=== obstacle_collider_flat ===
Figure 1. Layout detail (obstacle_collider_flat).
Region (24, 50) to (54, 80) µm. Cells in grey, sequential cells in the stronger grey; small squares are vias.
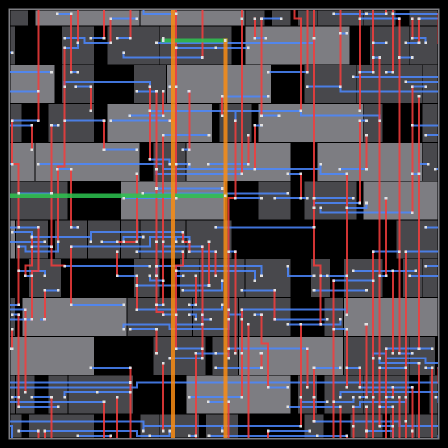

===== src/rtl/obstacle_collider_if.sv =====
// obstacle_collider_if: pixel/player inputs and obstacle outputs
// Slave side is the obstacle engine; master side drives counters.
interface obstacle_collider_if;
    logic [9:0] horCnt;
    logic [9:0] verCnt;
    logic [9:0] playerPos;
    logic [5:0] content;
    logic [9:0] objX;
    logic [9:0] objY;
    logic [7:0] score;
    logic       gameOver;

    modport master (
        output horCnt, verCnt, playerPos,
        input  content, objX, objY, score, gameOver
    );

    modport slave (
        input  horCnt, verCnt, playerPos,
        output content, objX, objY, score, gameOver
    );
endinterface


===== src/rtl/obstacle_collider.sv =====
// obstacle_collider: one falling obstacle, spawn, dodge score, collision.
// Optional OBSTACLE_SPEEDUP_EN raises fall speed by 1 every 8 dodges.
module obstacle_collider #(
    parameter int         OBJ_W     = 32,
    parameter int         OBJ_H     = 32,
    parameter int         PLAYER_W  = 40,
    parameter int         PLAYER_Y  = 440,
    parameter int         SPEED     = 2,
    parameter int         MAX_SPEED = 8,
    parameter logic [9:0] SEED      = 10'h2A5,
    parameter logic [5:0] OBJ_COLOR = 6'b110000,
    parameter logic [5:0] HIT_COLOR = 6'b111100
) (
    input logic                 clk,
    input logic                 reset,
    obstacle_collider_if.slave  bus
);
    typedef enum logic [1:0] {
        IDLE = 2'd0,
        FALL = 2'd1,
        HIT  = 2'd2
    } state_t;

    localparam logic [9:0] SPAWN_MAX = 10'(640 - OBJ_W);

    state_t      state_q;
    logic [9:0]  lfsr_q;
    logic [9:0]  lfsr_d;
    logic [9:0]  verCnt_q;
    logic        tick_q;
    logic        tick_d;
    logic [9:0]  objX_q;
    logic [9:0]  objY_q;
    logic [7:0]  score_q;
    logic        gameOver_q;
    logic [9:0]  spawn_x;
    logic [4:0]  spd;
    logic [10:0] ny;
    logic        hit;
    logic        in_x;
    logic        in_y;

    // LFSR step, vblank-entry detect and spawn x folding
    always_comb begin
        lfsr_d  = {lfsr_q[8:0], lfsr_q[9] ^ lfsr_q[6]};
        tick_d  = (bus.verCnt == 10'd480) && (verCnt_q != 10'd480);
        spawn_x = (lfsr_q >= SPAWN_MAX) ? (lfsr_q - SPAWN_MAX) : lfsr_q;
    end

`ifdef OBSTACLE_SPEEDUP_EN
    logic [4:0] spd_sum;
    // Speed grows with the dodge count, clamped at the ceiling
    always_comb begin
        spd_sum = 5'(SPEED) + score_q[7:3];
        spd     = (spd_sum > 5'(MAX_SPEED)) ? 5'(MAX_SPEED) : spd_sum;
    end
`else
    // Constant fall speed
    always_comb begin
        spd = 5'(SPEED);
    end
`endif

    // Next y and overlap of the obstacle at that y with the player
    always_comb begin
        ny  = {1'b0, objY_q} + 11'(spd);
        hit = ({1'b0, objX_q} < ({1'b0, bus.playerPos} + 11'(PLAYER_W)))
           && ({1'b0, bus.playerPos} < ({1'b0, objX_q} + 11'(OBJ_W)))
           && ((ny + 11'(OBJ_H)) > 11'(PLAYER_Y));
    end

    // Game FSM with registered position, score and game-over
    always_ff @(posedge clk) begin
        if (reset) begin
            state_q    <= IDLE;
            lfsr_q     <= SEED;
            verCnt_q   <= 10'd0;
            tick_q     <= 1'b0;
            objX_q     <= 10'd0;
            objY_q     <= 10'd0;
            score_q    <= 8'd0;
            gameOver_q <= 1'b0;
        end else begin
            lfsr_q   <= lfsr_d;
            verCnt_q <= bus.verCnt;
            tick_q   <= tick_d;
            unique case (state_q)
                IDLE: begin
                    if (tick_q) begin
                        objX_q  <= spawn_x;
                        objY_q  <= 10'd0;
                        state_q <= FALL;
                    end
                end
                FALL: begin
                    if (tick_q) begin
                        if (ny >= 11'd480) begin
                            if (score_q != 8'hFF) begin
                                score_q <= score_q + 8'd1;
                            end
                            objY_q <= 10'd0;
                            objX_q <= spawn_x;
                        end else begin
                            objY_q <= ny[9:0];
                            if (hit) begin
                                gameOver_q <= 1'b1;
                                state_q    <= HIT;
                            end
                        end
                    end
                end
                HIT: begin
                    gameOver_q <= 1'b1;
                end
                default: begin
                    state_q <= IDLE;
                end
            endcase
        end
    end

    // Pixel layer from registered box and live scan position
    always_comb begin
        in_x = (bus.horCnt >= objX_q)
            && ({1'b0, bus.horCnt} < ({1'b0, objX_q} + 11'(OBJ_W)));
        in_y = (bus.verCnt >= objY_q)
            && ({1'b0, bus.verCnt} < ({1'b0, objY_q} + 11'(OBJ_H)));
        bus.content = 6'd0;
        if (in_x && in_y) begin
            if (state_q == FALL) begin
                bus.content = OBJ_COLOR;
            end else if (state_q == HIT) begin
                bus.content = HIT_COLOR;
            end
        end
    end

    assign bus.objX     = objX_q;
    assign bus.objY     = objY_q;
    assign bus.score    = score_q;
    assign bus.gameOver = gameOver_q;
endmodule


===== src/flat_wrapper.sv =====
// flat-port wrapper written by rule: the top's interface ports become plain ports
module obstacle_collider_flat 
#(
    parameter int         OBJ_W     = 32,
    parameter int         OBJ_H     = 32,
    parameter int         PLAYER_W  = 40,
    parameter int         PLAYER_Y  = 440,
    parameter int         SPEED     = 2,
    parameter int         MAX_SPEED = 8,
    parameter logic [9:0] SEED      = 10'h2A5,
    parameter logic [5:0] OBJ_COLOR = 6'b110000,
    parameter logic [5:0] HIT_COLOR = 6'b111100
)
  (clk, reset, bus_horCnt, bus_verCnt, bus_playerPos, bus_content, bus_objX, bus_objY, bus_score, bus_gameOver);
  obstacle_collider_if bus_i ();
  input logic clk;
  input logic reset;
  input wire logic [$bits(bus_i.horCnt)-1:0] bus_horCnt;
  input wire logic [$bits(bus_i.verCnt)-1:0] bus_verCnt;
  input wire logic [$bits(bus_i.playerPos)-1:0] bus_playerPos;
  output wire logic [$bits(bus_i.content)-1:0] bus_content;
  output wire logic [$bits(bus_i.objX)-1:0] bus_objX;
  output wire logic [$bits(bus_i.objY)-1:0] bus_objY;
  output wire logic [$bits(bus_i.score)-1:0] bus_score;
  output wire logic [$bits(bus_i.gameOver)-1:0] bus_gameOver;
  assign bus_i.horCnt = bus_horCnt;
  assign bus_i.verCnt = bus_verCnt;
  assign bus_i.playerPos = bus_playerPos;
  assign bus_content = bus_i.content;
  assign bus_objX = bus_i.objX;
  assign bus_objY = bus_i.objY;
  assign bus_score = bus_i.score;
  assign bus_gameOver = bus_i.gameOver;
  obstacle_collider #(.OBJ_W(OBJ_W), .OBJ_H(OBJ_H), .PLAYER_W(PLAYER_W), .PLAYER_Y(PLAYER_Y), .SPEED(SPEED), .MAX_SPEED(MAX_SPEED), .SEED(SEED), .OBJ_COLOR(OBJ_COLOR), .HIT_COLOR(HIT_COLOR)) u_core (.clk(clk), .reset(reset), .bus(bus_i));
endmodule

===== config.mk =====
export PLATFORM = sky130hd
export DESIGN_NAME = obstacle_collider_flat
export DESIGN_NICKNAME = d
export VERILOG_FILES = /design/src/rtl/obstacle_collider_if.sv /design/src/rtl/obstacle_collider.sv /design/src/flat_wrapper.sv
export SDC_FILE = /design/constraint.sdc
export NUM_CORES = 1
export LEC_CHECK = 0
export CAP_MARGIN = 15
export CORE_ASPECT_RATIO = 1.2
export CORE_MARGIN = 2
export CORE_UTILIZATION = 58
export DETAILED_ROUTE_END_ITERATION = 10
export PLACE_DENSITY_LB_ADDON = 0.3
export SETUP_SLACK_MARGIN = 0.05
export SLEW_MARGIN = 20
export SYNTH_ARGS = -nofsm -noshare
export SYNTH_HDL_FRONTEND = slang
export SYNTH_SLANG_ARGS = --single-unit

===== constraint.sdc =====
create_clock -name clk -period 6.7 [get_ports clk]
set_input_delay 1.005 -clock clk [delete_from_list [all_inputs] [get_ports clk]]
set_output_delay 1.005 -clock clk [all_outputs]
set_load 0.05 [all_outputs]

=== ex_operand_stage ===
## src/rtl/ex_operand_stage.sv

```systemverilog
`default_nettype none
// ============================================================================
// Module   : ex_operand_stage
// Purpose  : ID/EX pipeline register with M/W operand forwarding ahead of the
//            ALU. Forwarding is built only when EX_FORWARD_EN is defined.
// Revision : 1.0 - initial release
// ============================================================================
module ex_operand_stage #(
   parameter int N = 32
) (
   input  logic         clk,
   input  logic         reset,
   input  logic         stallE,
   input  logic         flushE,
   input  logic [N-1:0] rd1D,
   input  logic [N-1:0] rd2D,
   input  logic [N-1:0] signimmD,
   input  logic [4:0]   rsD,
   input  logic [4:0]   rtD,
   input  logic [4:0]   rdD,
   input  logic         regwriteD,
   input  logic         memtoregD,
   input  logic         memwriteD,
   input  logic         alusrcD,
   input  logic         regdstD,
   input  logic [2:0]   alucontrolD,
   input  logic         regwriteM,
   input  logic [4:0]   writeregM,
   input  logic [N-1:0] aluoutM,
   input  logic         regwriteW,
   input  logic [4:0]   writeregW,
   input  logic [N-1:0] resultW,
   output logic [N-1:0] srcaE,
   output logic [N-1:0] srcbE,
   output logic [2:0]   alucontrolE,
   output logic [N-1:0] writedataE,
   output logic [4:0]   writeregE,
   output logic [4:0]   rsE,
   output logic [4:0]   rtE,
   output logic         regwriteE,
   output logic         memtoregE,
   output logic         memwriteE,
   output logic         validE,
   output logic [1:0]   forwardaE,
   output logic [1:0]   forwardbE
);

   localparam logic [4:0] c_reg_zero = 5'd0;
   localparam logic [1:0] c_fwd_none = 2'b00;
   localparam logic [1:0] c_fwd_wb   = 2'b01;
   localparam logic [1:0] c_fwd_mem  = 2'b10;

   logic [N-1:0] r_rd1;
   logic [N-1:0] r_rd2;
   logic [N-1:0] r_signimm;
   logic [4:0]   r_rs;
   logic [4:0]   r_rt;
   logic [4:0]   r_rd;
   logic         r_regwrite;
   logic         r_memtoreg;
   logic         r_memwrite;
   logic         r_alusrc;
   logic         r_regdst;
   logic [2:0]   r_alucontrol;
   logic         r_valid;

   logic [1:0]   w_forwarda;
   logic [1:0]   w_forwardb;
   logic [N-1:0] w_srca;
   logic [N-1:0] w_writedata;

   // A flush loads an all-zero bubble, so it never looks like a real write.
   always_ff @(posedge clk or posedge reset) begin
      if (reset) begin
         r_rd1        <= '0;
         r_rd2        <= '0;
         r_signimm    <= '0;
         r_rs         <= '0;
         r_rt         <= '0;
         r_rd         <= '0;
         r_regwrite   <= 1'b0;
         r_memtoreg   <= 1'b0;
         r_memwrite   <= 1'b0;
         r_alusrc     <= 1'b0;
         r_regdst     <= 1'b0;
         r_alucontrol <= '0;
         r_valid      <= 1'b0;
      end else if (flushE) begin
         r_rd1        <= '0;
         r_rd2        <= '0;
         r_signimm    <= '0;
         r_rs         <= '0;
         r_rt         <= '0;
         r_rd         <= '0;
         r_regwrite   <= 1'b0;
         r_memtoreg   <= 1'b0;
         r_memwrite   <= 1'b0;
         r_alusrc     <= 1'b0;
         r_regdst     <= 1'b0;
         r_alucontrol <= '0;
         r_valid      <= 1'b0;
      end else if (!stallE) begin
         r_rd1        <= rd1D;
         r_rd2        <= rd2D;
         r_signimm    <= signimmD;
         r_rs         <= rsD;
         r_rt         <= rtD;
         r_rd         <= rdD;
         r_regwrite   <= regwriteD;
         r_memtoreg   <= memtoregD;
         r_memwrite   <= memwriteD;
         r_alusrc     <= alusrcD;
         r_regdst     <= regdstD;
         r_alucontrol <= alucontrolD;
         r_valid      <= 1'b1;
      end
   end

`ifdef EX_FORWARD_EN
   // Memory stage is checked first: it holds the younger result.
   always_comb begin
      w_forwarda = c_fwd_none;
      if ((r_rs != c_reg_zero) && regwriteM && (r_rs == writeregM))
         w_forwarda = c_fwd_mem;
      else if ((r_rs != c_reg_zero) && regwriteW && (r_rs == writeregW))
         w_forwarda = c_fwd_wb;
   end

   always_comb begin
      w_forwardb = c_fwd_none;
      if ((r_rt != c_reg_zero) && regwriteM && (r_rt == writeregM))
         w_forwardb = c_fwd_mem;
      else if ((r_rt != c_reg_zero) && regwriteW && (r_rt == writeregW))
         w_forwardb = c_fwd_wb;
   end

   always_comb begin
      w_srca = r_rd1;
      case (w_forwarda)
         c_fwd_mem: w_srca = aluoutM;
         c_fwd_wb:  w_srca = resultW;
         default:   w_srca = r_rd1;
      endcase
   end

   always_comb begin
      w_writedata = r_rd2;
      case (w_forwardb)
         c_fwd_mem: w_writedata = aluoutM;
         c_fwd_wb:  w_writedata = resultW;
         default:   w_writedata = r_rd2;
      endcase
   end
`else
   logic w_unused_fwd;

   assign w_forwarda   = c_fwd_none;
   assign w_forwardb   = c_fwd_none;
   assign w_srca       = r_rd1;
   assign w_writedata  = r_rd2;
   // Forwarding inputs stay on the port list so both builds share one shell.
   assign w_unused_fwd = ^{regwriteM, writeregM, aluoutM, regwriteW, writeregW, resultW};
`endif

   assign forwardaE   = w_forwarda;
   assign forwardbE   = w_forwardb;
   assign srcaE       = w_srca;
   assign writedataE  = w_writedata;
   assign srcbE       = r_alusrc ? r_signimm : w_writedata;
   assign writeregE   = r_regdst ? r_rd : r_rt;
   assign alucontrolE = r_alucontrol;
   assign rsE         = r_rs;
   assign rtE         = r_rt;
   assign regwriteE   = r_regwrite;
   assign memtoregE   = r_memtoreg;
   assign memwriteE   = r_memwrite;
   assign validE      = r_valid;

endmodule
`default_nettype wire

```

## config.mk

```make
export PLATFORM = sky130hd
export DESIGN_NAME = ex_operand_stage
export DESIGN_NICKNAME = d
export VERILOG_FILES = /design/src/rtl/ex_operand_stage.sv
export SDC_FILE = /design/constraint.sdc
export NUM_CORES = 1
export LEC_CHECK = 0
export CORE_AREA = 3 3 124 126
export DETAILED_ROUTE_END_ITERATION = 12
export DIE_AREA = 0 0 127 129
export GPL_TIMING_DRIVEN = 0
export HOLD_SLACK_MARGIN = 0.08
export PLACE_DENSITY_LB_ADDON = 0.2
export SLEW_MARGIN = 20
export SYNTH_ARGS = -nofsm -noshare
export SYNTH_HDL_FRONTEND = slang
export SYNTH_SLANG_ARGS = --single-unit
```

## constraint.sdc

```tcl
create_clock -name clk -period 10.95 [get_ports clk]
set_input_delay 1.6425 -clock clk [delete_from_list [all_inputs] [get_ports clk]]
set_output_delay 1.6425 -clock clk [all_outputs]
set_load 0.01 [all_outputs]
```

=== uart_rx_flat ===
File: src/rtl/uart_rx_if.sv
// Host-side port bundle of uart_rx: FIFO read port plus status and error flags.
// parity_err is present only when UART_RX_PARITY_EN is defined.
interface uart_rx_if #(
   parameter int FIFO_DEPTH = 4
);
   localparam int CW = $clog2(FIFO_DEPTH) + 1;

   logic          rd_en;
   logic          err_clr;
   logic [7:0]    rx_data;
   logic          rx_valid;
   logic [CW-1:0] fifo_count;
   logic          frame_err;
   logic          overrun_err;
   logic          rx_busy;
`ifdef UART_RX_PARITY_EN
   logic          parity_err;

   modport master (
      input  rd_en, err_clr,
      output rx_data, rx_valid, fifo_count, frame_err, overrun_err, rx_busy, parity_err
   );
   modport slave (
      output rd_en, err_clr,
      input  rx_data, rx_valid, fifo_count, frame_err, overrun_err, rx_busy, parity_err
   );
`else
   modport master (
      input  rd_en, err_clr,
      output rx_data, rx_valid, fifo_count, frame_err, overrun_err, rx_busy
   );
   modport slave (
      output rd_en, err_clr,
      input  rx_data, rx_valid, fifo_count, frame_err, overrun_err, rx_busy
   );
`endif
endinterface

File: src/rtl/uart_rx.sv
// 8N1 serial receiver (LSB first, idle high) feeding a show-ahead FIFO, with sticky
// framing/overrun flags. Define UART_RX_PARITY_EN to add a parity bit and parity_err.
module uart_rx #(
   parameter int CLKS_PER_BIT = 260,
   parameter int FIFO_DEPTH   = 4
`ifdef UART_RX_PARITY_EN
   ,
   parameter bit PARITY_ODD   = 1'b0
`endif
) (
   input  logic      clk,
   input  logic      rst,
   input  logic      rx_serial,
   uart_rx_if.master bus
);

   localparam int CNT_W = $clog2(CLKS_PER_BIT);
   localparam int PTR_W = $clog2(FIFO_DEPTH);
   localparam int CW    = PTR_W + 1;
   localparam logic [CNT_W-1:0] CNT_LAST = CNT_W'(CLKS_PER_BIT - 1);
   localparam logic [CNT_W-1:0] CNT_MID  = CNT_W'((CLKS_PER_BIT - 1) / 2);

   localparam logic [2:0] IDLE   = 3'd0;
   localparam logic [2:0] START  = 3'd1;
   localparam logic [2:0] DATA   = 3'd2;
   localparam logic [2:0] STOP   = 3'd3;
   localparam logic [2:0] BREAK  = 3'd4;
`ifdef UART_RX_PARITY_EN
   localparam logic [2:0] PARITY = 3'd5;
`endif

   logic             sync1, rxs;
   logic [2:0]       state;
   logic [CNT_W-1:0] cnt;
   logic [2:0]       bit_idx;
   logic [7:0]       shreg;
   logic             at_last, push, frame_evt;

   // NOTE: sequential state uses non-blocking assignments so every flop samples pre-edge values.
   always_ff @(posedge clk) begin
      if (rst) begin
         sync1 <= 1'b1;
         rxs   <= 1'b1;
      end else begin
         sync1 <= rx_serial;
         rxs   <= sync1;
      end
   end

   assign at_last   = (cnt == CNT_LAST);
   assign frame_evt = (state == STOP) && at_last && !rxs;

`ifdef UART_RX_PARITY_EN
   logic par_bad, parity_evt, parity_err_q;
   assign parity_evt = (state == PARITY) && at_last && (rxs != ((^shreg) ^ PARITY_ODD));
   // A byte with bad parity is dropped even when its stop bit is good.
   assign push       = (state == STOP) && at_last && rxs && !par_bad;

   always_ff @(posedge clk) begin
      if (rst || state == START) par_bad <= 1'b0;
      else if (parity_evt)       par_bad <= 1'b1;
   end
`else
   assign push = (state == STOP) && at_last && rxs;
`endif

   always_ff @(posedge clk) begin
      if (rst) begin
         state   <= IDLE;
         cnt     <= '0;
         bit_idx <= '0;
         shreg   <= '0;
      end else begin
         case (state)
            IDLE: if (!rxs) begin
               state <= START;
               cnt   <= '0;
            end
            START: if (cnt == CNT_MID) begin
               cnt     <= '0;
               bit_idx <= '0;
               state   <= rxs ? IDLE : DATA;
            end else cnt <= cnt + 1'b1;
            DATA: if (at_last) begin
               cnt            <= '0;
               shreg[bit_idx] <= rxs;
               bit_idx        <= bit_idx + 1'b1;
`ifdef UART_RX_PARITY_EN
               if (bit_idx == 3'd7) state <= PARITY;
`else
               if (bit_idx == 3'd7) state <= STOP;
`endif
            end else cnt <= cnt + 1'b1;
`ifdef UART_RX_PARITY_EN
            PARITY: if (at_last) begin
               cnt   <= '0;
               state <= STOP;
            end else cnt <= cnt + 1'b1;
`endif
            STOP: if (at_last) begin
               cnt   <= '0;
               state <= rxs ? IDLE : BREAK;
            end else cnt <= cnt + 1'b1;
            // Wait out a held-low line so a break is not mistaken for a new start bit.
            BREAK: if (rxs) state <= IDLE;
            default: state <= IDLE;
         endcase
      end
   end

   logic [7:0]       mem [FIFO_DEPTH];
   logic [PTR_W-1:0] wr_ptr, rd_ptr;
   logic [CW-1:0]    count;
   logic             full, empty, pop, wr, overrun_evt;

   assign full        = (count == CW'(FIFO_DEPTH));
   assign empty       = (count == '0);
   assign pop         = bus.rd_en && !empty;
   assign wr          = push && (!full || pop);
   assign overrun_evt = push && full && !pop;

   // NOTE: the storage array has no reset; occupancy lives in count and rx_data is masked while empty.
   always_ff @(posedge clk) begin
      if (wr) mem[wr_ptr] <= shreg;
   end

   always_ff @(posedge clk) begin
      if (rst) begin
         wr_ptr <= '0;
         rd_ptr <= '0;
         count  <= '0;
      end else begin
         if (wr)  wr_ptr <= wr_ptr + 1'b1;
         if (pop) rd_ptr <= rd_ptr + 1'b1;
         case ({wr, pop})
            2'b10:   count <= count + 1'b1;
            2'b01:   count <= count - 1'b1;
            default: count <= count;
         endcase
      end
   end

   logic frame_err_q, overrun_err_q;

   // An error event in the same cycle as err_clr wins.
   always_ff @(posedge clk) begin
      if (rst) begin
         frame_err_q   <= 1'b0;
         overrun_err_q <= 1'b0;
      end else begin
         frame_err_q   <= (frame_err_q && !bus.err_clr) || frame_evt;
         overrun_err_q <= (overrun_err_q && !bus.err_clr) || overrun_evt;
      end
   end

`ifdef UART_RX_PARITY_EN
   always_ff @(posedge clk) begin
      if (rst) parity_err_q <= 1'b0;
      else     parity_err_q <= (parity_err_q && !bus.err_clr) || parity_evt;
   end
   assign bus.parity_err = parity_err_q;
`endif

   assign bus.rx_data     = empty ? 8'h00 : mem[rd_ptr];
   assign bus.rx_valid    = !empty;
   assign bus.fifo_count  = count;
   assign bus.frame_err   = frame_err_q;
   assign bus.overrun_err = overrun_err_q;
   assign bus.rx_busy     = (state != IDLE);

endmodule

File: src/flat_wrapper.sv
// flat-port wrapper written by rule: the top's interface ports become plain ports
module uart_rx_flat 
#(
   parameter int CLKS_PER_BIT = 260,
   parameter int FIFO_DEPTH   = 4

)
  (clk, rst, rx_serial, bus_rd_en, bus_err_clr, bus_rx_data, bus_rx_valid, bus_fifo_count, bus_frame_err, bus_overrun_err, bus_rx_busy);
  uart_rx_if #(.FIFO_DEPTH(FIFO_DEPTH)) bus_i ();
  input  logic clk;
  input  logic rst;
  input  logic rx_serial;
  input wire logic [$bits(bus_i.rd_en)-1:0] bus_rd_en;
  input wire logic [$bits(bus_i.err_clr)-1:0] bus_err_clr;
  output wire logic [$bits(bus_i.rx_data)-1:0] bus_rx_data;
  output wire logic [$bits(bus_i.rx_valid)-1:0] bus_rx_valid;
  output wire logic [$bits(bus_i.fifo_count)-1:0] bus_fifo_count;
  output wire logic [$bits(bus_i.frame_err)-1:0] bus_frame_err;
  output wire logic [$bits(bus_i.overrun_err)-1:0] bus_overrun_err;
  output wire logic [$bits(bus_i.rx_busy)-1:0] bus_rx_busy;
  assign bus_i.rd_en = bus_rd_en;
  assign bus_i.err_clr = bus_err_clr;
  assign bus_rx_data = bus_i.rx_data;
  assign bus_rx_valid = bus_i.rx_valid;
  assign bus_fifo_count = bus_i.fifo_count;
  assign bus_frame_err = bus_i.frame_err;
  assign bus_overrun_err = bus_i.overrun_err;
  assign bus_rx_busy = bus_i.rx_busy;
  uart_rx #(.CLKS_PER_BIT(CLKS_PER_BIT), .FIFO_DEPTH(FIFO_DEPTH)) u_core (.clk(clk), .rst(rst), .rx_serial(rx_serial), .bus(bus_i));
endmodule
File: config.mk
export PLATFORM = sky130hd
export DESIGN_NAME = uart_rx_flat
export DESIGN_NICKNAME = d
export VERILOG_FILES = /design/src/rtl/uart_rx_if.sv /design/src/rtl/uart_rx.sv /design/src/flat_wrapper.sv
export SDC_FILE = /design/constraint.sdc
export NUM_CORES = 1
export LEC_CHECK = 0
export CORE_MARGIN = 5
export CORE_UTILIZATION = 60
export DETAILED_ROUTE_END_ITERATION = 10
export PLACE_DENSITY_LB_ADDON = 0.08
export SYNTH_ARGS = -nofsm -noshare
export SYNTH_HDL_FRONTEND = slang
export SYNTH_SLANG_ARGS = --single-unit
File: constraint.sdc
create_clock -name clk -period 5.1 [get_ports clk]
set_input_delay 1.02 -clock clk [delete_from_list [all_inputs] [get_ports clk]]
set_output_delay 1.02 -clock clk [all_outputs]
set_load 0.05 [all_outputs]
Figure 2. Metal 1 (obstacle_collider_flat).
Drawn at 4 px/µm. Supply wires on this layer in grey.
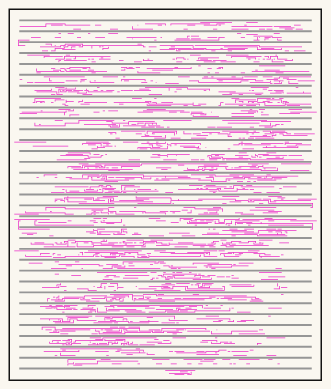
The longest straight run is 23.0 µm. The layer carries 3960 µm of wire. The wires run mostly horizontal. 527 nets have wire on it.
met1 track demand over resource: 0.304
via count: 3208

Notes on Figure 1 above:
metal 3: drawn in green. metal 4: drawn in orange. metal 1: drawn in blue. metal 2: drawn in red.
68 logic cells have their middle in the window. Netlist names of flops here include `u_core.bus.objX` (7), `u_core.lfsr_q` (6). Most frequent: dfxtp_1 (14), nor2b_1 (6), ha_1 (6). Sequential cells in the window: 14.

==> notes.md, obstacle_collider_flat <==
Physical implementation

The endpoint of the worst hold path is reported as u_core.lfsr_q[2]. The clock share of power is 0.344. The worst setup path is captured at an output port. The largest family of logic cells by area is adder cells. Ranked by total cell area, the synthesized netlist is headed by sky130_fd_sc_hd__dfxtp_1, sky130_fd_sc_hd__ha_1, sky130_fd_sc_hd__xnor2_1. For this run, the detailed router reports a per-instance via density of approximately 5.6. The run finished with clean final reports. The cell internal power dissipation is 0.000471 W. The largest cell class by area is combinational gates. The number of cell instances on the worst register-to-register path is 10. For this run, the script counts the antenna cells in the layout as 0. In the synthesis report, Yosys lists the chip area as 3770 µm².

The peak per-stage delay on the critical path is 0.90 ns. The die boundary height is about 92 µm. The start point of the worst hold path is u_core.lfsr_q[1]. The depth of the CTS H-tree is 2. The design draws 0.000629 W. Routability-driven placement finished with a final weighted congestion of approximately 0.9. The worst hold path stage count is 1. Subtracting the final worst setup slack from the clock period gives 5.06 ns.

The area share of and/or/nand/nor cells after synthesis is 0.194. Summing all flip-flop and latch instances after layout gives 1020 µm². The worst setup path is of the input port to output port kind. The minimum hold slack is 0.445 ns. The highest fanout seen on the critical path is 2.
==> obstacle_collider_flat: state kept, by name (all words and copies together), names as in the netlist <==
signal               flops
u_core.verCnt_q         10
u_core.state_q           2
u_core.bus.objX         10
u_core.lfsr_q           10
u_core.bus.score         8
u_core.bus.gameOver      1
u_core.tick_q            1
u_core.bus.objY          9
==> obstacle_collider_flat: cell families after synthesis <==
kind of cell / after synthesis
muxes: 9
adders and majority gates: 61
and+or+nand+nor: 132
AOI/OAI and AO/OA: 92
buffers and inverters: 54
other: 1
xor gates and xnor gates: 27
DFF: 51
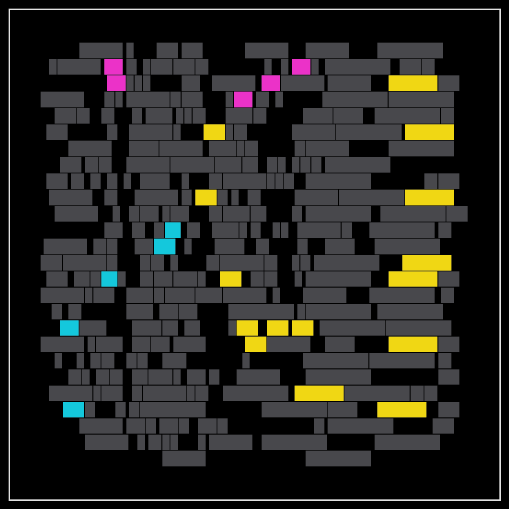
Figure 3: uart_rx_flat, gate families picked out.
Drawn at 6 px/µm.
non-inverting ao/oa cells: drawn in cyan, cells 5, where west. mux cells: drawn in yellow, cells 15. xor and xnor cells: drawn in magenta, cells 5, where north.

Figure 4. Layout detail (uart_rx_flat).
Region (26, 42) to (56, 72) µm. Cells in grey, sequential cells in the stronger grey; small squares are vias.
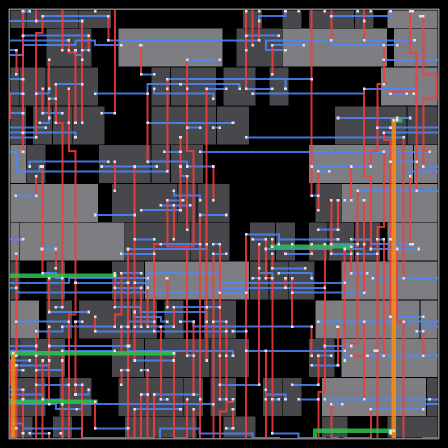
metal 2: drawn in red. metal 3: drawn in green. metal 1: drawn in blue. metal 4: drawn in orange.
Sequential cells in the window: 11. Netlist names of flops here include `u_core.shreg` (4), `u_core.bit_idx` (2), `u_core.mem` (2). 67 logic cells have their middle in the window. Most frequent: nor2_1 (10), dfxtp_1 (9).

==> notes.md, uart_rx_flat <==
Physical implementation

The flow ran to the end, and the final reports show no timing, DRC or antenna violations. The reg2reg setup slack is slightly above 2 ns. For hold timing, the worst endpoint is u_core.rxs. The upper clock frequency limit is 0.290 GHz. Headroom to the max-slew limit came out at 0.648. The gate family responsible for the most delay along the worst path is buffers and inverters. The via count of the first global-routing pass is 1800.

The xor/xnor cell area share of the yosys netlist is 0.0143. The total core area is 5040 µm². The pin count of the biggest net entering global routing is 31. The global routing report lists met2 layer usage as 0.277.

The number of nets in the synthesized netlist is roughly 280. The first global-routing pass estimated 8650 µm of wire. In this run the critical register-to-register path is launched from u_core.cnt[0].

Registers take ~1700 µm². The synthesis warning total is 0. The count of nets after finishing is 302. The transition at the pin with the smallest max-transition slack is 0.527 ns. The start point of the worst hold path is u_core.sync1.

The clock share of power is 0.428. The die area is 6650 µm². In this run, the synthesized area fraction spent on adder and majority cells is recorded as 0.0432.

The post-placement cell area is 3310 µm².
-- uart_rx_flat: sequential cells by signal, summed over array words and instances (netlist names), named ones only --
signal                  count
u_core.rxs                  1
u_core.mem                 32
u_core.bus.fifo_count       3
u_core.bit_idx              3
u_core.state                3
u_core.bus.frame_err        1
u_core.bus.overrun_err      1
u_core.rd_ptr               2
u_core.shreg                8
u_core.sync1                1
u_core.cnt                  9
u_core.wr_ptr               2
Figure 5. Metal 1 (ex_operand_stage).
Drawn at 3 px/µm. Supply wires on this layer in grey.
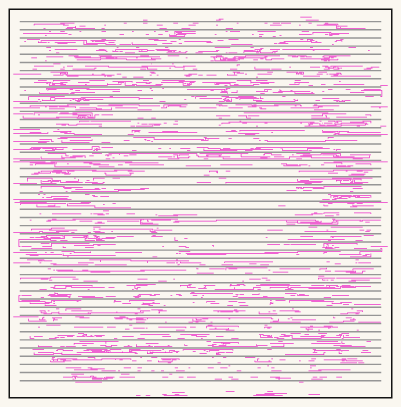
The layer holds 40% of the routed length. The layer carries 6000 µm of wire. 722 nets have wire on it. The longest straight run is 45.1 µm. The wires run mostly horizontal.

==> notes.md, ex_operand_stage <==
Physical implementation

The floorplan has 44 rows. The number of distinct standard cells referenced by the synthesized netlist is 11. The max-cap check violation count is 0.

At the floorplan stage, the core utilization is reported as 0.376. The largest buffer count on any clock path is 2. The report puts the cell count of the worst reg-to-reg path at 4.

Counting endpoints that fail hold in the final report gives 0. The number of antenna-violating nets in the routed design is 0. Yosys reports a chip area of around 5400 µm². The cell chosen for the clock root is sky130_fd_sc_hd__clkbuf_16.

Counting flops with a built-in enable in the synthesized netlist gives 0. In the final layout, excluding clock inverters the inverter count is 2. TritonCTS built the clock tree. There are 120 flip-flops and latches. The count of nets after finishing is 895. The remaining design rule violation count is 0. The capture point of the worst path is srcbE[2]. Of the combinational cells, the family taking the most area is multiplexers. The routed layout has between 4000 and 5000 vias. The footprint of the multi-input gates is around 2100 µm². In the global route stage, met1 resource usage came out at 0.224. The shortest period the worst path allows is 3.73 ns. The area share of and/or/nand/nor cells after synthesis is 0.0824. Leaving out fill and tap cells, the most frequent cell in the layout is sky130_fd_sc_hd__clkdlybuf4s50_1. The violation tally from detailed-route iteration zero is between 100 and 150. The worst hold path passes through 2 cells.

The kind of end point of the critical path is an output port. The biggest area consumer among cell classes is registers. The pin count of the biggest net entering global routing is 69. The global routing stage identified its most utilized layer as met2. The die area is 16400 µm². The die boundary height is 129 µm.

The upper clock frequency limit is 0.268 GHz. The total core area is between 10000 and 15000 µm². The worst hold endpoint is validE. The transition time recorded at the tightest slew-check pin is 0.533 ns. The power report lists the clock group at 0.000572 W. Between the synthesized netlist and the finished layout, the area growth was recorded as 60.3%. After detailed routing, the average wire length per cell comes to 16.9 µm. The top-area cell type share of the netlist area is 0.554.

After synthesis, the design contains 435 cells according to Yosys. The leakage component of the power was reported as a little over 4 nW. For this run, the total global-route usage over all layers was measured as 0.187. For this run, asynchronously set or reset flops after synthesis account for 1.00. The flow ran to the end, and the final reports show no timing, DRC or antenna violations. The switching part of the total is 0.243.
## ex_operand_stage: through the flow
step	setup slack, ns	cell area [µm²]	utilization	power, W	std cells
3_3_place_gp	4.35	8040	0.558	0.000700	860
5_1_grt	7.09	8690	0.602	0.00132	893
2_1_floorplan	6.12	5430	-	0.000586	438
4_1_cts	7.15	8690	0.602	0.00128	893
3_5_place_dp	7.61	8080	0.560	0.000707	861
6_report	7.22	8690	0.602	0.00127	893

=== gemm_seq_flat ===
Figure 6. Gate families picked out (gemm_seq_flat).
Drawn at 1.5 px/µm.
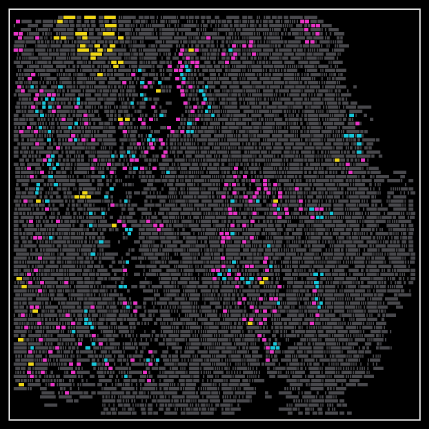

$ cat src/rtl/gemm_seq_if.sv
// Memory request/response bus and NICE multicycle response channel of the GEMM sequencer.
// master: the sequencer (drives requests and the job response). slave: memory plus core side.
// No storage or flow control lives here; it only bundles the wires.
interface gemm_seq_if #(
  parameter int AW = 32
);
  logic          mem_req_valid;
  logic          mem_req_ready;
  logic          mem_req_wr;
  logic [AW-1:0] mem_req_addr;
  logic [31:0]   mem_req_wdata;
  logic          mem_rsp_valid;
  logic [31:0]   mem_rsp_rdata;
  logic          mem_rsp_err;
  logic          nice_rsp_multicyc_valid;
  logic          nice_rsp_multicyc_ready;
  logic [31:0]   nice_rsp_multicyc_dat;
  logic          nice_rsp_multicyc_err;

  modport master (
    output mem_req_valid, mem_req_wr, mem_req_addr, mem_req_wdata,
    input  mem_req_ready, mem_rsp_valid, mem_rsp_rdata, mem_rsp_err,
    output nice_rsp_multicyc_valid, nice_rsp_multicyc_dat, nice_rsp_multicyc_err,
    input  nice_rsp_multicyc_ready
  );

  modport slave (
    input  mem_req_valid, mem_req_wr, mem_req_addr, mem_req_wdata,
    output mem_req_ready, mem_rsp_valid, mem_rsp_rdata, mem_rsp_err,
    input  nice_rsp_multicyc_valid, nice_rsp_multicyc_dat, nice_rsp_multicyc_err,
    output nice_rsp_multicyc_ready
  );
endinterface

$ cat src/rtl/gemm_seq.sv
// GEMM sequencer + int8 MAC: walks r/c/k loops, reads lhs/rhs bytes, writes int32 dst words.
// Latency: 5 cycles per MAC step with zero-wait memory, plus >=1 writeback cycle per element.
// Backpressure: one memory request outstanding, held stable until mem_req_ready; response held until accepted.
// Optional GEMM_SEQ_RELU_EN: clamp negative results to 0 on writeback.
module gemm_seq #(
  parameter int AW = 32,
  parameter int CW = 16
) (
  input  logic        nice_clk,
  input  logic        nice_rst_n,
  input  logic        start,
  input  logic [31:0] lhs_cols,
  input  logic [31:0] lhs_rows,
  input  logic [31:0] rhs_cols,
  input  logic [31:0] lhs_addr,
  input  logic [31:0] rhs_addr,
  input  logic [31:0] dst_addr,
  output logic [1:0]  state,
  gemm_seq_if.master  bus
);

  typedef enum logic [2:0] {
    S_IDLE, S_RD_LHS, S_RD_RHS, S_MAC, S_WR_DST, S_RSP
  } fsm_t;

  fsm_t               fsm;
  logic [CW-1:0]      k_dim, m_dim, n_dim;
  logic [CW-1:0]      r, c, k;
  logic [AW-1:0]      lhs_base, rhs_base, dst_base;
  logic               wait_rsp;
  logic [1:0]         lane;
  logic signed [7:0]  lhs8, rhs8;
  logic [31:0]        acc, count;
  logic               err;
  logic               rsp_valid;
  logic [31:0]        rsp_dat;
  logic               rsp_err;

  logic [AW-1:0]      lhs_rd_addr, rhs_rd_addr, dst_wr_addr, req_addr;
  logic [31:0]        wr_val;
  logic [7:0]         rsp_byte;
  logic signed [15:0] prod;
  logic [CW-1:0]      k_last, c_last, r_last;
  logic               zero_dim;
  logic               unused_hi;

  // Only the low CW bits of each dimension are meaningful.
  assign unused_hi = ^{lhs_cols[31:CW], lhs_rows[31:CW], rhs_cols[31:CW]};

  assign prod     = lhs8 * rhs8;
  assign k_last   = k_dim - CW'(1);
  assign c_last   = n_dim - CW'(1);
  assign r_last   = m_dim - CW'(1);
  assign zero_dim = (lhs_cols[CW-1:0] == '0) || (lhs_rows[CW-1:0] == '0) ||
                    (rhs_cols[CW-1:0] == '0);

  // Operand/result addresses from the loop counters; arithmetic wraps in AW bits.
  always_comb begin
    lhs_rd_addr = lhs_base + AW'(r) * AW'(k_dim) + AW'(k);
    rhs_rd_addr = rhs_base + AW'(c) * AW'(k_dim) + AW'(k);
    dst_wr_addr = dst_base + ((AW'(r) * AW'(n_dim) + AW'(c)) << 2);
    case (fsm)
      S_RD_LHS: req_addr = lhs_rd_addr;
      S_RD_RHS: req_addr = rhs_rd_addr;
      S_WR_DST: req_addr = dst_wr_addr;
      default:  req_addr = '0;
    endcase
  end

  // Writeback value, optionally clamped at zero.
  always_comb begin
`ifdef GEMM_SEQ_RELU_EN
    wr_val = acc[31] ? 32'd0 : acc;
`else
    wr_val = acc;
`endif
  end

  // Little-endian byte lane picked by the low address bits of the request.
  always_comb begin
    case (lane)
      2'd0:    rsp_byte = bus.mem_rsp_rdata[7:0];
      2'd1:    rsp_byte = bus.mem_rsp_rdata[15:8];
      2'd2:    rsp_byte = bus.mem_rsp_rdata[23:16];
      default: rsp_byte = bus.mem_rsp_rdata[31:24];
    endcase
  end

  // Bus and state outputs are pure decodes of registered state, so they hold while stalled.
  always_comb begin
    bus.mem_req_valid = ((fsm == S_RD_LHS || fsm == S_RD_RHS) && !wait_rsp) || (fsm == S_WR_DST);
    bus.mem_req_wr    = (fsm == S_WR_DST);
    bus.mem_req_addr  = req_addr;
    bus.mem_req_wdata = (fsm == S_WR_DST) ? wr_val : 32'd0;
    bus.nice_rsp_multicyc_valid = rsp_valid;
    bus.nice_rsp_multicyc_dat   = rsp_dat;
    bus.nice_rsp_multicyc_err   = rsp_err;
    case (fsm)
      S_IDLE:   state = 2'b00;
      S_WR_DST: state = 2'b10;
      S_RSP:    state = 2'b11;
      default:  state = 2'b01;
    endcase
  end

  // Job sequencer: loop counters, operand fetch, MAC, writeback and response.
  always_ff @(posedge nice_clk or negedge nice_rst_n) begin
    if (!nice_rst_n) begin
      fsm       <= S_IDLE;
      k_dim     <= '0;
      m_dim     <= '0;
      n_dim     <= '0;
      r         <= '0;
      c         <= '0;
      k         <= '0;
      lhs_base  <= '0;
      rhs_base  <= '0;
      dst_base  <= '0;
      wait_rsp  <= 1'b0;
      lane      <= 2'd0;
      lhs8      <= '0;
      rhs8      <= '0;
      acc       <= '0;
      count     <= '0;
      err       <= 1'b0;
      rsp_valid <= 1'b0;
      rsp_dat   <= '0;
      rsp_err   <= 1'b0;
    end else begin
      case (fsm)
        S_IDLE: begin
          if (start) begin
            k_dim    <= lhs_cols[CW-1:0];
            m_dim    <= lhs_rows[CW-1:0];
            n_dim    <= rhs_cols[CW-1:0];
            lhs_base <= AW'(lhs_addr);
            rhs_base <= AW'(rhs_addr);
            dst_base <= AW'(dst_addr);
            r        <= '0;
            c        <= '0;
            k        <= '0;
            acc      <= '0;
            count    <= '0;
            err      <= 1'b0;
            wait_rsp <= 1'b0;
            if (zero_dim) begin
              fsm       <= S_RSP;
              rsp_valid <= 1'b1;
              rsp_dat   <= 32'd0;
              rsp_err   <= 1'b0;
            end else begin
              fsm <= S_RD_LHS;
            end
          end
        end
        S_RD_LHS, S_RD_RHS: begin
          if (!wait_rsp) begin
            if (bus.mem_req_ready) begin
              wait_rsp <= 1'b1;
              lane     <= req_addr[1:0];
            end
          end else if (bus.mem_rsp_valid) begin
            wait_rsp <= 1'b0;
            err      <= err | bus.mem_rsp_err;
            if (fsm == S_RD_LHS) begin
              lhs8 <= signed'(rsp_byte);
              fsm  <= S_RD_RHS;
            end else begin
              rhs8 <= signed'(rsp_byte);
              fsm  <= S_MAC;
            end
          end
        end
        S_MAC: begin
          acc <= acc + {{16{prod[15]}}, prod};
          if (k == k_last) begin
            fsm <= S_WR_DST;
          end else begin
            k   <= k + CW'(1);
            fsm <= S_RD_LHS;
          end
        end
        S_WR_DST: begin
          if (bus.mem_req_ready) begin
            count <= count + 32'd1;
            k     <= '0;
            acc   <= '0;
            fsm   <= S_RD_LHS;
            if (c == c_last) begin
              c <= '0;
              if (r == r_last) begin
                fsm       <= S_RSP;
                rsp_valid <= 1'b1;
                rsp_dat   <= count + 32'd1;
                rsp_err   <= err;
              end else begin
                r <= r + CW'(1);
              end
            end else begin
              c <= c + CW'(1);
            end
          end
        end
        S_RSP: begin
          if (bus.nice_rsp_multicyc_ready) begin
            rsp_valid <= 1'b0;
            rsp_dat   <= '0;
            rsp_err   <= 1'b0;
            fsm       <= S_IDLE;
          end
        end
        default: fsm <= S_IDLE;
      endcase
    end
  end

endmodule
$ cat src/flat_wrapper.sv
// flat-port wrapper written by rule: the top's interface ports become plain ports
module gemm_seq_flat 
#(
  parameter int AW = 32,
  parameter int CW = 16
)
  (nice_clk, nice_rst_n, start, lhs_cols, lhs_rows, rhs_cols, lhs_addr, rhs_addr, dst_addr, state, bus_mem_req_valid, bus_mem_req_wr, bus_mem_req_addr, bus_mem_req_wdata, bus_mem_req_ready, bus_mem_rsp_valid, bus_mem_rsp_rdata, bus_mem_rsp_err, bus_nice_rsp_multicyc_valid, bus_nice_rsp_multicyc_dat, bus_nice_rsp_multicyc_err, bus_nice_rsp_multicyc_ready);
  gemm_seq_if #(.AW(AW)) bus_i ();
  input  logic nice_clk;
  input  logic nice_rst_n;
  input  logic start;
  input  logic [31:0] lhs_cols;
  input  logic [31:0] lhs_rows;
  input  logic [31:0] rhs_cols;
  input  logic [31:0] lhs_addr;
  input  logic [31:0] rhs_addr;
  input  logic [31:0] dst_addr;
  output logic [1:0] state;
  output wire logic [$bits(bus_i.mem_req_valid)-1:0] bus_mem_req_valid;
  output wire logic [$bits(bus_i.mem_req_wr)-1:0] bus_mem_req_wr;
  output wire logic [$bits(bus_i.mem_req_addr)-1:0] bus_mem_req_addr;
  output wire logic [$bits(bus_i.mem_req_wdata)-1:0] bus_mem_req_wdata;
  input wire logic [$bits(bus_i.mem_req_ready)-1:0] bus_mem_req_ready;
  input wire logic [$bits(bus_i.mem_rsp_valid)-1:0] bus_mem_rsp_valid;
  input wire logic [$bits(bus_i.mem_rsp_rdata)-1:0] bus_mem_rsp_rdata;
  input wire logic [$bits(bus_i.mem_rsp_err)-1:0] bus_mem_rsp_err;
  output wire logic [$bits(bus_i.nice_rsp_multicyc_valid)-1:0] bus_nice_rsp_multicyc_valid;
  output wire logic [$bits(bus_i.nice_rsp_multicyc_dat)-1:0] bus_nice_rsp_multicyc_dat;
  output wire logic [$bits(bus_i.nice_rsp_multicyc_err)-1:0] bus_nice_rsp_multicyc_err;
  input wire logic [$bits(bus_i.nice_rsp_multicyc_ready)-1:0] bus_nice_rsp_multicyc_ready;
  assign bus_mem_req_valid = bus_i.mem_req_valid;
  assign bus_mem_req_wr = bus_i.mem_req_wr;
  assign bus_mem_req_addr = bus_i.mem_req_addr;
  assign bus_mem_req_wdata = bus_i.mem_req_wdata;
  assign bus_i.mem_req_ready = bus_mem_req_ready;
  assign bus_i.mem_rsp_valid = bus_mem_rsp_valid;
  assign bus_i.mem_rsp_rdata = bus_mem_rsp_rdata;
  assign bus_i.mem_rsp_err = bus_mem_rsp_err;
  assign bus_nice_rsp_multicyc_valid = bus_i.nice_rsp_multicyc_valid;
  assign bus_nice_rsp_multicyc_dat = bus_i.nice_rsp_multicyc_dat;
  assign bus_nice_rsp_multicyc_err = bus_i.nice_rsp_multicyc_err;
  assign bus_i.nice_rsp_multicyc_ready = bus_nice_rsp_multicyc_ready;
  gemm_seq #(.AW(AW), .CW(CW)) u_core (.nice_clk(nice_clk), .nice_rst_n(nice_rst_n), .start(start), .lhs_cols(lhs_cols), .lhs_rows(lhs_rows), .rhs_cols(rhs_cols), .lhs_addr(lhs_addr), .rhs_addr(rhs_addr), .dst_addr(dst_addr), .state(state), .bus(bus_i));
endmodule
$ cat config.mk
export PLATFORM = sky130hd
export DESIGN_NAME = gemm_seq_flat
export DESIGN_NICKNAME = d
export VERILOG_FILES = /design/src/rtl/gemm_seq_if.sv /design/src/rtl/gemm_seq.sv /design/src/flat_wrapper.sv
export SDC_FILE = /design/constraint.sdc
export NUM_CORES = 2
export LEC_CHECK = 0
export ABC_AREA = 0
export CORE_MARGIN = 2
export CORE_UTILIZATION = 68
export CTS_BUF_LIST = sky130_fd_sc_hd__clkbuf_8
export CTS_CLUSTER_DIAMETER = 40
export DETAILED_ROUTE_END_ITERATION = 10
export GPL_TIMING_DRIVEN = 1
export PLACE_DENSITY = 0.95
export RECOVER_POWER = 25
export SLEW_MARGIN = 5
export SYNTH_ARGS = -nofsm -noshare
export SYNTH_HDL_FRONTEND = slang
export SYNTH_SLANG_ARGS = --single-unit
export TNS_END_PERCENT = 20
$ cat constraint.sdc
create_clock -name nice_clk -period 20.1 [get_ports nice_clk]
set_input_delay 6.03 -clock nice_clk [delete_from_list [all_inputs] [get_ports nice_clk]]
set_output_delay 6.03 -clock nice_clk [all_outputs]
set_load 0.005 [all_outputs]
=== spi_regbank_sl_flat ===
<file path="src/rtl/spi_regbank_sl_if.sv">
// -----------------------------------------------------------------------------
// spi_regbank_sl_if
// SPI pin bundle between an SPI master (or pad ring) and spi_regbank_sl.
//
// Signals:
//   sclk      SPI clock (asynchronous to the system clock)
//   cs_n      chip select, active low
//   mosi      master-out / slave-in serial data
//   spi_mode  {CPOL, CPHA}; quasi-static, sampled at the start of a frame
//   miso      master-in / slave-out serial data
//   miso_oe   tri-state enable for the miso pad
// -----------------------------------------------------------------------------
interface spi_regbank_sl_if;
   logic       sclk;
   logic       cs_n;
   logic       mosi;
   logic [1:0] spi_mode;
   logic       miso;
   logic       miso_oe;

   modport master (
      output sclk, cs_n, mosi, spi_mode,
      input  miso, miso_oe
   );

   modport slave (
      input  sclk, cs_n, mosi, spi_mode,
      output miso, miso_oe
   );
endinterface

</file>
<file path="src/rtl/spi_regbank_sl.sv">
// -----------------------------------------------------------------------------
// spi_regbank_sl
// SPI slave register bank. The SPI pins are oversampled in the sys_clk domain
// (2-FF synchronisers plus edge detection), so the whole block runs on one
// clock. Frames are MSB first: RWb (1 = read), ADDR, DATA. Read data is
// returned in the same frame; writes commit when cs_n rises after exactly
// FRAME_W sampled bits. Register 0 is a read-only ID.
//
// Ports:
//   sys_clk    system clock, sole clock
//   rstn       synchronous active-low reset
//   spi        SPI pins (slave modport of spi_regbank_sl_if)
//   reg_q      flattened register contents, reg i at [i*DATA_W +: DATA_W]
//   wr_stb     one-cycle pulse on a committed write
//   wr_addr    address of the last committed write
//   frame_err  one-cycle pulse: frame length differs from FRAME_W
//   addr_err   one-cycle pulse: address >= NUM_REGS
// -----------------------------------------------------------------------------
module spi_regbank_sl #(
   parameter int                ADDR_W   = 6,
   parameter int                DATA_W   = 16,
   parameter int                NUM_REGS = 16,
   parameter logic [DATA_W-1:0] ID_VAL   = 16'hA5C3
) (
   input  logic                         sys_clk,
   input  logic                         rstn,
   spi_regbank_sl_if.slave              spi,
   output logic [NUM_REGS*DATA_W-1:0]   reg_q,
   output logic                         wr_stb,
   output logic [ADDR_W-1:0]            wr_addr,
   output logic                         frame_err,
   output logic                         addr_err
);

   localparam int FRAME_W = 1 + ADDR_W + DATA_W;
   localparam int CNT_W   = $clog2(FRAME_W + 2);
   localparam int SH_W    = (ADDR_W > DATA_W) ? ADDR_W : DATA_W;
   localparam logic [ADDR_W:0]  NUM_REGS_L = (ADDR_W + 1)'(NUM_REGS);
   localparam logic [CNT_W-1:0] CNT_CMD    = CNT_W'(ADDR_W);
   localparam logic [CNT_W-1:0] CNT_FRAME  = CNT_W'(FRAME_W);
   localparam logic [CNT_W-1:0] CNT_SAT    = CNT_W'(FRAME_W + 1);

   typedef enum logic [1:0] {IDLE, CMD, DATA} state_t;

   // Synchronisers and delayed copies for edge detection
   logic [1:0] sclk_sync, cs_sync, mosi_sync, mode_m, mode_s;
   logic       sclk_d, cs_d;

   state_t              state;
   logic [CNT_W-1:0]    bit_cnt;
   logic                cpol, cpha;
   logic [SH_W-1:0]     shift_in;
   logic [DATA_W-1:0]   shift_out;
   logic                rwb;
   logic [ADDR_W-1:0]   addr;
   logic [DATA_W-1:0]   regs [1:NUM_REGS-1];

   logic sclk_s, cs_s, mosi_s;
   logic sclk_rise, sclk_fall, lead_edge, trail_edge;
   logic sample_edge, shift_edge, cs_fall, cs_rise;
   logic [ADDR_W:0]     cmd_word;

   assign sclk_s = sclk_sync[1];
   assign cs_s   = cs_sync[1];
   assign mosi_s = mosi_sync[1];

   assign sclk_rise  = sclk_s & ~sclk_d;
   assign sclk_fall  = ~sclk_s & sclk_d;
   assign lead_edge  = cpol ? sclk_fall : sclk_rise;
   assign trail_edge = cpol ? sclk_rise : sclk_fall;
   // sclk activity while cs_n is deasserted never reaches the frame logic
   assign sample_edge = (cpha ? trail_edge : lead_edge) & ~cs_s;
   assign shift_edge  = (cpha ? lead_edge : trail_edge) & ~cs_s;

   assign cs_fall = cs_d & ~cs_s;
   assign cs_rise = ~cs_d & cs_s;

   // RWb and ADDR as they stand on the last command sample: ADDR_W earlier
   // bits already shifted in plus the bit being sampled now.
   assign cmd_word = {shift_in[ADDR_W-1:0], mosi_s};

   function automatic logic in_range(input logic [ADDR_W-1:0] a);
      return {1'b0, a} < NUM_REGS_L;
   endfunction

   function automatic logic [DATA_W-1:0] reg_read(input logic [ADDR_W-1:0] a);
      logic [DATA_W-1:0] r;
      r = '0;
      if (a == '0) r = ID_VAL;
      for (int i = 1; i < NUM_REGS; i++)
         if (a == ADDR_W'(i)) r = regs[i];
      return r;
   endfunction

   always_comb begin
      reg_q = '0;
      reg_q[DATA_W-1:0] = ID_VAL;
      for (int i = 1; i < NUM_REGS; i++)
         reg_q[i*DATA_W +: DATA_W] = regs[i];
   end

   // NOTE: every register here, including the register file, is cleared by
   // the synchronous reset and updated only with non-blocking assignments so
   // all reads within a cycle see pre-edge values.
   always_ff @(posedge sys_clk) begin
      if (!rstn) begin
         sclk_sync <= '0;
         mosi_sync <= '0;
         // cs_n history resets to "asserted": a frame can only start after
         // cs_n has been seen high, so a reset mid-frame is not re-entered.
         cs_sync   <= '0;
         cs_d      <= 1'b0;
         sclk_d    <= 1'b0;
         mode_m    <= '0;
         mode_s    <= '0;
         state     <= IDLE;
         bit_cnt   <= '0;
         cpol      <= 1'b0;
         cpha      <= 1'b0;
         shift_in  <= '0;
         shift_out <= '0;
         rwb       <= 1'b0;
         addr      <= '0;
         spi.miso    <= 1'b0;
         spi.miso_oe <= 1'b0;
         wr_stb    <= 1'b0;
         wr_addr   <= '0;
         frame_err <= 1'b0;
         addr_err  <= 1'b0;
         for (int i = 1; i < NUM_REGS; i++) regs[i] <= '0;
      end else begin
         sclk_sync <= {sclk_sync[0], spi.sclk};
         cs_sync   <= {cs_sync[0], spi.cs_n};
         mosi_sync <= {mosi_sync[0], spi.mosi};
         mode_m    <= spi.spi_mode;
         mode_s    <= mode_m;
         sclk_d    <= sclk_s;
         cs_d      <= cs_s;

         wr_stb    <= 1'b0;
         frame_err <= 1'b0;
         addr_err  <= 1'b0;

         // cs_n rise takes priority over any sclk edge in the same cycle
         if (state != IDLE && cs_rise) begin
            state       <= IDLE;
            spi.miso    <= 1'b0;
            spi.miso_oe <= 1'b0;
            if (bit_cnt != CNT_FRAME) begin
               frame_err <= 1'b1;
            end else if (!rwb) begin
               if (!in_range(addr)) begin
                  addr_err <= 1'b1;
               end else if (addr != '0) begin
                  for (int i = 1; i < NUM_REGS; i++)
                     if (addr == ADDR_W'(i)) regs[i] <= shift_in[DATA_W-1:0];
                  wr_stb  <= 1'b1;
                  wr_addr <= addr;
               end
            end
         end else begin
            case (state)
               IDLE: begin
                  if (cs_fall) begin
                     cpol        <= mode_s[1];
                     cpha        <= mode_s[0];
                     bit_cnt     <= '0;
                     spi.miso    <= 1'b0;
                     spi.miso_oe <= 1'b1;
                     state       <= CMD;
                  end
               end
               CMD: begin
                  if (sample_edge) begin
                     shift_in <= {shift_in[SH_W-2:0], mosi_s};
                     bit_cnt  <= bit_cnt + 1'b1;
                     if (bit_cnt == CNT_CMD) begin
                        rwb       <= cmd_word[ADDR_W];
                        addr      <= cmd_word[ADDR_W-1:0];
                        // Write frames load zeros so miso stays low throughout
                        shift_out <= cmd_word[ADDR_W] ? reg_read(cmd_word[ADDR_W-1:0]) : '0;
                        if (cmd_word[ADDR_W] && !in_range(cmd_word[ADDR_W-1:0]))
                           addr_err <= 1'b1;
                        state <= DATA;
                     end
                  end
               end
               DATA: begin
                  if (sample_edge) begin
                     shift_in <= {shift_in[SH_W-2:0], mosi_s};
                     if (bit_cnt != CNT_SAT) bit_cnt <= bit_cnt + 1'b1;
                  end
                  if (shift_edge) begin
                     spi.miso  <= shift_out[DATA_W-1];
                     shift_out <= {shift_out[DATA_W-2:0], 1'b0};
                  end
               end
               default: state <= IDLE;
            endcase
         end
      end
   end

endmodule

</file>
<file path="src/flat_wrapper.sv">
// flat-port wrapper written by rule: the top's interface ports become plain ports
module spi_regbank_sl_flat 
#(
   parameter int                ADDR_W   = 6,
   parameter int                DATA_W   = 16,
   parameter int                NUM_REGS = 16,
   parameter logic [DATA_W-1:0] ID_VAL   = 16'hA5C3
)
  (sys_clk, rstn, reg_q, wr_stb, wr_addr, frame_err, addr_err, spi_sclk, spi_cs_n, spi_mosi, spi_spi_mode, spi_miso, spi_miso_oe);
  spi_regbank_sl_if spi_i ();
  input  logic sys_clk;
  input  logic rstn;
  output logic [NUM_REGS*DATA_W-1:0] reg_q;
  output logic wr_stb;
  output logic [ADDR_W-1:0] wr_addr;
  output logic frame_err;
  output logic addr_err;
  input wire logic [$bits(spi_i.sclk)-1:0] spi_sclk;
  input wire logic [$bits(spi_i.cs_n)-1:0] spi_cs_n;
  input wire logic [$bits(spi_i.mosi)-1:0] spi_mosi;
  input wire logic [$bits(spi_i.spi_mode)-1:0] spi_spi_mode;
  output wire logic [$bits(spi_i.miso)-1:0] spi_miso;
  output wire logic [$bits(spi_i.miso_oe)-1:0] spi_miso_oe;
  assign spi_i.sclk = spi_sclk;
  assign spi_i.cs_n = spi_cs_n;
  assign spi_i.mosi = spi_mosi;
  assign spi_i.spi_mode = spi_spi_mode;
  assign spi_miso = spi_i.miso;
  assign spi_miso_oe = spi_i.miso_oe;
  spi_regbank_sl #(.ADDR_W(ADDR_W), .DATA_W(DATA_W), .NUM_REGS(NUM_REGS), .ID_VAL(ID_VAL)) u_core (.sys_clk(sys_clk), .rstn(rstn), .spi(spi_i), .reg_q(reg_q), .wr_stb(wr_stb), .wr_addr(wr_addr), .frame_err(frame_err), .addr_err(addr_err));
endmodule
</file>
<file path="config.mk">
export PLATFORM = sky130hd
export DESIGN_NAME = spi_regbank_sl_flat
export DESIGN_NICKNAME = d
export VERILOG_FILES = /design/src/rtl/spi_regbank_sl_if.sv /design/src/rtl/spi_regbank_sl.sv /design/src/flat_wrapper.sv
export SDC_FILE = /design/constraint.sdc
export NUM_CORES = 1
export LEC_CHECK = 0
export ABC_AREA = 1
export CORE_ASPECT_RATIO = 0.6
export CORE_MARGIN = 4
export CORE_UTILIZATION = 49
export CTS_BUF_LIST = sky130_fd_sc_hd__clkbuf_4
export DETAILED_ROUTE_END_ITERATION = 8
export PLACE_DENSITY = 0.79
export SLEW_MARGIN = 20
export SYNTH_ARGS = -nofsm -noshare
export SYNTH_HDL_FRONTEND = slang
export SYNTH_SLANG_ARGS = --single-unit
</file>
<file path="constraint.sdc">
create_clock -name sys_clk -period 3.11 [get_ports sys_clk]
set_clock_uncertainty 0.15 [all_clocks]
set_input_delay 0.311 -clock sys_clk [delete_from_list [all_inputs] [get_ports sys_clk]]
set_output_delay 0.311 -clock sys_clk [all_outputs]
set_load 0.05 [all_outputs]
</file>
=== store_lane_unit ===
===== src/rtl/store_lane_unit.sv =====
`default_nettype none
// ============================================================================
// Module   : store_lane_unit
// Purpose  : Narrows store data to byte/half/word, places it on its byte lanes
//            and drains it to data memory through a small in-order buffer.
// Options  : MISALIGN_EXC_EN - drop misaligned/reserved stores, pulse misalign
// Revision : 1.0 - initial release
// ============================================================================
module store_lane_unit #(
    parameter int DEPTH = 4
) (
    input  logic                       clk,
    input  logic                       rst,
    input  logic                       stValid,
    output logic                       stReady,
    input  logic [31:0]                stAddr,
    input  logic [31:0]                stData,
    input  logic [1:0]                 stSize,
    output logic                       memReq,
    output logic [31:0]                memAddr,
    output logic [31:0]                memWData,
    output logic [3:0]                 memBe,
    input  logic                       memAck,
    output logic [$clog2(DEPTH+1)-1:0] bufCount,
    output logic                       bufEmpty,
    output logic                       misalign
);

    localparam int AW = $clog2(DEPTH);
    localparam int CW = $clog2(DEPTH + 1);
    localparam logic [CW-1:0] c_depth = CW'(DEPTH);
    localparam logic [1:0] c_size_byte = 2'b00;
    localparam logic [1:0] c_size_half = 2'b01;
    localparam logic [1:0] c_size_word = 2'b10;

    typedef enum logic [0:0] {
        S_IDLE = 1'b0,
        S_REQ  = 1'b1
    } state_t;

    // ------------------------------------------------------------------
    // Storage and control state
    // ------------------------------------------------------------------
    logic [29:0]   r_buf_addr  [DEPTH];
    logic [31:0]   r_buf_wdata [DEPTH];
    logic [3:0]    r_buf_be    [DEPTH];
    logic [AW-1:0] r_wr_ptr;
    logic [AW-1:0] r_rd_ptr;
    logic [CW-1:0] r_count;
    logic          r_empty;
    state_t        r_state;
    state_t        w_state_next;
    logic [31:0]   r_mem_addr;
    logic [31:0]   r_mem_wdata;
    logic [3:0]    r_mem_be;

    logic          w_accept;
    logic          w_enq;
    logic          w_pop;
    logic          w_latch;
    logic          w_illegal;
    logic [31:0]   w_wdata;
    logic [3:0]    w_be;
    logic [CW-1:0] w_count_next;

    // ------------------------------------------------------------------
    // Accept handshake: a full buffer refuses even if a pop is in flight
    // ------------------------------------------------------------------
    assign stReady  = !rst && (r_count < c_depth);
    assign w_accept = stValid && stReady;
    assign w_enq    = w_accept && !w_illegal;

    // ------------------------------------------------------------------
    // Lane placement
    // ------------------------------------------------------------------
    always_comb begin
        w_wdata = stData;
        w_be    = 4'b1111;
        case (stSize)
            c_size_byte: begin
                w_wdata = {4{stData[7:0]}};
                w_be    = 4'b0001 << stAddr[1:0];
            end
            c_size_half: begin
                w_wdata = {2{stData[15:0]}};
                w_be    = stAddr[1] ? 4'b1100 : 4'b0011;
            end
            default: begin
                w_wdata = stData;
                w_be    = 4'b1111;
            end
        endcase
    end

`ifdef MISALIGN_EXC_EN
    always_comb begin
        w_illegal = 1'b0;
        case (stSize)
            c_size_half: w_illegal = stAddr[0];
            c_size_word: w_illegal = (stAddr[1:0] != 2'b00);
            c_size_byte: w_illegal = 1'b0;
            default:     w_illegal = 1'b1;
        endcase
    end

    logic r_misalign;

    // Dropped stores are still accepted, so the pulse follows the accept edge
    always_ff @(posedge clk) begin
        if (rst) begin
            r_misalign <= 1'b0;
        end else begin
            r_misalign <= w_accept && w_illegal;
        end
    end

    assign misalign = r_misalign;
`else
    assign w_illegal = 1'b0;
    assign misalign  = 1'b0;
`endif

    // ------------------------------------------------------------------
    // Buffer storage (no reset needed: validity is tracked by the count)
    // ------------------------------------------------------------------
    always_ff @(posedge clk) begin
        if (w_enq) begin
            r_buf_addr[r_wr_ptr]  <= stAddr[31:2];
            r_buf_wdata[r_wr_ptr] <= w_wdata;
            r_buf_be[r_wr_ptr]    <= w_be;
        end
    end

    always_comb begin
        w_count_next = r_count;
        case ({w_enq, w_pop})
            2'b10:   w_count_next = r_count + 1'b1;
            2'b01:   w_count_next = r_count - 1'b1;
            default: w_count_next = r_count;
        endcase
    end

    // Pointers wrap naturally because DEPTH is a power of two
    always_ff @(posedge clk) begin
        if (rst) begin
            r_wr_ptr <= '0;
            r_rd_ptr <= '0;
            r_count  <= '0;
            r_empty  <= 1'b1;
        end else begin
            if (w_enq) begin
                r_wr_ptr <= r_wr_ptr + 1'b1;
            end
            if (w_pop) begin
                r_rd_ptr <= r_rd_ptr + 1'b1;
            end
            r_count <= w_count_next;
            r_empty <= (w_count_next == '0);
        end
    end

    // ------------------------------------------------------------------
    // Drain FSM
    // ------------------------------------------------------------------
    always_ff @(posedge clk) begin
        if (rst) begin
            r_state <= S_IDLE;
        end else begin
            r_state <= w_state_next;
        end
    end

    // The head stays in the buffer until acknowledged, so REQ always has one
    always_comb begin
        w_state_next = r_state;
        w_latch      = 1'b0;
        w_pop        = 1'b0;
        case (r_state)
            S_IDLE: begin
                if (r_count != '0) begin
                    w_latch      = 1'b1;
                    w_state_next = S_REQ;
                end
            end
            S_REQ: begin
                if (memAck) begin
                    w_pop        = 1'b1;
                    w_state_next = S_IDLE;
                end
            end
            default: begin
                w_state_next = S_IDLE;
            end
        endcase
    end

    always_ff @(posedge clk) begin
        if (rst) begin
            r_mem_addr  <= '0;
            r_mem_wdata <= '0;
            r_mem_be    <= '0;
        end else if (w_latch) begin
            r_mem_addr  <= {r_buf_addr[r_rd_ptr], 2'b00};
            r_mem_wdata <= r_buf_wdata[r_rd_ptr];
            r_mem_be    <= r_buf_be[r_rd_ptr];
        end
    end

    assign memReq   = (r_state == S_REQ);
    assign memAddr  = r_mem_addr;
    assign memWData = r_mem_wdata;
    assign memBe    = r_mem_be;
    assign bufCount = r_count;
    assign bufEmpty = r_empty;

endmodule
`default_nettype wire


===== config.mk =====
export PLATFORM = sky130hd
export DESIGN_NAME = store_lane_unit
export DESIGN_NICKNAME = d
export VERILOG_FILES = /design/src/rtl/store_lane_unit.sv
export SDC_FILE = /design/constraint.sdc
export NUM_CORES = 1
export LEC_CHECK = 0
export CORE_MARGIN = 4
export CORE_UTILIZATION = 46
export CTS_CLUSTER_SIZE = 16
export DETAILED_ROUTE_END_ITERATION = 8
export GPL_TIMING_DRIVEN = 0
export HOLD_SLACK_MARGIN = 0.03
export PLACE_DENSITY_LB_ADDON = 0.2
export SLEW_MARGIN = 30
export SYNTH_ARGS = -nofsm -noshare
export SYNTH_HDL_FRONTEND = slang
export SYNTH_SLANG_ARGS = --single-unit

===== constraint.sdc =====
create_clock -name clk -period 4 [get_ports clk]
set_clock_uncertainty 0.15 [all_clocks]
set_input_delay 0.8 -clock clk [delete_from_list [all_inputs] [get_ports clk]]
set_output_delay 0.8 -clock clk [all_outputs]
set_load 0.02 [all_outputs]


==> notes/layouts.md <==
Pictures saved along the way, in no particular order.

Congestion heat map.
shot_01.png
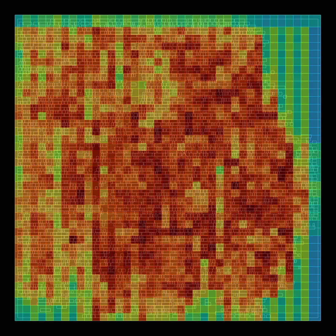
shot_02.png
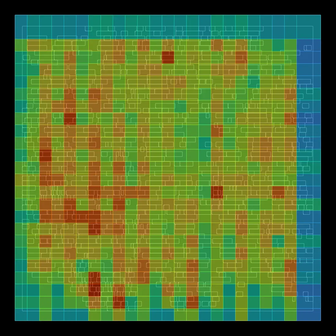
shot_03.png
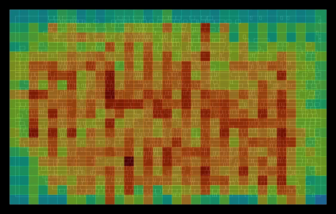
Of these, highest track usage: shot_01.png
Of these, lowest track usage: shot_02.png
| picture | from |
|---|---|
| shot_03.png | spi_regbank_sl_flat |
| shot_02.png | store_lane_unit |
| shot_01.png | gemm_seq_flat |

Figure 7. Layout detail (spi_regbank_sl_flat).
Region (99, 83) to (129, 113) µm. Cells in grey, sequential cells in the stronger grey; small squares are vias.
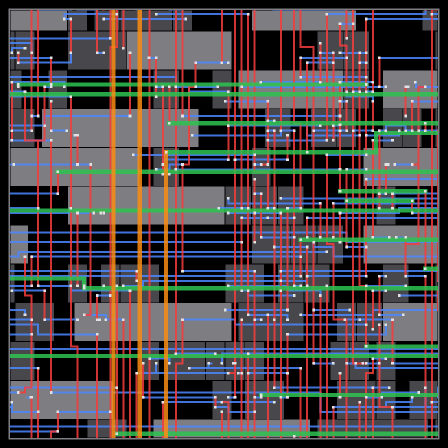
metal 2: drawn in red. metal 3: drawn in green. metal 1: drawn in blue. metal 4: drawn in orange.
63 logic cells have their middle in the window. Netlist names of flops here include `u_core.addr` (4), `u_core.regs` (4). Most frequent: nor2_1 (12), a21oi_1 (9). Sequential cells in the window: 10.

==> notes.md, spi_regbank_sl_flat <==
Physical implementation

The share of the clock period used by the worst path after layout is 0.939. The biggest area consumer among cell classes is registers. The initial antenna violation count was 0. Among all stages on the critical path, the largest delay is contributed by sky130_fd_sc_hd__dfxtp_1.

The largest buffer count on any clock path is 3. In this run the core area contains 48 standard-cell rows. The number of buffers other than clock buffers in the final layout is 310. The peak per-stage delay on the critical path is 0.52 ns. The total design power is 0.0112 W. For this block, the initial DRC count from the detailed router was 2009. The reg-to-reg startpoint is u_core.shift_in[2].

The final standard cell count with taps included and fillers excluded is 2219. The flow ran to the end, and the final reports show no timing, DRC or antenna violations. The required arrival time at the worst endpoint is 3.56 ns. The switching part of the total is 0.356. The flip-flop count of the largest register after layout is 240. The CTS report gives the tree buffer count as around 75. The final sum of negative setup slack is 0 ns. The count of buffers added by post-CTS timing repair for setup is 0.

Looking at the group totals, the largest power group turns out to be registers. For reference, the mux area share after synthesis is 0. Across the whole layout, storage elements account for about 8600 µm². Of the combinational cells, the family taking the most area is simple AND/OR/NAND/NOR gates. Looking at the max-slew report, the worst-margin pin has a slew of approximately 1.2 ns.

The filler cell count is 2331.
## spi_regbank_sl_flat: worst register-to-register path: stages, from the launching register on
cell and delay (ns):
sky130_fd_sc_hd__dfxtp_1 0.52, sky130_fd_sc_hd__inv_2 0.19, sky130_fd_sc_hd__nor2_2 0.15, sky130_fd_sc_hd__nand3_1 0.44, sky130_fd_sc_hd__or2_0 0.38, sky130_fd_sc_hd__nand2_1 0.13
sky130_fd_sc_hd__nand4_1 0.32, sky130_fd_sc_hd__nor2_1 0.25, sky130_fd_sc_hd__nand3_1 0.11, sky130_fd_sc_hd__nand2_1 0.10, sky130_fd_sc_hd__a21oi_1 0.07
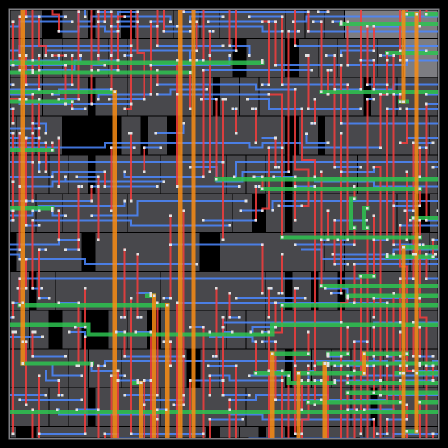
Figure 8: gemm_seq_flat, layout detail.
Region (121, 176) to (151, 206) µm. Cells in grey, sequential cells in the stronger grey; small squares are vias.
metal 1: drawn in blue. metal 4: drawn in orange. metal 3: drawn in green. metal 2: drawn in red.
Most frequent: inv_1 (38), fa_1 (16), ha_1 (15). Sequential cells in the window: 1. 104 logic cells have their middle in the window. Netlist names of flops here include `u_core.n_dim` (1).

About Figure 6:
non-inverting ao/oa cells: drawn in cyan, cells 124. xor and xnor cells: drawn in magenta, cells 254. mux cells: drawn in yellow, cells 44.
logic share of the area: 0.670
most used logic cell in the final layout: sky130_fd_sc_hd__inv_1

==> notes.md, gemm_seq_flat <==
Physical implementation

The most frequent cell on the critical path is sky130_fd_sc_hd__fa_1. The remaining design rule violation count is 1. The cell area power density is 121 nW/µm². Entering global routing, the biggest net connects 110 pins. On the critical path, the stage with the largest delay is an instance of sky130_fd_sc_hd__clkdlybuf4s50_1.

Sorting the Yosys area breakdown by cell type puts at the top sky130_fd_sc_hd__fa_1. Of the available clock period, the critical path in the final layout requires 0.829. The wire length the detailed router placed on met1 is approximately 50000 µm. The critical path crosses 35 cells after its start point. The run finished, with violations left.

The final count of pins violating max slew is slightly above 300. The fraction of final layout cells sized beyond drive strength 1 is 0.0429. The final reports fail on DRC, capacitance limit, slew limit. After global routing, the most crowded layer is met2.

The class of the worst hold path is flip-flop to flip-flop. In this run, CTS created clock tree buffers numbering about 68. The max-cap check violation count is 4. The layout has 4493 filler cells. The met2 demand-to-capacity share in global routing is 0.664. The via count of the first global-routing pass is 45800. The routed design could run at a clock period as short as 16.65 ns. The initial core utilization is 0.688.
## gemm_seq_flat: cell families after synthesis
logic type	synth area share
AND-OR/OR-AND	0.0913
XOR/XNOR	0.0453
adder cells (fa/ha/maj)	0.403
buffers and inverters	0.104
flip-flops	0.159
multiplexers	0.0116
AND/OR/NAND/NOR	0.186
## gemm_seq_flat: power by group
group	total (W)	internal (W)	switching (W)
combinational	0.00459	0.00176	0.00283
clock	0.000834	0.000464	0.000371
sequential	0.00114	0.000806	0.000333
total	0.00656	0.00303	0.00353
Figure 9. Metal 1 (store_lane_unit).
Drawn at 2 px/µm. Supply wires on this layer in grey.
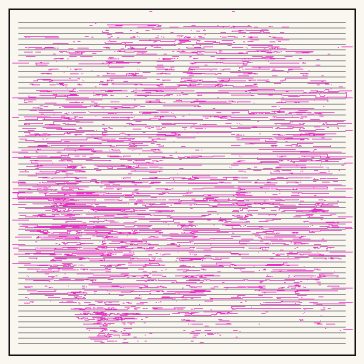
The longest straight run is 58.4 µm. 798 nets have wire on it. The layer holds 44% of the routed length. The layer carries 11300 µm of wire.
via count: 6297
met1 track demand over resource: 0.241
routed wire length: 25700 µm

==> notes.md, store_lane_unit <==
Physical implementation

The flow ran to the end, and the final reports show no timing, DRC or antenna violations. The max-cap check violation count is 0. The clock share of power is 0.359. The detail route stage leaves a number of antenna-violating nets equal to 0. Per the placement report, the placed cell count is 1083. Per the synthesis report, the dominant area consumer among library cells is sky130_fd_sc_hd__edfxtp_1.

For the pin with the worst max-slew slack, the measured transition is 0.807 ns. The number of warnings in the stage logs is 29. The clock insertion delay at the later pin of the skew report is 0.51 ns. Setup repair after global routing left no endpoint under its margin. After layout, the clock buffer instance count stands at 52.

The reg2reg setup slack is 1.67 ns. The flop count is 339. In the final routed layout, each cell accounts on average for 22.4 µm. The repair_antennas step left the layout with diodes totalling 0. The number of hold buffers added after cts is 0. The number of endpoints failing setup at the final stage is 0. Of the total standard cell area in the layout, the sequential portion is 0.605.

The layout has 8 inverters outside the clock class. According to the CTS report, the clock sink count is approximately 340. The number of buffers other than clock buffers in the final layout is roughly 180. The most flop-heavy register is r_buf_wdata. The total core area is roughly 26000 µm². The post-synth tally of flip-flops with integrated enable is 264. The register area is 9430 µm². The leakage power total is roughly 5.2 nW. The depth of the CTS H-tree is 2. Per STA, the worst path accumulates the most delay in the family buffers and inverters.

The proportion of final cell area spent on non-clock buffers is 0.112. The worst hold endpoint is memAddr[15]. The flow measured a signed area growth from synthesis to layout of 25.7%. The tree is rooted in a sky130_fd_sc_hd__clkbuf_16. The die boundary height is 172 µm. Among the stages of the critical path, the cell type that occurs most often is sky130_fd_sc_hd__clkdlybuf4s50_1. The worst slew slack as a fraction of its limit is 0.457. The die width is ~170 µm. Sorting the synthesized cells by how often they occur yields sky130_fd_sc_hd__edfxtp_1, sky130_fd_sc_hd__dfxtp_1, sky130_fd_sc_hd__a22o_1, sky130_fd_sc_hd__mux4_2, sky130_fd_sc_hd__buf_2. The mapped netlist covers 12400 µm². In this run the critical path is formed by clkdlybuf4s50_1, buf_2, nor2_1, clkdlybuf4s50_1.

The area figure in the yosys stat output is approximately 12000 µm². The number of buffers created by CTS is 36. The initial antenna violation count came to 1.

The setup slack at placement is just under 0.6 ns. The shortest period the worst path allows is between 3 and 4 ns. The clock network power reported by the tool is around 0.0034 W.
store_lane_unit: kinds of logic after synthesis:
family | after synthesis | share of synthesized area
mux | 90 | 0.141
compound gates | 82 | 0.0547
xor+xnor | 5 | 0.00353
simple gates | 33 | 0.0135
buf+inv | 45 | 0.0206
fa+ha+maj | 6 | 0.00666
other cells | 1 | 0.000302
flops | 339 | 0.760
store_lane_unit: layer usage:
layer / up-vias / wire, µm / track usage
li1: 2843 / - / -
met1: 3236 / 11300 / 0.241
met2: 184 / 12700 / 0.291
met3: 32 / 1450 / 0.0384
met4: 2 / 336 / 0.0414
met5: - / 11 / 0

=== rdyacpt_rr_arb ===
--- config.mk ---
export PLATFORM = sky130hd
export DESIGN_NAME = rdyacpt_rr_arb
export DESIGN_NICKNAME = d
export VERILOG_FILES = /design/src/rtl/rdyacpt_rr_arb.sv
export SDC_FILE = /design/constraint.sdc
export NUM_CORES = 1
export LEC_CHECK = 0
export CAP_MARGIN = 30
export CORE_MARGIN = 2
export CORE_UTILIZATION = 36
export DETAILED_ROUTE_END_ITERATION = 8
export HOLD_SLACK_MARGIN = 0.08
export PLACE_DENSITY = 0.88
export REMOVE_ABC_BUFFERS = 1
export SYNTH_ARGS = -nofsm -noshare
export SYNTH_HDL_FRONTEND = slang
export SYNTH_SLANG_ARGS = --single-unit
--- constraint.sdc ---
create_clock -name clk -period 3.4 [get_ports clk]
set_input_delay 0.68 -clock clk [delete_from_list [all_inputs] [get_ports clk]]
set_output_delay 0.68 -clock clk [all_outputs]
set_load 0.02 [all_outputs]
--- src/rtl/rdyacpt_rr_arb.sv ---
// Round-robin arbiter: NUM_PORTS ready/accept streams into one registered output beat tagged with its source port.
// Optional RDYACPT_ARB_BURST_EN lets the last-served port keep the grant for up to BURST_LEN consecutive beats.
module rdyacpt_rr_arb #(
    parameter int WIDTH     = 8,
    parameter int NUM_PORTS = 4,
    parameter int BURST_LEN = 4,
    localparam int SRC_W    = $clog2(NUM_PORTS)
) (
    input  logic                       clk,
    input  logic                       reset_n,
    input  logic [NUM_PORTS-1:0]       upstream_rdy,
    input  logic [NUM_PORTS*WIDTH-1:0] upstream_data,
    output logic [NUM_PORTS-1:0]       upstream_acpt,
    output logic                       downstream_rdy,
    output logic [WIDTH-1:0]           downstream_data,
    output logic [SRC_W-1:0]           downstream_src,
    input  logic                       downstream_acpt
);

    // Handshake: a beat moves on a posedge where rdy and acpt are both high on
    // the same side; acpt may depend on rdy combinationally, never the reverse.

    logic                 v;
    logic [WIDTH-1:0]     data_q;
    logic [SRC_W-1:0]     src_q;
    logic [SRC_W-1:0]     ptr;

    logic                 en;
    logic                 any_req;
    logic                 xfer;
    logic                 hold;
    logic [SRC_W-1:0]     start;
    logic [SRC_W-1:0]     gidx;
    logic [NUM_PORTS-1:0] grant;
    logic [2*NUM_PORTS-1:0] req2;
    int                   pos;
    int                   sum;

`ifdef RDYACPT_ARB_BURST_EN
    logic [7:0] burst_cnt;
    assign hold = (burst_cnt != 8'd0) && (int'(burst_cnt) < BURST_LEN) && upstream_rdy[ptr];
`else
    assign hold = 1'b0;
`endif

    assign en      = ~v | downstream_acpt;
    assign any_req = |upstream_rdy;
    assign xfer    = en & any_req;

    // Rotate the doubled request vector so the search origin sits at bit 0,
    // then the lowest set bit is the first requester in round-robin order.
    always_comb begin
        start = '0;
        req2  = '0;
        pos   = 0;
        sum   = 0;
        gidx  = '0;
        grant = '0;
        if (hold) begin
            start = ptr;
        end else if (int'(ptr) == NUM_PORTS - 1) begin
            start = '0;
        end else begin
            start = ptr + 1'b1;
        end
        req2 = {upstream_rdy, upstream_rdy} >> start;
        for (int i = NUM_PORTS - 1; i >= 0; i--) begin
            if (req2[i]) begin
                pos = i;
            end
        end
        sum = int'(start) + pos;
        if (sum >= NUM_PORTS) begin
            sum = sum - NUM_PORTS;
        end
        gidx = SRC_W'(sum);
        if (any_req) begin
            grant[gidx] = 1'b1;
        end
    end

    assign upstream_acpt = (reset_n && en) ? grant : '0;

    always_ff @(posedge clk or negedge reset_n) begin
        if (!reset_n) begin
            v      <= 1'b0;
            data_q <= '0;
            src_q  <= '0;
            ptr    <= SRC_W'(NUM_PORTS - 1);
        end else if (en) begin
            v <= any_req;
            if (any_req) begin
                data_q <= upstream_data[gidx*WIDTH +: WIDTH];
                src_q  <= gidx;
                ptr    <= gidx;
            end
        end
    end

`ifdef RDYACPT_ARB_BURST_EN
    // Counts beats served back-to-back from port ptr; saturates rather than wraps.
    always_ff @(posedge clk or negedge reset_n) begin
        if (!reset_n) begin
            burst_cnt <= 8'd0;
        end else if (xfer) begin
            if (gidx == ptr) begin
                if (burst_cnt != 8'hFF) begin
                    burst_cnt <= burst_cnt + 8'd1;
                end
            end else begin
                burst_cnt <= 8'd1;
            end
        end else if (!upstream_rdy[ptr]) begin
            burst_cnt <= 8'd0;
        end
    end
`endif

    assign downstream_rdy  = v;
    assign downstream_data = data_q;
    assign downstream_src  = src_q;

endmodule

=== if_fetch_stage ===
===== config.mk =====
export PLATFORM = sky130hd
export DESIGN_NAME = if_fetch_stage
export DESIGN_NICKNAME = d
export VERILOG_FILES = /design/src/rtl/if_fetch_stage.sv
export SDC_FILE = /design/constraint.sdc
export NUM_CORES = 1
export LEC_CHECK = 0
export CAP_MARGIN = 20
export CORE_MARGIN = 1
export CORE_UTILIZATION = 43
export DETAILED_ROUTE_END_ITERATION = 8
export PLACE_DENSITY = 0.87
export SLEW_MARGIN = 20
export SYNTH_ARGS = -nofsm -noshare
export SYNTH_HDL_FRONTEND = slang
export SYNTH_SLANG_ARGS = --single-unit

===== constraint.sdc =====
create_clock -name clk -period 2.1 [get_ports clk]
set_clock_uncertainty 0.1 [all_clocks]
set_input_delay 0.42 -clock clk [delete_from_list [all_inputs] [get_ports clk]]
set_output_delay 0.42 -clock clk [all_outputs]
set_load 0.1 [all_outputs]

===== src/rtl/if_fetch_stage.sv =====
// Instruction-fetch stage.
// This stage owns the program counter and drives the combinational instruction
// memory. It captures each returned word into the IF/ID register, which decode
// takes with a valid/ready handshake.
// A redirect flushes IF/ID and moves the PC. A misaligned redirect, or a PC
// past the end of memory, parks the stage in HALT until the next reset.
module if_fetch_stage #(
    parameter int              XLEN       = 32,
    parameter int              IMEM_BYTES = 1024,
    parameter logic [XLEN-1:0] RESET_PC   = '0
) (
    input  logic            clk,
    input  logic            reset,
    output logic [XLEN-1:0] imem_addr,
    input  logic [XLEN-1:0] imem_inst,
    input  logic            redirect_valid,
    input  logic [XLEN-1:0] redirect_pc,
    input  logic            id_ready,
    output logic            if_valid,
    output logic [XLEN-1:0] if_pc,
    output logic [XLEN-1:0] if_inst,
    output logic            halted,
    output logic [1:0]      fault_code,
    output logic [31:0]     fetch_count
);

    typedef enum logic {
        RUN  = 1'b0,
        HALT = 1'b1
    } state_t;

    localparam logic [1:0] FAULT_NONE      = 2'b00;
    localparam logic [1:0] FAULT_MISALIGN  = 2'b01;
    localparam logic [1:0] FAULT_RANGE     = 2'b10;

    // Highest byte address at which a whole 32-bit word still fits in memory.
    localparam logic [XLEN-1:0] LAST_WORD_PC = XLEN'(IMEM_BYTES - 4);
    localparam logic [XLEN-1:0] PC_STEP      = XLEN'(4);

    state_t          state_q;
    state_t          state_d;
    logic [1:0]      fault_d;
    logic [XLEN-1:0] pc_q;

    logic            in_run;
    logic            oob;
    logic            redirect_misaligned;
    logic            redirect_ok;
    logic            xfer;
    logic            load_en;

    // Decode of the current cycle's events. The priority order is:
    // misaligned redirect, then aligned redirect, then out-of-range,
    // then a normal fetch or stall.
    assign in_run              = (state_q == RUN);
    assign oob                 = (pc_q > LAST_WORD_PC);
    assign redirect_misaligned = redirect_valid && (redirect_pc[1:0] != 2'b00);
    assign redirect_ok         = redirect_valid && (redirect_pc[1:0] == 2'b00);
    assign xfer                = if_valid && id_ready;

    // A new word enters IF/ID only if the register is empty or is draining
    // this cycle. Any redirect turns the cycle into a bubble, and an
    // out-of-range PC blocks the load.
    assign load_en = in_run && (!if_valid || id_ready) && !redirect_valid && !oob;

    // The memory has no latency, so the PC register addresses it directly.
    assign imem_addr = pc_q;

    // State register for the RUN/HALT machine and its fault code.
    always_ff @(posedge clk) begin
        if (reset) begin
            state_q    <= RUN;
            fault_code <= FAULT_NONE;
        end else begin
            state_q    <= state_d;
            fault_code <= fault_d;
        end
    end

    // Next-state logic: faults are only raised while running. HALT exits only through reset.
    always_comb begin
        state_d = state_q;
        fault_d = fault_code;
        if (in_run) begin
            if (redirect_misaligned) begin
                state_d = HALT;
                fault_d = FAULT_MISALIGN;
            end else if (!redirect_valid && oob) begin
                state_d = HALT;
                fault_d = FAULT_RANGE;
            end
        end
    end

    // Output decode of the state machine.
    always_comb begin
        halted = (state_q == HALT);
    end

    // Program counter: an aligned redirect wins, otherwise advance on every load.
    // A misaligned redirect leaves the PC where it was, so the faulting context stays visible.
    always_ff @(posedge clk) begin
        if (reset) begin
            pc_q <= RESET_PC;
        end else if (in_run && redirect_ok) begin
            pc_q <= redirect_pc;
        end else if (load_en) begin
            pc_q <= pc_q + PC_STEP;
        end
    end

    // IF/ID valid flag. Any redirect in RUN flushes it, even if decode is
    // taking the word this cycle. Otherwise it is set by a load, or cleared
    // by a transfer that has no load behind it.
    // In HALT, nothing flushes the register, so a pending word drains normally.
    always_ff @(posedge clk) begin
        if (reset) begin
            if_valid <= 1'b0;
        end else if (in_run && redirect_valid) begin
            if_valid <= 1'b0;
        end else if (load_en) begin
            if_valid <= 1'b1;
        end else if (xfer) begin
            if_valid <= 1'b0;
        end
    end

    // IF/ID payload: updated only on a load, so it stays stable under back-pressure.
    always_ff @(posedge clk) begin
        if (reset) begin
            if_pc   <= '0;
            if_inst <= '0;
        end else if (load_en) begin
            if_pc   <= pc_q;
            if_inst <= imem_inst;
        end
    end

    // Count of instructions taken by decode. This includes transfers in redirect/fault cycles, and wraps naturally.
    always_ff @(posedge clk) begin
        if (reset) begin
            fetch_count <= '0;
        end else if (xfer) begin
            fetch_count <= fetch_count + 32'd1;
        end
    end

endmodule

=== alu_op_sequencer ===
--- src/rtl/alu_pkg.sv ---
// alu_pkg: shared widths, sequencer state encoding and processing_unit opcodes.
package alu_pkg;
    localparam int SEL_W = 3;
    typedef enum logic [1:0] {IDLE, EXEC, DONE} state_t;
    localparam logic [SEL_W-1:0] OP_SEL0 = 3'b000;
    localparam logic [SEL_W-1:0] OP_SEL1 = 3'b001;
    localparam logic [SEL_W-1:0] OP_SEL2 = 3'b010;
    localparam logic [SEL_W-1:0] OP_SEL3 = 3'b011;
    localparam logic [SEL_W-1:0] OP_SEL4 = 3'b100;
    localparam logic [SEL_W-1:0] OP_SEL5 = 3'b101;
    localparam logic [SEL_W-1:0] OP_SEL6 = 3'b110;
    localparam logic [SEL_W-1:0] OP_SEL7 = 3'b111;
endpackage

--- src/rtl/alu_op_sequencer.sv ---
// alu_op_sequencer: valid/ready front-end that registers ALU inputs, waits one settle cycle,
// captures the result and chains it through an accumulator.
module alu_op_sequencer
    import alu_pkg::*;
#(
    parameter int N  = 8,
    parameter int CW = 8
) (
    input  logic             clk,
    input  logic             rst_n,
    input  logic             cmd_valid,
    output logic             cmd_ready,
    input  logic [N-1:0]     cmd_a,
    input  logic [N-1:0]     cmd_b,
    input  logic [SEL_W-1:0] cmd_op,
    input  logic             cmd_use_acc,
    output logic [N-1:0]     alu_dataa,
    output logic [N-1:0]     alu_datab,
    output logic [SEL_W-1:0] alu_selop,
    input  logic [N-1:0]     alu_result,
    input  logic             alu_cout,
    output logic             res_valid,
    input  logic             res_ready,
    output logic [N-1:0]     res_data,
    output logic             res_cout,
    output logic             res_zero,
    output logic [CW-1:0]    op_count
);
    state_t             r_state, w_next;
    logic [N-1:0]       r_dataa, r_datab, r_acc, r_res_data;
    logic [SEL_W-1:0]   r_selop;
    logic               r_res_cout, r_res_zero;
    logic [CW-1:0]      r_op_count;
    logic               w_accept, w_capture, w_retire;

    assign w_accept  = (r_state == IDLE) && cmd_valid;
    assign w_capture = (r_state == EXEC);
    assign w_retire  = (r_state == DONE) && res_ready;

    always_ff @(posedge clk) begin
        if (!rst_n) r_state <= IDLE;
        else        r_state <= w_next;
    end

    always_comb begin
        w_next = r_state;
        w_next = w_accept ? EXEC : w_capture ? DONE : w_retire ? IDLE : r_state;
    end

    // ALU drive only moves on acceptance, so the ALU never sees mid-operation changes
    always_ff @(posedge clk) begin
        if (!rst_n) begin
            r_dataa    <= '0;
            r_datab    <= '0;
            r_selop    <= '0;
            r_acc      <= '0;
            r_res_data <= '0;
            r_res_cout <= 1'b0;
            r_res_zero <= 1'b0;
            r_op_count <= '0;
        end else begin
            if (w_accept) begin
                r_dataa <= cmd_use_acc ? r_acc : cmd_a;
                r_datab <= cmd_b;
                r_selop <= cmd_op;
            end
            if (w_capture) begin
                r_res_data <= alu_result;
                r_res_cout <= alu_cout;
                r_res_zero <= (alu_result == '0);
                r_acc      <= alu_result;
            end
            if (w_retire) r_op_count <= r_op_count + CW'(1);
        end
    end

    assign cmd_ready = (r_state == IDLE);
    assign res_valid = (r_state == DONE);
    assign alu_dataa = r_dataa;
    assign alu_datab = r_datab;
    assign alu_selop = r_selop;
    assign res_data  = r_res_data;
    assign res_cout  = r_res_cout;
    assign res_zero  = r_res_zero;
    assign op_count  = r_op_count;
endmodule

--- config.mk ---
export PLATFORM = sky130hd
export DESIGN_NAME = alu_op_sequencer
export DESIGN_NICKNAME = d
export VERILOG_FILES = /design/src/rtl/alu_pkg.sv /design/src/rtl/alu_op_sequencer.sv
export SDC_FILE = /design/constraint.sdc
export NUM_CORES = 1
export LEC_CHECK = 0
export CORE_AREA = 8 8 72 74
export CTS_CLUSTER_SIZE = 40
export DETAILED_ROUTE_END_ITERATION = 8
export DIE_AREA = 0 0 80 82
export GPL_ROUTABILITY_DRIVEN = 0
export PLACE_DENSITY_LB_ADDON = 0.05
export SLEW_MARGIN = 40
export SYNTH_ARGS = -nofsm -noshare
export SYNTH_HDL_FRONTEND = slang
export SYNTH_SLANG_ARGS = --single-unit
--- constraint.sdc ---
create_clock -name clk -period 1.6 [get_ports clk]
set_clock_uncertainty 0.15 [all_clocks]
set_input_delay 0.32 -clock clk [delete_from_list [all_inputs] [get_ports clk]]
set_output_delay 0.32 -clock clk [all_outputs]
set_load 0.05 [all_outputs]

==> gallery <==
Layout detail.
Plate I
Region (14, 26) to (44, 56) µm. Cells in grey, sequential cells in the stronger grey; small squares are vias.
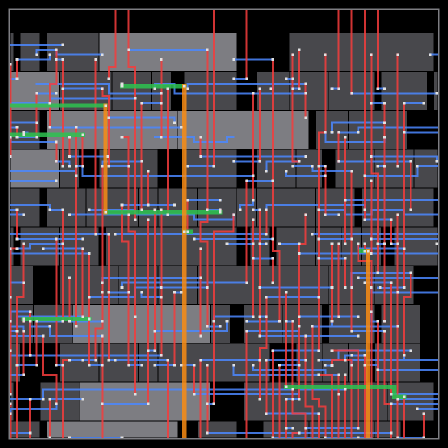
Plate II
Region (25, 42) to (55, 72) µm. Cells in grey, sequential cells in the stronger grey; small squares are vias.
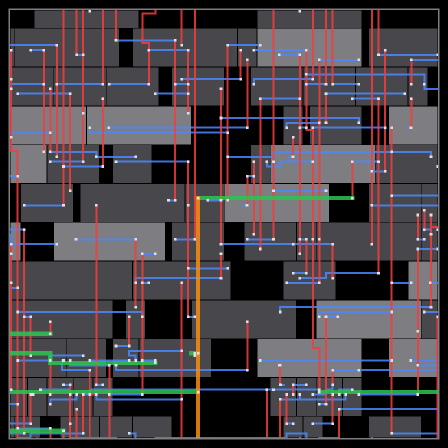
Plate III
Region (40, 62) to (70, 92) µm. Cells in grey, sequential cells in the stronger grey; small squares are vias.
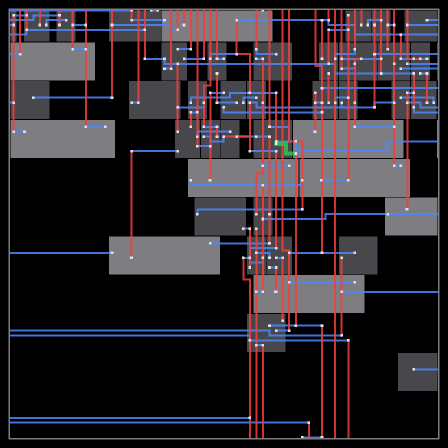
if_fetch_stage is Plate III.
rdyacpt_rr_arb is Plate I.
alu_op_sequencer is Plate II.

Key to Plate III:
metal 1: drawn in blue. metal 3: drawn in green. metal 2: drawn in red.
Sequential cells in the window: 8. Netlist names of flops here include `imem_addr` (8). 40 logic cells have their middle in the window. Most frequent: nand2_1 (11), dfxtp_2 (8), a21oi_1 (7).

Figure 10. Metal 1 (rdyacpt_rr_arb).
Drawn at 6 px/µm. Supply wires on this layer in grey.
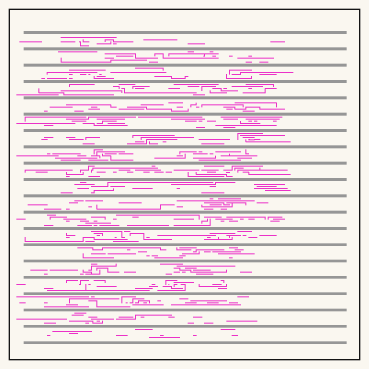
The layer holds 39% of the routed length. The layer carries 1340 µm of wire. The longest straight run is 17.5 µm. 200 nets have wire on it.
routed wire length: 3460 µm
via count: 1193
met1 track demand over resource: 0.239

==> notes.md, rdyacpt_rr_arb <==
Physical implementation

The flow ran to the end, but the final reports show violations. The checks that failed: setup timing. Per the synthesis report, the XOR/XNOR share of the synthesized area is 0.00829. The number of cells in the yosys synthesis report is 109.

After synthesis, the chip area reported by Yosys is 1060 µm². Traced cell by cell, the critical path runs through ha_4, nand2b_4, a21oi_2, nor2_1, o31a_2, ha_4, xor2_4, and4_4, or2_4, nor3_2, buf_4. The flip-flop and latch count after synthesis is 13. In the final layout, the clock buffer count is 4. The leakage power total is 0.828 nW.

In this design, the largest share of critical-path delay is due to simple AND/OR/NAND/NOR gates. Total power for the finished layout comes to 0.00214 W. The main flop type after synthesis is sky130_fd_sc_hd__dfrtp_1. The sink count of the clock tree is 13. The number of diodes is 0. The start point of the worst hold path is downstream_data[0].

Counting the buffers created by CTS gives 3. Per the timing report, the most critical flop-to-flop path finishes at downstream_data[0]. The count of nets after finishing is 228. Looking at the max-slew report, the worst-margin pin has a slew of 0.340 ns. According to the cell report, flip-flops and latches in the layout number 13. The violation tally from detailed-route iteration zero is 33.

Counting both buffers and inverters, the worst setup path holds a total of 1. The initial antenna violation count is 0. In this run the number of H-tree levels came out at 1. TritonCTS built the clock tree. The die width is 58.2 µm. The final hold violation count is 0. The worst setup path is captured at an output port. Setup violations remaining at the end of the flow were counted as 3. The required arrival time at the worst endpoint is ~2.7 ns. After synthesis, the share of cell area in mux cells is 0.173. The total core area is 2780 µm². The capture point of the worst path is upstream_acpt[0]. The cell chosen for the clock root is sky130_fd_sc_hd__clkbuf_4. Pins over their slew limit in the final report were tallied at 0. The number of different library cells used by synthesis comes to 31. The final timing report gives a worst setup slack of -0.101 ns.
## rdyacpt_rr_arb: power by group
group / leakage (nW) / switching [W] / internal, W
logic: 0.661 / 0.000819 / 0.000927
registers: 0.152 / 0.0000507 / 0.000243
clock network: 0.0150 / 0.0000500 / 0.0000456
## rdyacpt_rr_arb: stage by stage
| step | setup TNS, ns | hold WS [ns] |
|---|---|---|
| after floorplan | -0.614 | 0.384 |
| after CTS | -0.0124 | 0.528 |
| after global routing | -0.586 | 0.547 |
| final | -0.268 | 0.526 |
| after global placement | -2.60 | 0.463 |
| after detailed placement | -2.88 | 0.499 |
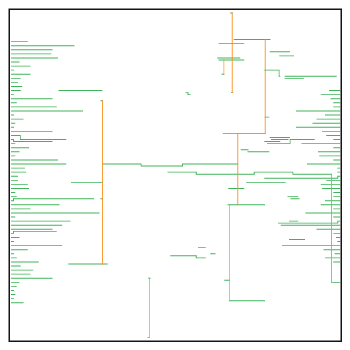
Figure 11: if_fetch_stage, wiring by layer.
Drawn at 3 px/µm. Only two layers are drawn.
metal 4: drawn in orange, wire length 229 µm. metal 3: drawn in green, wire length 1130 µm.

Figure 12. Gate families picked out (if_fetch_stage).
Drawn at 4 px/µm.
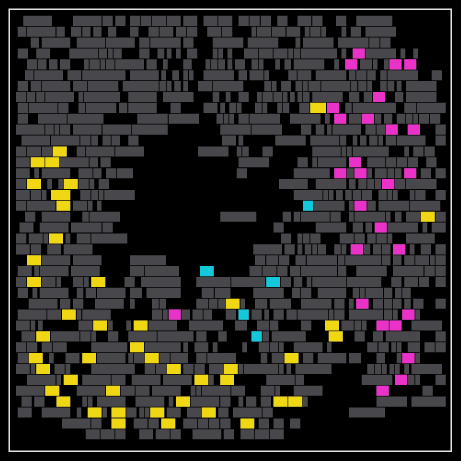
xor and xnor cells: drawn in magenta, cells 27. non-inverting ao/oa cells: drawn in cyan, cells 5. mux cells: drawn in yellow, cells 44.
most used logic cell in the final layout: sky130_fd_sc_hd__buf_4
logic share of the area: 0.294
final non-filler cell total: 905

==> notes.md, if_fetch_stage <==
Physical implementation

The flow ran to the end, and the final reports show no timing, DRC or antenna violations. The HPWL reported at the end of detailed placement is roughly 10000 µm. The final layout reports a setup TNS of 0 ns. The largest buffer count on any clock path is 2. The post-synthesis async set-or-reset flop share is 0.

The number of nets handed over by synthesis was 608. The global routing report lists met3 layer usage as 0.0823. Of the total power, registers draw 0.377.

The finished layout reports a core utilization of 0.676. The top-area cell type share of the netlist area is 0.525. Per the layout report, the design carries 17 clock buffers. Fill cells in the final layout number 878. The number of antenna diodes in the final layout is 0. The clock share of power is 0.424. Summed over the clock group, the power is 0.00301 W.

Setup slack on the critical path of the routed design comes to just over 0.03 ns. The largest family of logic cells by area is simple AND/OR/NAND/NOR gates. The tool warning count for the run is 27. For the worst setup path, the data arrival time is 2.29 ns. Setup repair after global routing could not meet its margin everywhere. Ranked by total cell area, the synthesized netlist is headed by sky130_fd_sc_hd__dfxtp_1, sky130_fd_sc_hd__mux2i_1, sky130_fd_sc_hd__nor2_1.

The final power report lists total power as a little over 0.007 W. The number of distinct standard cells referenced by the synthesized netlist is 40.
if_fetch_stage: worst paths after layout:
check	start	end	slack (ns)	cells past startpoint
setup / recovery	imem_addr[13]	imem_addr[2]	0.03	7
hold / removal	reset	if_inst[8]	0.29	2
setup reg to reg	imem_addr[13]	imem_addr[2]	0.03	7
hold reg to reg	if_pc[26]	if_pc[26]	0.36	1
if_fetch_stage: what timing repair did:
| action | 4_1_cts | 5_1_grt |
|---|---|---|
| setup buffers | 0 | 1 |
| setup endpoints to repair | 23 | 9 |
| gates resized | 4 | 3 |
| hold buffers | 0 | 0 |
| pin swaps | 0 | 3 |
Figure 13. Congestion heat map (alu_op_sequencer).
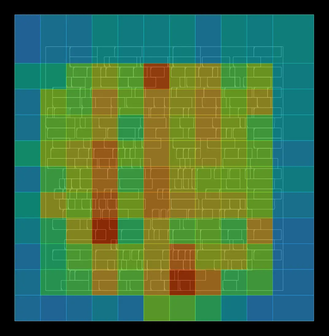
fraction of met2 tracks used by global routing: 0.237
gr busiest metal: met2
GRT met3 Usage: 0.0646
met1 track demand over resource: 0.153

==> notes.md, alu_op_sequencer <==
Physical implementation

For the worst reg-to-reg path, the startpoint reported by OpenROAD is op_count[0]. Measured on the final layout, the clock distribution area share stands at 0.0450. The flow ran to the end, and the final reports show no timing, DRC or antenna violations.

The depth of the CTS H-tree is 2. The commonest cells after synthesis are sky130_fd_sc_hd__dfxtp_1, sky130_fd_sc_hd__nor2_1, sky130_fd_sc_hd__nand2_1. For reference, the placement row count at floorplan is 24. The core region is 4140 µm². Entering global routing, the biggest net connects 40 pins. The area fraction of the largest cell type after synthesis is 0.502.

The number of antenna-violating nets in the routed design is 0. The report counts max-capacitance violations totalling 0. On the final layout, the worst hold slack is roughly 0.3 ns. The fraction of final layout cells sized beyond drive strength 1 is 0.274. The TritonCTS clock tree is yes.

The area share of and-or/or-and cells after synthesis is 0.113. The portion of total power attributed to combinational logic is 0.255. The via count of the first global-routing pass is 1491. The number of cells in the yosys synthesis report is 168. The clock share of power is 0.348.

The net switching power of the design is 0.000732 W. The routed length per placed instance is 15.5 µm. Signal routing reaches up to met4. In this design, the largest share of critical-path delay is due to flip-flops.
==> alu_op_sequencer: what timing repair did <==
item	4_1_cts	5_1_grt
hold endpoints to repair	0	0
gates resized	2	3
pin swaps	0	0
setup endpoints to repair	3	5
==> alu_op_sequencer: stage by stage <==
step | instance area (µm²) | setup WS, ns
after floorplan | 1570 | 0.0319
final | 2950 | 0.0647
after global routing | 2950 | 0.0211
after detailed placement | 2810 | -0.282
after CTS | 2940 | 0.00276
after global placement | 2810 | -0.233

=== inst_issue_seq ===
Figure 14. Congestion heat map (inst_issue_seq).
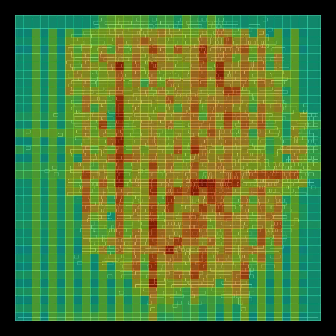

[src/rtl/inst_issue_seq.sv]
// Instruction issue sequencer. It loads a program into a small buffer, checks
// each word against the core's R-type format, and issues one word per
// unstalled cycle to the core.
module inst_issue_seq #(
    parameter int DEPTH = 16,
    parameter int AW    = 4
) (
    input  logic          clock,
    input  logic          reset_n,
    input  logic          wr_en,
    input  logic [AW-1:0] wr_addr,
    input  logic [31:0]   wr_data,
    input  logic          start,
    input  logic [AW:0]   prog_len,
    input  logic          stall,
    output logic [31:0]   inst,
    output logic          inst_valid,
    output logic [AW-1:0] pc,
    output logic          busy,
    output logic          done,
    output logic          err
);

    typedef enum logic [2:0] {
        S_IDLE  = 3'd0,
        S_RUN   = 3'd1,
        S_DRAIN = 3'd2,
        S_DONE  = 3'd3,
        S_ERR   = 3'd4
    } state_t;

    localparam logic [AW:0] DEPTH_L = (AW+1)'(DEPTH);

    state_t        state_q, state_d;
    logic [31:0]   inst_q, inst_d;
    logic          valid_q, valid_d;
    logic [AW-1:0] pc_q, pc_d;
    logic [AW:0]   len_q, len_d;
    logic          busy_q, busy_d;
    logic          done_q, done_d;
    logic          err_q, err_d;

    logic [31:0]   mem_q [DEPTH];
    logic [31:0]   cur_word;
    logic [AW:0]   start_len;

    // Legal words have funct7 = 0 and one of the listed opcode/funct3 pairs.
    function automatic logic is_legal(input logic [31:0] w);
        logic ok;
        ok = 1'b0;
        if (w[31:25] == 7'h00) begin
            case (w[6:0])
                7'h01:   ok = (w[14:12] <= 3'd1);
                7'h03:   ok = (w[14:12] <= 3'd2);
                7'h07:   ok = (w[14:12] <= 3'd1);
                7'h0f:   ok = (w[14:12] <= 3'd2);
                default: ok = 1'b0;
            endcase
        end
        return ok;
    endfunction

    assign cur_word  = mem_q[pc_q];
    assign start_len = (prog_len > DEPTH_L) ? DEPTH_L : prog_len;

    // Program buffer: no reset, so contents survive a reset; writes are
    // dropped while a program is being issued (pre-edge busy).
    always_ff @(posedge clock) begin
        if (wr_en && !busy_q) begin
            mem_q[wr_addr] <= wr_data;
        end
    end

    // Next-state and output logic for the issue FSM.
    always_comb begin
        state_d = state_q;
        inst_d  = inst_q;
        valid_d = valid_q;
        pc_d    = pc_q;
        len_d   = len_q;
        done_d  = done_q;
        err_d   = err_q;
        case (state_q)
            S_IDLE, S_DONE, S_ERR: begin
                if (start) begin
                    done_d = 1'b0;
                    err_d  = 1'b0;
                    pc_d   = '0;
                    len_d  = start_len;
                    if (start_len == '0) begin
                        state_d = S_DONE;
                        done_d  = 1'b1;
                    end else begin
                        state_d = S_RUN;
                    end
                end
            end
            S_RUN: begin
                if (!stall) begin
                    if (is_legal(cur_word)) begin
                        inst_d  = cur_word;
                        valid_d = 1'b1;
                        pc_d    = pc_q + 1'b1;
                        if ({1'b0, pc_q} == len_q - 1'b1) begin
                            state_d = S_DRAIN;
                        end
                    end else begin
                        // pc stays on the offending word for debug
                        inst_d  = '0;
                        valid_d = 1'b0;
                        err_d   = 1'b1;
                        state_d = S_ERR;
                    end
                end
            end
            S_DRAIN: begin
                if (!stall) begin
                    inst_d  = '0;
                    valid_d = 1'b0;
                    done_d  = 1'b1;
                    state_d = S_DONE;
                end
            end
            default: state_d = S_IDLE;
        endcase
        busy_d = (state_d == S_RUN) || (state_d == S_DRAIN);
    end

    // State and output registers, cleared asynchronously.
    always_ff @(posedge clock or negedge reset_n) begin
        if (!reset_n) begin
            state_q <= S_IDLE;
            inst_q  <= '0;
            valid_q <= 1'b0;
            pc_q    <= '0;
            len_q   <= '0;
            busy_q  <= 1'b0;
            done_q  <= 1'b0;
            err_q   <= 1'b0;
        end else begin
            state_q <= state_d;
            inst_q  <= inst_d;
            valid_q <= valid_d;
            pc_q    <= pc_d;
            len_q   <= len_d;
            busy_q  <= busy_d;
            done_q  <= done_d;
            err_q   <= err_d;
        end
    end

    assign inst       = inst_q;
    assign inst_valid = valid_q;
    assign pc         = pc_q;
    assign busy       = busy_q;
    assign done       = done_q;
    assign err        = err_q;

endmodule
[config.mk]
export PLATFORM = sky130hd
export DESIGN_NAME = inst_issue_seq
export DESIGN_NICKNAME = d
export VERILOG_FILES = /design/src/rtl/inst_issue_seq.sv
export SDC_FILE = /design/constraint.sdc
export NUM_CORES = 1
export LEC_CHECK = 0
export CORE_MARGIN = 2
export CORE_UTILIZATION = 35
export CTS_CLUSTER_SIZE = 10
export DETAILED_ROUTE_END_ITERATION = 6
export GPL_ROUTABILITY_DRIVEN = 0
export SLEW_MARGIN = 10
export SYNTH_ARGS = -nofsm -noshare
export SYNTH_HDL_FRONTEND = slang
export SYNTH_SLANG_ARGS = --single-unit
[constraint.sdc]
create_clock -name clock -period 4.05 [get_ports clock]
set_clock_uncertainty 0.05 [all_clocks]
set_input_delay 0.81 -clock clock [delete_from_list [all_inputs] [get_ports clock]]
set_output_delay 0.81 -clock clock [all_outputs]
set_load 0.02 [all_outputs]
=== uart_tx_arbiter_flat ===
### src/rtl/uart_tx_arbiter_if.sv
// uart_tx_arbiter_if: requester-side and UART-side handshake bundle for the TX arbiter.
interface uart_tx_arbiter_if;
    logic [1:0]  valid_i;
    logic [15:0] data_i;
    logic [1:0]  last_i;
    logic [1:0]  ready_o;
    logic        valid_o;
    logic [7:0]  data_o;
    logic        last_o;
    logic        ready_i;
    logic [1:0]  grant_o;
    logic        timeout_o;
    modport slave (
        input  valid_i, data_i, last_i, ready_i,
        output ready_o, valid_o, data_o, last_o, grant_o, timeout_o
    );
    modport master (
        output valid_i, data_i, last_i, ready_i,
        input  ready_o, valid_o, data_o, last_o, grant_o, timeout_o
    );
endinterface

### src/rtl/uart_tx_arbiter.sv
// uart_tx_arbiter: packet-granular round-robin share of one UART TX byte stream between two requesters.
module uart_tx_arbiter #(
    parameter int TIMEOUT_CYCLES = 1024,
    parameter int CNT_W = 16
) (
    input logic clk_i,
    input logic reset_ni,
    uart_tx_arbiter_if.slave bus
);
    typedef enum logic {IDLE, BUSY} state_t;
    localparam logic [CNT_W-1:0] LIMIT = CNT_W'(TIMEOUT_CYCLES == 0 ? 0 : TIMEOUT_CYCLES - 1);
    state_t           state_q;
    logic             owner_q, last_grant_q, valid_q, last_q, timeout_q;
    logic [7:0]       data_q;
    logic [1:0]       grant_q;
    logic [CNT_W-1:0] cnt_q;
    logic             can_take, acc, req, expire;
    logic [7:0]       sel_data;
    always_comb begin
        can_take = state_q == BUSY && (!valid_q || bus.ready_i);
        bus.ready_o = can_take ? (owner_q ? 2'b10 : 2'b01) : 2'b00;
        acc = can_take && bus.valid_i[owner_q];
        sel_data = owner_q ? bus.data_i[15:8] : bus.data_i[7:0];
        req = &bus.valid_i ? !last_grant_q : bus.valid_i[1];
        expire = TIMEOUT_CYCLES != 0 && cnt_q == LIMIT;
    end
    assign bus.valid_o = valid_q;
    assign bus.data_o = data_q;
    assign bus.last_o = last_q;
    assign bus.grant_o = grant_q;
    assign bus.timeout_o = timeout_q;
    // Output stage drains on its own; the FSM only decides who may refill it.
    always_ff @(posedge clk_i or negedge reset_ni) begin
        if (!reset_ni) begin
            state_q <= IDLE;
            owner_q <= 1'b0;
            last_grant_q <= 1'b1;
            valid_q <= 1'b0;
            data_q <= '0;
            last_q <= 1'b0;
            grant_q <= 2'b00;
            timeout_q <= 1'b0;
            cnt_q <= '0;
        end else begin
            timeout_q <= 1'b0;
            if (acc) begin
                valid_q <= 1'b1;
                data_q <= sel_data;
                last_q <= bus.last_i[owner_q];
            end else if (bus.ready_i) begin
                valid_q <= 1'b0;
            end
            if (state_q == IDLE) begin
                cnt_q <= '0;
                if (|bus.valid_i) begin
                    state_q <= BUSY;
                    owner_q <= req;
                    grant_q <= req ? 2'b10 : 2'b01;
                end
            end else if (acc) begin
                cnt_q <= '0;
                if (bus.last_i[owner_q]) begin
                    state_q <= IDLE;
                    last_grant_q <= owner_q;
                    grant_q <= 2'b00;
                end
            end else if (expire) begin
                state_q <= IDLE;
                timeout_q <= 1'b1;
                last_grant_q <= owner_q;
                grant_q <= 2'b00;
                cnt_q <= '0;
            end else begin
                cnt_q <= TIMEOUT_CYCLES == 0 ? '0 : cnt_q + 1'b1;
            end
        end
    end
endmodule
### src/flat_wrapper.sv
// flat-port wrapper written by rule: the top's interface ports become plain ports
module uart_tx_arbiter_flat 
#(
    parameter int TIMEOUT_CYCLES = 1024,
    parameter int CNT_W = 16
)
  (clk_i, reset_ni, bus_valid_i, bus_data_i, bus_last_i, bus_ready_i, bus_ready_o, bus_valid_o, bus_data_o, bus_last_o, bus_grant_o, bus_timeout_o);
  uart_tx_arbiter_if bus_i ();
  input logic clk_i;
  input logic reset_ni;
  input wire logic [$bits(bus_i.valid_i)-1:0] bus_valid_i;
  input wire logic [$bits(bus_i.data_i)-1:0] bus_data_i;
  input wire logic [$bits(bus_i.last_i)-1:0] bus_last_i;
  input wire logic [$bits(bus_i.ready_i)-1:0] bus_ready_i;
  output wire logic [$bits(bus_i.ready_o)-1:0] bus_ready_o;
  output wire logic [$bits(bus_i.valid_o)-1:0] bus_valid_o;
  output wire logic [$bits(bus_i.data_o)-1:0] bus_data_o;
  output wire logic [$bits(bus_i.last_o)-1:0] bus_last_o;
  output wire logic [$bits(bus_i.grant_o)-1:0] bus_grant_o;
  output wire logic [$bits(bus_i.timeout_o)-1:0] bus_timeout_o;
  assign bus_i.valid_i = bus_valid_i;
  assign bus_i.data_i = bus_data_i;
  assign bus_i.last_i = bus_last_i;
  assign bus_i.ready_i = bus_ready_i;
  assign bus_ready_o = bus_i.ready_o;
  assign bus_valid_o = bus_i.valid_o;
  assign bus_data_o = bus_i.data_o;
  assign bus_last_o = bus_i.last_o;
  assign bus_grant_o = bus_i.grant_o;
  assign bus_timeout_o = bus_i.timeout_o;
  uart_tx_arbiter #(.TIMEOUT_CYCLES(TIMEOUT_CYCLES), .CNT_W(CNT_W)) u_core (.clk_i(clk_i), .reset_ni(reset_ni), .bus(bus_i));
endmodule
### config.mk
export PLATFORM = sky130hd
export DESIGN_NAME = uart_tx_arbiter_flat
export DESIGN_NICKNAME = d
export VERILOG_FILES = /design/src/rtl/uart_tx_arbiter_if.sv /design/src/rtl/uart_tx_arbiter.sv /design/src/flat_wrapper.sv
export SDC_FILE = /design/constraint.sdc
export NUM_CORES = 1
export LEC_CHECK = 0
export CORE_ASPECT_RATIO = 0.75
export CORE_MARGIN = 1.5
export CORE_UTILIZATION = 49
export DETAILED_ROUTE_END_ITERATION = 16
export PLACE_DENSITY = 0.79
export SETUP_SLACK_MARGIN = 0.4
export SYNTH_ARGS = -nofsm -noshare
export SYNTH_HDL_FRONTEND = slang
export SYNTH_SLANG_ARGS = --single-unit
### constraint.sdc
create_clock -name clk_i -period 2 [get_ports clk_i]
set_input_delay 0.4 -clock clk_i [delete_from_list [all_inputs] [get_ports clk_i]]
set_output_delay 0.4 -clock clk_i [all_outputs]
set_load 0.02 [all_outputs]
=== login_sequencer ===
==> config.mk <==
export PLATFORM = sky130hd
export DESIGN_NAME = login_sequencer
export DESIGN_NICKNAME = d
export VERILOG_FILES = /design/src/rtl/login_sequencer.sv
export SDC_FILE = /design/constraint.sdc
export NUM_CORES = 1
export LEC_CHECK = 0
export ABC_CLOCK_PERIOD_IN_PS = 14000
export CORE_MARGIN = 1.5
export CORE_UTILIZATION = 45
export CTS_BUF_LIST = sky130_fd_sc_hd__clkbuf_16
export DETAILED_ROUTE_END_ITERATION = 8
export SYNTH_ARGS = -nofsm -noshare
export SYNTH_HDL_FRONTEND = slang
export SYNTH_SLANG_ARGS = --single-unit
==> constraint.sdc <==
create_clock -name clk -period 14 [get_ports clk]
set_input_delay 2.8 -clock clk [delete_from_list [all_inputs] [get_ports clk]]
set_output_delay 2.8 -clock clk [all_outputs]
set_load 0.005 [all_outputs]
==> src/rtl/login_sequencer.sv <==
// ---------------------------------------------------------------------------
// login_sequencer
//
// Front-end controller for the lab lock. It collects a 4-character username
// and a 4-character password from a strobed 5-bit character stream. It then
// walks the credential table one entry per cycle and drives the lock. The
// block also owns enrollment writes, consecutive-failure counting and the
// timed lockout.
//
// Ports
//   clk          rising-edge clock
//   rst_n        synchronous active-low reset; also restores the table
//   charValid    1-cycle strobe, charIn holds a character
//   charIn[4:0]  character code
//   backspace    1-cycle strobe, drops the last character (wins over charValid)
//   relock       1-cycle strobe, re-arms the lock or abandons the entry/scan
//   wrEn         enrollment write strobe (dropped while scanning)
//   wrIndex[2:0] table entry to write
//   wrUser[19:0] username, char k in bits [5k+4:5k]
//   wrPass[19:0] password, same packing
//   lock         1 = locked
//   inputCount   characters currently held, 0..8
//   busy         high while scanning the table
//   authFail     1-cycle pulse when an attempt fails
//   lockedOut    high during the lockout period
//   matchIndex   index of the last matching table entry
// ---------------------------------------------------------------------------
module login_sequencer #(
    parameter int NUM_USERS      = 8,
    parameter int MAX_FAILS      = 3,
    parameter int LOCKOUT_CYCLES = 50_000_000
) (
    input  logic        clk,
    input  logic        rst_n,
    input  logic        charValid,
    input  logic [4:0]  charIn,
    input  logic        backspace,
    input  logic        relock,
    input  logic        wrEn,
    input  logic [2:0]  wrIndex,
    input  logic [19:0] wrUser,
    input  logic [19:0] wrPass,
    output logic        lock,
    output logic [3:0]  inputCount,
    output logic        busy,
    output logic        authFail,
    output logic        lockedOut,
    output logic [2:0]  matchIndex
);

    localparam int IDX_W  = 3;
    localparam int CRED_W = 20;
    localparam int LO_W   = 26;
    // One spare bit so the incremented count cannot wrap before the compare.
    localparam int FAIL_W = $clog2(MAX_FAILS + 1) + 1;

    localparam logic [1:0] S_ENTRY    = 2'd0;
    localparam logic [1:0] S_SCAN     = 2'd1;
    localparam logic [1:0] S_UNLOCKED = 2'd2;
    localparam logic [1:0] S_LOCKOUT  = 2'd3;

    localparam logic [IDX_W-1:0] LAST_IDX = IDX_W'(NUM_USERS - 1);
    localparam logic [LO_W-1:0]  LO_LAST  = LO_W'(LOCKOUT_CYCLES - 1);
    localparam logic [FAIL_W-1:0] FAIL_LIM = FAIL_W'(MAX_FAILS);

    typedef struct packed {
        logic              vld;
        logic [CRED_W-1:0] user;
        logic [CRED_W-1:0] pass;
    } cred_t;

    // ------------------------------------------------------------------
    // State
    // ------------------------------------------------------------------
    logic [1:0]        state_q, state_d;
    logic [3:0]        cnt_q, cnt_d;
    logic [CRED_W-1:0] user_q, user_d;
    logic [CRED_W-1:0] pass_q, pass_d;
    logic [IDX_W-1:0]  idx_q, idx_d;
    logic [FAIL_W-1:0] fail_q, fail_d, fail_inc;
    logic [LO_W-1:0]   lo_cnt_q, lo_cnt_d;
    logic              lock_q, lock_d;
    logic              auth_q, auth_d;
    logic              busy_q, lockout_q;
    logic [IDX_W-1:0]  match_q, match_d;
    cred_t             tbl_q [NUM_USERS];

    logic              hit;
    logic              wr_ok;

    // The table is only read while scanning, and writes are refused then,
    // so a scan never sees an entry change under it.
    assign wr_ok    = wrEn && (state_q != S_SCAN) && (int'(wrIndex) < NUM_USERS);
    assign hit      = tbl_q[idx_q].vld && (tbl_q[idx_q].user == user_q) &&
                      (tbl_q[idx_q].pass == pass_q);
    assign fail_inc = fail_q + FAIL_W'(1);

    // ------------------------------------------------------------------
    // Next-state logic
    // ------------------------------------------------------------------
    always_comb begin
        state_d  = state_q;
        cnt_d    = cnt_q;
        user_d   = user_q;
        pass_d   = pass_q;
        idx_d    = idx_q;
        fail_d   = fail_q;
        lo_cnt_d = lo_cnt_q;
        lock_d   = lock_q;
        auth_d   = 1'b0;
        match_d  = match_q;

        case (state_q)
            S_ENTRY: begin
                if (relock) begin
                    cnt_d = '0;
                end else if (backspace) begin
                    // Backspace beats a simultaneous character; stale
                    // characters stay in the buffer and are overwritten.
                    if (cnt_q != 4'd0) cnt_d = cnt_q - 4'd1;
                end else if (charValid) begin
                    for (int k = 0; k < 4; k++) begin
                        if (cnt_q == 4'(k))     user_d[5*k +: 5] = charIn;
                        if (cnt_q == 4'(k + 4)) pass_d[5*k +: 5] = charIn;
                    end
                    cnt_d = cnt_q + 4'd1;
                    if (cnt_q == 4'd7) begin
                        state_d = S_SCAN;
                        idx_d   = '0;
                    end
                end
            end

            S_SCAN: begin
                // Abort outranks any result of the entry under comparison.
                if (relock) begin
                    state_d = S_ENTRY;
                    cnt_d   = '0;
                end else if (hit) begin
                    state_d = S_UNLOCKED;
                    lock_d  = 1'b0;
                    match_d = idx_q;
                    fail_d  = '0;
                    cnt_d   = '0;
                end else if (idx_q == LAST_IDX) begin
                    auth_d = 1'b1;
                    fail_d = fail_inc;
                    cnt_d  = '0;
                    if (fail_inc >= FAIL_LIM) begin
                        state_d  = S_LOCKOUT;
                        lo_cnt_d = '0;
                    end else begin
                        state_d = S_ENTRY;
                    end
                end else begin
                    idx_d = idx_q + IDX_W'(1);
                end
            end

            S_UNLOCKED: begin
                if (relock) begin
                    state_d = S_ENTRY;
                    lock_d  = 1'b1;
                    cnt_d   = '0;
                end
            end

            default: begin // S_LOCKOUT
                lock_d = 1'b1;
                if (lo_cnt_q == LO_LAST) begin
                    state_d  = S_ENTRY;
                    fail_d   = '0;
                    lo_cnt_d = '0;
                end else begin
                    lo_cnt_d = lo_cnt_q + LO_W'(1);
                end
            end
        endcase
    end

    // ------------------------------------------------------------------
    // Registers
    // ------------------------------------------------------------------
    always_ff @(posedge clk) begin
        if (!rst_n) begin
            state_q   <= S_ENTRY;
            cnt_q     <= '0;
            user_q    <= '0;
            pass_q    <= '0;
            idx_q     <= '0;
            fail_q    <= '0;
            lo_cnt_q  <= '0;
            lock_q    <= 1'b1;
            auth_q    <= 1'b0;
            busy_q    <= 1'b0;
            lockout_q <= 1'b0;
            match_q   <= '0;
        end else begin
            state_q   <= state_d;
            cnt_q     <= cnt_d;
            user_q    <= user_d;
            pass_q    <= pass_d;
            idx_q     <= idx_d;
            fail_q    <= fail_d;
            lo_cnt_q  <= lo_cnt_d;
            lock_q    <= lock_d;
            auth_q    <= auth_d;
            // Flags are registered from the next state so they line up
            // with the state they describe.
            busy_q    <= (state_d == S_SCAN);
            lockout_q <= (state_d == S_LOCKOUT);
            match_q   <= match_d;
        end
    end

    // Credential table: entry 0 comes out of reset as a valid all-zero
    // credential, every other entry invalid.
    always_ff @(posedge clk) begin
        if (!rst_n) begin
            for (int i = 0; i < NUM_USERS; i++) begin
                tbl_q[i]     <= '0;
                tbl_q[i].vld <= (i == 0);
            end
        end else if (wr_ok) begin
            tbl_q[wrIndex] <= '{vld: 1'b1, user: wrUser, pass: wrPass};
        end
    end

    assign lock       = lock_q;
    assign inputCount = cnt_q;
    assign busy       = busy_q;
    assign authFail   = auth_q;
    assign lockedOut  = lockout_q;
    assign matchIndex = match_q;

endmodule

Figure 15. Gate families picked out (uart_tx_arbiter_flat).
Drawn at 6 px/µm.
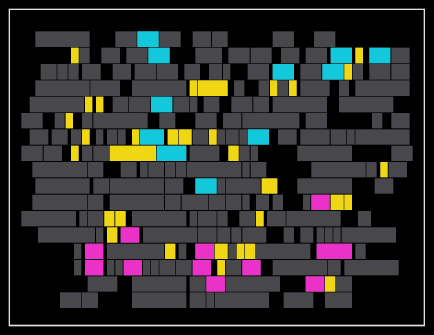
xor and xnor cells: drawn in magenta, cells 11. nand cells: drawn in yellow, cells 32. mux cells: drawn in cyan, cells 11.

Figure 16. Layout detail (uart_tx_arbiter_flat).
Region (19, 22) to (49, 52) µm. Cells in grey, sequential cells in the stronger grey; small squares are vias.
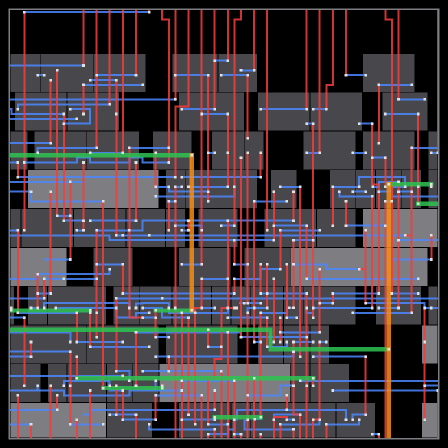
metal 4: drawn in orange. metal 3: drawn in green. metal 2: drawn in red. metal 1: drawn in blue.
70 logic cells have their middle in the window. Netlist names of flops here include `u_core.cnt_q` (2). Sequential cells in the window: 5. Most frequent: clkdlybuf4s50_1 (12), buf_4 (9).

==> notes.md, uart_tx_arbiter_flat <==
Physical implementation

The most frequent cell after synthesis is sky130_fd_sc_hd__dfrtp_1. The detailed router finished its first iteration with roughly 110 violations. The final global-route overflow total is 0. The switching part of the total is 0.389. The synthesis warning total is 0. Post-synthesis, Yosys gives the total cell area as 1600 µm². The synthesis report lists the most area-consuming cells as sky130_fd_sc_hd__dfrtp_1, sky130_fd_sc_hd__mux2i_1, sky130_fd_sc_hd__nor2_1. For this configuration, the core starts out at a cell density of 0.529. The share of total power dissipated in combinational logic is 0.442. The number of input and output port buffers inserted is 37. The footprint of the multi-input gates is 801 µm². The sink count of the clock tree is 32.

Ranked by total area, the top cell class in this layout is registers. The inserted tap cell count is 38. The critical path endpoint has a required time of around 2.2 ns. The clock insertion delay at the later pin of the skew report is about 0.29 ns. The portion of synthesized area spent on multiplexers is 0.0697. The synthesis run shows the most used standard cells to be sky130_fd_sc_hd__dfrtp_1, sky130_fd_sc_hd__nor2_1, sky130_fd_sc_hd__nand2_1. The largest register by flop count is u_core.cnt_q. The number of antenna-violating nets in the routed design is 0. Wires add up to 4080 µm.

The flop count is 32. The die area is roughly 3600 µm². The initial antenna violation count is 0.

Entering global routing, the biggest net connects 33 pins. The worst VDD IR drop from the latest analysis is 0.913 mV. The count of buffers added by post-CTS timing repair for setup is 9. The worst hold endpoint is u_core.bus.data_o[3].

The mapped cell area is 1600 µm². The power report attributes to the sequential group a share of 0.363. The reg2reg setup slack is 0.35 ns. TritonCTS built the clock tree.

The top-area cell type share of the netlist area is 0.486. The fraction of final layout cells sized beyond drive strength 1 is 0.222. The area taken by sequential standard cells is reported as between 800 and 900 µm². The fraction of standard cell area that is sequential is 0.354. Once the clock tree was built, the resizer swapped 28 gates to a different size. The plain and repair buffers instantiated in the layout total 56. A synthesized cell averages 9.63 µm².

The met1 track demand over resource is 0.293. The share of total power dissipated in the clock network is 0.195. The flow ran to the end, and the final reports show no timing, DRC or antenna violations. The part of the Yosys area used for sequential elements is 0.502. The synthesized design spends more area on one cell type than any other, namely sky130_fd_sc_hd__dfrtp_1.

The ratio of routed vias to standard cells is roughly 5.6. In the per-layer breakdown of the detailed-route log, met1 shows 1710 µm. The number of buffers created by CTS is 5.

The number of hold buffers added after cts is 0. The number of nets at floorplan is 190. In the final layout, the fill cell count is 208. Of the available clock period, the critical path in the final layout requires 0.826.
==> uart_tx_arbiter_flat: worst max path at each step <==
stage / start / end / depth (start not counted)
final: u_core.cnt_q[1] / u_core.cnt_q[14] / 5
after global routing: u_core.cnt_q[1] / u_core.cnt_q[14] / 5
after CTS: bus_ready_i / bus_ready_o[1] / 5
after global placement: bus_ready_i / bus_ready_o[0] / 5
after detailed placement: bus_ready_i / bus_ready_o[1] / 5
after floorplan: u_core.cnt_q[0] / u_core.cnt_q[12] / 5
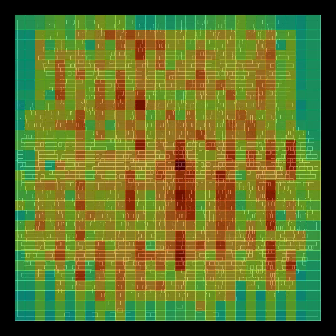
Figure 17: login_sequencer, congestion heat map.
gr busiest metal: met2
core occupancy in the finished layout: 0.518
fraction of met2 tracks used by global routing: 0.360
GRT met3 Usage: 0.0414
met1 track demand over resource: 0.317

Figure 18. Layout detail (login_sequencer).
Region (90, 132) to (120, 162) µm. Cells in grey, sequential cells in the stronger grey; small squares are vias.
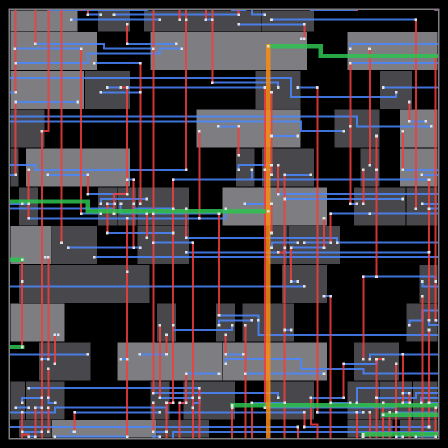
metal 2: drawn in red. metal 4: drawn in orange. metal 3: drawn in green. metal 1: drawn in blue.
Most frequent: mux2i_1 (10), nor2_1 (10), dfxtp_1 (7). Sequential cells in the window: 8. Netlist names of flops here include `user_q` (7), `tbl_q` (1). 46 logic cells have their middle in the window.

==> notes.md, login_sequencer <==
Physical implementation

The run finished with clean final reports. The ratio of routed vias to standard cells is 5.67. The net count of the finished layout is 1569.

Per the synth stats, the flop cell with the highest instance count is sky130_fd_sc_hd__edfxtp_1. The shortest period the worst path allows is around 5.8 ns. The total wire length is 48500 µm. The number of endpoints failing setup at the final stage is 0. After synthesis, the cell types taking the most area are sky130_fd_sc_hd__edfxtp_1, sky130_fd_sc_hd__and2_1, sky130_fd_sc_hd__dfxtp_1. In this run, synthesis produced a sequential element count of 416. The count of standard-cell rows is 75.

The most used logic cell in the final layout is sky130_fd_sc_hd__and2_1. Leaving out fill and tap cells, the most frequent cells in the layout are sky130_fd_sc_hd__and2_1, sky130_fd_sc_hd__edfxtp_1, sky130_fd_sc_hd__dfxtp_1, sky130_fd_sc_hd__nand2_1, sky130_fd_sc_hd__mux4_2. The timing report gives the biggest stage delay along the critical path as 0.79 ns. The power report attributes to the sequential group a share of 0.529. The area growth from synthesis to layout is 12.9%.

The TritonCTS clock tree is yes. Of the total power, combinational logic draws 0.051. The longest clock path from root to sink contains 3 buffers. The largest cell class by area is registers. The data arrival time of the worst path is 5.96 ns. In the final layout, the multi-input gates occupy 7440 µm². Entering global routing, the biggest net connects ~70 pins. The mapped cell area is 19300 µm². Hold analysis shows the worst path with a depth of 1. The detailed router reports a met2 wire length of around 23000 µm. Across the VDD grid, the largest voltage drop is 0.0983 mV. The final timing report lists clock skew as between 0.02 and 0.03 ns. The CTS report gives the tree buffer count as 46. The switching part of the total is 0.226. The area figure in the yosys stat output is about 19000 µm². Sorting the synthesis cell report by count puts at the top sky130_fd_sc_hd__and2_1. The layout has 3565 filler cells. The tally of clock buffers in the finished layout is between 40 and 50. The global-route total usage across every layer is 0.225. The number of warnings in the stage logs is 34. The fraction of standard cell area that is sequential is 0.529.
==> login_sequencer: worst paths after layout <==
kind | end
worst max-delay path | tbl_q[1][4]
worst min register to register | tbl_q[0][40]
worst max register to register | lo_cnt_q[17]
worst min-delay path | tbl_q[0][40]
==> login_sequencer: cells by family after synthesis <==
group           Yosys count  share of synthesized area
mux                     150                      0.129
xor+xnor                 39                     0.0177
buf+inv                 110                     0.0258
simple gates            592                      0.174
fa+ha+maj                14                    0.00906
compound gates          145                     0.0480
flops                   416                      0.596
Figure 19. Layout detail (inst_issue_seq).
Region (111, 162) to (141, 192) µm. Cells in grey, sequential cells in the stronger grey; small squares are vias.
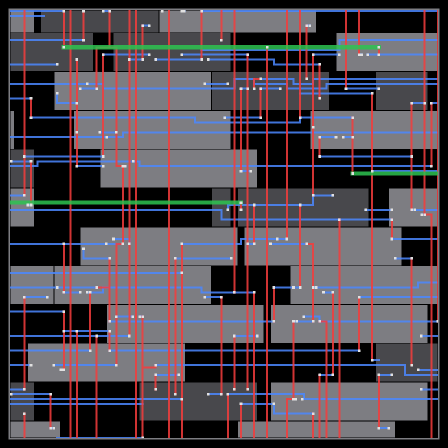
metal 3: drawn in green. metal 1: drawn in blue. metal 2: drawn in red.
Sequential cells in the window: 14. Netlist names of flops here include `mem_q` (14). 23 logic cells have their middle in the window. Most frequent: edfxtp_1 (14), mux4_2 (5), clkbuf_16 (2).

About Figure 14:
fraction of met2 tracks used by global routing: 0.259
total global routing track utilization: 0.158
GRT met3 Usage: 0.0280
met1 track demand over resource: 0.213

==> notes.md, inst_issue_seq <==
Physical implementation

The number of diodes is 0. The clock network power consumption is roughly 0.0052 W. Of the total power, combinational logic draws 0.138. Per the timing report, the most critical flop-to-flop path originates at pc[1]. Sorting the synthesized cells by area gives the leading types as sky130_fd_sc_hd__edfxtp_1, sky130_fd_sc_hd__mux4_2, sky130_fd_sc_hd__dfrtp_1. The number of distinct standard cells referenced by the synthesized netlist is 57. The DRC violation total left in the routed layout is recorded as 0. Buffers inserted to repair hold after CTS numbered 0. Per the GRT congestion report, total overflow comes to 0. In the layout the commonest cells are sky130_fd_sc_hd__edfxtp_1, sky130_fd_sc_hd__mux4_2, sky130_fd_sc_hd__clkdlybuf4s50_1, sky130_fd_sc_hd__clkbuf_16, sky130_fd_sc_hd__mux2i_1. Per the synthesis report, the simple-gate share of the synthesized area is 0.0380. The cell area power density is 538 nW/µm². After detailed placement, the total cell area comes to 23700 µm².

Summed over all nets, the switching power comes to 0.00331 W. For the worst reg-to-reg path, the endpoint reported by OpenROAD is inst[13]. The first global-routing pass estimated 73900 µm of wire. The number of cell instances on the worst register-to-register path is 9. The HPWL reported at the end of detailed placement is 27400 µm. The number of buffers other than clock buffers in the final layout is about 130.

A synthesized cell averages 20.2 µm². The reg2reg setup slack is 0.64 ns. The flip-flop count of the largest register after layout is 512. The area fraction of the largest cell type after synthesis is 0.711.

The worst setup path is launched from a flip-flop. The shortest period the worst path allows is 3.53 ns. For this configuration, the core starts out at a cell density of 0.352. The total core area is 61400 µm². The routed length per placed instance is 24.2 µm. The finished design was reported to have a net count of 1261.

Synthesis inferred 560 register bits. Synthesis produced a netlist with a net count of 1118. The final design utilization is 0.417.

The flow ran to the end, and the final reports show no timing, DRC or antenna violations. The number of ports placed on the die boundary is ~86. The number of input and output port buffers inserted is 85.

The synthesis warning total is 0. In this run the worst path has a maximum fanout of approximately 47. For this run, the top clock speed supported by timing is 0.283 GHz. The highest supply drop recorded on VDD is approximately 0.26 mV. Per the post-CTS timing run, clock transition at the registers of the reported paths is 0.05 ns.

The proportion of final cell area spent on non-clock buffers is 0.0490. The number of logic inverters in the finished layout is 24. The H-tree generated during clock tree synthesis spans 3 levels. The power report lists cell-internal power as about 0.010 W.
-- inst_issue_seq: critical path, stage by stage (launching register included) --
cell	delay, ns
sky130_fd_sc_hd__dfrtp_4	0.57
sky130_fd_sc_hd__buf_4	0.68
sky130_fd_sc_hd__clkdlybuf4s50_1	0.76
-- inst_issue_seq: per-layer routing --
| layer | global-route usage | vias to the layer above | part of all wire |
|---|---|---|---|
| met3 | 0.0280 | 76 | 0.049 |
| met5 | 0 | - | 0.00049 |
| met1 | 0.213 | 5654 | 0.43 |
| li1 | - | 4649 | - |
| met4 | 0.0558 | 4 | 0.023 |
| met2 | 0.259 | 284 | 0.50 |

=== control_unit_flat ===
Figure 20. Congestion heat map (control_unit_flat).
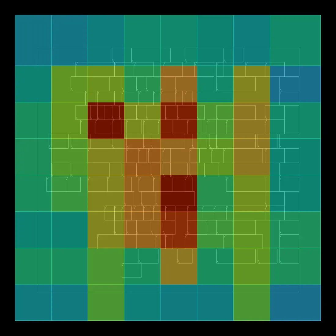

## src/rtl/cpu_ctrl_pkg.sv

```systemverilog
// Shared types and constants for the mini-CPU hardwired control unit:
// FSM states, opcode map, ALU codes and instruction classes.
package cpu_ctrl_pkg;

  localparam int OP_W = 5;
  localparam int IR_W = 32;

  typedef enum logic [2:0] {
    ST_RESET = 3'd0,
    ST_T0    = 3'd1,
    ST_T1    = 3'd2,
    ST_T2    = 3'd3,
    ST_T3    = 3'd4,
    ST_T4    = 3'd5,
    ST_T5    = 3'd6,
    ST_HALT  = 3'd7
  } state_e;

  typedef enum logic [2:0] {
    CLS_R    = 3'd0,
    CLS_I    = 3'd1,
    CLS_NOP  = 3'd2,
    CLS_HALT = 3'd3,
    CLS_ILL  = 3'd4
  } instr_class_e;

  localparam logic [4:0] OP_ADD  = 5'b00011;
  localparam logic [4:0] OP_SUB  = 5'b00100;
  localparam logic [4:0] OP_SHR  = 5'b00101;
  localparam logic [4:0] OP_SHRA = 5'b00110;
  localparam logic [4:0] OP_SHL  = 5'b00111;
  localparam logic [4:0] OP_ROR  = 5'b01000;
  localparam logic [4:0] OP_AND  = 5'b01001;
  localparam logic [4:0] OP_OR   = 5'b01010;
  localparam logic [4:0] OP_ROL  = 5'b01011;
  localparam logic [4:0] OP_ADDI = 5'b01100;
  localparam logic [4:0] OP_ANDI = 5'b01101;
  localparam logic [4:0] OP_ORI  = 5'b01110;
  localparam logic [4:0] OP_NOP  = 5'b11010;
  localparam logic [4:0] OP_HALT = 5'b11011;

  localparam logic [4:0] ALU_NONE = 5'b00000;
  localparam logic [4:0] ALU_ADD  = 5'b00011;
  localparam logic [4:0] ALU_AND  = 5'b01001;
  localparam logic [4:0] ALU_OR   = 5'b01010;

  typedef struct packed {
    logic       pc_out;
    logic       zlow_out;
    logic       mdr_out;
    logic       c_out;
    logic       r_out;
    logic       mar_in;
    logic       z_in;
    logic       pc_in;
    logic       mdr_in;
    logic       ir_in;
    logic       y_in;
    logic       r_in;
    logic       gra;
    logic       grb;
    logic       grc;
    logic       inc_pc;
    logic       read;
    logic [4:0] operation;
    logic       run;
  } ctrl_t;

  function automatic logic is_r_type(input logic [4:0] op);
    return (op >= OP_ADD) && (op <= OP_ROL);
  endfunction

endpackage

```

## src/rtl/control_unit_if.sv

```systemverilog
// Control-unit <-> datapath signal bundle: instruction word and halt request
// in, bus/register strobes and status out.
interface control_unit_if #(
  parameter int IR_W = 32,
  parameter int OP_W = 5
);
  logic [IR_W-1:0] IR;
  logic            Stop;
  logic            PCout, Zlowout, MDRout, Cout, Rout;
  logic            MARin, Zin, PCin, MDRin, IRin, Yin, Rin;
  logic            Gra, Grb, Grc;
  logic            IncPC, Read;
  logic [OP_W-1:0] Operation;
  logic            Run, Illegal;

  modport master (
    input  IR, Stop,
    output PCout, Zlowout, MDRout, Cout, Rout,
           MARin, Zin, PCin, MDRin, IRin, Yin, Rin,
           Gra, Grb, Grc, IncPC, Read, Operation, Run, Illegal
  );

  modport slave (
    output IR, Stop,
    input  PCout, Zlowout, MDRout, Cout, Rout,
           MARin, Zin, PCin, MDRin, IRin, Yin, Rin,
           Gra, Grb, Grc, IncPC, Read, Operation, Run, Illegal
  );
endinterface

```

## src/rtl/control_unit_opcode_decode.sv

```systemverilog
// Combinational opcode decoder: instruction class plus the ALU operation
// the execute phase should request.
module opcode_decode
  import cpu_ctrl_pkg::*;
#(
  parameter int OP_W = 5
) (
  input  logic [OP_W-1:0] opcode,
  output instr_class_e    cls,
  output logic [OP_W-1:0] alu_op
);

  // Classify the opcode; immediate forms reuse the matching register-form ALU code
  always_comb begin
    cls    = CLS_ILL;
    alu_op = ALU_NONE;
    if (is_r_type(opcode)) begin
      cls    = CLS_R;
      alu_op = opcode;
    end else begin
      case (opcode)
        OP_ADDI: begin cls = CLS_I; alu_op = ALU_ADD; end
        OP_ANDI: begin cls = CLS_I; alu_op = ALU_AND; end
        OP_ORI:  begin cls = CLS_I; alu_op = ALU_OR;  end
        OP_NOP:  cls = CLS_NOP;
        OP_HALT: cls = CLS_HALT;
        default: cls = CLS_ILL;
      endcase
    end
  end

endmodule

```

## src/rtl/control_unit.sv

```systemverilog
// Hardwired Moore sequencer for the mini-CPU datapath: fetch T0-T2, execute
// T3-T5, with strobes registered from the state so they lag it by one clock.
module control_unit
  import cpu_ctrl_pkg::*;
#(
  parameter int OP_W = 5,
  parameter int IR_W = 32
) (
  input  logic           Clock,
  input  logic           Clear,
  control_unit_if.master cu
);

  state_e          state_q, state_d;
  ctrl_t           ctrl_q, ctrl_d;
  logic            illegal_q, illegal_d;
  instr_class_e    cls_s;
  logic [OP_W-1:0] alu_op_s;
  logic            reg_op_s;
  logic            unused_ir_s;

  opcode_decode #(.OP_W(OP_W)) u_decode (
    .opcode (cu.IR[IR_W-1 -: OP_W]),
    .cls    (cls_s),
    .alu_op (alu_op_s)
  );

  assign unused_ir_s = ^cu.IR[IR_W-OP_W-1:0];
  assign reg_op_s    = (cls_s == CLS_R) || (cls_s == CLS_I);

  // Next state; Stop only matters at the two instruction-boundary states
  always_comb begin
    state_d = state_q;
    case (state_q)
      ST_RESET: state_d = ST_T0;
      ST_T0:    state_d = ST_T1;
      ST_T1:    state_d = ST_T2;
      ST_T2:    state_d = ST_T3;
      ST_T3: begin
        case (cls_s)
          CLS_R, CLS_I: state_d = ST_T4;
          CLS_HALT:     state_d = ST_HALT;
          default:      state_d = cu.Stop ? ST_HALT : ST_T0;
        endcase
      end
      ST_T4:    state_d = ST_T5;
      ST_T5:    state_d = cu.Stop ? ST_HALT : ST_T0;
      ST_HALT:  state_d = ST_HALT;
      default:  state_d = ST_RESET;
    endcase
  end

  // Sticky illegal-opcode flag, raised when the bad opcode is decoded
  always_comb begin
    if ((state_q == ST_T3) && (cls_s == CLS_ILL)) begin
      illegal_d = 1'b1;
    end else begin
      illegal_d = illegal_q;
    end
  end

  // Strobe decode from the current state; registered below
  always_comb begin
    ctrl_d = '0;
    case (state_q)
      ST_T0: begin
        ctrl_d.pc_out = 1'b1;
        ctrl_d.mar_in = 1'b1;
        ctrl_d.inc_pc = 1'b1;
        ctrl_d.z_in   = 1'b1;
        ctrl_d.run    = 1'b1;
      end
      ST_T1: begin
        ctrl_d.zlow_out = 1'b1;
        ctrl_d.pc_in    = 1'b1;
        ctrl_d.read     = 1'b1;
        ctrl_d.mdr_in   = 1'b1;
        ctrl_d.run      = 1'b1;
      end
      ST_T2: begin
        ctrl_d.mdr_out = 1'b1;
        ctrl_d.ir_in   = 1'b1;
        ctrl_d.run     = 1'b1;
      end
      ST_T3: begin
        ctrl_d.grb   = reg_op_s;
        ctrl_d.r_out = reg_op_s;
        ctrl_d.y_in  = reg_op_s;
        ctrl_d.run   = 1'b1;
      end
      ST_T4: begin
        ctrl_d.grc       = (cls_s == CLS_R);
        ctrl_d.r_out     = (cls_s == CLS_R);
        ctrl_d.c_out     = (cls_s == CLS_I);
        ctrl_d.operation = alu_op_s;
        ctrl_d.z_in      = 1'b1;
        ctrl_d.run       = 1'b1;
      end
      ST_T5: begin
        ctrl_d.zlow_out = 1'b1;
        ctrl_d.gra      = 1'b1;
        ctrl_d.r_in     = 1'b1;
        ctrl_d.run      = 1'b1;
      end
      default: ctrl_d = '0;
    endcase
  end

  // State, strobe and flag registers; Clear wipes all of them in one edge
  always_ff @(posedge Clock) begin
    if (Clear) begin
      state_q   <= ST_RESET;
      ctrl_q    <= '0;
      illegal_q <= 1'b0;
    end else begin
      state_q   <= state_d;
      ctrl_q    <= ctrl_d;
      illegal_q <= illegal_d;
    end
  end

  assign cu.PCout     = ctrl_q.pc_out;
  assign cu.Zlowout   = ctrl_q.zlow_out;
  assign cu.MDRout    = ctrl_q.mdr_out;
  assign cu.Cout      = ctrl_q.c_out;
  assign cu.Rout      = ctrl_q.r_out;
  assign cu.MARin     = ctrl_q.mar_in;
  assign cu.Zin       = ctrl_q.z_in;
  assign cu.PCin      = ctrl_q.pc_in;
  assign cu.MDRin     = ctrl_q.mdr_in;
  assign cu.IRin      = ctrl_q.ir_in;
  assign cu.Yin       = ctrl_q.y_in;
  assign cu.Rin       = ctrl_q.r_in;
  assign cu.Gra       = ctrl_q.gra;
  assign cu.Grb       = ctrl_q.grb;
  assign cu.Grc       = ctrl_q.grc;
  assign cu.IncPC     = ctrl_q.inc_pc;
  assign cu.Read      = ctrl_q.read;
  assign cu.Operation = ctrl_q.operation;
  assign cu.Run       = ctrl_q.run;
  assign cu.Illegal   = illegal_q;

endmodule

```

## src/flat_wrapper.sv

```systemverilog
// flat-port wrapper written by rule: the top's interface ports become plain ports
module control_unit_flat import cpu_ctrl_pkg::*;
#(
  parameter int OP_W = 5,
  parameter int IR_W = 32
)
  (Clock, Clear, cu_IR, cu_Stop, cu_PCout, cu_Zlowout, cu_MDRout, cu_Cout, cu_Rout, cu_MARin, cu_Zin, cu_PCin, cu_MDRin, cu_IRin, cu_Yin, cu_Rin, cu_Gra, cu_Grb, cu_Grc, cu_IncPC, cu_Read, cu_Operation, cu_Run, cu_Illegal);
  control_unit_if #(.IR_W(IR_W), .OP_W(OP_W)) cu_i ();
  input  logic Clock;
  input  logic Clear;
  input wire logic [$bits(cu_i.IR)-1:0] cu_IR;
  input wire logic [$bits(cu_i.Stop)-1:0] cu_Stop;
  output wire logic [$bits(cu_i.PCout)-1:0] cu_PCout;
  output wire logic [$bits(cu_i.Zlowout)-1:0] cu_Zlowout;
  output wire logic [$bits(cu_i.MDRout)-1:0] cu_MDRout;
  output wire logic [$bits(cu_i.Cout)-1:0] cu_Cout;
  output wire logic [$bits(cu_i.Rout)-1:0] cu_Rout;
  output wire logic [$bits(cu_i.MARin)-1:0] cu_MARin;
  output wire logic [$bits(cu_i.Zin)-1:0] cu_Zin;
  output wire logic [$bits(cu_i.PCin)-1:0] cu_PCin;
  output wire logic [$bits(cu_i.MDRin)-1:0] cu_MDRin;
  output wire logic [$bits(cu_i.IRin)-1:0] cu_IRin;
  output wire logic [$bits(cu_i.Yin)-1:0] cu_Yin;
  output wire logic [$bits(cu_i.Rin)-1:0] cu_Rin;
  output wire logic [$bits(cu_i.Gra)-1:0] cu_Gra;
  output wire logic [$bits(cu_i.Grb)-1:0] cu_Grb;
  output wire logic [$bits(cu_i.Grc)-1:0] cu_Grc;
  output wire logic [$bits(cu_i.IncPC)-1:0] cu_IncPC;
  output wire logic [$bits(cu_i.Read)-1:0] cu_Read;
  output wire logic [$bits(cu_i.Operation)-1:0] cu_Operation;
  output wire logic [$bits(cu_i.Run)-1:0] cu_Run;
  output wire logic [$bits(cu_i.Illegal)-1:0] cu_Illegal;
  assign cu_i.IR = cu_IR;
  assign cu_i.Stop = cu_Stop;
  assign cu_PCout = cu_i.PCout;
  assign cu_Zlowout = cu_i.Zlowout;
  assign cu_MDRout = cu_i.MDRout;
  assign cu_Cout = cu_i.Cout;
  assign cu_Rout = cu_i.Rout;
  assign cu_MARin = cu_i.MARin;
  assign cu_Zin = cu_i.Zin;
  assign cu_PCin = cu_i.PCin;
  assign cu_MDRin = cu_i.MDRin;
  assign cu_IRin = cu_i.IRin;
  assign cu_Yin = cu_i.Yin;
  assign cu_Rin = cu_i.Rin;
  assign cu_Gra = cu_i.Gra;
  assign cu_Grb = cu_i.Grb;
  assign cu_Grc = cu_i.Grc;
  assign cu_IncPC = cu_i.IncPC;
  assign cu_Read = cu_i.Read;
  assign cu_Operation = cu_i.Operation;
  assign cu_Run = cu_i.Run;
  assign cu_Illegal = cu_i.Illegal;
  control_unit #(.OP_W(OP_W), .IR_W(IR_W)) u_core (.Clock(Clock), .Clear(Clear), .cu(cu_i));
endmodule
```

## config.mk

```make
export PLATFORM = sky130hd
export DESIGN_NAME = control_unit_flat
export DESIGN_NICKNAME = d
export VERILOG_FILES = /design/src/rtl/cpu_ctrl_pkg.sv /design/src/rtl/control_unit_if.sv /design/src/rtl/control_unit_opcode_decode.sv /design/src/rtl/control_unit.sv /design/src/flat_wrapper.sv
export SDC_FILE = /design/constraint.sdc
export NUM_CORES = 1
export LEC_CHECK = 0
export ABC_CLOCK_PERIOD_IN_PS = 2100
export CAP_MARGIN = 20
export CORE_MARGIN = 4
export CORE_UTILIZATION = 34
export CTS_CLUSTER_SIZE = 25
export DETAILED_ROUTE_END_ITERATION = 12
export PLACE_DENSITY = 0.78
export SETUP_SLACK_MARGIN = 0.2
export SYNTH_ARGS = -nofsm -noshare
export SYNTH_HDL_FRONTEND = slang
export SYNTH_SLANG_ARGS = --single-unit
```

## constraint.sdc

```tcl
create_clock -name Clock -period 2.1 [get_ports Clock]
set_clock_uncertainty 0.2 [all_clocks]
set_input_delay 0.315 -clock Clock [delete_from_list [all_inputs] [get_ports Clock]]
set_output_delay 0.315 -clock Clock [all_outputs]
set_load 0.02 [all_outputs]
```

=== encoder_layer_1_attention_self_query_bias_sink ===
**config.mk**
```make
export PLATFORM = sky130hd
export DESIGN_NAME = encoder_layer_1_attention_self_query_bias_sink
export DESIGN_NICKNAME = d
export VERILOG_FILES = /design/src/rtl/encoder_layer_1_attention_self_query_bias_sink.sv
export SDC_FILE = /design/constraint.sdc
export NUM_CORES = 1
export LEC_CHECK = 0
export CORE_MARGIN = 4
export CORE_UTILIZATION = 30
export DETAILED_ROUTE_END_ITERATION = 10
export PLACE_DENSITY = 0.48
export SETUP_SLACK_MARGIN = 0.1
export SYNTH_ARGS = -nofsm -noshare
export SYNTH_HDL_FRONTEND = slang
export SYNTH_SLANG_ARGS = --single-unit
```
**constraint.sdc**
```tcl
create_clock -name clk -period 14.3 [get_ports clk]
set_input_delay 1.43 -clock clk [delete_from_list [all_inputs] [get_ports clk]]
set_output_delay 1.43 -clock clk [all_outputs]
set_load 0.02 [all_outputs]
```
**src/rtl/encoder_layer_1_attention_self_query_bias_sink.sv**
```systemverilog
// Query-bias parameter sink: packs handshaked beats into an on-chip word memory
// and serves the stored words on a 2-cycle-latency read port.
module encoder_layer_1_attention_self_query_bias_sink #(
    parameter int QUERY_BIAS_TENSOR_SIZE_DIM_0 = 32,
    parameter int QUERY_BIAS_TENSOR_SIZE_DIM_1 = 1,
    parameter int QUERY_BIAS_PRECISION_0       = 16,
    parameter int QUERY_BIAS_PRECISION_1       = 3,
    parameter int QUERY_BIAS_PARALLELISM_DIM_0 = 4,
    parameter int QUERY_BIAS_PARALLELISM_DIM_1 = 1,
    parameter int IN_DEPTH = (QUERY_BIAS_TENSOR_SIZE_DIM_0 * QUERY_BIAS_TENSOR_SIZE_DIM_1)
                           / (QUERY_BIAS_PARALLELISM_DIM_0 * QUERY_BIAS_PARALLELISM_DIM_1)
) (
    input  logic                                   clk,
    input  logic                                   rst,
    input  logic [QUERY_BIAS_PRECISION_0-1:0]      data_in [QUERY_BIAS_PARALLELISM_DIM_0*QUERY_BIAS_PARALLELISM_DIM_1],
    input  logic                                   data_in_valid,
    output logic                                   data_in_ready,
    input  logic                                   reload,
    output logic                                   load_done,
    output logic [$clog2(IN_DEPTH):0]              beat_count,
    input  logic                                   rd_en,
    input  logic [$clog2(IN_DEPTH):0]              rd_addr,
    output logic [QUERY_BIAS_PRECISION_0*QUERY_BIAS_PARALLELISM_DIM_0*QUERY_BIAS_PARALLELISM_DIM_1-1:0] rd_data,
    output logic                                   rd_valid
);

    localparam int PAR    = QUERY_BIAS_PARALLELISM_DIM_0 * QUERY_BIAS_PARALLELISM_DIM_1;
    localparam int WORD_W = QUERY_BIAS_PRECISION_0 * PAR;
    localparam int CNT_W  = $clog2(IN_DEPTH) + 1;
    localparam int PTR_W  = (IN_DEPTH > 1) ? $clog2(IN_DEPTH) : 1;
    localparam logic [PTR_W-1:0] LAST_PTR    = PTR_W'(IN_DEPTH - 1);
    localparam logic [CNT_W-1:0] DEPTH_COUNT = CNT_W'(IN_DEPTH);

    // Fractional bits only describe the fixed-point format; data passes through untouched.
    if (QUERY_BIAS_PRECISION_1 > QUERY_BIAS_PRECISION_0) begin : g_frac_wider_than_element
    end

    typedef enum logic {LOAD, DONE} state_t;

    state_t             state_reg, state_next;
    logic [PTR_W-1:0]   wr_ptr_reg, wr_ptr_next;
    logic [CNT_W-1:0]   beat_count_reg, beat_count_next;
    logic               ready_reg;
    logic               accept;
    logic               wr_en;
    logic [WORD_W-1:0]  beat_word;

    logic [WORD_W-1:0]  mem [IN_DEPTH];
    logic [WORD_W-1:0]  rd_word_reg;
    logic               rd_in_range;
    logic [PTR_W-1:0]   rd_idx;
    logic               rd_stage_valid_reg;
    logic               rd_stage_oob_reg;
    logic               rd_valid_reg;
    logic [WORD_W-1:0]  rd_data_reg;

    // Element j lands at bits [P0*j +: P0], mirroring how the source blocks unpack.
    for (genvar gi = 0; gi < PAR; gi++) begin : g_pack
        assign beat_word[QUERY_BIAS_PRECISION_0*gi +: QUERY_BIAS_PRECISION_0] = data_in[gi];
    end

    assign accept = data_in_valid && ready_reg;

    always_comb begin
        state_next      = state_reg;
        wr_ptr_next     = wr_ptr_reg;
        beat_count_next = beat_count_reg;
        wr_en           = 1'b0;
        case (state_reg)
            LOAD: begin
                // reload wins over a beat accepted in the same cycle
                if (reload) begin
                    wr_ptr_next     = '0;
                    beat_count_next = '0;
                end else if (accept) begin
                    wr_en           = 1'b1;
                    beat_count_next = beat_count_reg + CNT_W'(1);
                    if (wr_ptr_reg == LAST_PTR) begin
                        wr_ptr_next     = '0;
                        beat_count_next = DEPTH_COUNT;
                        state_next      = DONE;
                    end else begin
                        wr_ptr_next = wr_ptr_reg + PTR_W'(1);
                    end
                end
            end
            DONE: begin
                if (reload) begin
                    state_next      = LOAD;
                    wr_ptr_next     = '0;
                    beat_count_next = '0;
                end
            end
            default: state_next = LOAD;
        endcase
    end

    always_ff @(posedge clk) begin
        if (!rst) begin
            state_reg      <= LOAD;
            wr_ptr_reg     <= '0;
            beat_count_reg <= '0;
            ready_reg      <= 1'b0;
        end else begin
            state_reg      <= state_next;
            wr_ptr_reg     <= wr_ptr_next;
            beat_count_reg <= beat_count_next;
            ready_reg      <= (state_next == LOAD);
        end
    end

    // Memory is deliberately left out of reset so a reset does not lose loaded words.
    always_ff @(posedge clk) begin
        if (rst && wr_en) begin
            mem[wr_ptr_reg] <= beat_word;
        end
    end

    assign rd_in_range = (rd_addr < DEPTH_COUNT);
    assign rd_idx      = rd_in_range ? rd_addr[PTR_W-1:0] : '0;

    always_ff @(posedge clk) begin
        rd_word_reg <= mem[rd_idx];
    end

    always_ff @(posedge clk) begin
        if (!rst) begin
            rd_stage_valid_reg <= 1'b0;
            rd_stage_oob_reg   <= 1'b0;
            rd_valid_reg       <= 1'b0;
            rd_data_reg        <= '0;
        end else begin
            rd_stage_valid_reg <= rd_en;
            rd_stage_oob_reg   <= !rd_in_range;
            rd_valid_reg       <= rd_stage_valid_reg;
            if (rd_stage_valid_reg) begin
                rd_data_reg <= rd_stage_oob_reg ? '0 : rd_word_reg;
            end
        end
    end

    assign data_in_ready = ready_reg;
    assign load_done     = (state_reg == DONE);
    assign beat_count    = beat_count_reg;
    assign rd_data       = rd_data_reg;
    assign rd_valid      = rd_valid_reg;

endmodule
```
=== spi_cmd_master ===
$ cat config.mk
export PLATFORM = sky130hd
export DESIGN_NAME = spi_cmd_master
export DESIGN_NICKNAME = d
export VERILOG_FILES = /design/src/rtl/spi_cmd_pkg.sv /design/src/rtl/spi_cmd_master_cmd_fifo.sv /design/src/rtl/spi_cmd_master.sv
export SDC_FILE = /design/constraint.sdc
export NUM_CORES = 1
export LEC_CHECK = 0
export ABC_AREA = 0
export CORE_UTILIZATION = 65
export CTS_BUF_LIST = sky130_fd_sc_hd__clkbuf_4
export CTS_CLUSTER_DIAMETER = 200
export DETAILED_ROUTE_END_ITERATION = 10
export PLACE_DENSITY_LB_ADDON = 0.05
export SLEW_MARGIN = 15
export SYNTH_ARGS = -nofsm -noshare
export SYNTH_HDL_FRONTEND = slang
export SYNTH_SLANG_ARGS = --single-unit
$ cat constraint.sdc
create_clock -name clk -period 5.95 [get_ports clk]
set_input_delay 1.19 -clock clk [delete_from_list [all_inputs] [get_ports clk]]
set_output_delay 1.19 -clock clk [all_outputs]
set_load 0.005 [all_outputs]
$ cat src/rtl/spi_cmd_pkg.sv
// Shared types and constants for the SPI command master: FSM states, FIFO entry
// layout and the command-byte codes understood by the slave's decoder.
package spi_cmd_pkg;

  typedef enum logic [2:0] {
    IDLE   = 3'd0,
    SETUP  = 3'd1,
    BIT_HI = 3'd2,
    BIT_LO = 3'd3,
    WAIT   = 3'd4,
    HOLD   = 3'd5,
    GAP    = 3'd6
  } state_t;

  typedef struct packed {
    logic       last;
    logic [7:0] data;
  } entry_t;

  localparam logic [7:0] CMD_NOP        = 8'h00;
  localparam logic [7:0] CMD_WR_REG     = 8'h01;
  localparam logic [7:0] CMD_WR_SPRITE  = 8'h02;
  localparam logic [7:0] CMD_RD_SPRITE  = 8'h03;
  localparam logic [7:0] CMD_SET_COLOUR = 8'h04;

  // Chip select is asserted in every state between SETUP and HOLD inclusive.
  function automatic logic cs_active(input state_t s);
    case (s)
      SETUP, BIT_HI, BIT_LO, WAIT, HOLD: cs_active = 1'b1;
      default:                           cs_active = 1'b0;
    endcase
  endfunction

endpackage

$ cat src/rtl/spi_cmd_master_cmd_fifo.sv
// Synchronous show-ahead FIFO of {last, data} command entries with registered
// full/empty flags; count_next exposes the occupancy after the current cycle.
module cmd_fifo
  import spi_cmd_pkg::*;
#(
  parameter int DEPTH = 4,
  parameter int AW    = $clog2(DEPTH)
) (
  input  logic        clk,
  input  logic        reset,
  input  logic        push,
  input  entry_t      wr_entry,
  input  logic        pop,
  output entry_t      rd_entry,
  output logic        full,
  output logic        empty,
  output logic [AW:0] count_next
);

  localparam logic [AW-1:0] PTR_ONE  = AW'(1);
  localparam logic [AW:0]   CNT_ONE  = (AW + 1)'(1);
  localparam logic [AW:0]   CNT_FULL = (AW + 1)'(DEPTH);
  localparam logic [AW:0]   CNT_ZERO = (AW + 1)'(0);

  entry_t        mem_r [DEPTH];
  logic [AW-1:0] wr_ptr_r, rd_ptr_r;
  logic [AW:0]   count_r;
  logic          full_r, empty_r, push_s, pop_s;

  assign push_s   = push && !full_r;
  assign pop_s    = pop && !empty_r;
  assign rd_entry = mem_r[rd_ptr_r];
  assign full     = full_r;
  assign empty    = empty_r;

  // Occupancy after this cycle's accepted push/pop.
  always_comb begin
    count_next = count_r;
    if (push_s && !pop_s) begin
      count_next = count_r + CNT_ONE;
    end else if (pop_s && !push_s) begin
      count_next = count_r - CNT_ONE;
    end else begin
      count_next = count_r;
    end
  end

  // Pointers, occupancy and registered flags.
  always_ff @(posedge clk or posedge reset) begin
    if (reset) begin
      wr_ptr_r <= {AW{1'b0}};
      rd_ptr_r <= {AW{1'b0}};
      count_r  <= CNT_ZERO;
      full_r   <= 1'b0;
      empty_r  <= 1'b1;
    end else begin
      if (push_s) wr_ptr_r <= wr_ptr_r + PTR_ONE;
      if (pop_s)  rd_ptr_r <= rd_ptr_r + PTR_ONE;
      count_r <= count_next;
      full_r  <= (count_next == CNT_FULL);
      empty_r <= (count_next == CNT_ZERO);
    end
  end

  // Entry storage; a slot is only read after it has been written.
  always_ff @(posedge clk) begin
    if (push_s) mem_r[wr_ptr_r] <= wr_entry;
  end

endmodule

$ cat src/rtl/spi_cmd_master.sv
// SPI master (CPOL=0, CPHA=1, MSB first) serialising queued command bytes and capturing MISO.
// Define SPI_CMD_MASTER_FRAME_GATE_EN to start transactions only on a next_frame pulse.
module spi_cmd_master
  import spi_cmd_pkg::*;
#(
  parameter int CLK_DIV    = 4,
  parameter int FIFO_DEPTH = 4
) (
  input  logic       clk,
  input  logic       reset,
  input  logic       in_valid,
  input  logic [7:0] in_data,
  input  logic       in_last,
  output logic       in_ready,
  input  logic       next_frame,
  output logic       spi_sclk,
  output logic       spi_mosi,
  input  logic       spi_miso,
  output logic       spi_cs,
  output logic [7:0] rx_data,
  output logic       rx_valid,
  output logic       busy
);

  localparam int         AW     = $clog2(FIFO_DEPTH);
  localparam logic [7:0] H_LAST = 8'(CLK_DIV - 1);

  state_t      state_r, state_nxt_s;
  logic [7:0]  cnt_r, tx_r, rx_sh_r, rx_data_r;
  logic [2:0]  bit_r;
  logic        last_r, cs_r, sclk_r, mosi_r, rx_valid_r, busy_r;
  logic        pop_s, tdone_s, gate_s, full_s, empty_s, hi_entry_s, lo_entry_s;
  logic [AW:0] fifo_cnt_nxt_s;
  entry_t      wr_entry_s, rd_entry_s;

`ifdef SPI_CMD_MASTER_FRAME_GATE_EN
  assign gate_s = next_frame;
`else
  logic unused_next_frame_s;
  assign unused_next_frame_s = next_frame;
  assign gate_s              = 1'b1;
`endif

  assign wr_entry_s = {in_last, in_data};
  assign tdone_s    = (cnt_r == H_LAST);
  assign hi_entry_s = (state_nxt_s == BIT_HI) && (state_r != BIT_HI);
  assign lo_entry_s = (state_nxt_s == BIT_LO) && (state_r == BIT_HI);

  cmd_fifo #(.DEPTH(FIFO_DEPTH)) u_fifo (
    .clk        (clk),
    .reset      (reset),
    .push       (in_valid),
    .wr_entry   (wr_entry_s),
    .pop        (pop_s),
    .rd_entry   (rd_entry_s),
    .full       (full_s),
    .empty      (empty_s),
    .count_next (fifo_cnt_nxt_s)
  );

  // Next-state and FIFO pop decision.
  always_comb begin
    state_nxt_s = state_r;
    pop_s       = 1'b0;
    case (state_r)
      IDLE: begin
        if (!empty_s && gate_s) begin
          pop_s       = 1'b1;
          state_nxt_s = SETUP;
        end else begin
          state_nxt_s = IDLE;
        end
      end
      SETUP:  state_nxt_s = tdone_s ? BIT_HI : SETUP;
      BIT_HI: state_nxt_s = tdone_s ? BIT_LO : BIT_HI;
      BIT_LO: begin
        if (!tdone_s) begin
          state_nxt_s = BIT_LO;
        end else if (bit_r != 3'd7) begin
          state_nxt_s = BIT_HI;
        end else if (last_r) begin
          state_nxt_s = HOLD;
        end else if (!empty_s) begin
          pop_s       = 1'b1;
          state_nxt_s = BIT_HI;
        end else begin
          state_nxt_s = WAIT;
        end
      end
      WAIT: begin
        if (!empty_s) begin
          pop_s       = 1'b1;
          state_nxt_s = BIT_HI;
        end else begin
          state_nxt_s = WAIT;
        end
      end
      HOLD:    state_nxt_s = tdone_s ? GAP : HOLD;
      GAP:     state_nxt_s = tdone_s ? IDLE : GAP;
      default: state_nxt_s = IDLE;
    endcase
  end

  // State, timer, shift registers and registered pin/status outputs.
  always_ff @(posedge clk or posedge reset) begin
    if (reset) begin
      state_r    <= IDLE;
      cnt_r      <= 8'd0;
      tx_r       <= 8'd0;
      rx_sh_r    <= 8'd0;
      rx_data_r  <= 8'd0;
      bit_r      <= 3'd0;
      last_r     <= 1'b0;
      cs_r       <= 1'b1;
      sclk_r     <= 1'b0;
      mosi_r     <= 1'b0;
      rx_valid_r <= 1'b0;
      busy_r     <= 1'b0;
    end else begin
      state_r <= state_nxt_s;
      if (state_nxt_s != state_r) begin
        cnt_r <= 8'd0;
      end else if (!tdone_s) begin
        cnt_r <= cnt_r + 8'd1;
      end
      if (pop_s) last_r <= rd_entry_s.last;
      // A pop straight into BIT_HI drives the new byte's MSB on the same edge.
      if (hi_entry_s) begin
        if (pop_s) begin
          mosi_r <= rd_entry_s.data[7];
          tx_r   <= {rd_entry_s.data[6:0], 1'b0};
          bit_r  <= 3'd0;
        end else begin
          mosi_r <= tx_r[7];
          tx_r   <= {tx_r[6:0], 1'b0};
          bit_r  <= (state_r == SETUP) ? 3'd0 : bit_r + 3'd1;
        end
      end else if (pop_s) begin
        tx_r <= rd_entry_s.data;
      end
      rx_valid_r <= 1'b0;
      if (lo_entry_s) begin
        rx_sh_r <= {rx_sh_r[6:0], spi_miso};
        if (bit_r == 3'd7) begin
          rx_data_r  <= {rx_sh_r[6:0], spi_miso};
          rx_valid_r <= 1'b1;
        end
      end
      cs_r   <= !cs_active(state_nxt_s);
      sclk_r <= (state_nxt_s == BIT_HI);
      busy_r <= (state_nxt_s != IDLE) || (fifo_cnt_nxt_s != (AW + 1)'(0));
    end
  end

  assign in_ready = !full_s;
  assign spi_cs   = cs_r;
  assign spi_sclk = sclk_r;
  assign spi_mosi = mosi_r;
  assign rx_data  = rx_data_r;
  assign rx_valid = rx_valid_r;
  assign busy     = busy_r;

endmodule


==> layout pictures side by side <==
Metal 1.
(a)
Drawn at 4 px/µm. Supply wires on this layer in grey.
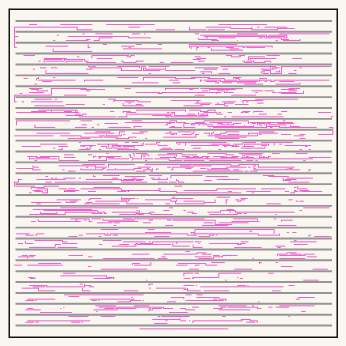
(b)
Drawn at 1 px/µm. Supply wires on this layer in grey.
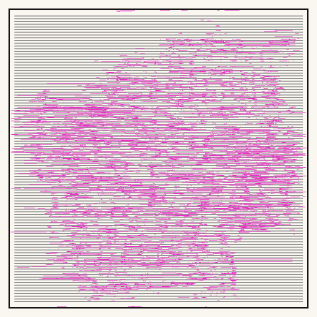
(c)
Drawn at 6 px/µm. Supply wires on this layer in grey.
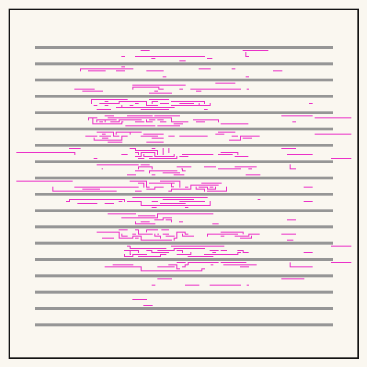
The one with the largest die is (b).
The one with the smallest die is (c).
(c): control_unit_flat
(b): encoder_layer_1_attention_self_query_bias_sink
(a): spi_cmd_master

Key to (c):
The wires run mostly horizontal. 114 nets have wire on it. The layer carries 739 µm of wire. The longest straight run is 12.4 µm.

Figure 21. Wiring by layer (spi_cmd_master).
Drawn at 4 px/µm. Only two layers are drawn.
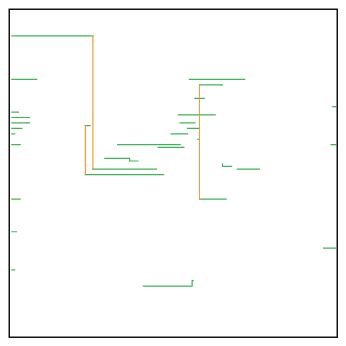
metal 3: drawn in green, wire length 189 µm. metal 4: drawn in orange, wire length 74.1 µm.
routed wire length: 6960 µm
via count: 2388
average wire per standard cell: 17.9 µm

==> notes.md, spi_cmd_master <==
Physical implementation

Based on the critical path, the design can be clocked at up to 0.359 GHz. The fraction of standard cell area that is sequential is 0.527. The number of resized instances in the post-cts repair step is 0. Per the layout report, the design carries 9 non-clock inverters.

The final hold violation count is 0. The number of input and output port buffers inserted is 26. The count of nets left with antenna violations once routing finished came out at 0.

The mapped cell area is 4120 µm². In the layout the commonest cells are sky130_fd_sc_hd__dfrtp_1, sky130_fd_sc_hd__edfxtp_1, sky130_fd_sc_hd__clkdlybuf4s50_1, sky130_fd_sc_hd__mux2_2. The slew check shows that the tightest pin keeps a relative margin of 0.423.

The final sum of negative setup slack is 0 ns. Per the TritonCTS log, the buffer count is 9. Counting flops and latches in the post-synthesis netlist gives 88. The run finished with clean final reports.

The most used flip-flop cell after synthesis is sky130_fd_sc_hd__dfrtp_1. The peak per-stage delay on the critical path is 0.58 ns. Per the cell usage report, the commonest logic cell in the layout is sky130_fd_sc_hd__dfrtp_1.

The source of the critical timing path is bit_r[0]. The die boundary height is 81.6 µm. The inserted tap cell count is 75.

The number of warnings in the stage logs is 31. The cell at the slowest stage of the critical path is sky130_fd_sc_hd__nand2_1. The final cell area excluding filler cells is between 4000 and 5000 µm². The depth of the CTS H-tree is 3. The commonest cells after synthesis are sky130_fd_sc_hd__dfrtp_1, sky130_fd_sc_hd__edfxtp_1, sky130_fd_sc_hd__mux2_2.

The heaviest power group is registers. For this run the detailed placement stage logged an HPWL of 4760 µm. The multi-input gate count is 175. The met2 routed wirelength is approximately 3400 µm. The met1 track demand over resource is 0.327. According to the report, the first pass of detailed routing completed in 4 iterations. The most frequent cell on the critical path is sky130_fd_sc_hd__ha_1.
## spi_cmd_master: worst reg2reg max path, cell delays in order (launching register included)
cell and delay (ns):
sky130_fd_sc_hd__dfrtp_1 0.40, sky130_fd_sc_hd__ha_1 0.16, sky130_fd_sc_hd__ha_1 0.25, sky130_fd_sc_hd__nor4bb_1 0.39, sky130_fd_sc_hd__nand4_1 0.21, sky130_fd_sc_hd__nand2_1 0.58, sky130_fd_sc_hd__mux2_2 0.43, sky130_fd_sc_hd__mux2_4 0.27
Figure 22. Wiring by layer (encoder_layer_1_attention_self_query_bias_sink).
Drawn at 1 px/µm. Only two layers are drawn.
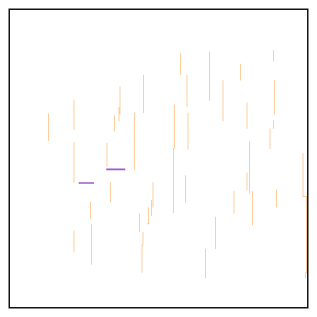
metal 4: drawn in orange, wire length 1260 µm. metal 5: drawn in purple, wire length 31.3 µm.
via count: 13900
average wire per standard cell: 20.8 µm

==> notes.md, encoder_layer_1_attention_self_query_bias_sink <==
Physical implementation

The register with the most flip-flops in the layout has about 500 of them. The reg-to-reg startpoint is data_in_ready. TritonCTS built the clock tree. After synthesis, the design contains 1652 cells according to Yosys. Of the total synthesized cell area, the portion taken by XOR and XNOR cells is 0. For reference, the top cells by area after synthesis are sky130_fd_sc_hd__edfxtp_1, sky130_fd_sc_hd__dfxtp_1, sky130_fd_sc_hd__mux2i_1. The clock skew is 0.0287 ns. Warnings reported by Yosys during synthesis add up to 0. The clock share of power is 0.441. The largest single stage delay on the critical path is 0.99 ns. The design draws a little over 0.004 W. The clock network power reported by the tool is 0.00182 W. Among the non-sequential cells, AND-OR/OR-AND gates take the most area. The run finished with clean final reports. The met3 wirelength from detailed routing is 2640 µm. The area fraction of the largest cell type after synthesis is 0.613. The share of the clock period used by the worst path after layout is 0.316. Timing would allow up to 0.221 GHz. The area share of and/or/nand/nor cells after synthesis is 0.0796.

Across the VDD grid, the largest voltage drop is between 0.08 and 0.09 mV.
## encoder_layer_1_attention_self_query_bias_sink: worst min-delay path, cell delays in order (launching register included)
cell                      delay, ns
sky130_fd_sc_hd__dfxtp_1       0.30
sky130_fd_sc_hd__a21oi_1       0.05
sky130_fd_sc_hd__nor2b_1       0.09
## encoder_layer_1_attention_self_query_bias_sink: layout make-up
class                      count  area (µm²)
antenna                        1        2.50
clock buffer                 115        2190
clock inverter                18         174
fill                        7846       52700
inverter                       1        3.75
multi-input combinational    883        6360
sequential                   652       18200
tap                         1070        1340
timing repair buffer         163        1590
Figure 23. Wiring by layer (control_unit_flat).
Drawn at 6 px/µm. Only two layers are drawn.
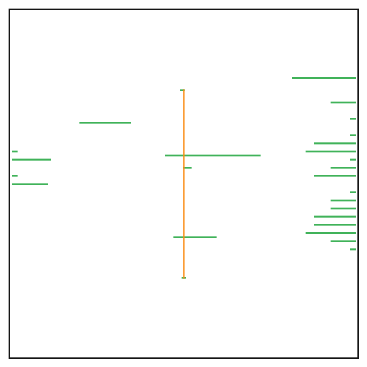
metal 4: drawn in orange, wire length 31.3 µm. metal 3: drawn in green, wire length 122 µm.
total global routing track utilization: 0.117
via count: 766
average wire per standard cell: 11.7 µm
routed wire length: 1800 µm

About Figure 20:
fraction of met2 tracks used by global routing: 0.200
core occupancy in the finished layout: 0.533
gr busiest metal: met2
GRT met3 Usage: 0.0312

==> notes.md, control_unit_flat <==
Physical implementation

The synthesis warning total is 0. Setup repair after global routing left no endpoint under its margin. The main flop type after synthesis is sky130_fd_sc_hd__dfxtp_1.

The final global-route overflow total is 0. The met2 routed wirelength is 911 µm. The cell sitting at the root of the clock tree is a sky130_fd_sc_hd__clkbuf_4. Per the synthesis report, the XOR/XNOR share of the synthesized area is 0.0103. The clock insertion delay at the later pin of the skew report is 0.30 ns. The violation tally from detailed-route iteration zero is 13.

Per the synthesis report, the AND-OR/OR-AND share of the synthesized area is 0.173. Per the synthesis report, the dominant area consumer among library cells is sky130_fd_sc_hd__dfxtp_1. Of the post-synthesis cell area, the dominant cell type holds 0.473. The kind of end point of the critical path is a flip-flop. After clock tree synthesis, the repair step resized 0 gates. The detailed router put a total of 739 µm of wire on met1.

The ratio of routed vias to standard cells is slightly below 5. The cell internal power dissipation is 0.000514 W. According to the floorplan log, the row count is 17. Yosys mapped a number of flops with a built-in enable equal to 0. Per STA, the worst path accumulates the most delay in the family simple AND/OR/NAND/NOR gates. The reg2reg setup slack is 0.40 ns. The final count of pins violating max slew is 0. Among logic cells in the layout, the one with the most instances is sky130_fd_sc_hd__clkdlybuf4s50_1.

The share of synthesized area spent on multiplexers is 0. The final worst setup slack is 0.273 ns. The max-cap check violation count is 0. The number of antenna-violating nets in the routed design is 0. The pin count of the biggest net entering global routing is 16. The detailed router used layers up to and including met4. The synthesis run shows the most used standard cells to be sky130_fd_sc_hd__dfxtp_1, sky130_fd_sc_hd__nor2_1, sky130_fd_sc_hd__buf_4. The floorplan step records an initial core utilization of 0.369.

The net switching power of the design is 0.000167 W. The combinational-cell power consumption is 0.000110 W. The part of the power in registers is 0.581. After detailed placement, the design holds a cell count of 151. Of the total power, the clock network draws 0.257. The cell at the slowest stage of the critical path is sky130_fd_sc_hd__or4b_1.

The number of cells in the yosys synthesis report is 93. The highest clock rate this design can be run at is 0.547 GHz. The number of diodes is 0. The number of buffers and inverters on the critical path is 1. The report gives the cell count of the worst hold path as 1. The minimum hold slack is 0.311 ns. The number of input and output port buffers inserted is 31.

The remaining design rule violation count is 0. The count of buffers added by post-CTS timing repair for setup is 0. The flow ran to the end, and the final reports show no timing, DRC or antenna violations.
control_unit_flat: worst register-to-register path, stage by stage, from the launching register on:
cell                      delay, ns
sky130_fd_sc_hd__dfxtp_1       0.50
sky130_fd_sc_hd__nor3b_2       0.28
sky130_fd_sc_hd__nand3_1       0.18
sky130_fd_sc_hd__or2_2         0.35
sky130_fd_sc_hd__a21oi_1       0.12
control_unit_flat: cell type report:
| class | count | area share |
|---|---|---|
| clock buffer | 3 | 0.0184 |
| inverter | 3 | 0.00919 |
| multi-input combinational | 55 | 0.278 |
| sequential | 20 | 0.327 |
| tap | 28 | 0.0286 |
| timing repair buffer | 45 | 0.339 |

=== secure_tx_framer ===
Figure 24. Gate families picked out (secure_tx_framer).
Drawn at 4 px/µm.
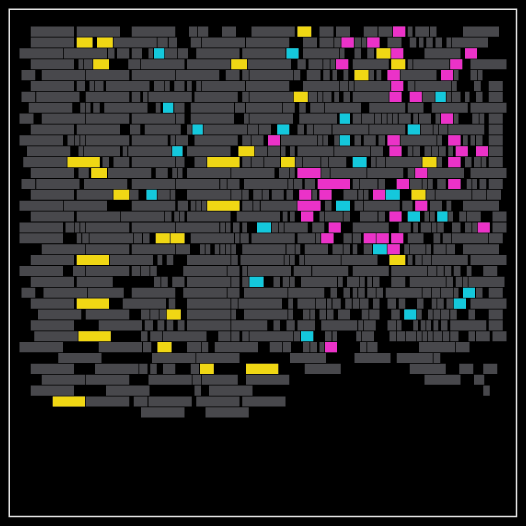

File: src/rtl/secure_tx_framer.sv
// rtl/secure_tx_framer.sv - keyed payload framer: SOF, LEN, payload, CRC-16 toward UART TX
// Optional payload scrambling with the latched aes_key: define SECURE_TX_FRAMER_SCRAMBLE_EN.
module secure_tx_framer #(
  parameter int         MAX_LEN  = 16,
  parameter logic [7:0] SOF_BYTE = 8'h7E
) (
  input  logic         clk,
  input  logic         rst_n,
  output logic         key_gen,
  input  logic         key_valid,
  input  logic [15:0]  crc_key,
  input  logic [127:0] aes_key,
  input  logic [7:0]   s_data,
  input  logic         s_valid,
  input  logic         s_last,
  output logic         s_ready,
  output logic [7:0]   m_data,
  output logic         m_valid,
  input  logic         m_ready,
  output logic         frame_busy,
  output logic         err_overflow
);

  localparam int         AW       = (MAX_LEN > 1) ? $clog2(MAX_LEN) : 1;
  localparam logic [8:0] MAX_LEN9 = 9'(MAX_LEN);

  typedef enum logic [3:0] {
    IDLE, REQ_KEY, KEY_WAIT, LOAD,
    SEND_SOF, SEND_LEN, SEND_PAY, SEND_CRC_H, SEND_CRC_L
  } state_t;

  state_t         state, state_d;
  logic [7:0]     count, count_d;
  logic [7:0]     idx, idx_d;
  logic [15:0]    crc, crc_d;
  logic           seen_low, seen_low_d;
  logic           key_gen_d, s_ready_d, m_valid_d, frame_busy_d, err_overflow_d;
  logic [7:0]     m_data_d;
  logic           buf_we;
  logic [8:0]     count_inc;
  logic [15:0]    crc_nxt;
  logic [AW-1:0]  rd_addr;
  logic [7:0]     pay_next;
  logic [7:0]     buffer [MAX_LEN];

  // One full byte of CRC-16-CCITT (poly 0x1021), MSB first, no reflection.
  function automatic logic [15:0] crc16_byte(input logic [15:0] c_in, input logic [7:0] d);
    logic [15:0] c;
    c = c_in ^ {d, 8'h00};
    for (int b = 0; b < 8; b++) begin
      c = c[15] ? ((c << 1) ^ 16'h1021) : (c << 1);
    end
    return c;
  endfunction

  assign count_inc = {1'b0, count} + 9'd1;
  // The CRC runs over the byte actually on m_data, so scrambled bytes are covered.
  assign crc_nxt   = crc16_byte(crc, m_data);

`ifdef SECURE_TX_FRAMER_SCRAMBLE_EN
  logic [127:0] aes_key_q;
  logic [3:0]   key_sel;

  // Capture the scramble key together with the CRC seed.
  always_ff @(posedge clk or negedge rst_n) begin
    if (!rst_n) begin
      aes_key_q <= '0;
    end else if (state == KEY_WAIT && seen_low && key_valid) begin
      aes_key_q <= aes_key;
    end
  end
`else
  logic unused_aes_key;
  assign unused_aes_key = ^aes_key;
`endif

  // Next payload byte to present: index 0 after LEN, otherwise idx+1.
  always_comb begin
    rd_addr  = (state == SEND_LEN) ? '0 : AW'(idx + 8'd1);
    pay_next = buffer[rd_addr];
`ifdef SECURE_TX_FRAMER_SCRAMBLE_EN
    key_sel  = (state == SEND_LEN) ? 4'd0 : 4'(idx + 8'd1);
    pay_next = pay_next ^ aes_key_q[{key_sel, 3'b000} +: 8];
`endif
  end

  // Payload buffer: plain storage, no reset needed since count gates every read.
  always_ff @(posedge clk) begin
    if (buf_we) begin
      buffer[count[AW-1:0]] <= s_data;
    end
  end

  // Next-state and next-output logic; every output is registered below.
  always_comb begin
    state_d        = state;
    count_d        = count;
    idx_d          = idx;
    crc_d          = crc;
    seen_low_d     = seen_low;
    key_gen_d      = 1'b0;
    s_ready_d      = 1'b0;
    m_valid_d      = m_valid;
    m_data_d       = m_data;
    frame_busy_d   = frame_busy;
    err_overflow_d = 1'b0;
    buf_we         = 1'b0;
    case (state)
      IDLE: begin
        if (s_valid) begin
          state_d      = REQ_KEY;
          frame_busy_d = 1'b1;
          count_d      = 8'd0;
          idx_d        = 8'd0;
        end
      end
      REQ_KEY: begin
        key_gen_d  = 1'b1;
        seen_low_d = 1'b0;
        state_d    = KEY_WAIT;
      end
      KEY_WAIT: begin
        // A key_valid still high from the previous key must first be seen low.
        if (!key_valid) begin
          seen_low_d = 1'b1;
        end else if (seen_low) begin
          crc_d     = crc_key;
          state_d   = LOAD;
          s_ready_d = 1'b1;
        end
      end
      LOAD: begin
        s_ready_d = 1'b1;
        if (s_valid && s_ready) begin
          buf_we  = 1'b1;
          count_d = count_inc[7:0];
          if (s_last || count_inc == MAX_LEN9) begin
            s_ready_d      = 1'b0;
            err_overflow_d = !s_last;
            state_d        = SEND_SOF;
            m_valid_d      = 1'b1;
            m_data_d       = SOF_BYTE;
          end
        end
      end
      SEND_SOF: begin
        if (m_valid && m_ready) begin
          state_d  = SEND_LEN;
          m_data_d = count;
        end
      end
      SEND_LEN: begin
        if (m_valid && m_ready) begin
          state_d  = SEND_PAY;
          idx_d    = 8'd0;
          m_data_d = pay_next;
        end
      end
      SEND_PAY: begin
        if (m_valid && m_ready) begin
          crc_d = crc_nxt;
          if (idx + 8'd1 == count) begin
            state_d  = SEND_CRC_H;
            m_data_d = crc_nxt[15:8];
          end else begin
            idx_d    = idx + 8'd1;
            m_data_d = pay_next;
          end
        end
      end
      SEND_CRC_H: begin
        if (m_valid && m_ready) begin
          state_d  = SEND_CRC_L;
          m_data_d = crc[7:0];
        end
      end
      SEND_CRC_L: begin
        if (m_valid && m_ready) begin
          state_d      = IDLE;
          m_valid_d    = 1'b0;
          frame_busy_d = 1'b0;
        end
      end
      default: state_d = IDLE;
    endcase
  end

  // State, datapath and registered outputs; reset aborts any frame in flight.
  always_ff @(posedge clk or negedge rst_n) begin
    if (!rst_n) begin
      state        <= IDLE;
      count        <= 8'd0;
      idx          <= 8'd0;
      crc          <= 16'd0;
      seen_low     <= 1'b0;
      key_gen      <= 1'b0;
      s_ready      <= 1'b0;
      m_valid      <= 1'b0;
      m_data       <= 8'd0;
      frame_busy   <= 1'b0;
      err_overflow <= 1'b0;
    end else begin
      state        <= state_d;
      count        <= count_d;
      idx          <= idx_d;
      crc          <= crc_d;
      seen_low     <= seen_low_d;
      key_gen      <= key_gen_d;
      s_ready      <= s_ready_d;
      m_valid      <= m_valid_d;
      m_data       <= m_data_d;
      frame_busy   <= frame_busy_d;
      err_overflow <= err_overflow_d;
    end
  end

endmodule

File: config.mk
export PLATFORM = sky130hd
export DESIGN_NAME = secure_tx_framer
export DESIGN_NICKNAME = d
export VERILOG_FILES = /design/src/rtl/secure_tx_framer.sv
export SDC_FILE = /design/constraint.sdc
export NUM_CORES = 1
export LEC_CHECK = 0
export CORE_MARGIN = 2
export CORE_UTILIZATION = 56
export CTS_CLUSTER_DIAMETER = 120
export CTS_CLUSTER_SIZE = 25
export DETAILED_ROUTE_END_ITERATION = 12
export HOLD_SLACK_MARGIN = 0.06
export PLACE_DENSITY = 0.95
export SYNTH_ARGS = -nofsm -noshare
export SYNTH_HDL_FRONTEND = slang
export SYNTH_SLANG_ARGS = --single-unit
export TNS_END_PERCENT = 20
File: constraint.sdc
create_clock -name clk -period 7.7 [get_ports clk]
set_input_delay 1.54 -clock clk [delete_from_list [all_inputs] [get_ports clk]]
set_output_delay 1.54 -clock clk [all_outputs]
set_load 0.02 [all_outputs]
=== read_buffer_fifo ===
==> config.mk <==
export PLATFORM = sky130hd
export DESIGN_NAME = read_buffer_fifo
export DESIGN_NICKNAME = d
export VERILOG_FILES = /design/src/rtl/read_buffer_fifo.sv
export SDC_FILE = /design/constraint.sdc
export NUM_CORES = 2
export LEC_CHECK = 0
export ABC_AREA = 1
export CORE_AREA = 4 4 461 463
export CTS_CLUSTER_DIAMETER = 80
export CTS_CLUSTER_SIZE = 12
export DETAILED_ROUTE_END_ITERATION = 8
export DIE_AREA = 0 0 465 467
export GPL_TIMING_DRIVEN = 0
export SLEW_MARGIN = 5
export SYNTH_ARGS = -nofsm -noshare
export SYNTH_HDL_FRONTEND = slang
export SYNTH_SLANG_ARGS = --single-unit
==> constraint.sdc <==
create_clock -name clk -period 17.4 [get_ports clk]
set_input_delay 2.61 -clock clk [delete_from_list [all_inputs] [get_ports clk]]
set_output_delay 2.61 -clock clk [all_outputs]
set_load 0.005 [all_outputs]
==> src/rtl/read_buffer_fifo.sv <==
// read_buffer_fifo
//   Read-path helper for the PageRank engine. It captures one FULL_WIDTH-bit
//   read line and emits its slots [base, min(bounds, SLOTS)) one per cycle
//   into a show-ahead FIFO. It also provides a combinational selector that
//   picks one WIDTH-bit word out of a line.
//
// Ports
//   clk, reset_n             clock (rising edge) and asynchronous active-low reset
//   line_valid, line_data    read-data beat and its line
//   line_base, line_bounds   slot window [base, bounds); bounds is clamped to SLOTS
//   busy                     a line is held and its slots are still being emitted
//   overrun                  one-cycle pulse: a line arrived while busy and was dropped
//   fifo_rdreq               pop request
//   fifo_q                   head element (0 when the FIFO is empty)
//   fifo_empty, fifo_full    occupancy flags, derived from fifo_count
//   fifo_count               number of elements held
//   sel_line, sel_idx        line and word index for the selector
//   sel_word                 selected word, 0 when sel_idx >= SLOTS
module read_buffer_fifo #(
    parameter  int FULL_WIDTH = 512,
    parameter  int WIDTH      = 64,
    parameter  int LOG_DEPTH  = 4,
    localparam int SLOTS      = FULL_WIDTH / WIDTH,
    localparam int IDX_W      = (SLOTS > 1) ? $clog2(SLOTS) : 1
) (
    input  logic                  clk,
    input  logic                  reset_n,
    input  logic                  line_valid,
    input  logic [FULL_WIDTH-1:0] line_data,
    input  logic [7:0]            line_base,
    input  logic [7:0]            line_bounds,
    output logic                  busy,
    input  logic                  fifo_rdreq,
    output logic [WIDTH-1:0]      fifo_q,
    output logic                  fifo_empty,
    output logic                  fifo_full,
    output logic [LOG_DEPTH:0]    fifo_count,
    output logic                  overrun,
    input  logic [FULL_WIDTH-1:0] sel_line,
    input  logic [IDX_W-1:0]      sel_idx,
    output logic [WIDTH-1:0]      sel_word
);

    // Slot-position arithmetic is wide enough for the 8-bit base/bounds and for SLOTS.
    localparam int              PW      = (IDX_W + 1 > 9) ? IDX_W + 1 : 9;
    localparam int              DEPTH   = 1 << LOG_DEPTH;
    localparam logic [PW-1:0]   SLOTS_P = PW'(SLOTS);

    logic [WIDTH-1:0]     line_slots_next [SLOTS];
    logic [WIDTH-1:0]     line_slots_reg  [SLOTS];
    logic [WIDTH-1:0]     sel_slots       [SLOTS];
    logic [WIDTH-1:0]     mem_reg         [DEPTH];

    logic [PW-1:0]        idx_reg;
    logic [PW-1:0]        end_reg;
    logic                 busy_reg;
    logic                 overrun_reg;
    logic [LOG_DEPTH-1:0] wr_ptr_reg;
    logic [LOG_DEPTH-1:0] rd_ptr_reg;
    logic [LOG_DEPTH:0]   count_reg;

    logic [PW-1:0]        base_ext;
    logic [PW-1:0]        bounds_ext;
    logic [PW-1:0]        end_next;
    logic                 capture;
    logic                 pop;
    logic                 push;
    logic                 last;
    logic [WIDTH-1:0]     push_data;

    // Unpack both lines into slot arrays.
    for (genvar gi = 0; gi < SLOTS; gi++) begin : g_slots
        assign line_slots_next[gi] = line_data[WIDTH*gi +: WIDTH];
        assign sel_slots[gi]       = sel_line[WIDTH*gi +: WIDTH];
    end

    assign base_ext   = PW'(line_base);
    assign bounds_ext = PW'(line_bounds);
    assign end_next   = (bounds_ext > SLOTS_P) ? SLOTS_P : bounds_ext;

    assign fifo_empty = (count_reg == '0);
    assign fifo_full  = (count_reg == (LOG_DEPTH+1)'(DEPTH));
    assign fifo_count = count_reg;
    assign busy       = busy_reg;
    assign overrun    = overrun_reg;

    assign capture   = line_valid && !busy_reg;
    assign pop       = fifo_rdreq && !fifo_empty;
    // A same-edge pop frees the slot, so a full FIFO can still take a push.
    assign push      = busy_reg && (!fifo_full || pop);
    assign last      = ((idx_reg + PW'(1)) == end_reg);
    assign push_data = line_slots_reg[idx_reg[IDX_W-1:0]];

    // Show-ahead head; forced to 0 when empty so stale entries never leak out.
    assign fifo_q = fifo_empty ? '0 : mem_reg[rd_ptr_reg];

    always_ff @(posedge clk or negedge reset_n) begin
        if (!reset_n) begin
            idx_reg     <= '0;
            end_reg     <= '0;
            busy_reg    <= 1'b0;
            overrun_reg <= 1'b0;
            wr_ptr_reg  <= '0;
            rd_ptr_reg  <= '0;
            count_reg   <= '0;
        end else begin
            overrun_reg <= line_valid && busy_reg;

            if (capture) begin
                idx_reg  <= base_ext;
                end_reg  <= end_next;
                // An empty window leaves the buffer idle.
                busy_reg <= (base_ext < end_next);
            end else if (push) begin
                idx_reg <= idx_reg + PW'(1);
                if (last) begin
                    busy_reg <= 1'b0;
                end
            end

            if (push) begin
                wr_ptr_reg <= wr_ptr_reg + LOG_DEPTH'(1);
            end
            if (pop) begin
                rd_ptr_reg <= rd_ptr_reg + LOG_DEPTH'(1);
            end

            case ({push, pop})
                2'b10:   count_reg <= count_reg + (LOG_DEPTH+1)'(1);
                2'b01:   count_reg <= count_reg - (LOG_DEPTH+1)'(1);
                default: count_reg <= count_reg;
            endcase
        end
    end

    // Datapath storage carries no reset; validity is tracked by busy and count.
    always_ff @(posedge clk) begin
        if (capture) begin
            line_slots_reg <= line_slots_next;
        end
        if (push) begin
            mem_reg[wr_ptr_reg] <= push_data;
        end
    end

    always_comb begin
        sel_word = '0;
        if (int'(sel_idx) < SLOTS) begin
            sel_word = sel_slots[sel_idx];
        end
    end

endmodule

=== seg_scan_controller ===
==> config.mk <==
export PLATFORM = sky130hd
export DESIGN_NAME = seg_scan_controller
export DESIGN_NICKNAME = d
export VERILOG_FILES = /design/src/rtl/seg_pkg.sv /design/src/rtl/binaryToSegment.sv /design/src/rtl/seg_scan_controller.sv
export SDC_FILE = /design/constraint.sdc
export NUM_CORES = 1
export LEC_CHECK = 0
export ABC_CLOCK_PERIOD_IN_PS = 4700
export CORE_UTILIZATION = 50
export DETAILED_ROUTE_END_ITERATION = 16
export GPL_ROUTABILITY_DRIVEN = 0
export PLACE_DENSITY = 0.7
export SLEW_MARGIN = 20
export SYNTH_ARGS = -nofsm -noshare
export SYNTH_HDL_FRONTEND = slang
export SYNTH_SLANG_ARGS = --single-unit
==> constraint.sdc <==
create_clock -name clk -period 4.7 [get_ports clk]
set_input_delay 0.94 -clock clk [delete_from_list [all_inputs] [get_ports clk]]
set_output_delay 0.94 -clock clk [all_outputs]
set_load 0.02 [all_outputs]
==> src/rtl/seg_pkg.sv <==
// Shared display-code constants and controller state encoding for the seven-segment scan path.
package seg_pkg;

  localparam logic [4:0] CODE_L     = 5'h10;
  localparam logic [4:0] CODE_D     = 5'h11;
  localparam logic [4:0] CODE_P     = 5'h12;
  localparam logic [4:0] CODE_N     = 5'h13;
  localparam logic [4:0] CODE_DASH  = 5'h14;
  localparam logic [4:0] CODE_BLANK = 5'h15;
  localparam logic [4:0] CODE_MAX   = 5'h15;

  localparam logic [1:0] EMPTY = 2'd0;
  localparam logic [1:0] SHOW  = 2'd1;
  localparam logic [1:0] LOAD  = 2'd2;

  // Unassigned codes render as blank rather than garbage.
  function automatic logic [4:0] sanitize_code(input logic [4:0] code);
    return (code > CODE_MAX) ? CODE_BLANK : code;
  endfunction

endpackage

==> src/rtl/binaryToSegment.sv <==
// Display-code to seven-segment decoder; output is active-low {a,b,c,d,e,f,g}.
module binaryToSegment
  import seg_pkg::*;
(
  input  logic [4:0] bin,
  output logic [6:0] seg
);

  always_comb begin
    seg = 7'b1111111;
    case (bin)
      5'h00:      seg = 7'b0000001;
      5'h01:      seg = 7'b1001111;
      5'h02:      seg = 7'b0010010;
      5'h03:      seg = 7'b0000110;
      5'h04:      seg = 7'b1001100;
      5'h05:      seg = 7'b0100100;
      5'h06:      seg = 7'b0100000;
      5'h07:      seg = 7'b0001111;
      5'h08:      seg = 7'b0000000;
      5'h09:      seg = 7'b0000100;
      5'h0A:      seg = 7'b0001000;
      5'h0B:      seg = 7'b1100000;
      5'h0C:      seg = 7'b0110001;
      5'h0D:      seg = 7'b1000010;
      5'h0E:      seg = 7'b0110000;
      5'h0F:      seg = 7'b0111000;
      CODE_L:     seg = 7'b1110001;
      CODE_D:     seg = 7'b1000010;
      CODE_P:     seg = 7'b0011000;
      CODE_N:     seg = 7'b1101010;
      CODE_DASH:  seg = 7'b1111110;
      CODE_BLANK: seg = 7'b1111111;
      default:    seg = 7'b1111111;
    endcase
  end

endmodule

==> src/rtl/seg_scan_controller.sv <==
// Time-multiplexed scan controller: buffers an 8-character message and shows a scrolling
// 4-character window on a common-anode seven-segment display.
module seg_scan_controller
  import seg_pkg::*;
#(
  parameter int unsigned NUM_DIGITS    = 4,
  parameter int unsigned MSG_LEN       = 8,
  parameter int unsigned REFRESH_DIV   = 100000,
  parameter int unsigned SCROLL_FRAMES = 50
) (
  input  logic                   clk,
  input  logic                   rst_n,
  input  logic                   msg_valid,
  output logic                   msg_ready,
  input  logic [5*MSG_LEN-1:0]   msg_data,
  input  logic                   scroll_en,
  input  logic                   blank_all,
  output logic [NUM_DIGITS-1:0]  an,
  output logic [6:0]             seg,
  output logic                   frame_tick
);

  localparam int unsigned RefW = $clog2(REFRESH_DIV);
  localparam int unsigned DigW = (NUM_DIGITS > 1) ? $clog2(NUM_DIGITS) : 1;
  localparam int unsigned OffW = (MSG_LEN > 1) ? $clog2(MSG_LEN) : 1;
  localparam int unsigned FrmW = (SCROLL_FRAMES > 1) ? $clog2(SCROLL_FRAMES) : 1;

  logic [1:0]            state_q, state_d;
  logic [RefW-1:0]       refresh_q, refresh_d;
  logic [DigW-1:0]       digit_q, digit_d;
  logic [FrmW-1:0]       frame_q, frame_d;
  logic [OffW-1:0]       offset_q, offset_d;
  logic [4:0]            buf_q [MSG_LEN];
  logic                  ready_q, ready_d;
  logic [NUM_DIGITS-1:0] an_q, an_d;
  logic [6:0]            seg_q;
  logic                  tick_q;

  logic                  accept;
  logic                  slot_end;
  logic                  frame_wrap;
  logic [OffW-1:0]       sel;
  logic [4:0]            code;
  logic [6:0]            seg_dec;

  assign accept     = msg_valid && ready_q;
  assign slot_end   = (refresh_q == RefW'(REFRESH_DIV - 1));
  assign frame_wrap = slot_end && (digit_q == '0);

  always_comb begin
    refresh_d = slot_end ? '0 : refresh_q + RefW'(1);
    digit_d   = digit_q;
    if (slot_end) begin
      digit_d = frame_wrap ? DigW'(NUM_DIGITS - 1) : digit_q - DigW'(1);
    end
  end

  always_comb begin
    state_d = state_q;
    case (state_q)
      EMPTY:   if (accept) state_d = LOAD;
      SHOW:    if (accept) state_d = LOAD;
      LOAD:    state_d = SHOW;
      default: state_d = EMPTY;
    endcase
    // LOAD blocks a back-to-back accept; ready returns the cycle after.
    ready_d = !accept;
  end

  // An accept takes priority over a scroll step landing on the same edge.
  always_comb begin
    frame_d  = frame_q;
    offset_d = offset_q;
    if (accept) begin
      frame_d  = '0;
      offset_d = '0;
    end else if (!scroll_en) begin
      frame_d = '0;
    end else if (state_q != EMPTY && frame_wrap) begin
      if (frame_q == FrmW'(SCROLL_FRAMES - 1)) begin
        frame_d  = '0;
        offset_d = (offset_q == OffW'(MSG_LEN - 1)) ? '0 : offset_q + OffW'(1);
      end else begin
        frame_d = frame_q + FrmW'(1);
      end
    end
  end

  always_comb begin
    sel  = OffW'((32'(offset_q) + NUM_DIGITS - 32'd1 - 32'(digit_q)) % MSG_LEN);
    code = (state_q == EMPTY) ? CODE_DASH : sanitize_code(buf_q[sel]);
    // Slot cycle 0 keeps every anode off so the previous digit cannot ghost.
    if (blank_all || refresh_q == '0) begin
      an_d = '1;
    end else begin
      an_d = ~(NUM_DIGITS'(1) << digit_q);
    end
  end

  binaryToSegment u_dec (
    .bin (code),
    .seg (seg_dec)
  );

  always_ff @(posedge clk or negedge rst_n) begin
    if (!rst_n) begin
      state_q   <= EMPTY;
      refresh_q <= '0;
      digit_q   <= DigW'(NUM_DIGITS - 1);
      frame_q   <= '0;
      offset_q  <= '0;
      ready_q   <= 1'b0;
      an_q      <= '1;
      seg_q     <= 7'b1111111;
      tick_q    <= 1'b0;
      for (int i = 0; i < MSG_LEN; i++) begin
        buf_q[i] <= CODE_BLANK;
      end
    end else begin
      state_q   <= state_d;
      refresh_q <= refresh_d;
      digit_q   <= digit_d;
      frame_q   <= frame_d;
      offset_q  <= offset_d;
      ready_q   <= ready_d;
      an_q      <= an_d;
      seg_q     <= seg_dec;
      tick_q    <= frame_wrap;
      if (accept) begin
        for (int i = 0; i < MSG_LEN; i++) begin
          buf_q[i] <= msg_data[5*i +: 5];
        end
      end
    end
  end

  assign msg_ready  = ready_q;
  assign an         = an_q;
  assign seg        = seg_q;
  assign frame_tick = tick_q;

endmodule

=== endec_tx_serializer ===
[src/rtl/endec_tx_serializer.sv]
`default_nettype none
// ============================================================================
//  Module      : endec_tx_serializer
//  Description : Captures one encoded frame (256 or 384 valid bits) from the
//                encoder and streams it out LSB word first as OUT_W-bit words
//                over a valid/ready handshake. Back-to-back frames are
//                accepted on the final word; other mid-frame arrivals are
//                dropped and flagged.
//  Revision    : 1.0 - initial release
// ============================================================================
module endec_tx_serializer #(
  parameter int OUT_W = 8
) (
  input  logic               sys_clk,
  input  logic               rst,
  input  logic               en,
  input  logic               i_code_rate,
  input  logic [383:0]       i_encoder_data,
  input  logic               i_encoder_done,
  output logic [OUT_W-1:0]   o_data,
  output logic               o_valid,
  input  logic               i_ready,
  output logic               o_last,
  output logic               o_busy,
  output logic               o_overrun
);

  localparam int c_FRAME_W = 384;
  localparam int c_N_R12   = 256 / OUT_W;
  localparam int c_N_R13   = 384 / OUT_W;
  localparam int c_IDX_W   = $clog2(c_N_R13);

  localparam logic [c_IDX_W-1:0] c_LAST_R12 = c_IDX_W'(c_N_R12 - 1);
  localparam logic [c_IDX_W-1:0] c_LAST_R13 = c_IDX_W'(c_N_R13 - 1);

  typedef enum logic [0:0] {
    ST_IDLE = 1'b0,
    ST_SEND = 1'b1
  } state_t;

  state_t               r_state;
  state_t               w_state_nxt;
  logic [c_FRAME_W-1:0] r_frame;
  logic [c_FRAME_W-1:0] w_frame_nxt;
  logic                 r_rate;
  logic                 w_rate_nxt;
  logic [c_IDX_W-1:0]   r_idx;
  logic [c_IDX_W-1:0]   w_idx_nxt;
  logic                 r_overrun;
  logic                 w_overrun_nxt;

  logic                 w_send;
  logic [c_IDX_W-1:0]   w_last_idx;
  logic                 w_at_last;
  logic                 w_xfer;
  logic                 w_load;

  // Handshake and load qualifiers; the frame register is a shift register so
  // the word on offer is always its bottom OUT_W bits.
  assign w_send     = (r_state == ST_SEND);
  assign w_last_idx = r_rate ? c_LAST_R13 : c_LAST_R12;
  assign w_at_last  = w_send && (r_idx == w_last_idx);
  assign w_xfer     = en && w_send && i_ready;
  // A new frame is taken when idle, or on the very transfer that retires the
  // last word of the current frame (seamless back-to-back).
  assign w_load     = en && i_encoder_done && (!w_send || (w_xfer && w_at_last));

  // State, frame, index and overrun flag registers
  always_ff @(posedge sys_clk) begin
    if (rst) begin
      r_state   <= ST_IDLE;
      r_frame   <= '0;
      r_rate    <= 1'b0;
      r_idx     <= '0;
      r_overrun <= 1'b0;
    end else begin
      r_state   <= w_state_nxt;
      r_frame   <= w_frame_nxt;
      r_rate    <= w_rate_nxt;
      r_idx     <= w_idx_nxt;
      r_overrun <= w_overrun_nxt;
    end
  end

  // Next-state logic: load takes priority, otherwise advance on a transfer
  always_comb begin
    w_state_nxt   = r_state;
    w_frame_nxt   = r_frame;
    w_rate_nxt    = r_rate;
    w_idx_nxt     = r_idx;
    w_overrun_nxt = 1'b0;

    if (w_load) begin
      w_state_nxt = ST_SEND;
      w_frame_nxt = i_encoder_data;
      w_rate_nxt  = i_code_rate;
      w_idx_nxt   = '0;
    end else if (w_xfer) begin
      if (w_at_last) begin
        w_state_nxt = ST_IDLE;
        w_idx_nxt   = '0;
      end else begin
        w_idx_nxt   = r_idx + c_IDX_W'(1);
        w_frame_nxt = r_frame >> OUT_W;
      end
    end

    // A frame arriving mid-send that was not absorbed as back-to-back is lost
    if (en && i_encoder_done && w_send && !w_load) begin
      w_overrun_nxt = 1'b1;
    end
  end

  // Outputs are pure decodes of registered state, so they cannot move while
  // the handshake stalls or the block is disabled.
  assign o_valid   = w_send;
  assign o_busy    = w_send;
  assign o_last    = w_at_last;
  assign o_data    = w_send ? r_frame[OUT_W-1:0] : '0;
  assign o_overrun = r_overrun;

endmodule
`default_nettype wire

[config.mk]
export PLATFORM = sky130hd
export DESIGN_NAME = endec_tx_serializer
export DESIGN_NICKNAME = d
export VERILOG_FILES = /design/src/rtl/endec_tx_serializer.sv
export SDC_FILE = /design/constraint.sdc
export NUM_CORES = 1
export LEC_CHECK = 0
export CORE_ASPECT_RATIO = 0.7
export CORE_MARGIN = 1
export CORE_UTILIZATION = 48
export DETAILED_ROUTE_END_ITERATION = 8
export PLACE_DENSITY_LB_ADDON = 0.05
export SLEW_MARGIN = 20
export SYNTH_ARGS = -nofsm -noshare
export SYNTH_HDL_FRONTEND = slang
export SYNTH_SLANG_ARGS = --single-unit
[constraint.sdc]
create_clock -name sys_clk -period 1.9 [get_ports sys_clk]
set_input_delay 0.475 -clock sys_clk [delete_from_list [all_inputs] [get_ports sys_clk]]
set_output_delay 0.475 -clock sys_clk [all_outputs]
set_load 0.05 [all_outputs]

==> screenshots <==
Wiring by layer.
panel A
Drawn at 1.5 px/µm. Only two layers are drawn.
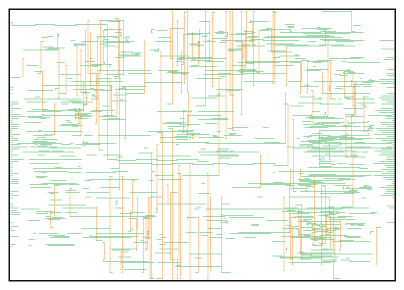
panel B
Drawn at 3 px/µm. Only two layers are drawn.
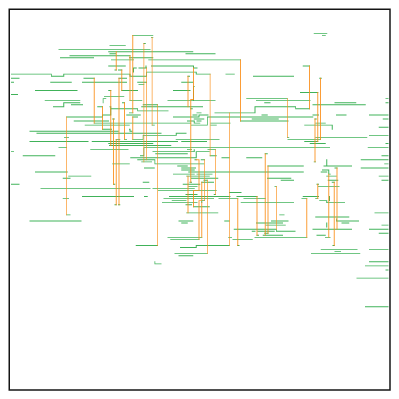
panel C
Drawn at 1 px/µm. Only two layers are drawn.
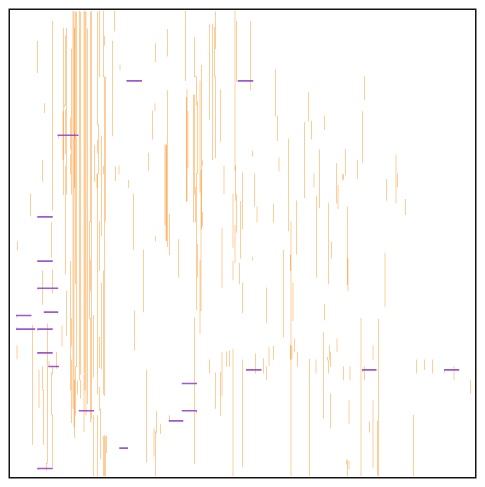
panel D
Drawn at 4 px/µm. Only two layers are drawn.
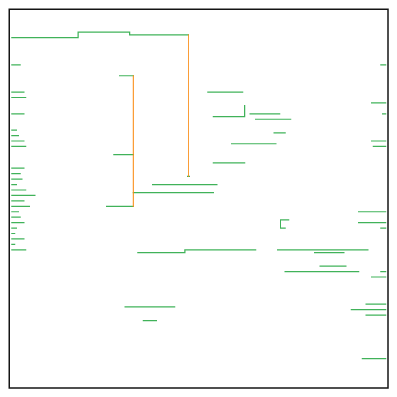
panel D: seg_scan_controller
panel A: endec_tx_serializer
panel B: secure_tx_framer
panel C: read_buffer_fifo
The one with the smallest die is panel D.

Figure 25. Metal 1 (secure_tx_framer).
Drawn at 3 px/µm. Supply wires on this layer in grey.
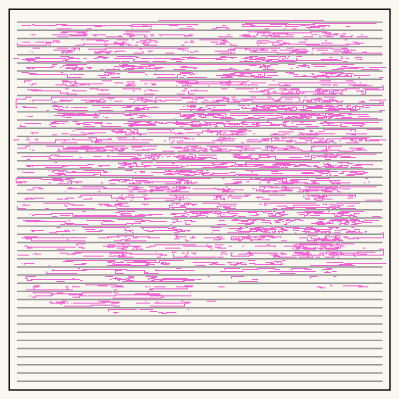
The wires run mostly horizontal. The layer carries 7520 µm of wire. The longest straight run is 55.2 µm.
met1 track demand over resource: 0.324
routed wire length: 20500 µm
via count: 6039

Figure 26. Layout detail (secure_tx_framer).
Region (48, 74) to (78, 104) µm. Cells in grey, sequential cells in the stronger grey; small squares are vias.
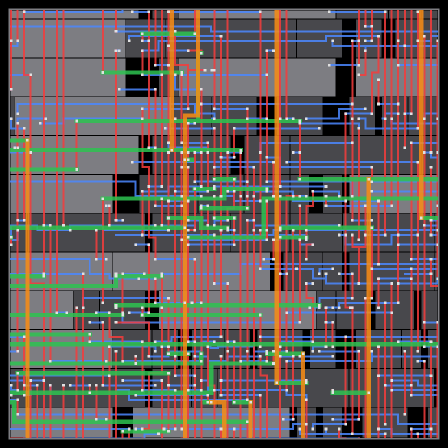
metal 2: drawn in red. metal 1: drawn in blue. metal 4: drawn in orange. metal 3: drawn in green.
Netlist names of flops here include `buffer` (12), `idx` (2). Most frequent: edfxtp_1 (12), nand2_1 (9), buf_4 (5). Sequential cells in the window: 14. 68 logic cells have their middle in the window.

## Picture notes: Figure 24
xor and xnor cells: drawn in magenta, cells 40. mux cells: drawn in yellow, cells 29. non-inverting ao/oa cells: drawn in cyan, cells 23.

==> notes.md, secure_tx_framer <==
Physical implementation

The share of total power dissipated in sequential elements is 0.374. Setup repair after global routing left no endpoint under its margin. The die width is 126 µm. The part of the Yosys area used for sequential elements is 0.607. TritonCTS built the clock tree.

For the worst setup path, the data arrival time is 4.39 ns. The run finished with clean final reports. The shortest period the worst path allows is 4.13 ns. The routed design shows a via density per instance of 6.59. The library cell with the largest summed area after synthesis is sky130_fd_sc_hd__edfxtp_1. The worst setup path is launched from a flip-flop. The footprint of the multi-input gates is 3030 µm². Yosys reports a chip area of 8400 µm². The core region is 14600 µm².

Across the VDD grid, the largest voltage drop is 0.204 mV.
[secure_tx_framer: cells by family (layout without fill, tap and decap cells)]
| group | Yosys count | in the layout | synth area share |
|---|---|---|---|
| and+or+nand+nor | 218 | 218 | 0.123 |
| DFF | 178 | 178 | 0.607 |
| AOI/OAI and AO/OA | 172 | 172 | 0.138 |
| buffers and inverters | 55 | 90 | 0.0328 |
| xor gates and xnor gates | 40 | 40 | 0.0443 |
| muxes | 29 | 29 | 0.0477 |
| adders and majority gates | 5 | 5 | 0.00745 |
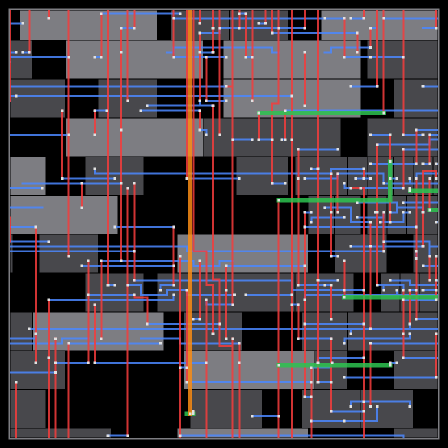
Figure 27: seg_scan_controller, layout detail.
Region (32, 51) to (62, 81) µm. Cells in grey, sequential cells in the stronger grey; small squares are vias.
metal 3: drawn in green. metal 2: drawn in red. metal 1: drawn in blue. metal 4: drawn in orange.
Most frequent: mux2_2 (10), dfstp_2 (6), dfrtp_1 (4). Sequential cells in the window: 10. 46 logic cells have their middle in the window. Netlist names of flops here include `buf_q` (10).

==> notes.md, seg_scan_controller <==
Physical implementation

The run finished with clean final reports. Per the detail_route report, DRC violations left total 0. The final timing summary puts the cycle share of the worst path at 0.832. The initial core utilization is 0.518.

The post-synth tally of flip-flops with integrated enable is 0. The switching part of the total is 0.250. The class occupying the most area after layout is reported as registers. The start point of the worst hold path is refresh_q[8].

The end-of-flow timing check tallies setup violations at 0. In this run the worst setup path terminates at seg[3]. Checking hold timing, the worst path is listed with class flip-flop to flip-flop.

The required arrival time at the worst endpoint is 4.95 ns. sky130_fd_sc_hd__dfrtp_1 is the most common cell in the netlist. Setup total negative slack on the finished layout was measured at 0 ns. TritonCTS built the clock tree. For reference, the top cells by count after synthesis are sky130_fd_sc_hd__dfrtp_1, sky130_fd_sc_hd__mux2_2, sky130_fd_sc_hd__dfstp_2. The cell-mix breakdown from Yosys lists the XOR/XNOR area share as 0.0364.

The number of resized instances in the post-cts repair step is 0. In this run the post-CTS setup repair buffer count came out at 0. Of the post-synthesis cell area, the dominant cell type holds 0.270.

The pre-CTS setup check shows a worst slack of around 0.84 ns. The setup path with the least slack is of type flip-flop to flip-flop. The proportion of cell area spent on the clock network is 0.0465. The minimum hold slack is 0.500 ns. CTS reports a maximum clock tree buffer depth of 2. The report counts max-capacitance violations totalling 0. According to the finish report, the design has a final net count of ~460. Ranked by total cell area, the synthesized netlist is headed by sky130_fd_sc_hd__dfrtp_1, sky130_fd_sc_hd__dfstp_2, sky130_fd_sc_hd__mux2_2. Among the stages of the critical path, the cell type that occurs most often is sky130_fd_sc_hd__nor2_1. The number of distinct standard cells referenced by the synthesized netlist is 51. In the CTS report, the clock slew at the register clock pins of the worst setup and hold paths is listed as ~0.080 ns. The flow reported a cell area power density of roughly 350 nW/µm².

The die area is ~9000 µm². The most used flip-flop cell after synthesis is sky130_fd_sc_hd__dfrtp_1. The via count of the first global-routing pass is 2650. The met1 track demand over resource is 0.294.

The most used logic cell in the final layout is sky130_fd_sc_hd__clkdlybuf4s50_1. The initial antenna violation count is 0. The peak per-stage delay on the critical path is 0.66 ns. The met3 demand-to-capacity share in global routing is 0.0461. Per the GRT log, the top usage layer is met1.

The clock skew is 0.00883 ns. The number of buffers other than clock buffers in the final layout is 59. The final layout report lists a filler cell count of 641.

The count of standard-cell rows is 33. Per the OpenROAD floorplan log, the area of the core is 8220 µm². The placed cell area is about 4900 µm².

The layout report gives the multi-input gate share of total cell area as 0.397. The part of the Yosys area used for sequential elements is 0.499. The endpoint of the worst hold path is reported as refresh_q[8].
[seg_scan_controller: power groups by stage]
stage          Clock [W]  Sequential (W)  Combinational, W
2_1_floorplan          0        0.000878          0.000196
3_3_place_gp           0        0.000866          0.000333
3_5_place_dp           0        0.000866          0.000339
4_1_cts         0.000624        0.000853          0.000341
5_1_grt         0.000661        0.000862          0.000373
6_report        0.000609        0.000853          0.000340
Figure 28. Metal 1 (endec_tx_serializer).
Drawn at 1.5 px/µm. Supply wires on this layer in grey.
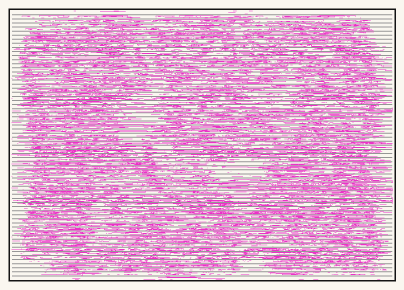
The layer holds 40% of the routed length. 3290 nets have wire on it.
met1 track demand over resource: 0.476
routed wire length: 96600 µm

==> notes.md, endec_tx_serializer <==
Physical implementation

The setup path with the least slack is of type flip-flop to flip-flop. According to the floorplan report, the die width is 256 µm. The sink count of the clock tree is 393.

Measured on the final layout, buffering overhead outside the clock network stands at 0.295. Synthesis produced a netlist with a net count of 3026. In the final routed layout, each cell accounts on average for roughly 26 µm. The fraction of cell area in sequential cells is reported as 0.221. The filler cell count is 2567. The finished layout holds about 3800 standard cells, fillers aside. The first global-routing pass estimated 129000 µm of wire. The initial antenna violation count came to 22. The final global-route overflow total is 0. The report counts max-capacitance violations totalling 0. The run finished, with violations left. The portion of total power attributed to combinational logic is 0.181.

The cell-mix breakdown from Yosys lists the adder-cell area share as 0.000576. The core region is 44100 µm². The global-route total usage across every layer is 0.340. Ranked by instance count, the synthesized netlist is headed by sky130_fd_sc_hd__dfxtp_1, sky130_fd_sc_hd__nand2_1, sky130_fd_sc_hd__inv_1. The script extracted a net switching power of between 0.006 and 0.007 W. Across all stage logs, warnings added up to 32. The TritonCTS clock tree is yes.

The final cell area excluding filler cells is around 36000 µm². The largest cell class by area is combinational gates. The inserted tap cell count is 594.

The required arrival time at the worst endpoint is 2.32 ns. The number of cells reported by Yosys stat comes to roughly 2600. The final hold violation count is 0. The die is 180 µm tall. The heaviest power group is registers. The number of buffers created by CTS is about 41.

RePlAce ended its routability-driven mode at a weighted congestion of 0.877. The clock-pin slew on the worst setup and hold paths is 0.07 ns. The count of standard-cell rows is 64.

The number of endpoints failing setup at the final stage is around 380. The number of antenna-violating nets in the routed design is 0. The final worst setup slack is -0.284 ns. The checks that failed: setup timing. The total design power is between 0.02 and 0.025 W. The top cell types in the final layout, fill and taps aside, are sky130_fd_sc_hd__clkdlybuf4s50_1, sky130_fd_sc_hd__dfxtp_1, sky130_fd_sc_hd__nand2_1, sky130_fd_sc_hd__inv_1, sky130_fd_sc_hd__o211ai_1. The xor/xnor cell area share of the yosys netlist is 0.00161. The number of logic inverters in the finished layout is 360. The footprint of the multi-input gates is 13800 µm².

Setup repair after global routing could not meet its margin everywhere. The via count of the first global-routing pass is ~23000. The capture point of the worst path is r_frame[189].
## endec_tx_serializer: layer usage
layer,global-route usage,up-vias,part of all wire
met5,0,-,0
met4,0.143,0,0.047
met3,0.0478,318,0.091
met2,0.523,1678,0.46
met1,0.476,12500,0.40
li1,-,11100,-
## endec_tx_serializer: flip-flops by register name, summed over array words and instances, names as in the netlist
register and cells:
r_idx 6, r_rate 1, o_busy 1, r_frame 384, o_overrun 1
Figure 29. Congestion heat map (read_buffer_fifo).
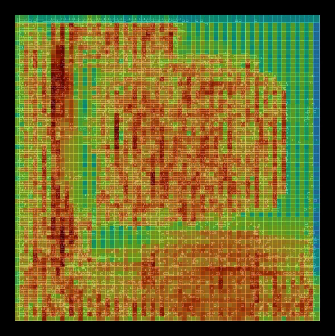
GRT met3 Usage: 0.0824
total global routing track utilization: 0.316
gr busiest metal: met2
core occupancy in the finished layout: 0.420
met1 track demand over resource: 0.440

Figure 30. Metal 1 (read_buffer_fifo).
Drawn at 1 px/µm. Supply wires on this layer in grey.
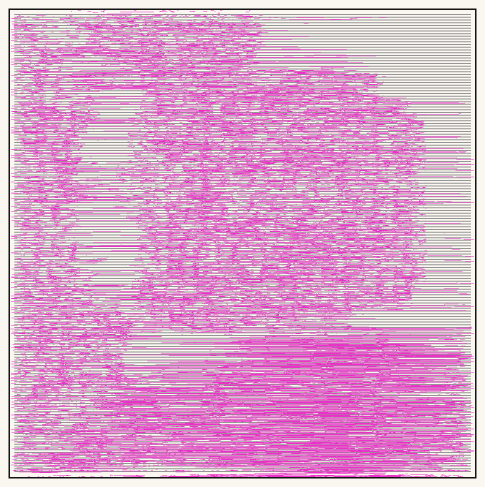
The layer holds 42% of the routed length. The longest straight run is 231 µm.

==> notes.md, read_buffer_fifo <==
Physical implementation

Per the STA report, the cell with the highest stage delay on the worst path is sky130_fd_sc_hd__a31oi_1. The final standard cell count with taps included and fillers excluded is 9700. The final reports fail on capacitance limit, slew limit.

The ratio of routed vias to standard cells is 5.61. Per the run summary, max-cap violations total 2. For this run, the leading register cell type out of synthesis is sky130_fd_sc_hd__edfxtp_1. The reg-to-reg startpoint is idx_reg[0].

The clock skew is 0.0389 ns. Per the OpenROAD floorplan log, the height of the die is 467 µm. The data arrival time of the worst path is 7.22 ns.

The clock reaches the later pin of the worst-skew pair after 0.81 ns. The kind of end point of the critical path is an output port. The fraction of final layout cells sized beyond drive strength 1 is 0.0883. The clock tree synthesis step divided the H-tree into 4 levels.

The run finished, with violations left. The tally of clock buffers in the finished layout is 169. The final cell area excluding filler cells is 87600 µm². The number of buffers and inverters on the critical path is 6. Headroom to the max-slew limit came out at -0.00603. approximately 1200 I/O pins were placed.

The leakage power total is 28.5 nW. The worst path meets setup with 7.57 ns of slack. The xor/xnor cell area share of the yosys netlist is 0.00174.

Per the post-route antenna check, the number of violating nets is 0. The number of input and output port buffers inserted is 1183. Yosys reported a register bit count of approximately 1600. The number of distinct standard cells referenced by the synthesized netlist is 36.

The capture point of the worst path is sel_word[40]. In the final layout, the fill cell count is just under 20000. Ranked by instance count, the synthesized netlist is headed by sky130_fd_sc_hd__edfxtp_1, sky130_fd_sc_hd__nor2_1, sky130_fd_sc_hd__o21ai_0. The final global-route overflow total is 0.

Among all stages on the critical path, the maximum delay recorded is 1.06 ns. Per the timing report, the most critical flop-to-flop path finishes at mem_reg[5][9]. The total wire length is 355000 µm. TritonCTS reports the number of clock sinks as ~1600.

Max-slew check failures listed in the final report amount to 3. Total power normalized to cell area comes to 184 nW/µm².
[read_buffer_fifo: power breakdown]
part	total (W)	switching, W	internal [W]
Clock	0.00302	0.00143	0.00159
Combinational	0.00722	0.00515	0.00206
Sequential	0.00589	0.000196	0.00569
[read_buffer_fifo: per-layer routing]
layer / vias up / global-route usage / wire, µm
li1: 22900 / - / -
met3: 528 / 0.0824 / 36600
met4: 42 / 0.119 / 15800
met2: 3410 / 0.474 / 154000
met5: - / 0 / 290
met1: 27600 / 0.440 / 149000

=== pht_update_queue ===
Figure 31. Layout detail (pht_update_queue).
Region (85, 126) to (115, 156) µm. Cells in grey, sequential cells in the stronger grey; small squares are vias.
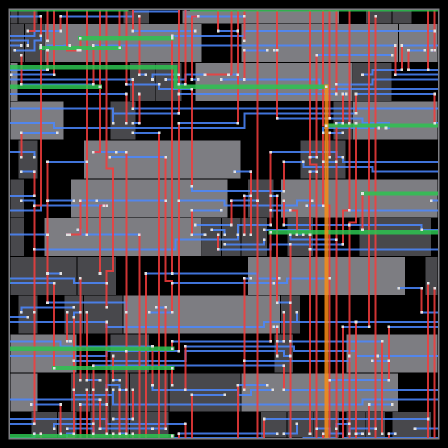

### src/rtl/pht_update_queue_pkg.sv
// Shared fetch-unit types for the PHT update path.
// Branch result record, PHT index/entry paths, queue entry and helpers.
package pht_update_queue_pkg;

  localparam int ADDR_WIDTH = 32;
  localparam int INSN_ADDR_BIT_WIDTH = 2;
  localparam int PHT_ENTRY_NUM_BIT_WIDTH = 10;
  localparam int PHT_ENTRY_WIDTH = 2;
  localparam int BRANCH_GLOBAL_HISTORY_BIT_WIDTH = 8;
  localparam int PHT_QUEUE_SIZE = 32;
  localparam int PHT_QUEUE_SIZE_BIT_WIDTH = $clog2(PHT_QUEUE_SIZE);

  typedef logic [ADDR_WIDTH-1:0] PC_Path;
  typedef logic [BRANCH_GLOBAL_HISTORY_BIT_WIDTH-1:0]
    BranchGlobalHistoryPath;
  typedef logic [PHT_ENTRY_NUM_BIT_WIDTH-1:0] PHT_IndexPath;
  typedef logic [PHT_ENTRY_WIDTH-1:0] PHT_EntryPath;

  // Extra MSB is the wrap bit that separates full from empty.
  typedef logic [PHT_QUEUE_SIZE_BIT_WIDTH:0] PhtQueuePointerPath;

  localparam PHT_EntryPath PHT_ENTRY_MAX = '1;
  localparam PHT_EntryPath PHT_ENTRY_MIN = '0;

  typedef struct packed {
    logic valid;
    logic isCondBr;
    logic execTaken;
    PC_Path pc;
    BranchGlobalHistoryPath globalHistory;
    PHT_EntryPath phtPrevValue;
  } BranchResult;

  typedef struct packed {
    PHT_IndexPath phtWA;
    PHT_EntryPath phtWV;
  } PhtUpdateEntry;

  // gshare index: word-aligned PC bits XOR history in the low bits.
  function automatic PHT_IndexPath ToPHT_Index(
    input PC_Path pc,
    input BranchGlobalHistoryPath gh
  );
    PHT_IndexPath idx;
    idx = pc[INSN_ADDR_BIT_WIDTH +: PHT_ENTRY_NUM_BIT_WIDTH];
    idx = idx ^ PHT_IndexPath'(gh);
    return idx;
  endfunction

  // 2-bit saturating counter step.
  function automatic PHT_EntryPath NextPhtValue(
    input logic taken,
    input PHT_EntryPath prev
  );
    PHT_EntryPath nv;
    if (taken) begin
      nv = (prev == PHT_ENTRY_MAX) ? prev : prev + PHT_EntryPath'(1);
    end else begin
      nv = (prev == PHT_ENTRY_MIN) ? prev : prev - PHT_EntryPath'(1);
    end
    return nv;
  endfunction

endpackage

### src/rtl/pht_update_fifo.sv
// Circular buffer of PHT updates with wrap-bit pointers.
// Ports: clk, rst, push/pushData, pop, headData, full, empty.
module pht_update_fifo
  import pht_update_queue_pkg::*;
#(
  parameter int QUEUE_SIZE = PHT_QUEUE_SIZE
) (
  input  logic          clk,
  input  logic          rst,
  input  logic          push,
  input  PhtUpdateEntry pushData,
  input  logic          pop,
  output PhtUpdateEntry headData,
  output logic          full,
  output logic          empty
);

  localparam int IW = $clog2(QUEUE_SIZE);

  typedef logic [IW:0] PtrPath;

  PtrPath headPtr;
  PtrPath tailPtr;

  // Storage has no reset; contents are only read behind headPtr.
  PhtUpdateEntry body [QUEUE_SIZE];

  // The caller qualifies push and pop against full/empty.
  always_ff @(posedge clk or posedge rst) begin
    if (rst) begin
      headPtr <= '0;
      tailPtr <= '0;
    end else begin
      if (push) tailPtr <= tailPtr + PtrPath'(1);
      if (pop) headPtr <= headPtr + PtrPath'(1);
    end
  end

  always_ff @(posedge clk) begin
    if (push) body[tailPtr[IW-1:0]] <= pushData;
  end

  always_comb begin
    headData = body[headPtr[IW-1:0]];
    empty = (headPtr == tailPtr);
    full = (headPtr[IW-1:0] == tailPtr[IW-1:0]) &&
           (headPtr[IW] != tailPtr[IW]);
  end

endmodule

### src/rtl/pht_update_queue.sv
// Buffers PHT counter updates and drains them into the PHT write port.
// Ports: clk, rst, brResult, portBusy, phtWE/WA/WV, full, empty, dropCount.
module pht_update_queue
  import pht_update_queue_pkg::*;
#(
  parameter int QUEUE_SIZE = PHT_QUEUE_SIZE,
  parameter int DROP_COUNT_WIDTH = 16
) (
  input  logic                        clk,
  input  logic                        rst,
  input  BranchResult                 brResult,
  input  logic                        portBusy,
  output logic                        phtWE,
  output PHT_IndexPath                phtWA,
  output PHT_EntryPath                phtWV,
  output logic                        full,
  output logic                        empty,
  output logic [DROP_COUNT_WIDTH-1:0] dropCount
);

  typedef logic [DROP_COUNT_WIDTH-1:0] DropCountPath;

  logic          pushReq;
  logic          pushFire;
  logic          popFire;
  logic          dropEvent;
  PhtUpdateEntry pushEntry;
  PhtUpdateEntry headEntry;

  always_comb begin
    pushReq = brResult.valid && brResult.isCondBr;
    // Pop depends only on registered state and portBusy.
    popFire = !empty && !portBusy;
    // A full queue still accepts when the head leaves this cycle.
    pushFire = pushReq && (!full || popFire);
    dropEvent = pushReq && !pushFire;
    pushEntry.phtWA = ToPHT_Index(brResult.pc, brResult.globalHistory);
    pushEntry.phtWV = NextPhtValue(
      brResult.execTaken,
      brResult.phtPrevValue
    );
  end

  pht_update_fifo #(
    .QUEUE_SIZE(QUEUE_SIZE)
  ) fifo (
    .clk(clk),
    .rst(rst),
    .push(pushFire),
    .pushData(pushEntry),
    .pop(popFire),
    .headData(headEntry),
    .full(full),
    .empty(empty)
  );

  always_comb begin
    phtWE = popFire;
    phtWA = headEntry.phtWA;
    phtWV = headEntry.phtWV;
  end

  always_ff @(posedge clk or posedge rst) begin
    if (rst) begin
      dropCount <= '0;
    end else if (dropEvent && (dropCount != '1)) begin
      dropCount <= dropCount + DropCountPath'(1);
    end
  end

endmodule
### config.mk
export PLATFORM = sky130hd
export DESIGN_NAME = pht_update_queue
export DESIGN_NICKNAME = d
export VERILOG_FILES = /design/src/rtl/pht_update_queue_pkg.sv /design/src/rtl/pht_update_fifo.sv /design/src/rtl/pht_update_queue.sv
export SDC_FILE = /design/constraint.sdc
export NUM_CORES = 1
export LEC_CHECK = 0
export ABC_AREA = 1
export CAP_MARGIN = 10
export CORE_MARGIN = 4
export CORE_UTILIZATION = 47
export CTS_BUF_LIST = sky130_fd_sc_hd__clkbuf_4 sky130_fd_sc_hd__clkbuf_8
export DETAILED_ROUTE_END_ITERATION = 10
export PLACE_DENSITY = 0.63
export SYNTH_ARGS = -nofsm -noshare
export SYNTH_HDL_FRONTEND = slang
export SYNTH_SLANG_ARGS = --single-unit
### constraint.sdc
create_clock -name clk -period 4.91 [get_ports clk]
set_input_delay 0.982 -clock clk [delete_from_list [all_inputs] [get_ports clk]]
set_output_delay 0.982 -clock clk [all_outputs]
set_load 0.01 [all_outputs]
=== uart_rx ===
## src/rtl/uart_rx.sv

```systemverilog
// UART receiver: 2-flop synchronizer, oversampled start/data/stop detection, 8N1-style framing.
// Latency: rx_valid (DATA_BITS+1)*OS_RATE + OS_RATE/2 ticks after start detect, plus 2 clk sync delay.
// Backpressure: none; rx_data is overwritten by each new good frame, rx_valid/frame_err are 1-clk pulses.
module uart_rx #(
    parameter int DATA_BITS = 8,
    parameter int OS_RATE   = 16
) (
    input  logic                 clk,
    input  logic                 rst,
    input  logic                 baud_tick,
    input  logic                 rx_in,
    output logic [DATA_BITS-1:0] rx_data,
    output logic                 rx_valid,
    output logic                 frame_err,
    output logic                 busy
);

    localparam int TW = $clog2(OS_RATE);
    localparam int BW = $clog2(DATA_BITS + 1);

    // Tick counter compare points: middle of start bit, then one full bit period
    localparam logic [TW-1:0] TICK_MID  = TW'(OS_RATE / 2 - 1);
    localparam logic [TW-1:0] TICK_LAST = TW'(OS_RATE - 1);
    localparam logic [BW-1:0] BIT_LAST  = BW'(DATA_BITS - 1);

    typedef enum logic [2:0] {
        IDLE,
        START,
        DATA,
        STOP,
        WAIT_HIGH
    } state_t;

    state_t                 state_q,     state_d;
    logic                   rx_meta_q,   rx_meta_d;
    logic                   rx_s_q,      rx_s_d;
    logic [TW-1:0]          tick_cnt_q,  tick_cnt_d;
    logic [BW-1:0]          bit_cnt_q,   bit_cnt_d;
    logic [DATA_BITS-1:0]   shreg_q,     shreg_d;
    logic [DATA_BITS-1:0]   rx_data_q,   rx_data_d;
    logic                   rx_valid_q,  rx_valid_d;
    logic                   frame_err_q, frame_err_d;

    // Next-state logic: counters only move on baud_tick; WAIT_HIGH exits on any clk once the line is high
    always_comb begin
        rx_meta_d   = rx_in;
        rx_s_d      = rx_meta_q;
        state_d     = state_q;
        tick_cnt_d  = tick_cnt_q;
        bit_cnt_d   = bit_cnt_q;
        shreg_d     = shreg_q;
        rx_data_d   = rx_data_q;
        rx_valid_d  = 1'b0;
        frame_err_d = 1'b0;

        case (state_q)
            IDLE: begin
                if (baud_tick && !rx_s_q) begin
                    state_d    = START;
                    tick_cnt_d = '0;
                end
            end
            START: begin
                if (baud_tick) begin
                    if (tick_cnt_q == TICK_MID) begin
                        tick_cnt_d = '0;
                        bit_cnt_d  = '0;
                        // A line that is back high at mid start bit was only a glitch
                        state_d    = rx_s_q ? IDLE : DATA;
                    end else begin
                        tick_cnt_d = tick_cnt_q + 1'b1;
                    end
                end
            end
            DATA: begin
                if (baud_tick) begin
                    if (tick_cnt_q == TICK_LAST) begin
                        // Shift right so the first bit on the line ends up in the LSB
                        shreg_d    = {rx_s_q, shreg_q[DATA_BITS-1:1]};
                        tick_cnt_d = '0;
                        bit_cnt_d  = bit_cnt_q + 1'b1;
                        if (bit_cnt_q == BIT_LAST) begin
                            state_d = STOP;
                        end
                    end else begin
                        tick_cnt_d = tick_cnt_q + 1'b1;
                    end
                end
            end
            STOP: begin
                if (baud_tick) begin
                    if (tick_cnt_q == TICK_LAST) begin
                        tick_cnt_d = '0;
                        if (rx_s_q) begin
                            rx_data_d  = shreg_q;
                            rx_valid_d = 1'b1;
                            state_d    = IDLE;
                        end else begin
                            // Bad stop bit: keep the old word, wait out a break before re-arming
                            frame_err_d = 1'b1;
                            state_d     = WAIT_HIGH;
                        end
                    end else begin
                        tick_cnt_d = tick_cnt_q + 1'b1;
                    end
                end
            end
            WAIT_HIGH: begin
                if (rx_s_q) begin
                    state_d = IDLE;
                end
            end
            default: begin
                state_d = IDLE;
            end
        endcase
    end

    // State and output registers with synchronous reset; synchronizer resets to the idle-high level
    always_ff @(posedge clk) begin
        if (rst) begin
            state_q     <= IDLE;
            rx_meta_q   <= 1'b1;
            rx_s_q      <= 1'b1;
            tick_cnt_q  <= '0;
            bit_cnt_q   <= '0;
            shreg_q     <= '0;
            rx_data_q   <= '0;
            rx_valid_q  <= 1'b0;
            frame_err_q <= 1'b0;
        end else begin
            state_q     <= state_d;
            rx_meta_q   <= rx_meta_d;
            rx_s_q      <= rx_s_d;
            tick_cnt_q  <= tick_cnt_d;
            bit_cnt_q   <= bit_cnt_d;
            shreg_q     <= shreg_d;
            rx_data_q   <= rx_data_d;
            rx_valid_q  <= rx_valid_d;
            frame_err_q <= frame_err_d;
        end
    end

    assign rx_data   = rx_data_q;
    assign rx_valid  = rx_valid_q;
    assign frame_err = frame_err_q;
    assign busy      = (state_q != IDLE);

endmodule
```

## config.mk

```make
export PLATFORM = sky130hd
export DESIGN_NAME = uart_rx
export DESIGN_NICKNAME = d
export VERILOG_FILES = /design/src/rtl/uart_rx.sv
export SDC_FILE = /design/constraint.sdc
export NUM_CORES = 1
export LEC_CHECK = 0
export CORE_MARGIN = 2
export CORE_UTILIZATION = 25
export CTS_BUF_LIST = sky130_fd_sc_hd__clkbuf_4
export DETAILED_ROUTE_END_ITERATION = 8
export PLACE_DENSITY = 0.5
export SLEW_MARGIN = 5
export SYNTH_ARGS = -nofsm -noshare
export SYNTH_HDL_FRONTEND = slang
export SYNTH_SLANG_ARGS = --single-unit
```

## constraint.sdc

```tcl
create_clock -name clk -period 2.05 [get_ports clk]
set_input_delay 0.41 -clock clk [delete_from_list [all_inputs] [get_ports clk]]
set_output_delay 0.41 -clock clk [all_outputs]
set_load 0.02 [all_outputs]
```

Figure 32. Metal 1 (pht_update_queue).
Drawn at 2 px/µm. Supply wires on this layer in grey.
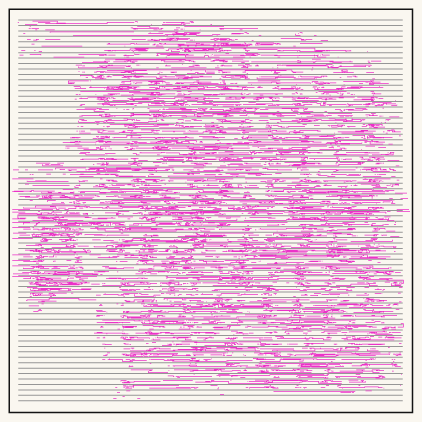
The longest straight run is 69.9 µm. The layer carries 18600 µm of wire.

About Figure 31:
metal 2: drawn in red. metal 4: drawn in orange. metal 1: drawn in blue. metal 3: drawn in green.
Most frequent: nor2_1 (19), edfxtp_1 (12). Sequential cells in the window: 12. Netlist names of flops here include `fifo.body` (12). 53 logic cells have their middle in the window.

==> notes.md, pht_update_queue <==
Physical implementation

The biggest area consumer among cell classes is registers. The Yosys step of the flow raised 0 warnings. Per the detailed placement report, the placed cell area equals 18800 µm². The main flop type after synthesis is sky130_fd_sc_hd__edfxtp_1.

The number of buffers created by CTS is 68. The kind of launch point of the worst setup path is a flip-flop. The total wire length is between 40000 and 50000 µm. The critical path endpoint has a required time of roughly 3.9 ns. Hold timing on the final database bottoms out at a slack of 0.516 ns. The post-synth tally of flip-flops with integrated enable is 384. The global-route total usage across every layer is 0.216.

The remaining design rule violation count is 0. For this design, the CTS-stage hold fixing added 0 buffers. The post-route report lists met1 wire length as 18600 µm.

The worst hold path stage count is 2. After layout, the inverter instance count without clock inverters stands at between 40 and 50. The cell area power density is 523 nW/µm².

The share of the clock period used by the worst path after layout is 0.892. The most frequent cell on the critical path is sky130_fd_sc_hd__nand2_1. The mapped cell area is 17500 µm².

The run finished with clean final reports. The inserted tap cell count is 468. In the global route stage, met1 resource usage came out at 0.291. The wire length of the first global-routing pass is just under 70000 µm. The final global-route overflow total is 0. sky130_fd_sc_hd__edfxtp_1 is the most common cell in the netlist. The post-synthesis average cell area is 11.0 µm². The startpoint identified for the worst hold timing path is fifo.headPtr[5]. The initialized floorplan defines ~70 standard-cell rows.
## pht_update_queue: state kept, by name (all words and copies together) (netlist names)
register      cells
fifo.headPtr      6
dropCount        16
fifo.tailPtr      6
fifo.body       384
## pht_update_queue: report_power, final
group / leakage (nW) / internal, W / switching, W
clock network: 0.686 / 0.00158 / 0.00132
registers: 3.83 / 0.00400 / 0.000107
logic: 2.81 / 0.00110 / 0.00242
## pht_update_queue: logic make-up after synthesis
family	share of synthesized area
AND-OR/OR-AND	0.0514
XOR/XNOR	0.0115
adder cells (fa/ha/maj)	0.00430
buffers and inverters	0.0330
flip-flops	0.700
AND/OR/NAND/NOR	0.200
Figure 33. Gate families picked out (uart_rx).
Drawn at 6 px/µm.
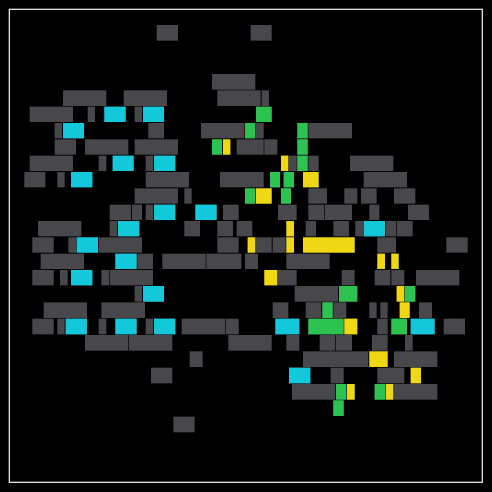
aoi and oai cells: drawn in green, cells 18. nand cells: drawn in yellow, cells 18. mux cells: drawn in cyan, cells 20.
most used logic cell in the final layout: sky130_fd_sc_hd__dfxtp_1
final non-filler cell total: 242
logic share of the area: 0.414

Figure 34. Wiring by layer (uart_rx).
Drawn at 4 px/µm. Only two layers are drawn.
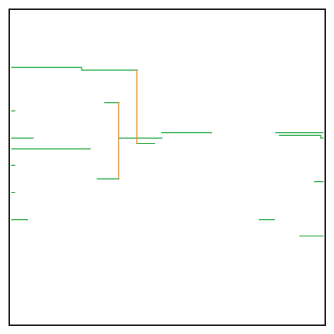
metal 3: drawn in green, wire length 134 µm. metal 4: drawn in orange, wire length 37.4 µm.

==> notes.md, uart_rx <==
Physical implementation

The flow ran to the end, and the final reports show no timing, DRC or antenna violations. The leakage power total is 0.631 nW. The part of the power in registers is 0.537. Looking at the reg2reg group, the worst path ends at rx_data[3]. The met3 demand-to-capacity share in global routing is 0.0356.

In this run the mean area of a mapped cell was 9.46 µm². The proportion of final cell area spent on non-clock buffers is 0.131. On the critical path, the stage with the largest delay is an instance of sky130_fd_sc_hd__clkdlybuf4s50_1. After detailed routing, the number of remaining DRC violations is 0. The transition at the pin with the smallest max-transition slack is 0.341 ns. Walking the worst path, the cells encountered are or3_1, clkdlybuf4s50_1. The commonest cells after synthesis are sky130_fd_sc_hd__dfxtp_1, sky130_fd_sc_hd__nor2_1, sky130_fd_sc_hd__mux2i_1. Once the clock tree was built, the resizer swapped 0 gates to a different size. The main flop type after synthesis is sky130_fd_sc_hd__dfxtp_1. The critical path endpoint has a required time of 1.64 ns.

The largest total area in the synthesized netlist belongs to sky130_fd_sc_hd__dfxtp_1. The part of the Yosys area used for sequential elements is 0.446. The mapped cell area is 1390 µm².

In the final report, the number of pins over their slew limit comes to 0. The biggest area consumer among cell classes is combinational gates. The number of antenna-violating nets in the routed design is 0. The highest fanout seen on the critical path is 2. The fraction of standard cell area that is sequential is 0.357. The number of hold buffers added after cts is 0. The number of placed cells counting well taps is 234. Yosys printed 0 warnings. The region available for standard cell placement spans 5440 µm². During tapcell insertion the tool placed 72 well taps. The share of the clock period used by the worst path after layout is 0.959.
==> uart_rx: logic make-up after synthesis <==
| logic type | synth area share |
|---|---|
| mux | 0.146 |
| xor+xnor | 0.00630 |
| buf+inv | 0.0369 |
| fa+ha+maj | 0.0180 |
| flops | 0.446 |
| simple gates | 0.263 |
| compound gates | 0.0845 |
==> uart_rx: worst max path at each step <==
stage / to / slack, ns / depth (start not counted)
global route: busy / 0.03 / 2
finish: busy / 0.08 / 2
CTS: busy / 0.07 / 2
detailed placement: state_q[2] / 0.1 / 4
floorplan: rx_data[7] / 0.46 / 5
global placement: state_q[2] / 0.12 / 4

==> layout pictures side by side <==
Congestion heat map.
image #1
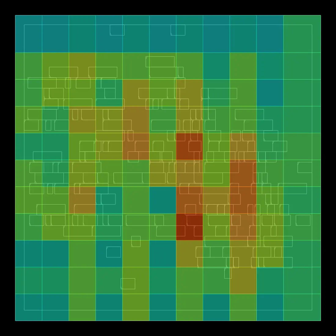
image #2
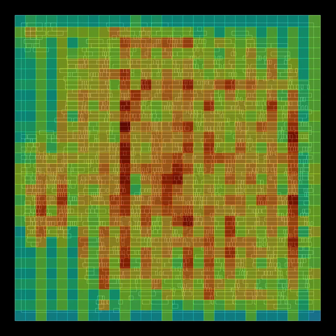
Image #1 comes from uart_rx.
Image #2 comes from pht_update_queue.



==> screenshots <==
Gate families picked out.
picture 1
Drawn at 6 px/µm.
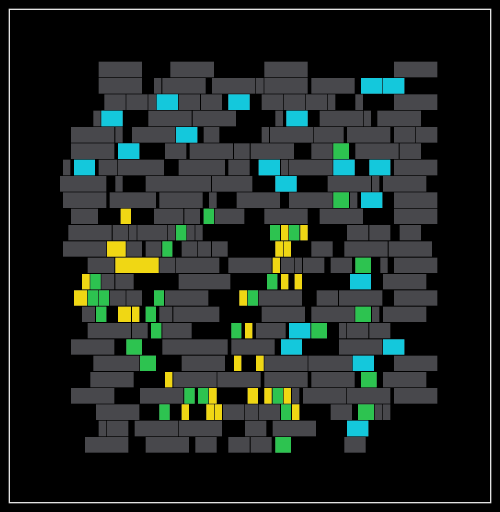
picture 2
Drawn at 2 px/µm.
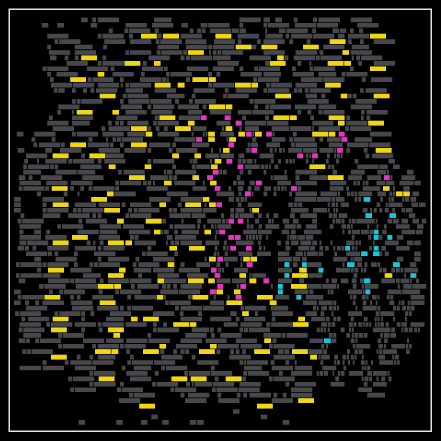
picture 3
Drawn at 8 px/µm.
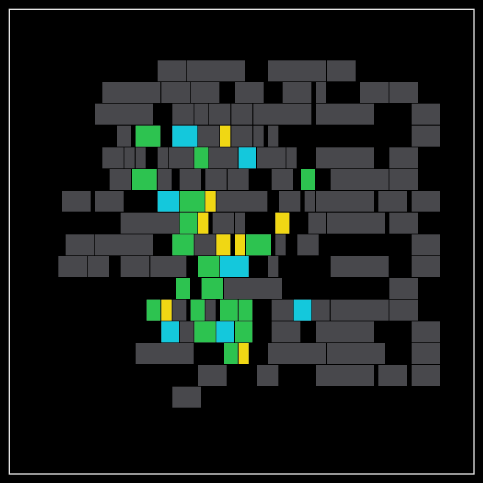
picture 4
Drawn at 4 px/µm.
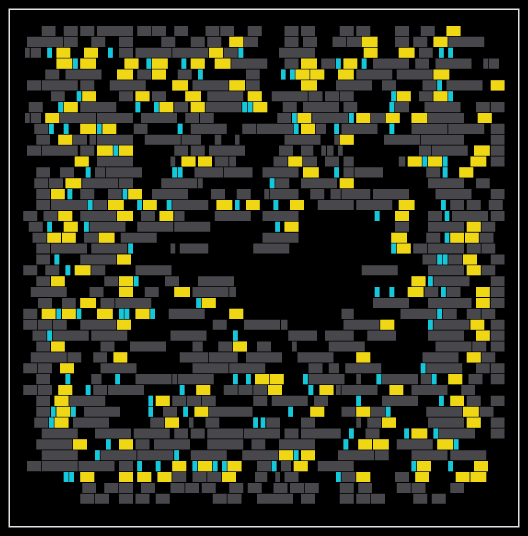
picture 5
Drawn at 4 px/µm.
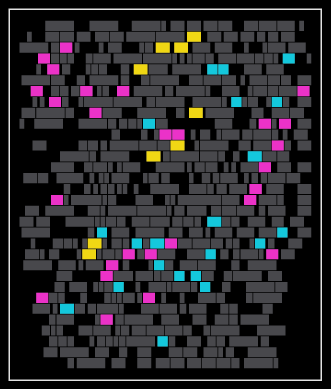
picture 6
Drawn at 4 px/µm.
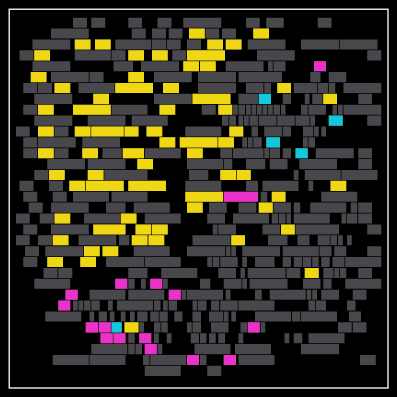
Of these, most cells: picture 2
Of these, smallest die: picture 3
Picture 2 is login_sequencer.
Picture 6 is seg_scan_controller.
Picture 3 is control_unit_flat.
Picture 1 is alu_op_sequencer.
Picture 4 is ex_operand_stage.
Picture 5 is obstacle_collider_flat.

Key to picture 4:
nor cells: drawn in cyan, cells 119, where all over the die. mux cells: drawn in yellow, cells 156, where all over the die.


==> screenshots <==
Layout detail.
picture 1
Region (113, 111) to (143, 141) µm. Cells in grey, sequential cells in the stronger grey; small squares are vias.
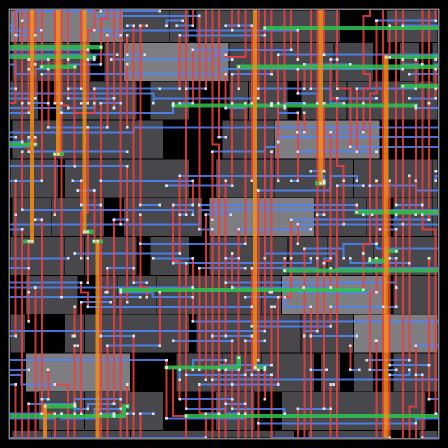
picture 2
Region (24, 40) to (54, 70) µm. Cells in grey, sequential cells in the stronger grey; small squares are vias.
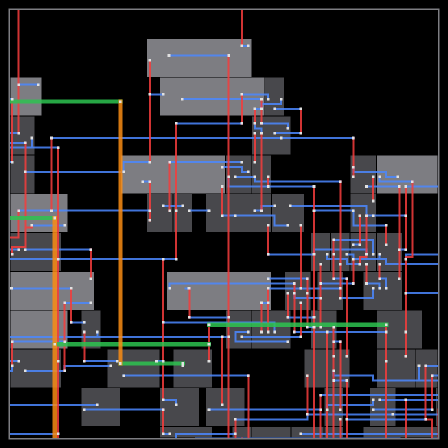
picture 3
Region (71, 106) to (101, 136) µm. Cells in grey, sequential cells in the stronger grey; small squares are vias.
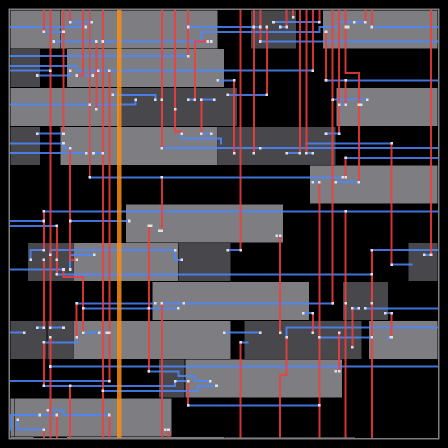
picture 4
Region (14, 26) to (44, 56) µm. Cells in grey, sequential cells in the stronger grey; small squares are vias.
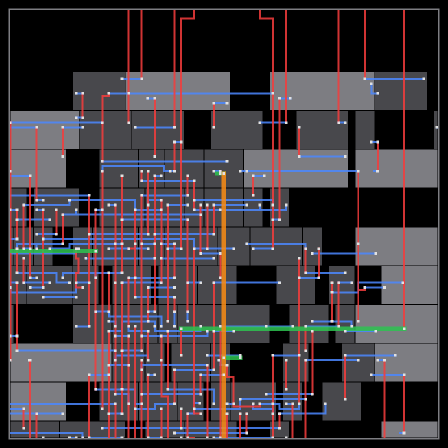
picture 5
Region (134, 193) to (164, 223) µm. Cells in grey, sequential cells in the stronger grey; small squares are vias.
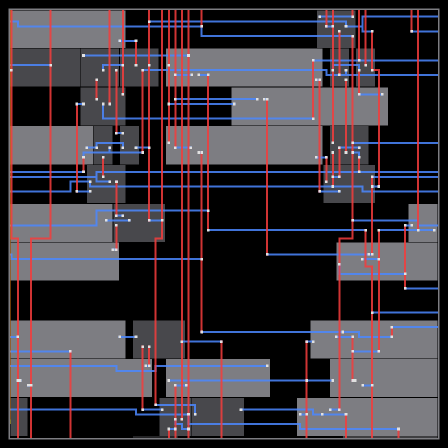
picture 6
Region (218, 312) to (248, 342) µm. Cells in grey, sequential cells in the stronger grey; small squares are vias.
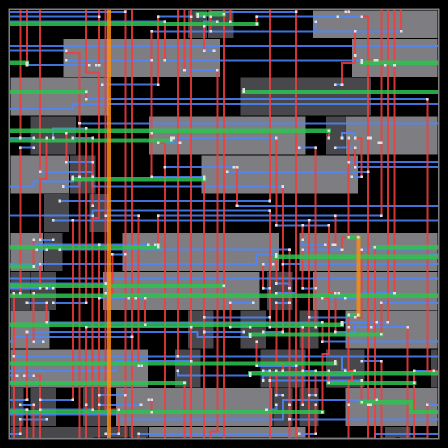
| from | picture |
|---|---|
| store_lane_unit | picture 3 |
| read_buffer_fifo | picture 6 |
| endec_tx_serializer | picture 1 |
| uart_rx | picture 2 |
| control_unit_flat | picture 4 |
| encoder_layer_1_attention_self_query_bias_sink | picture 5 |

Power is estimated from default activity; no workload was simulated.
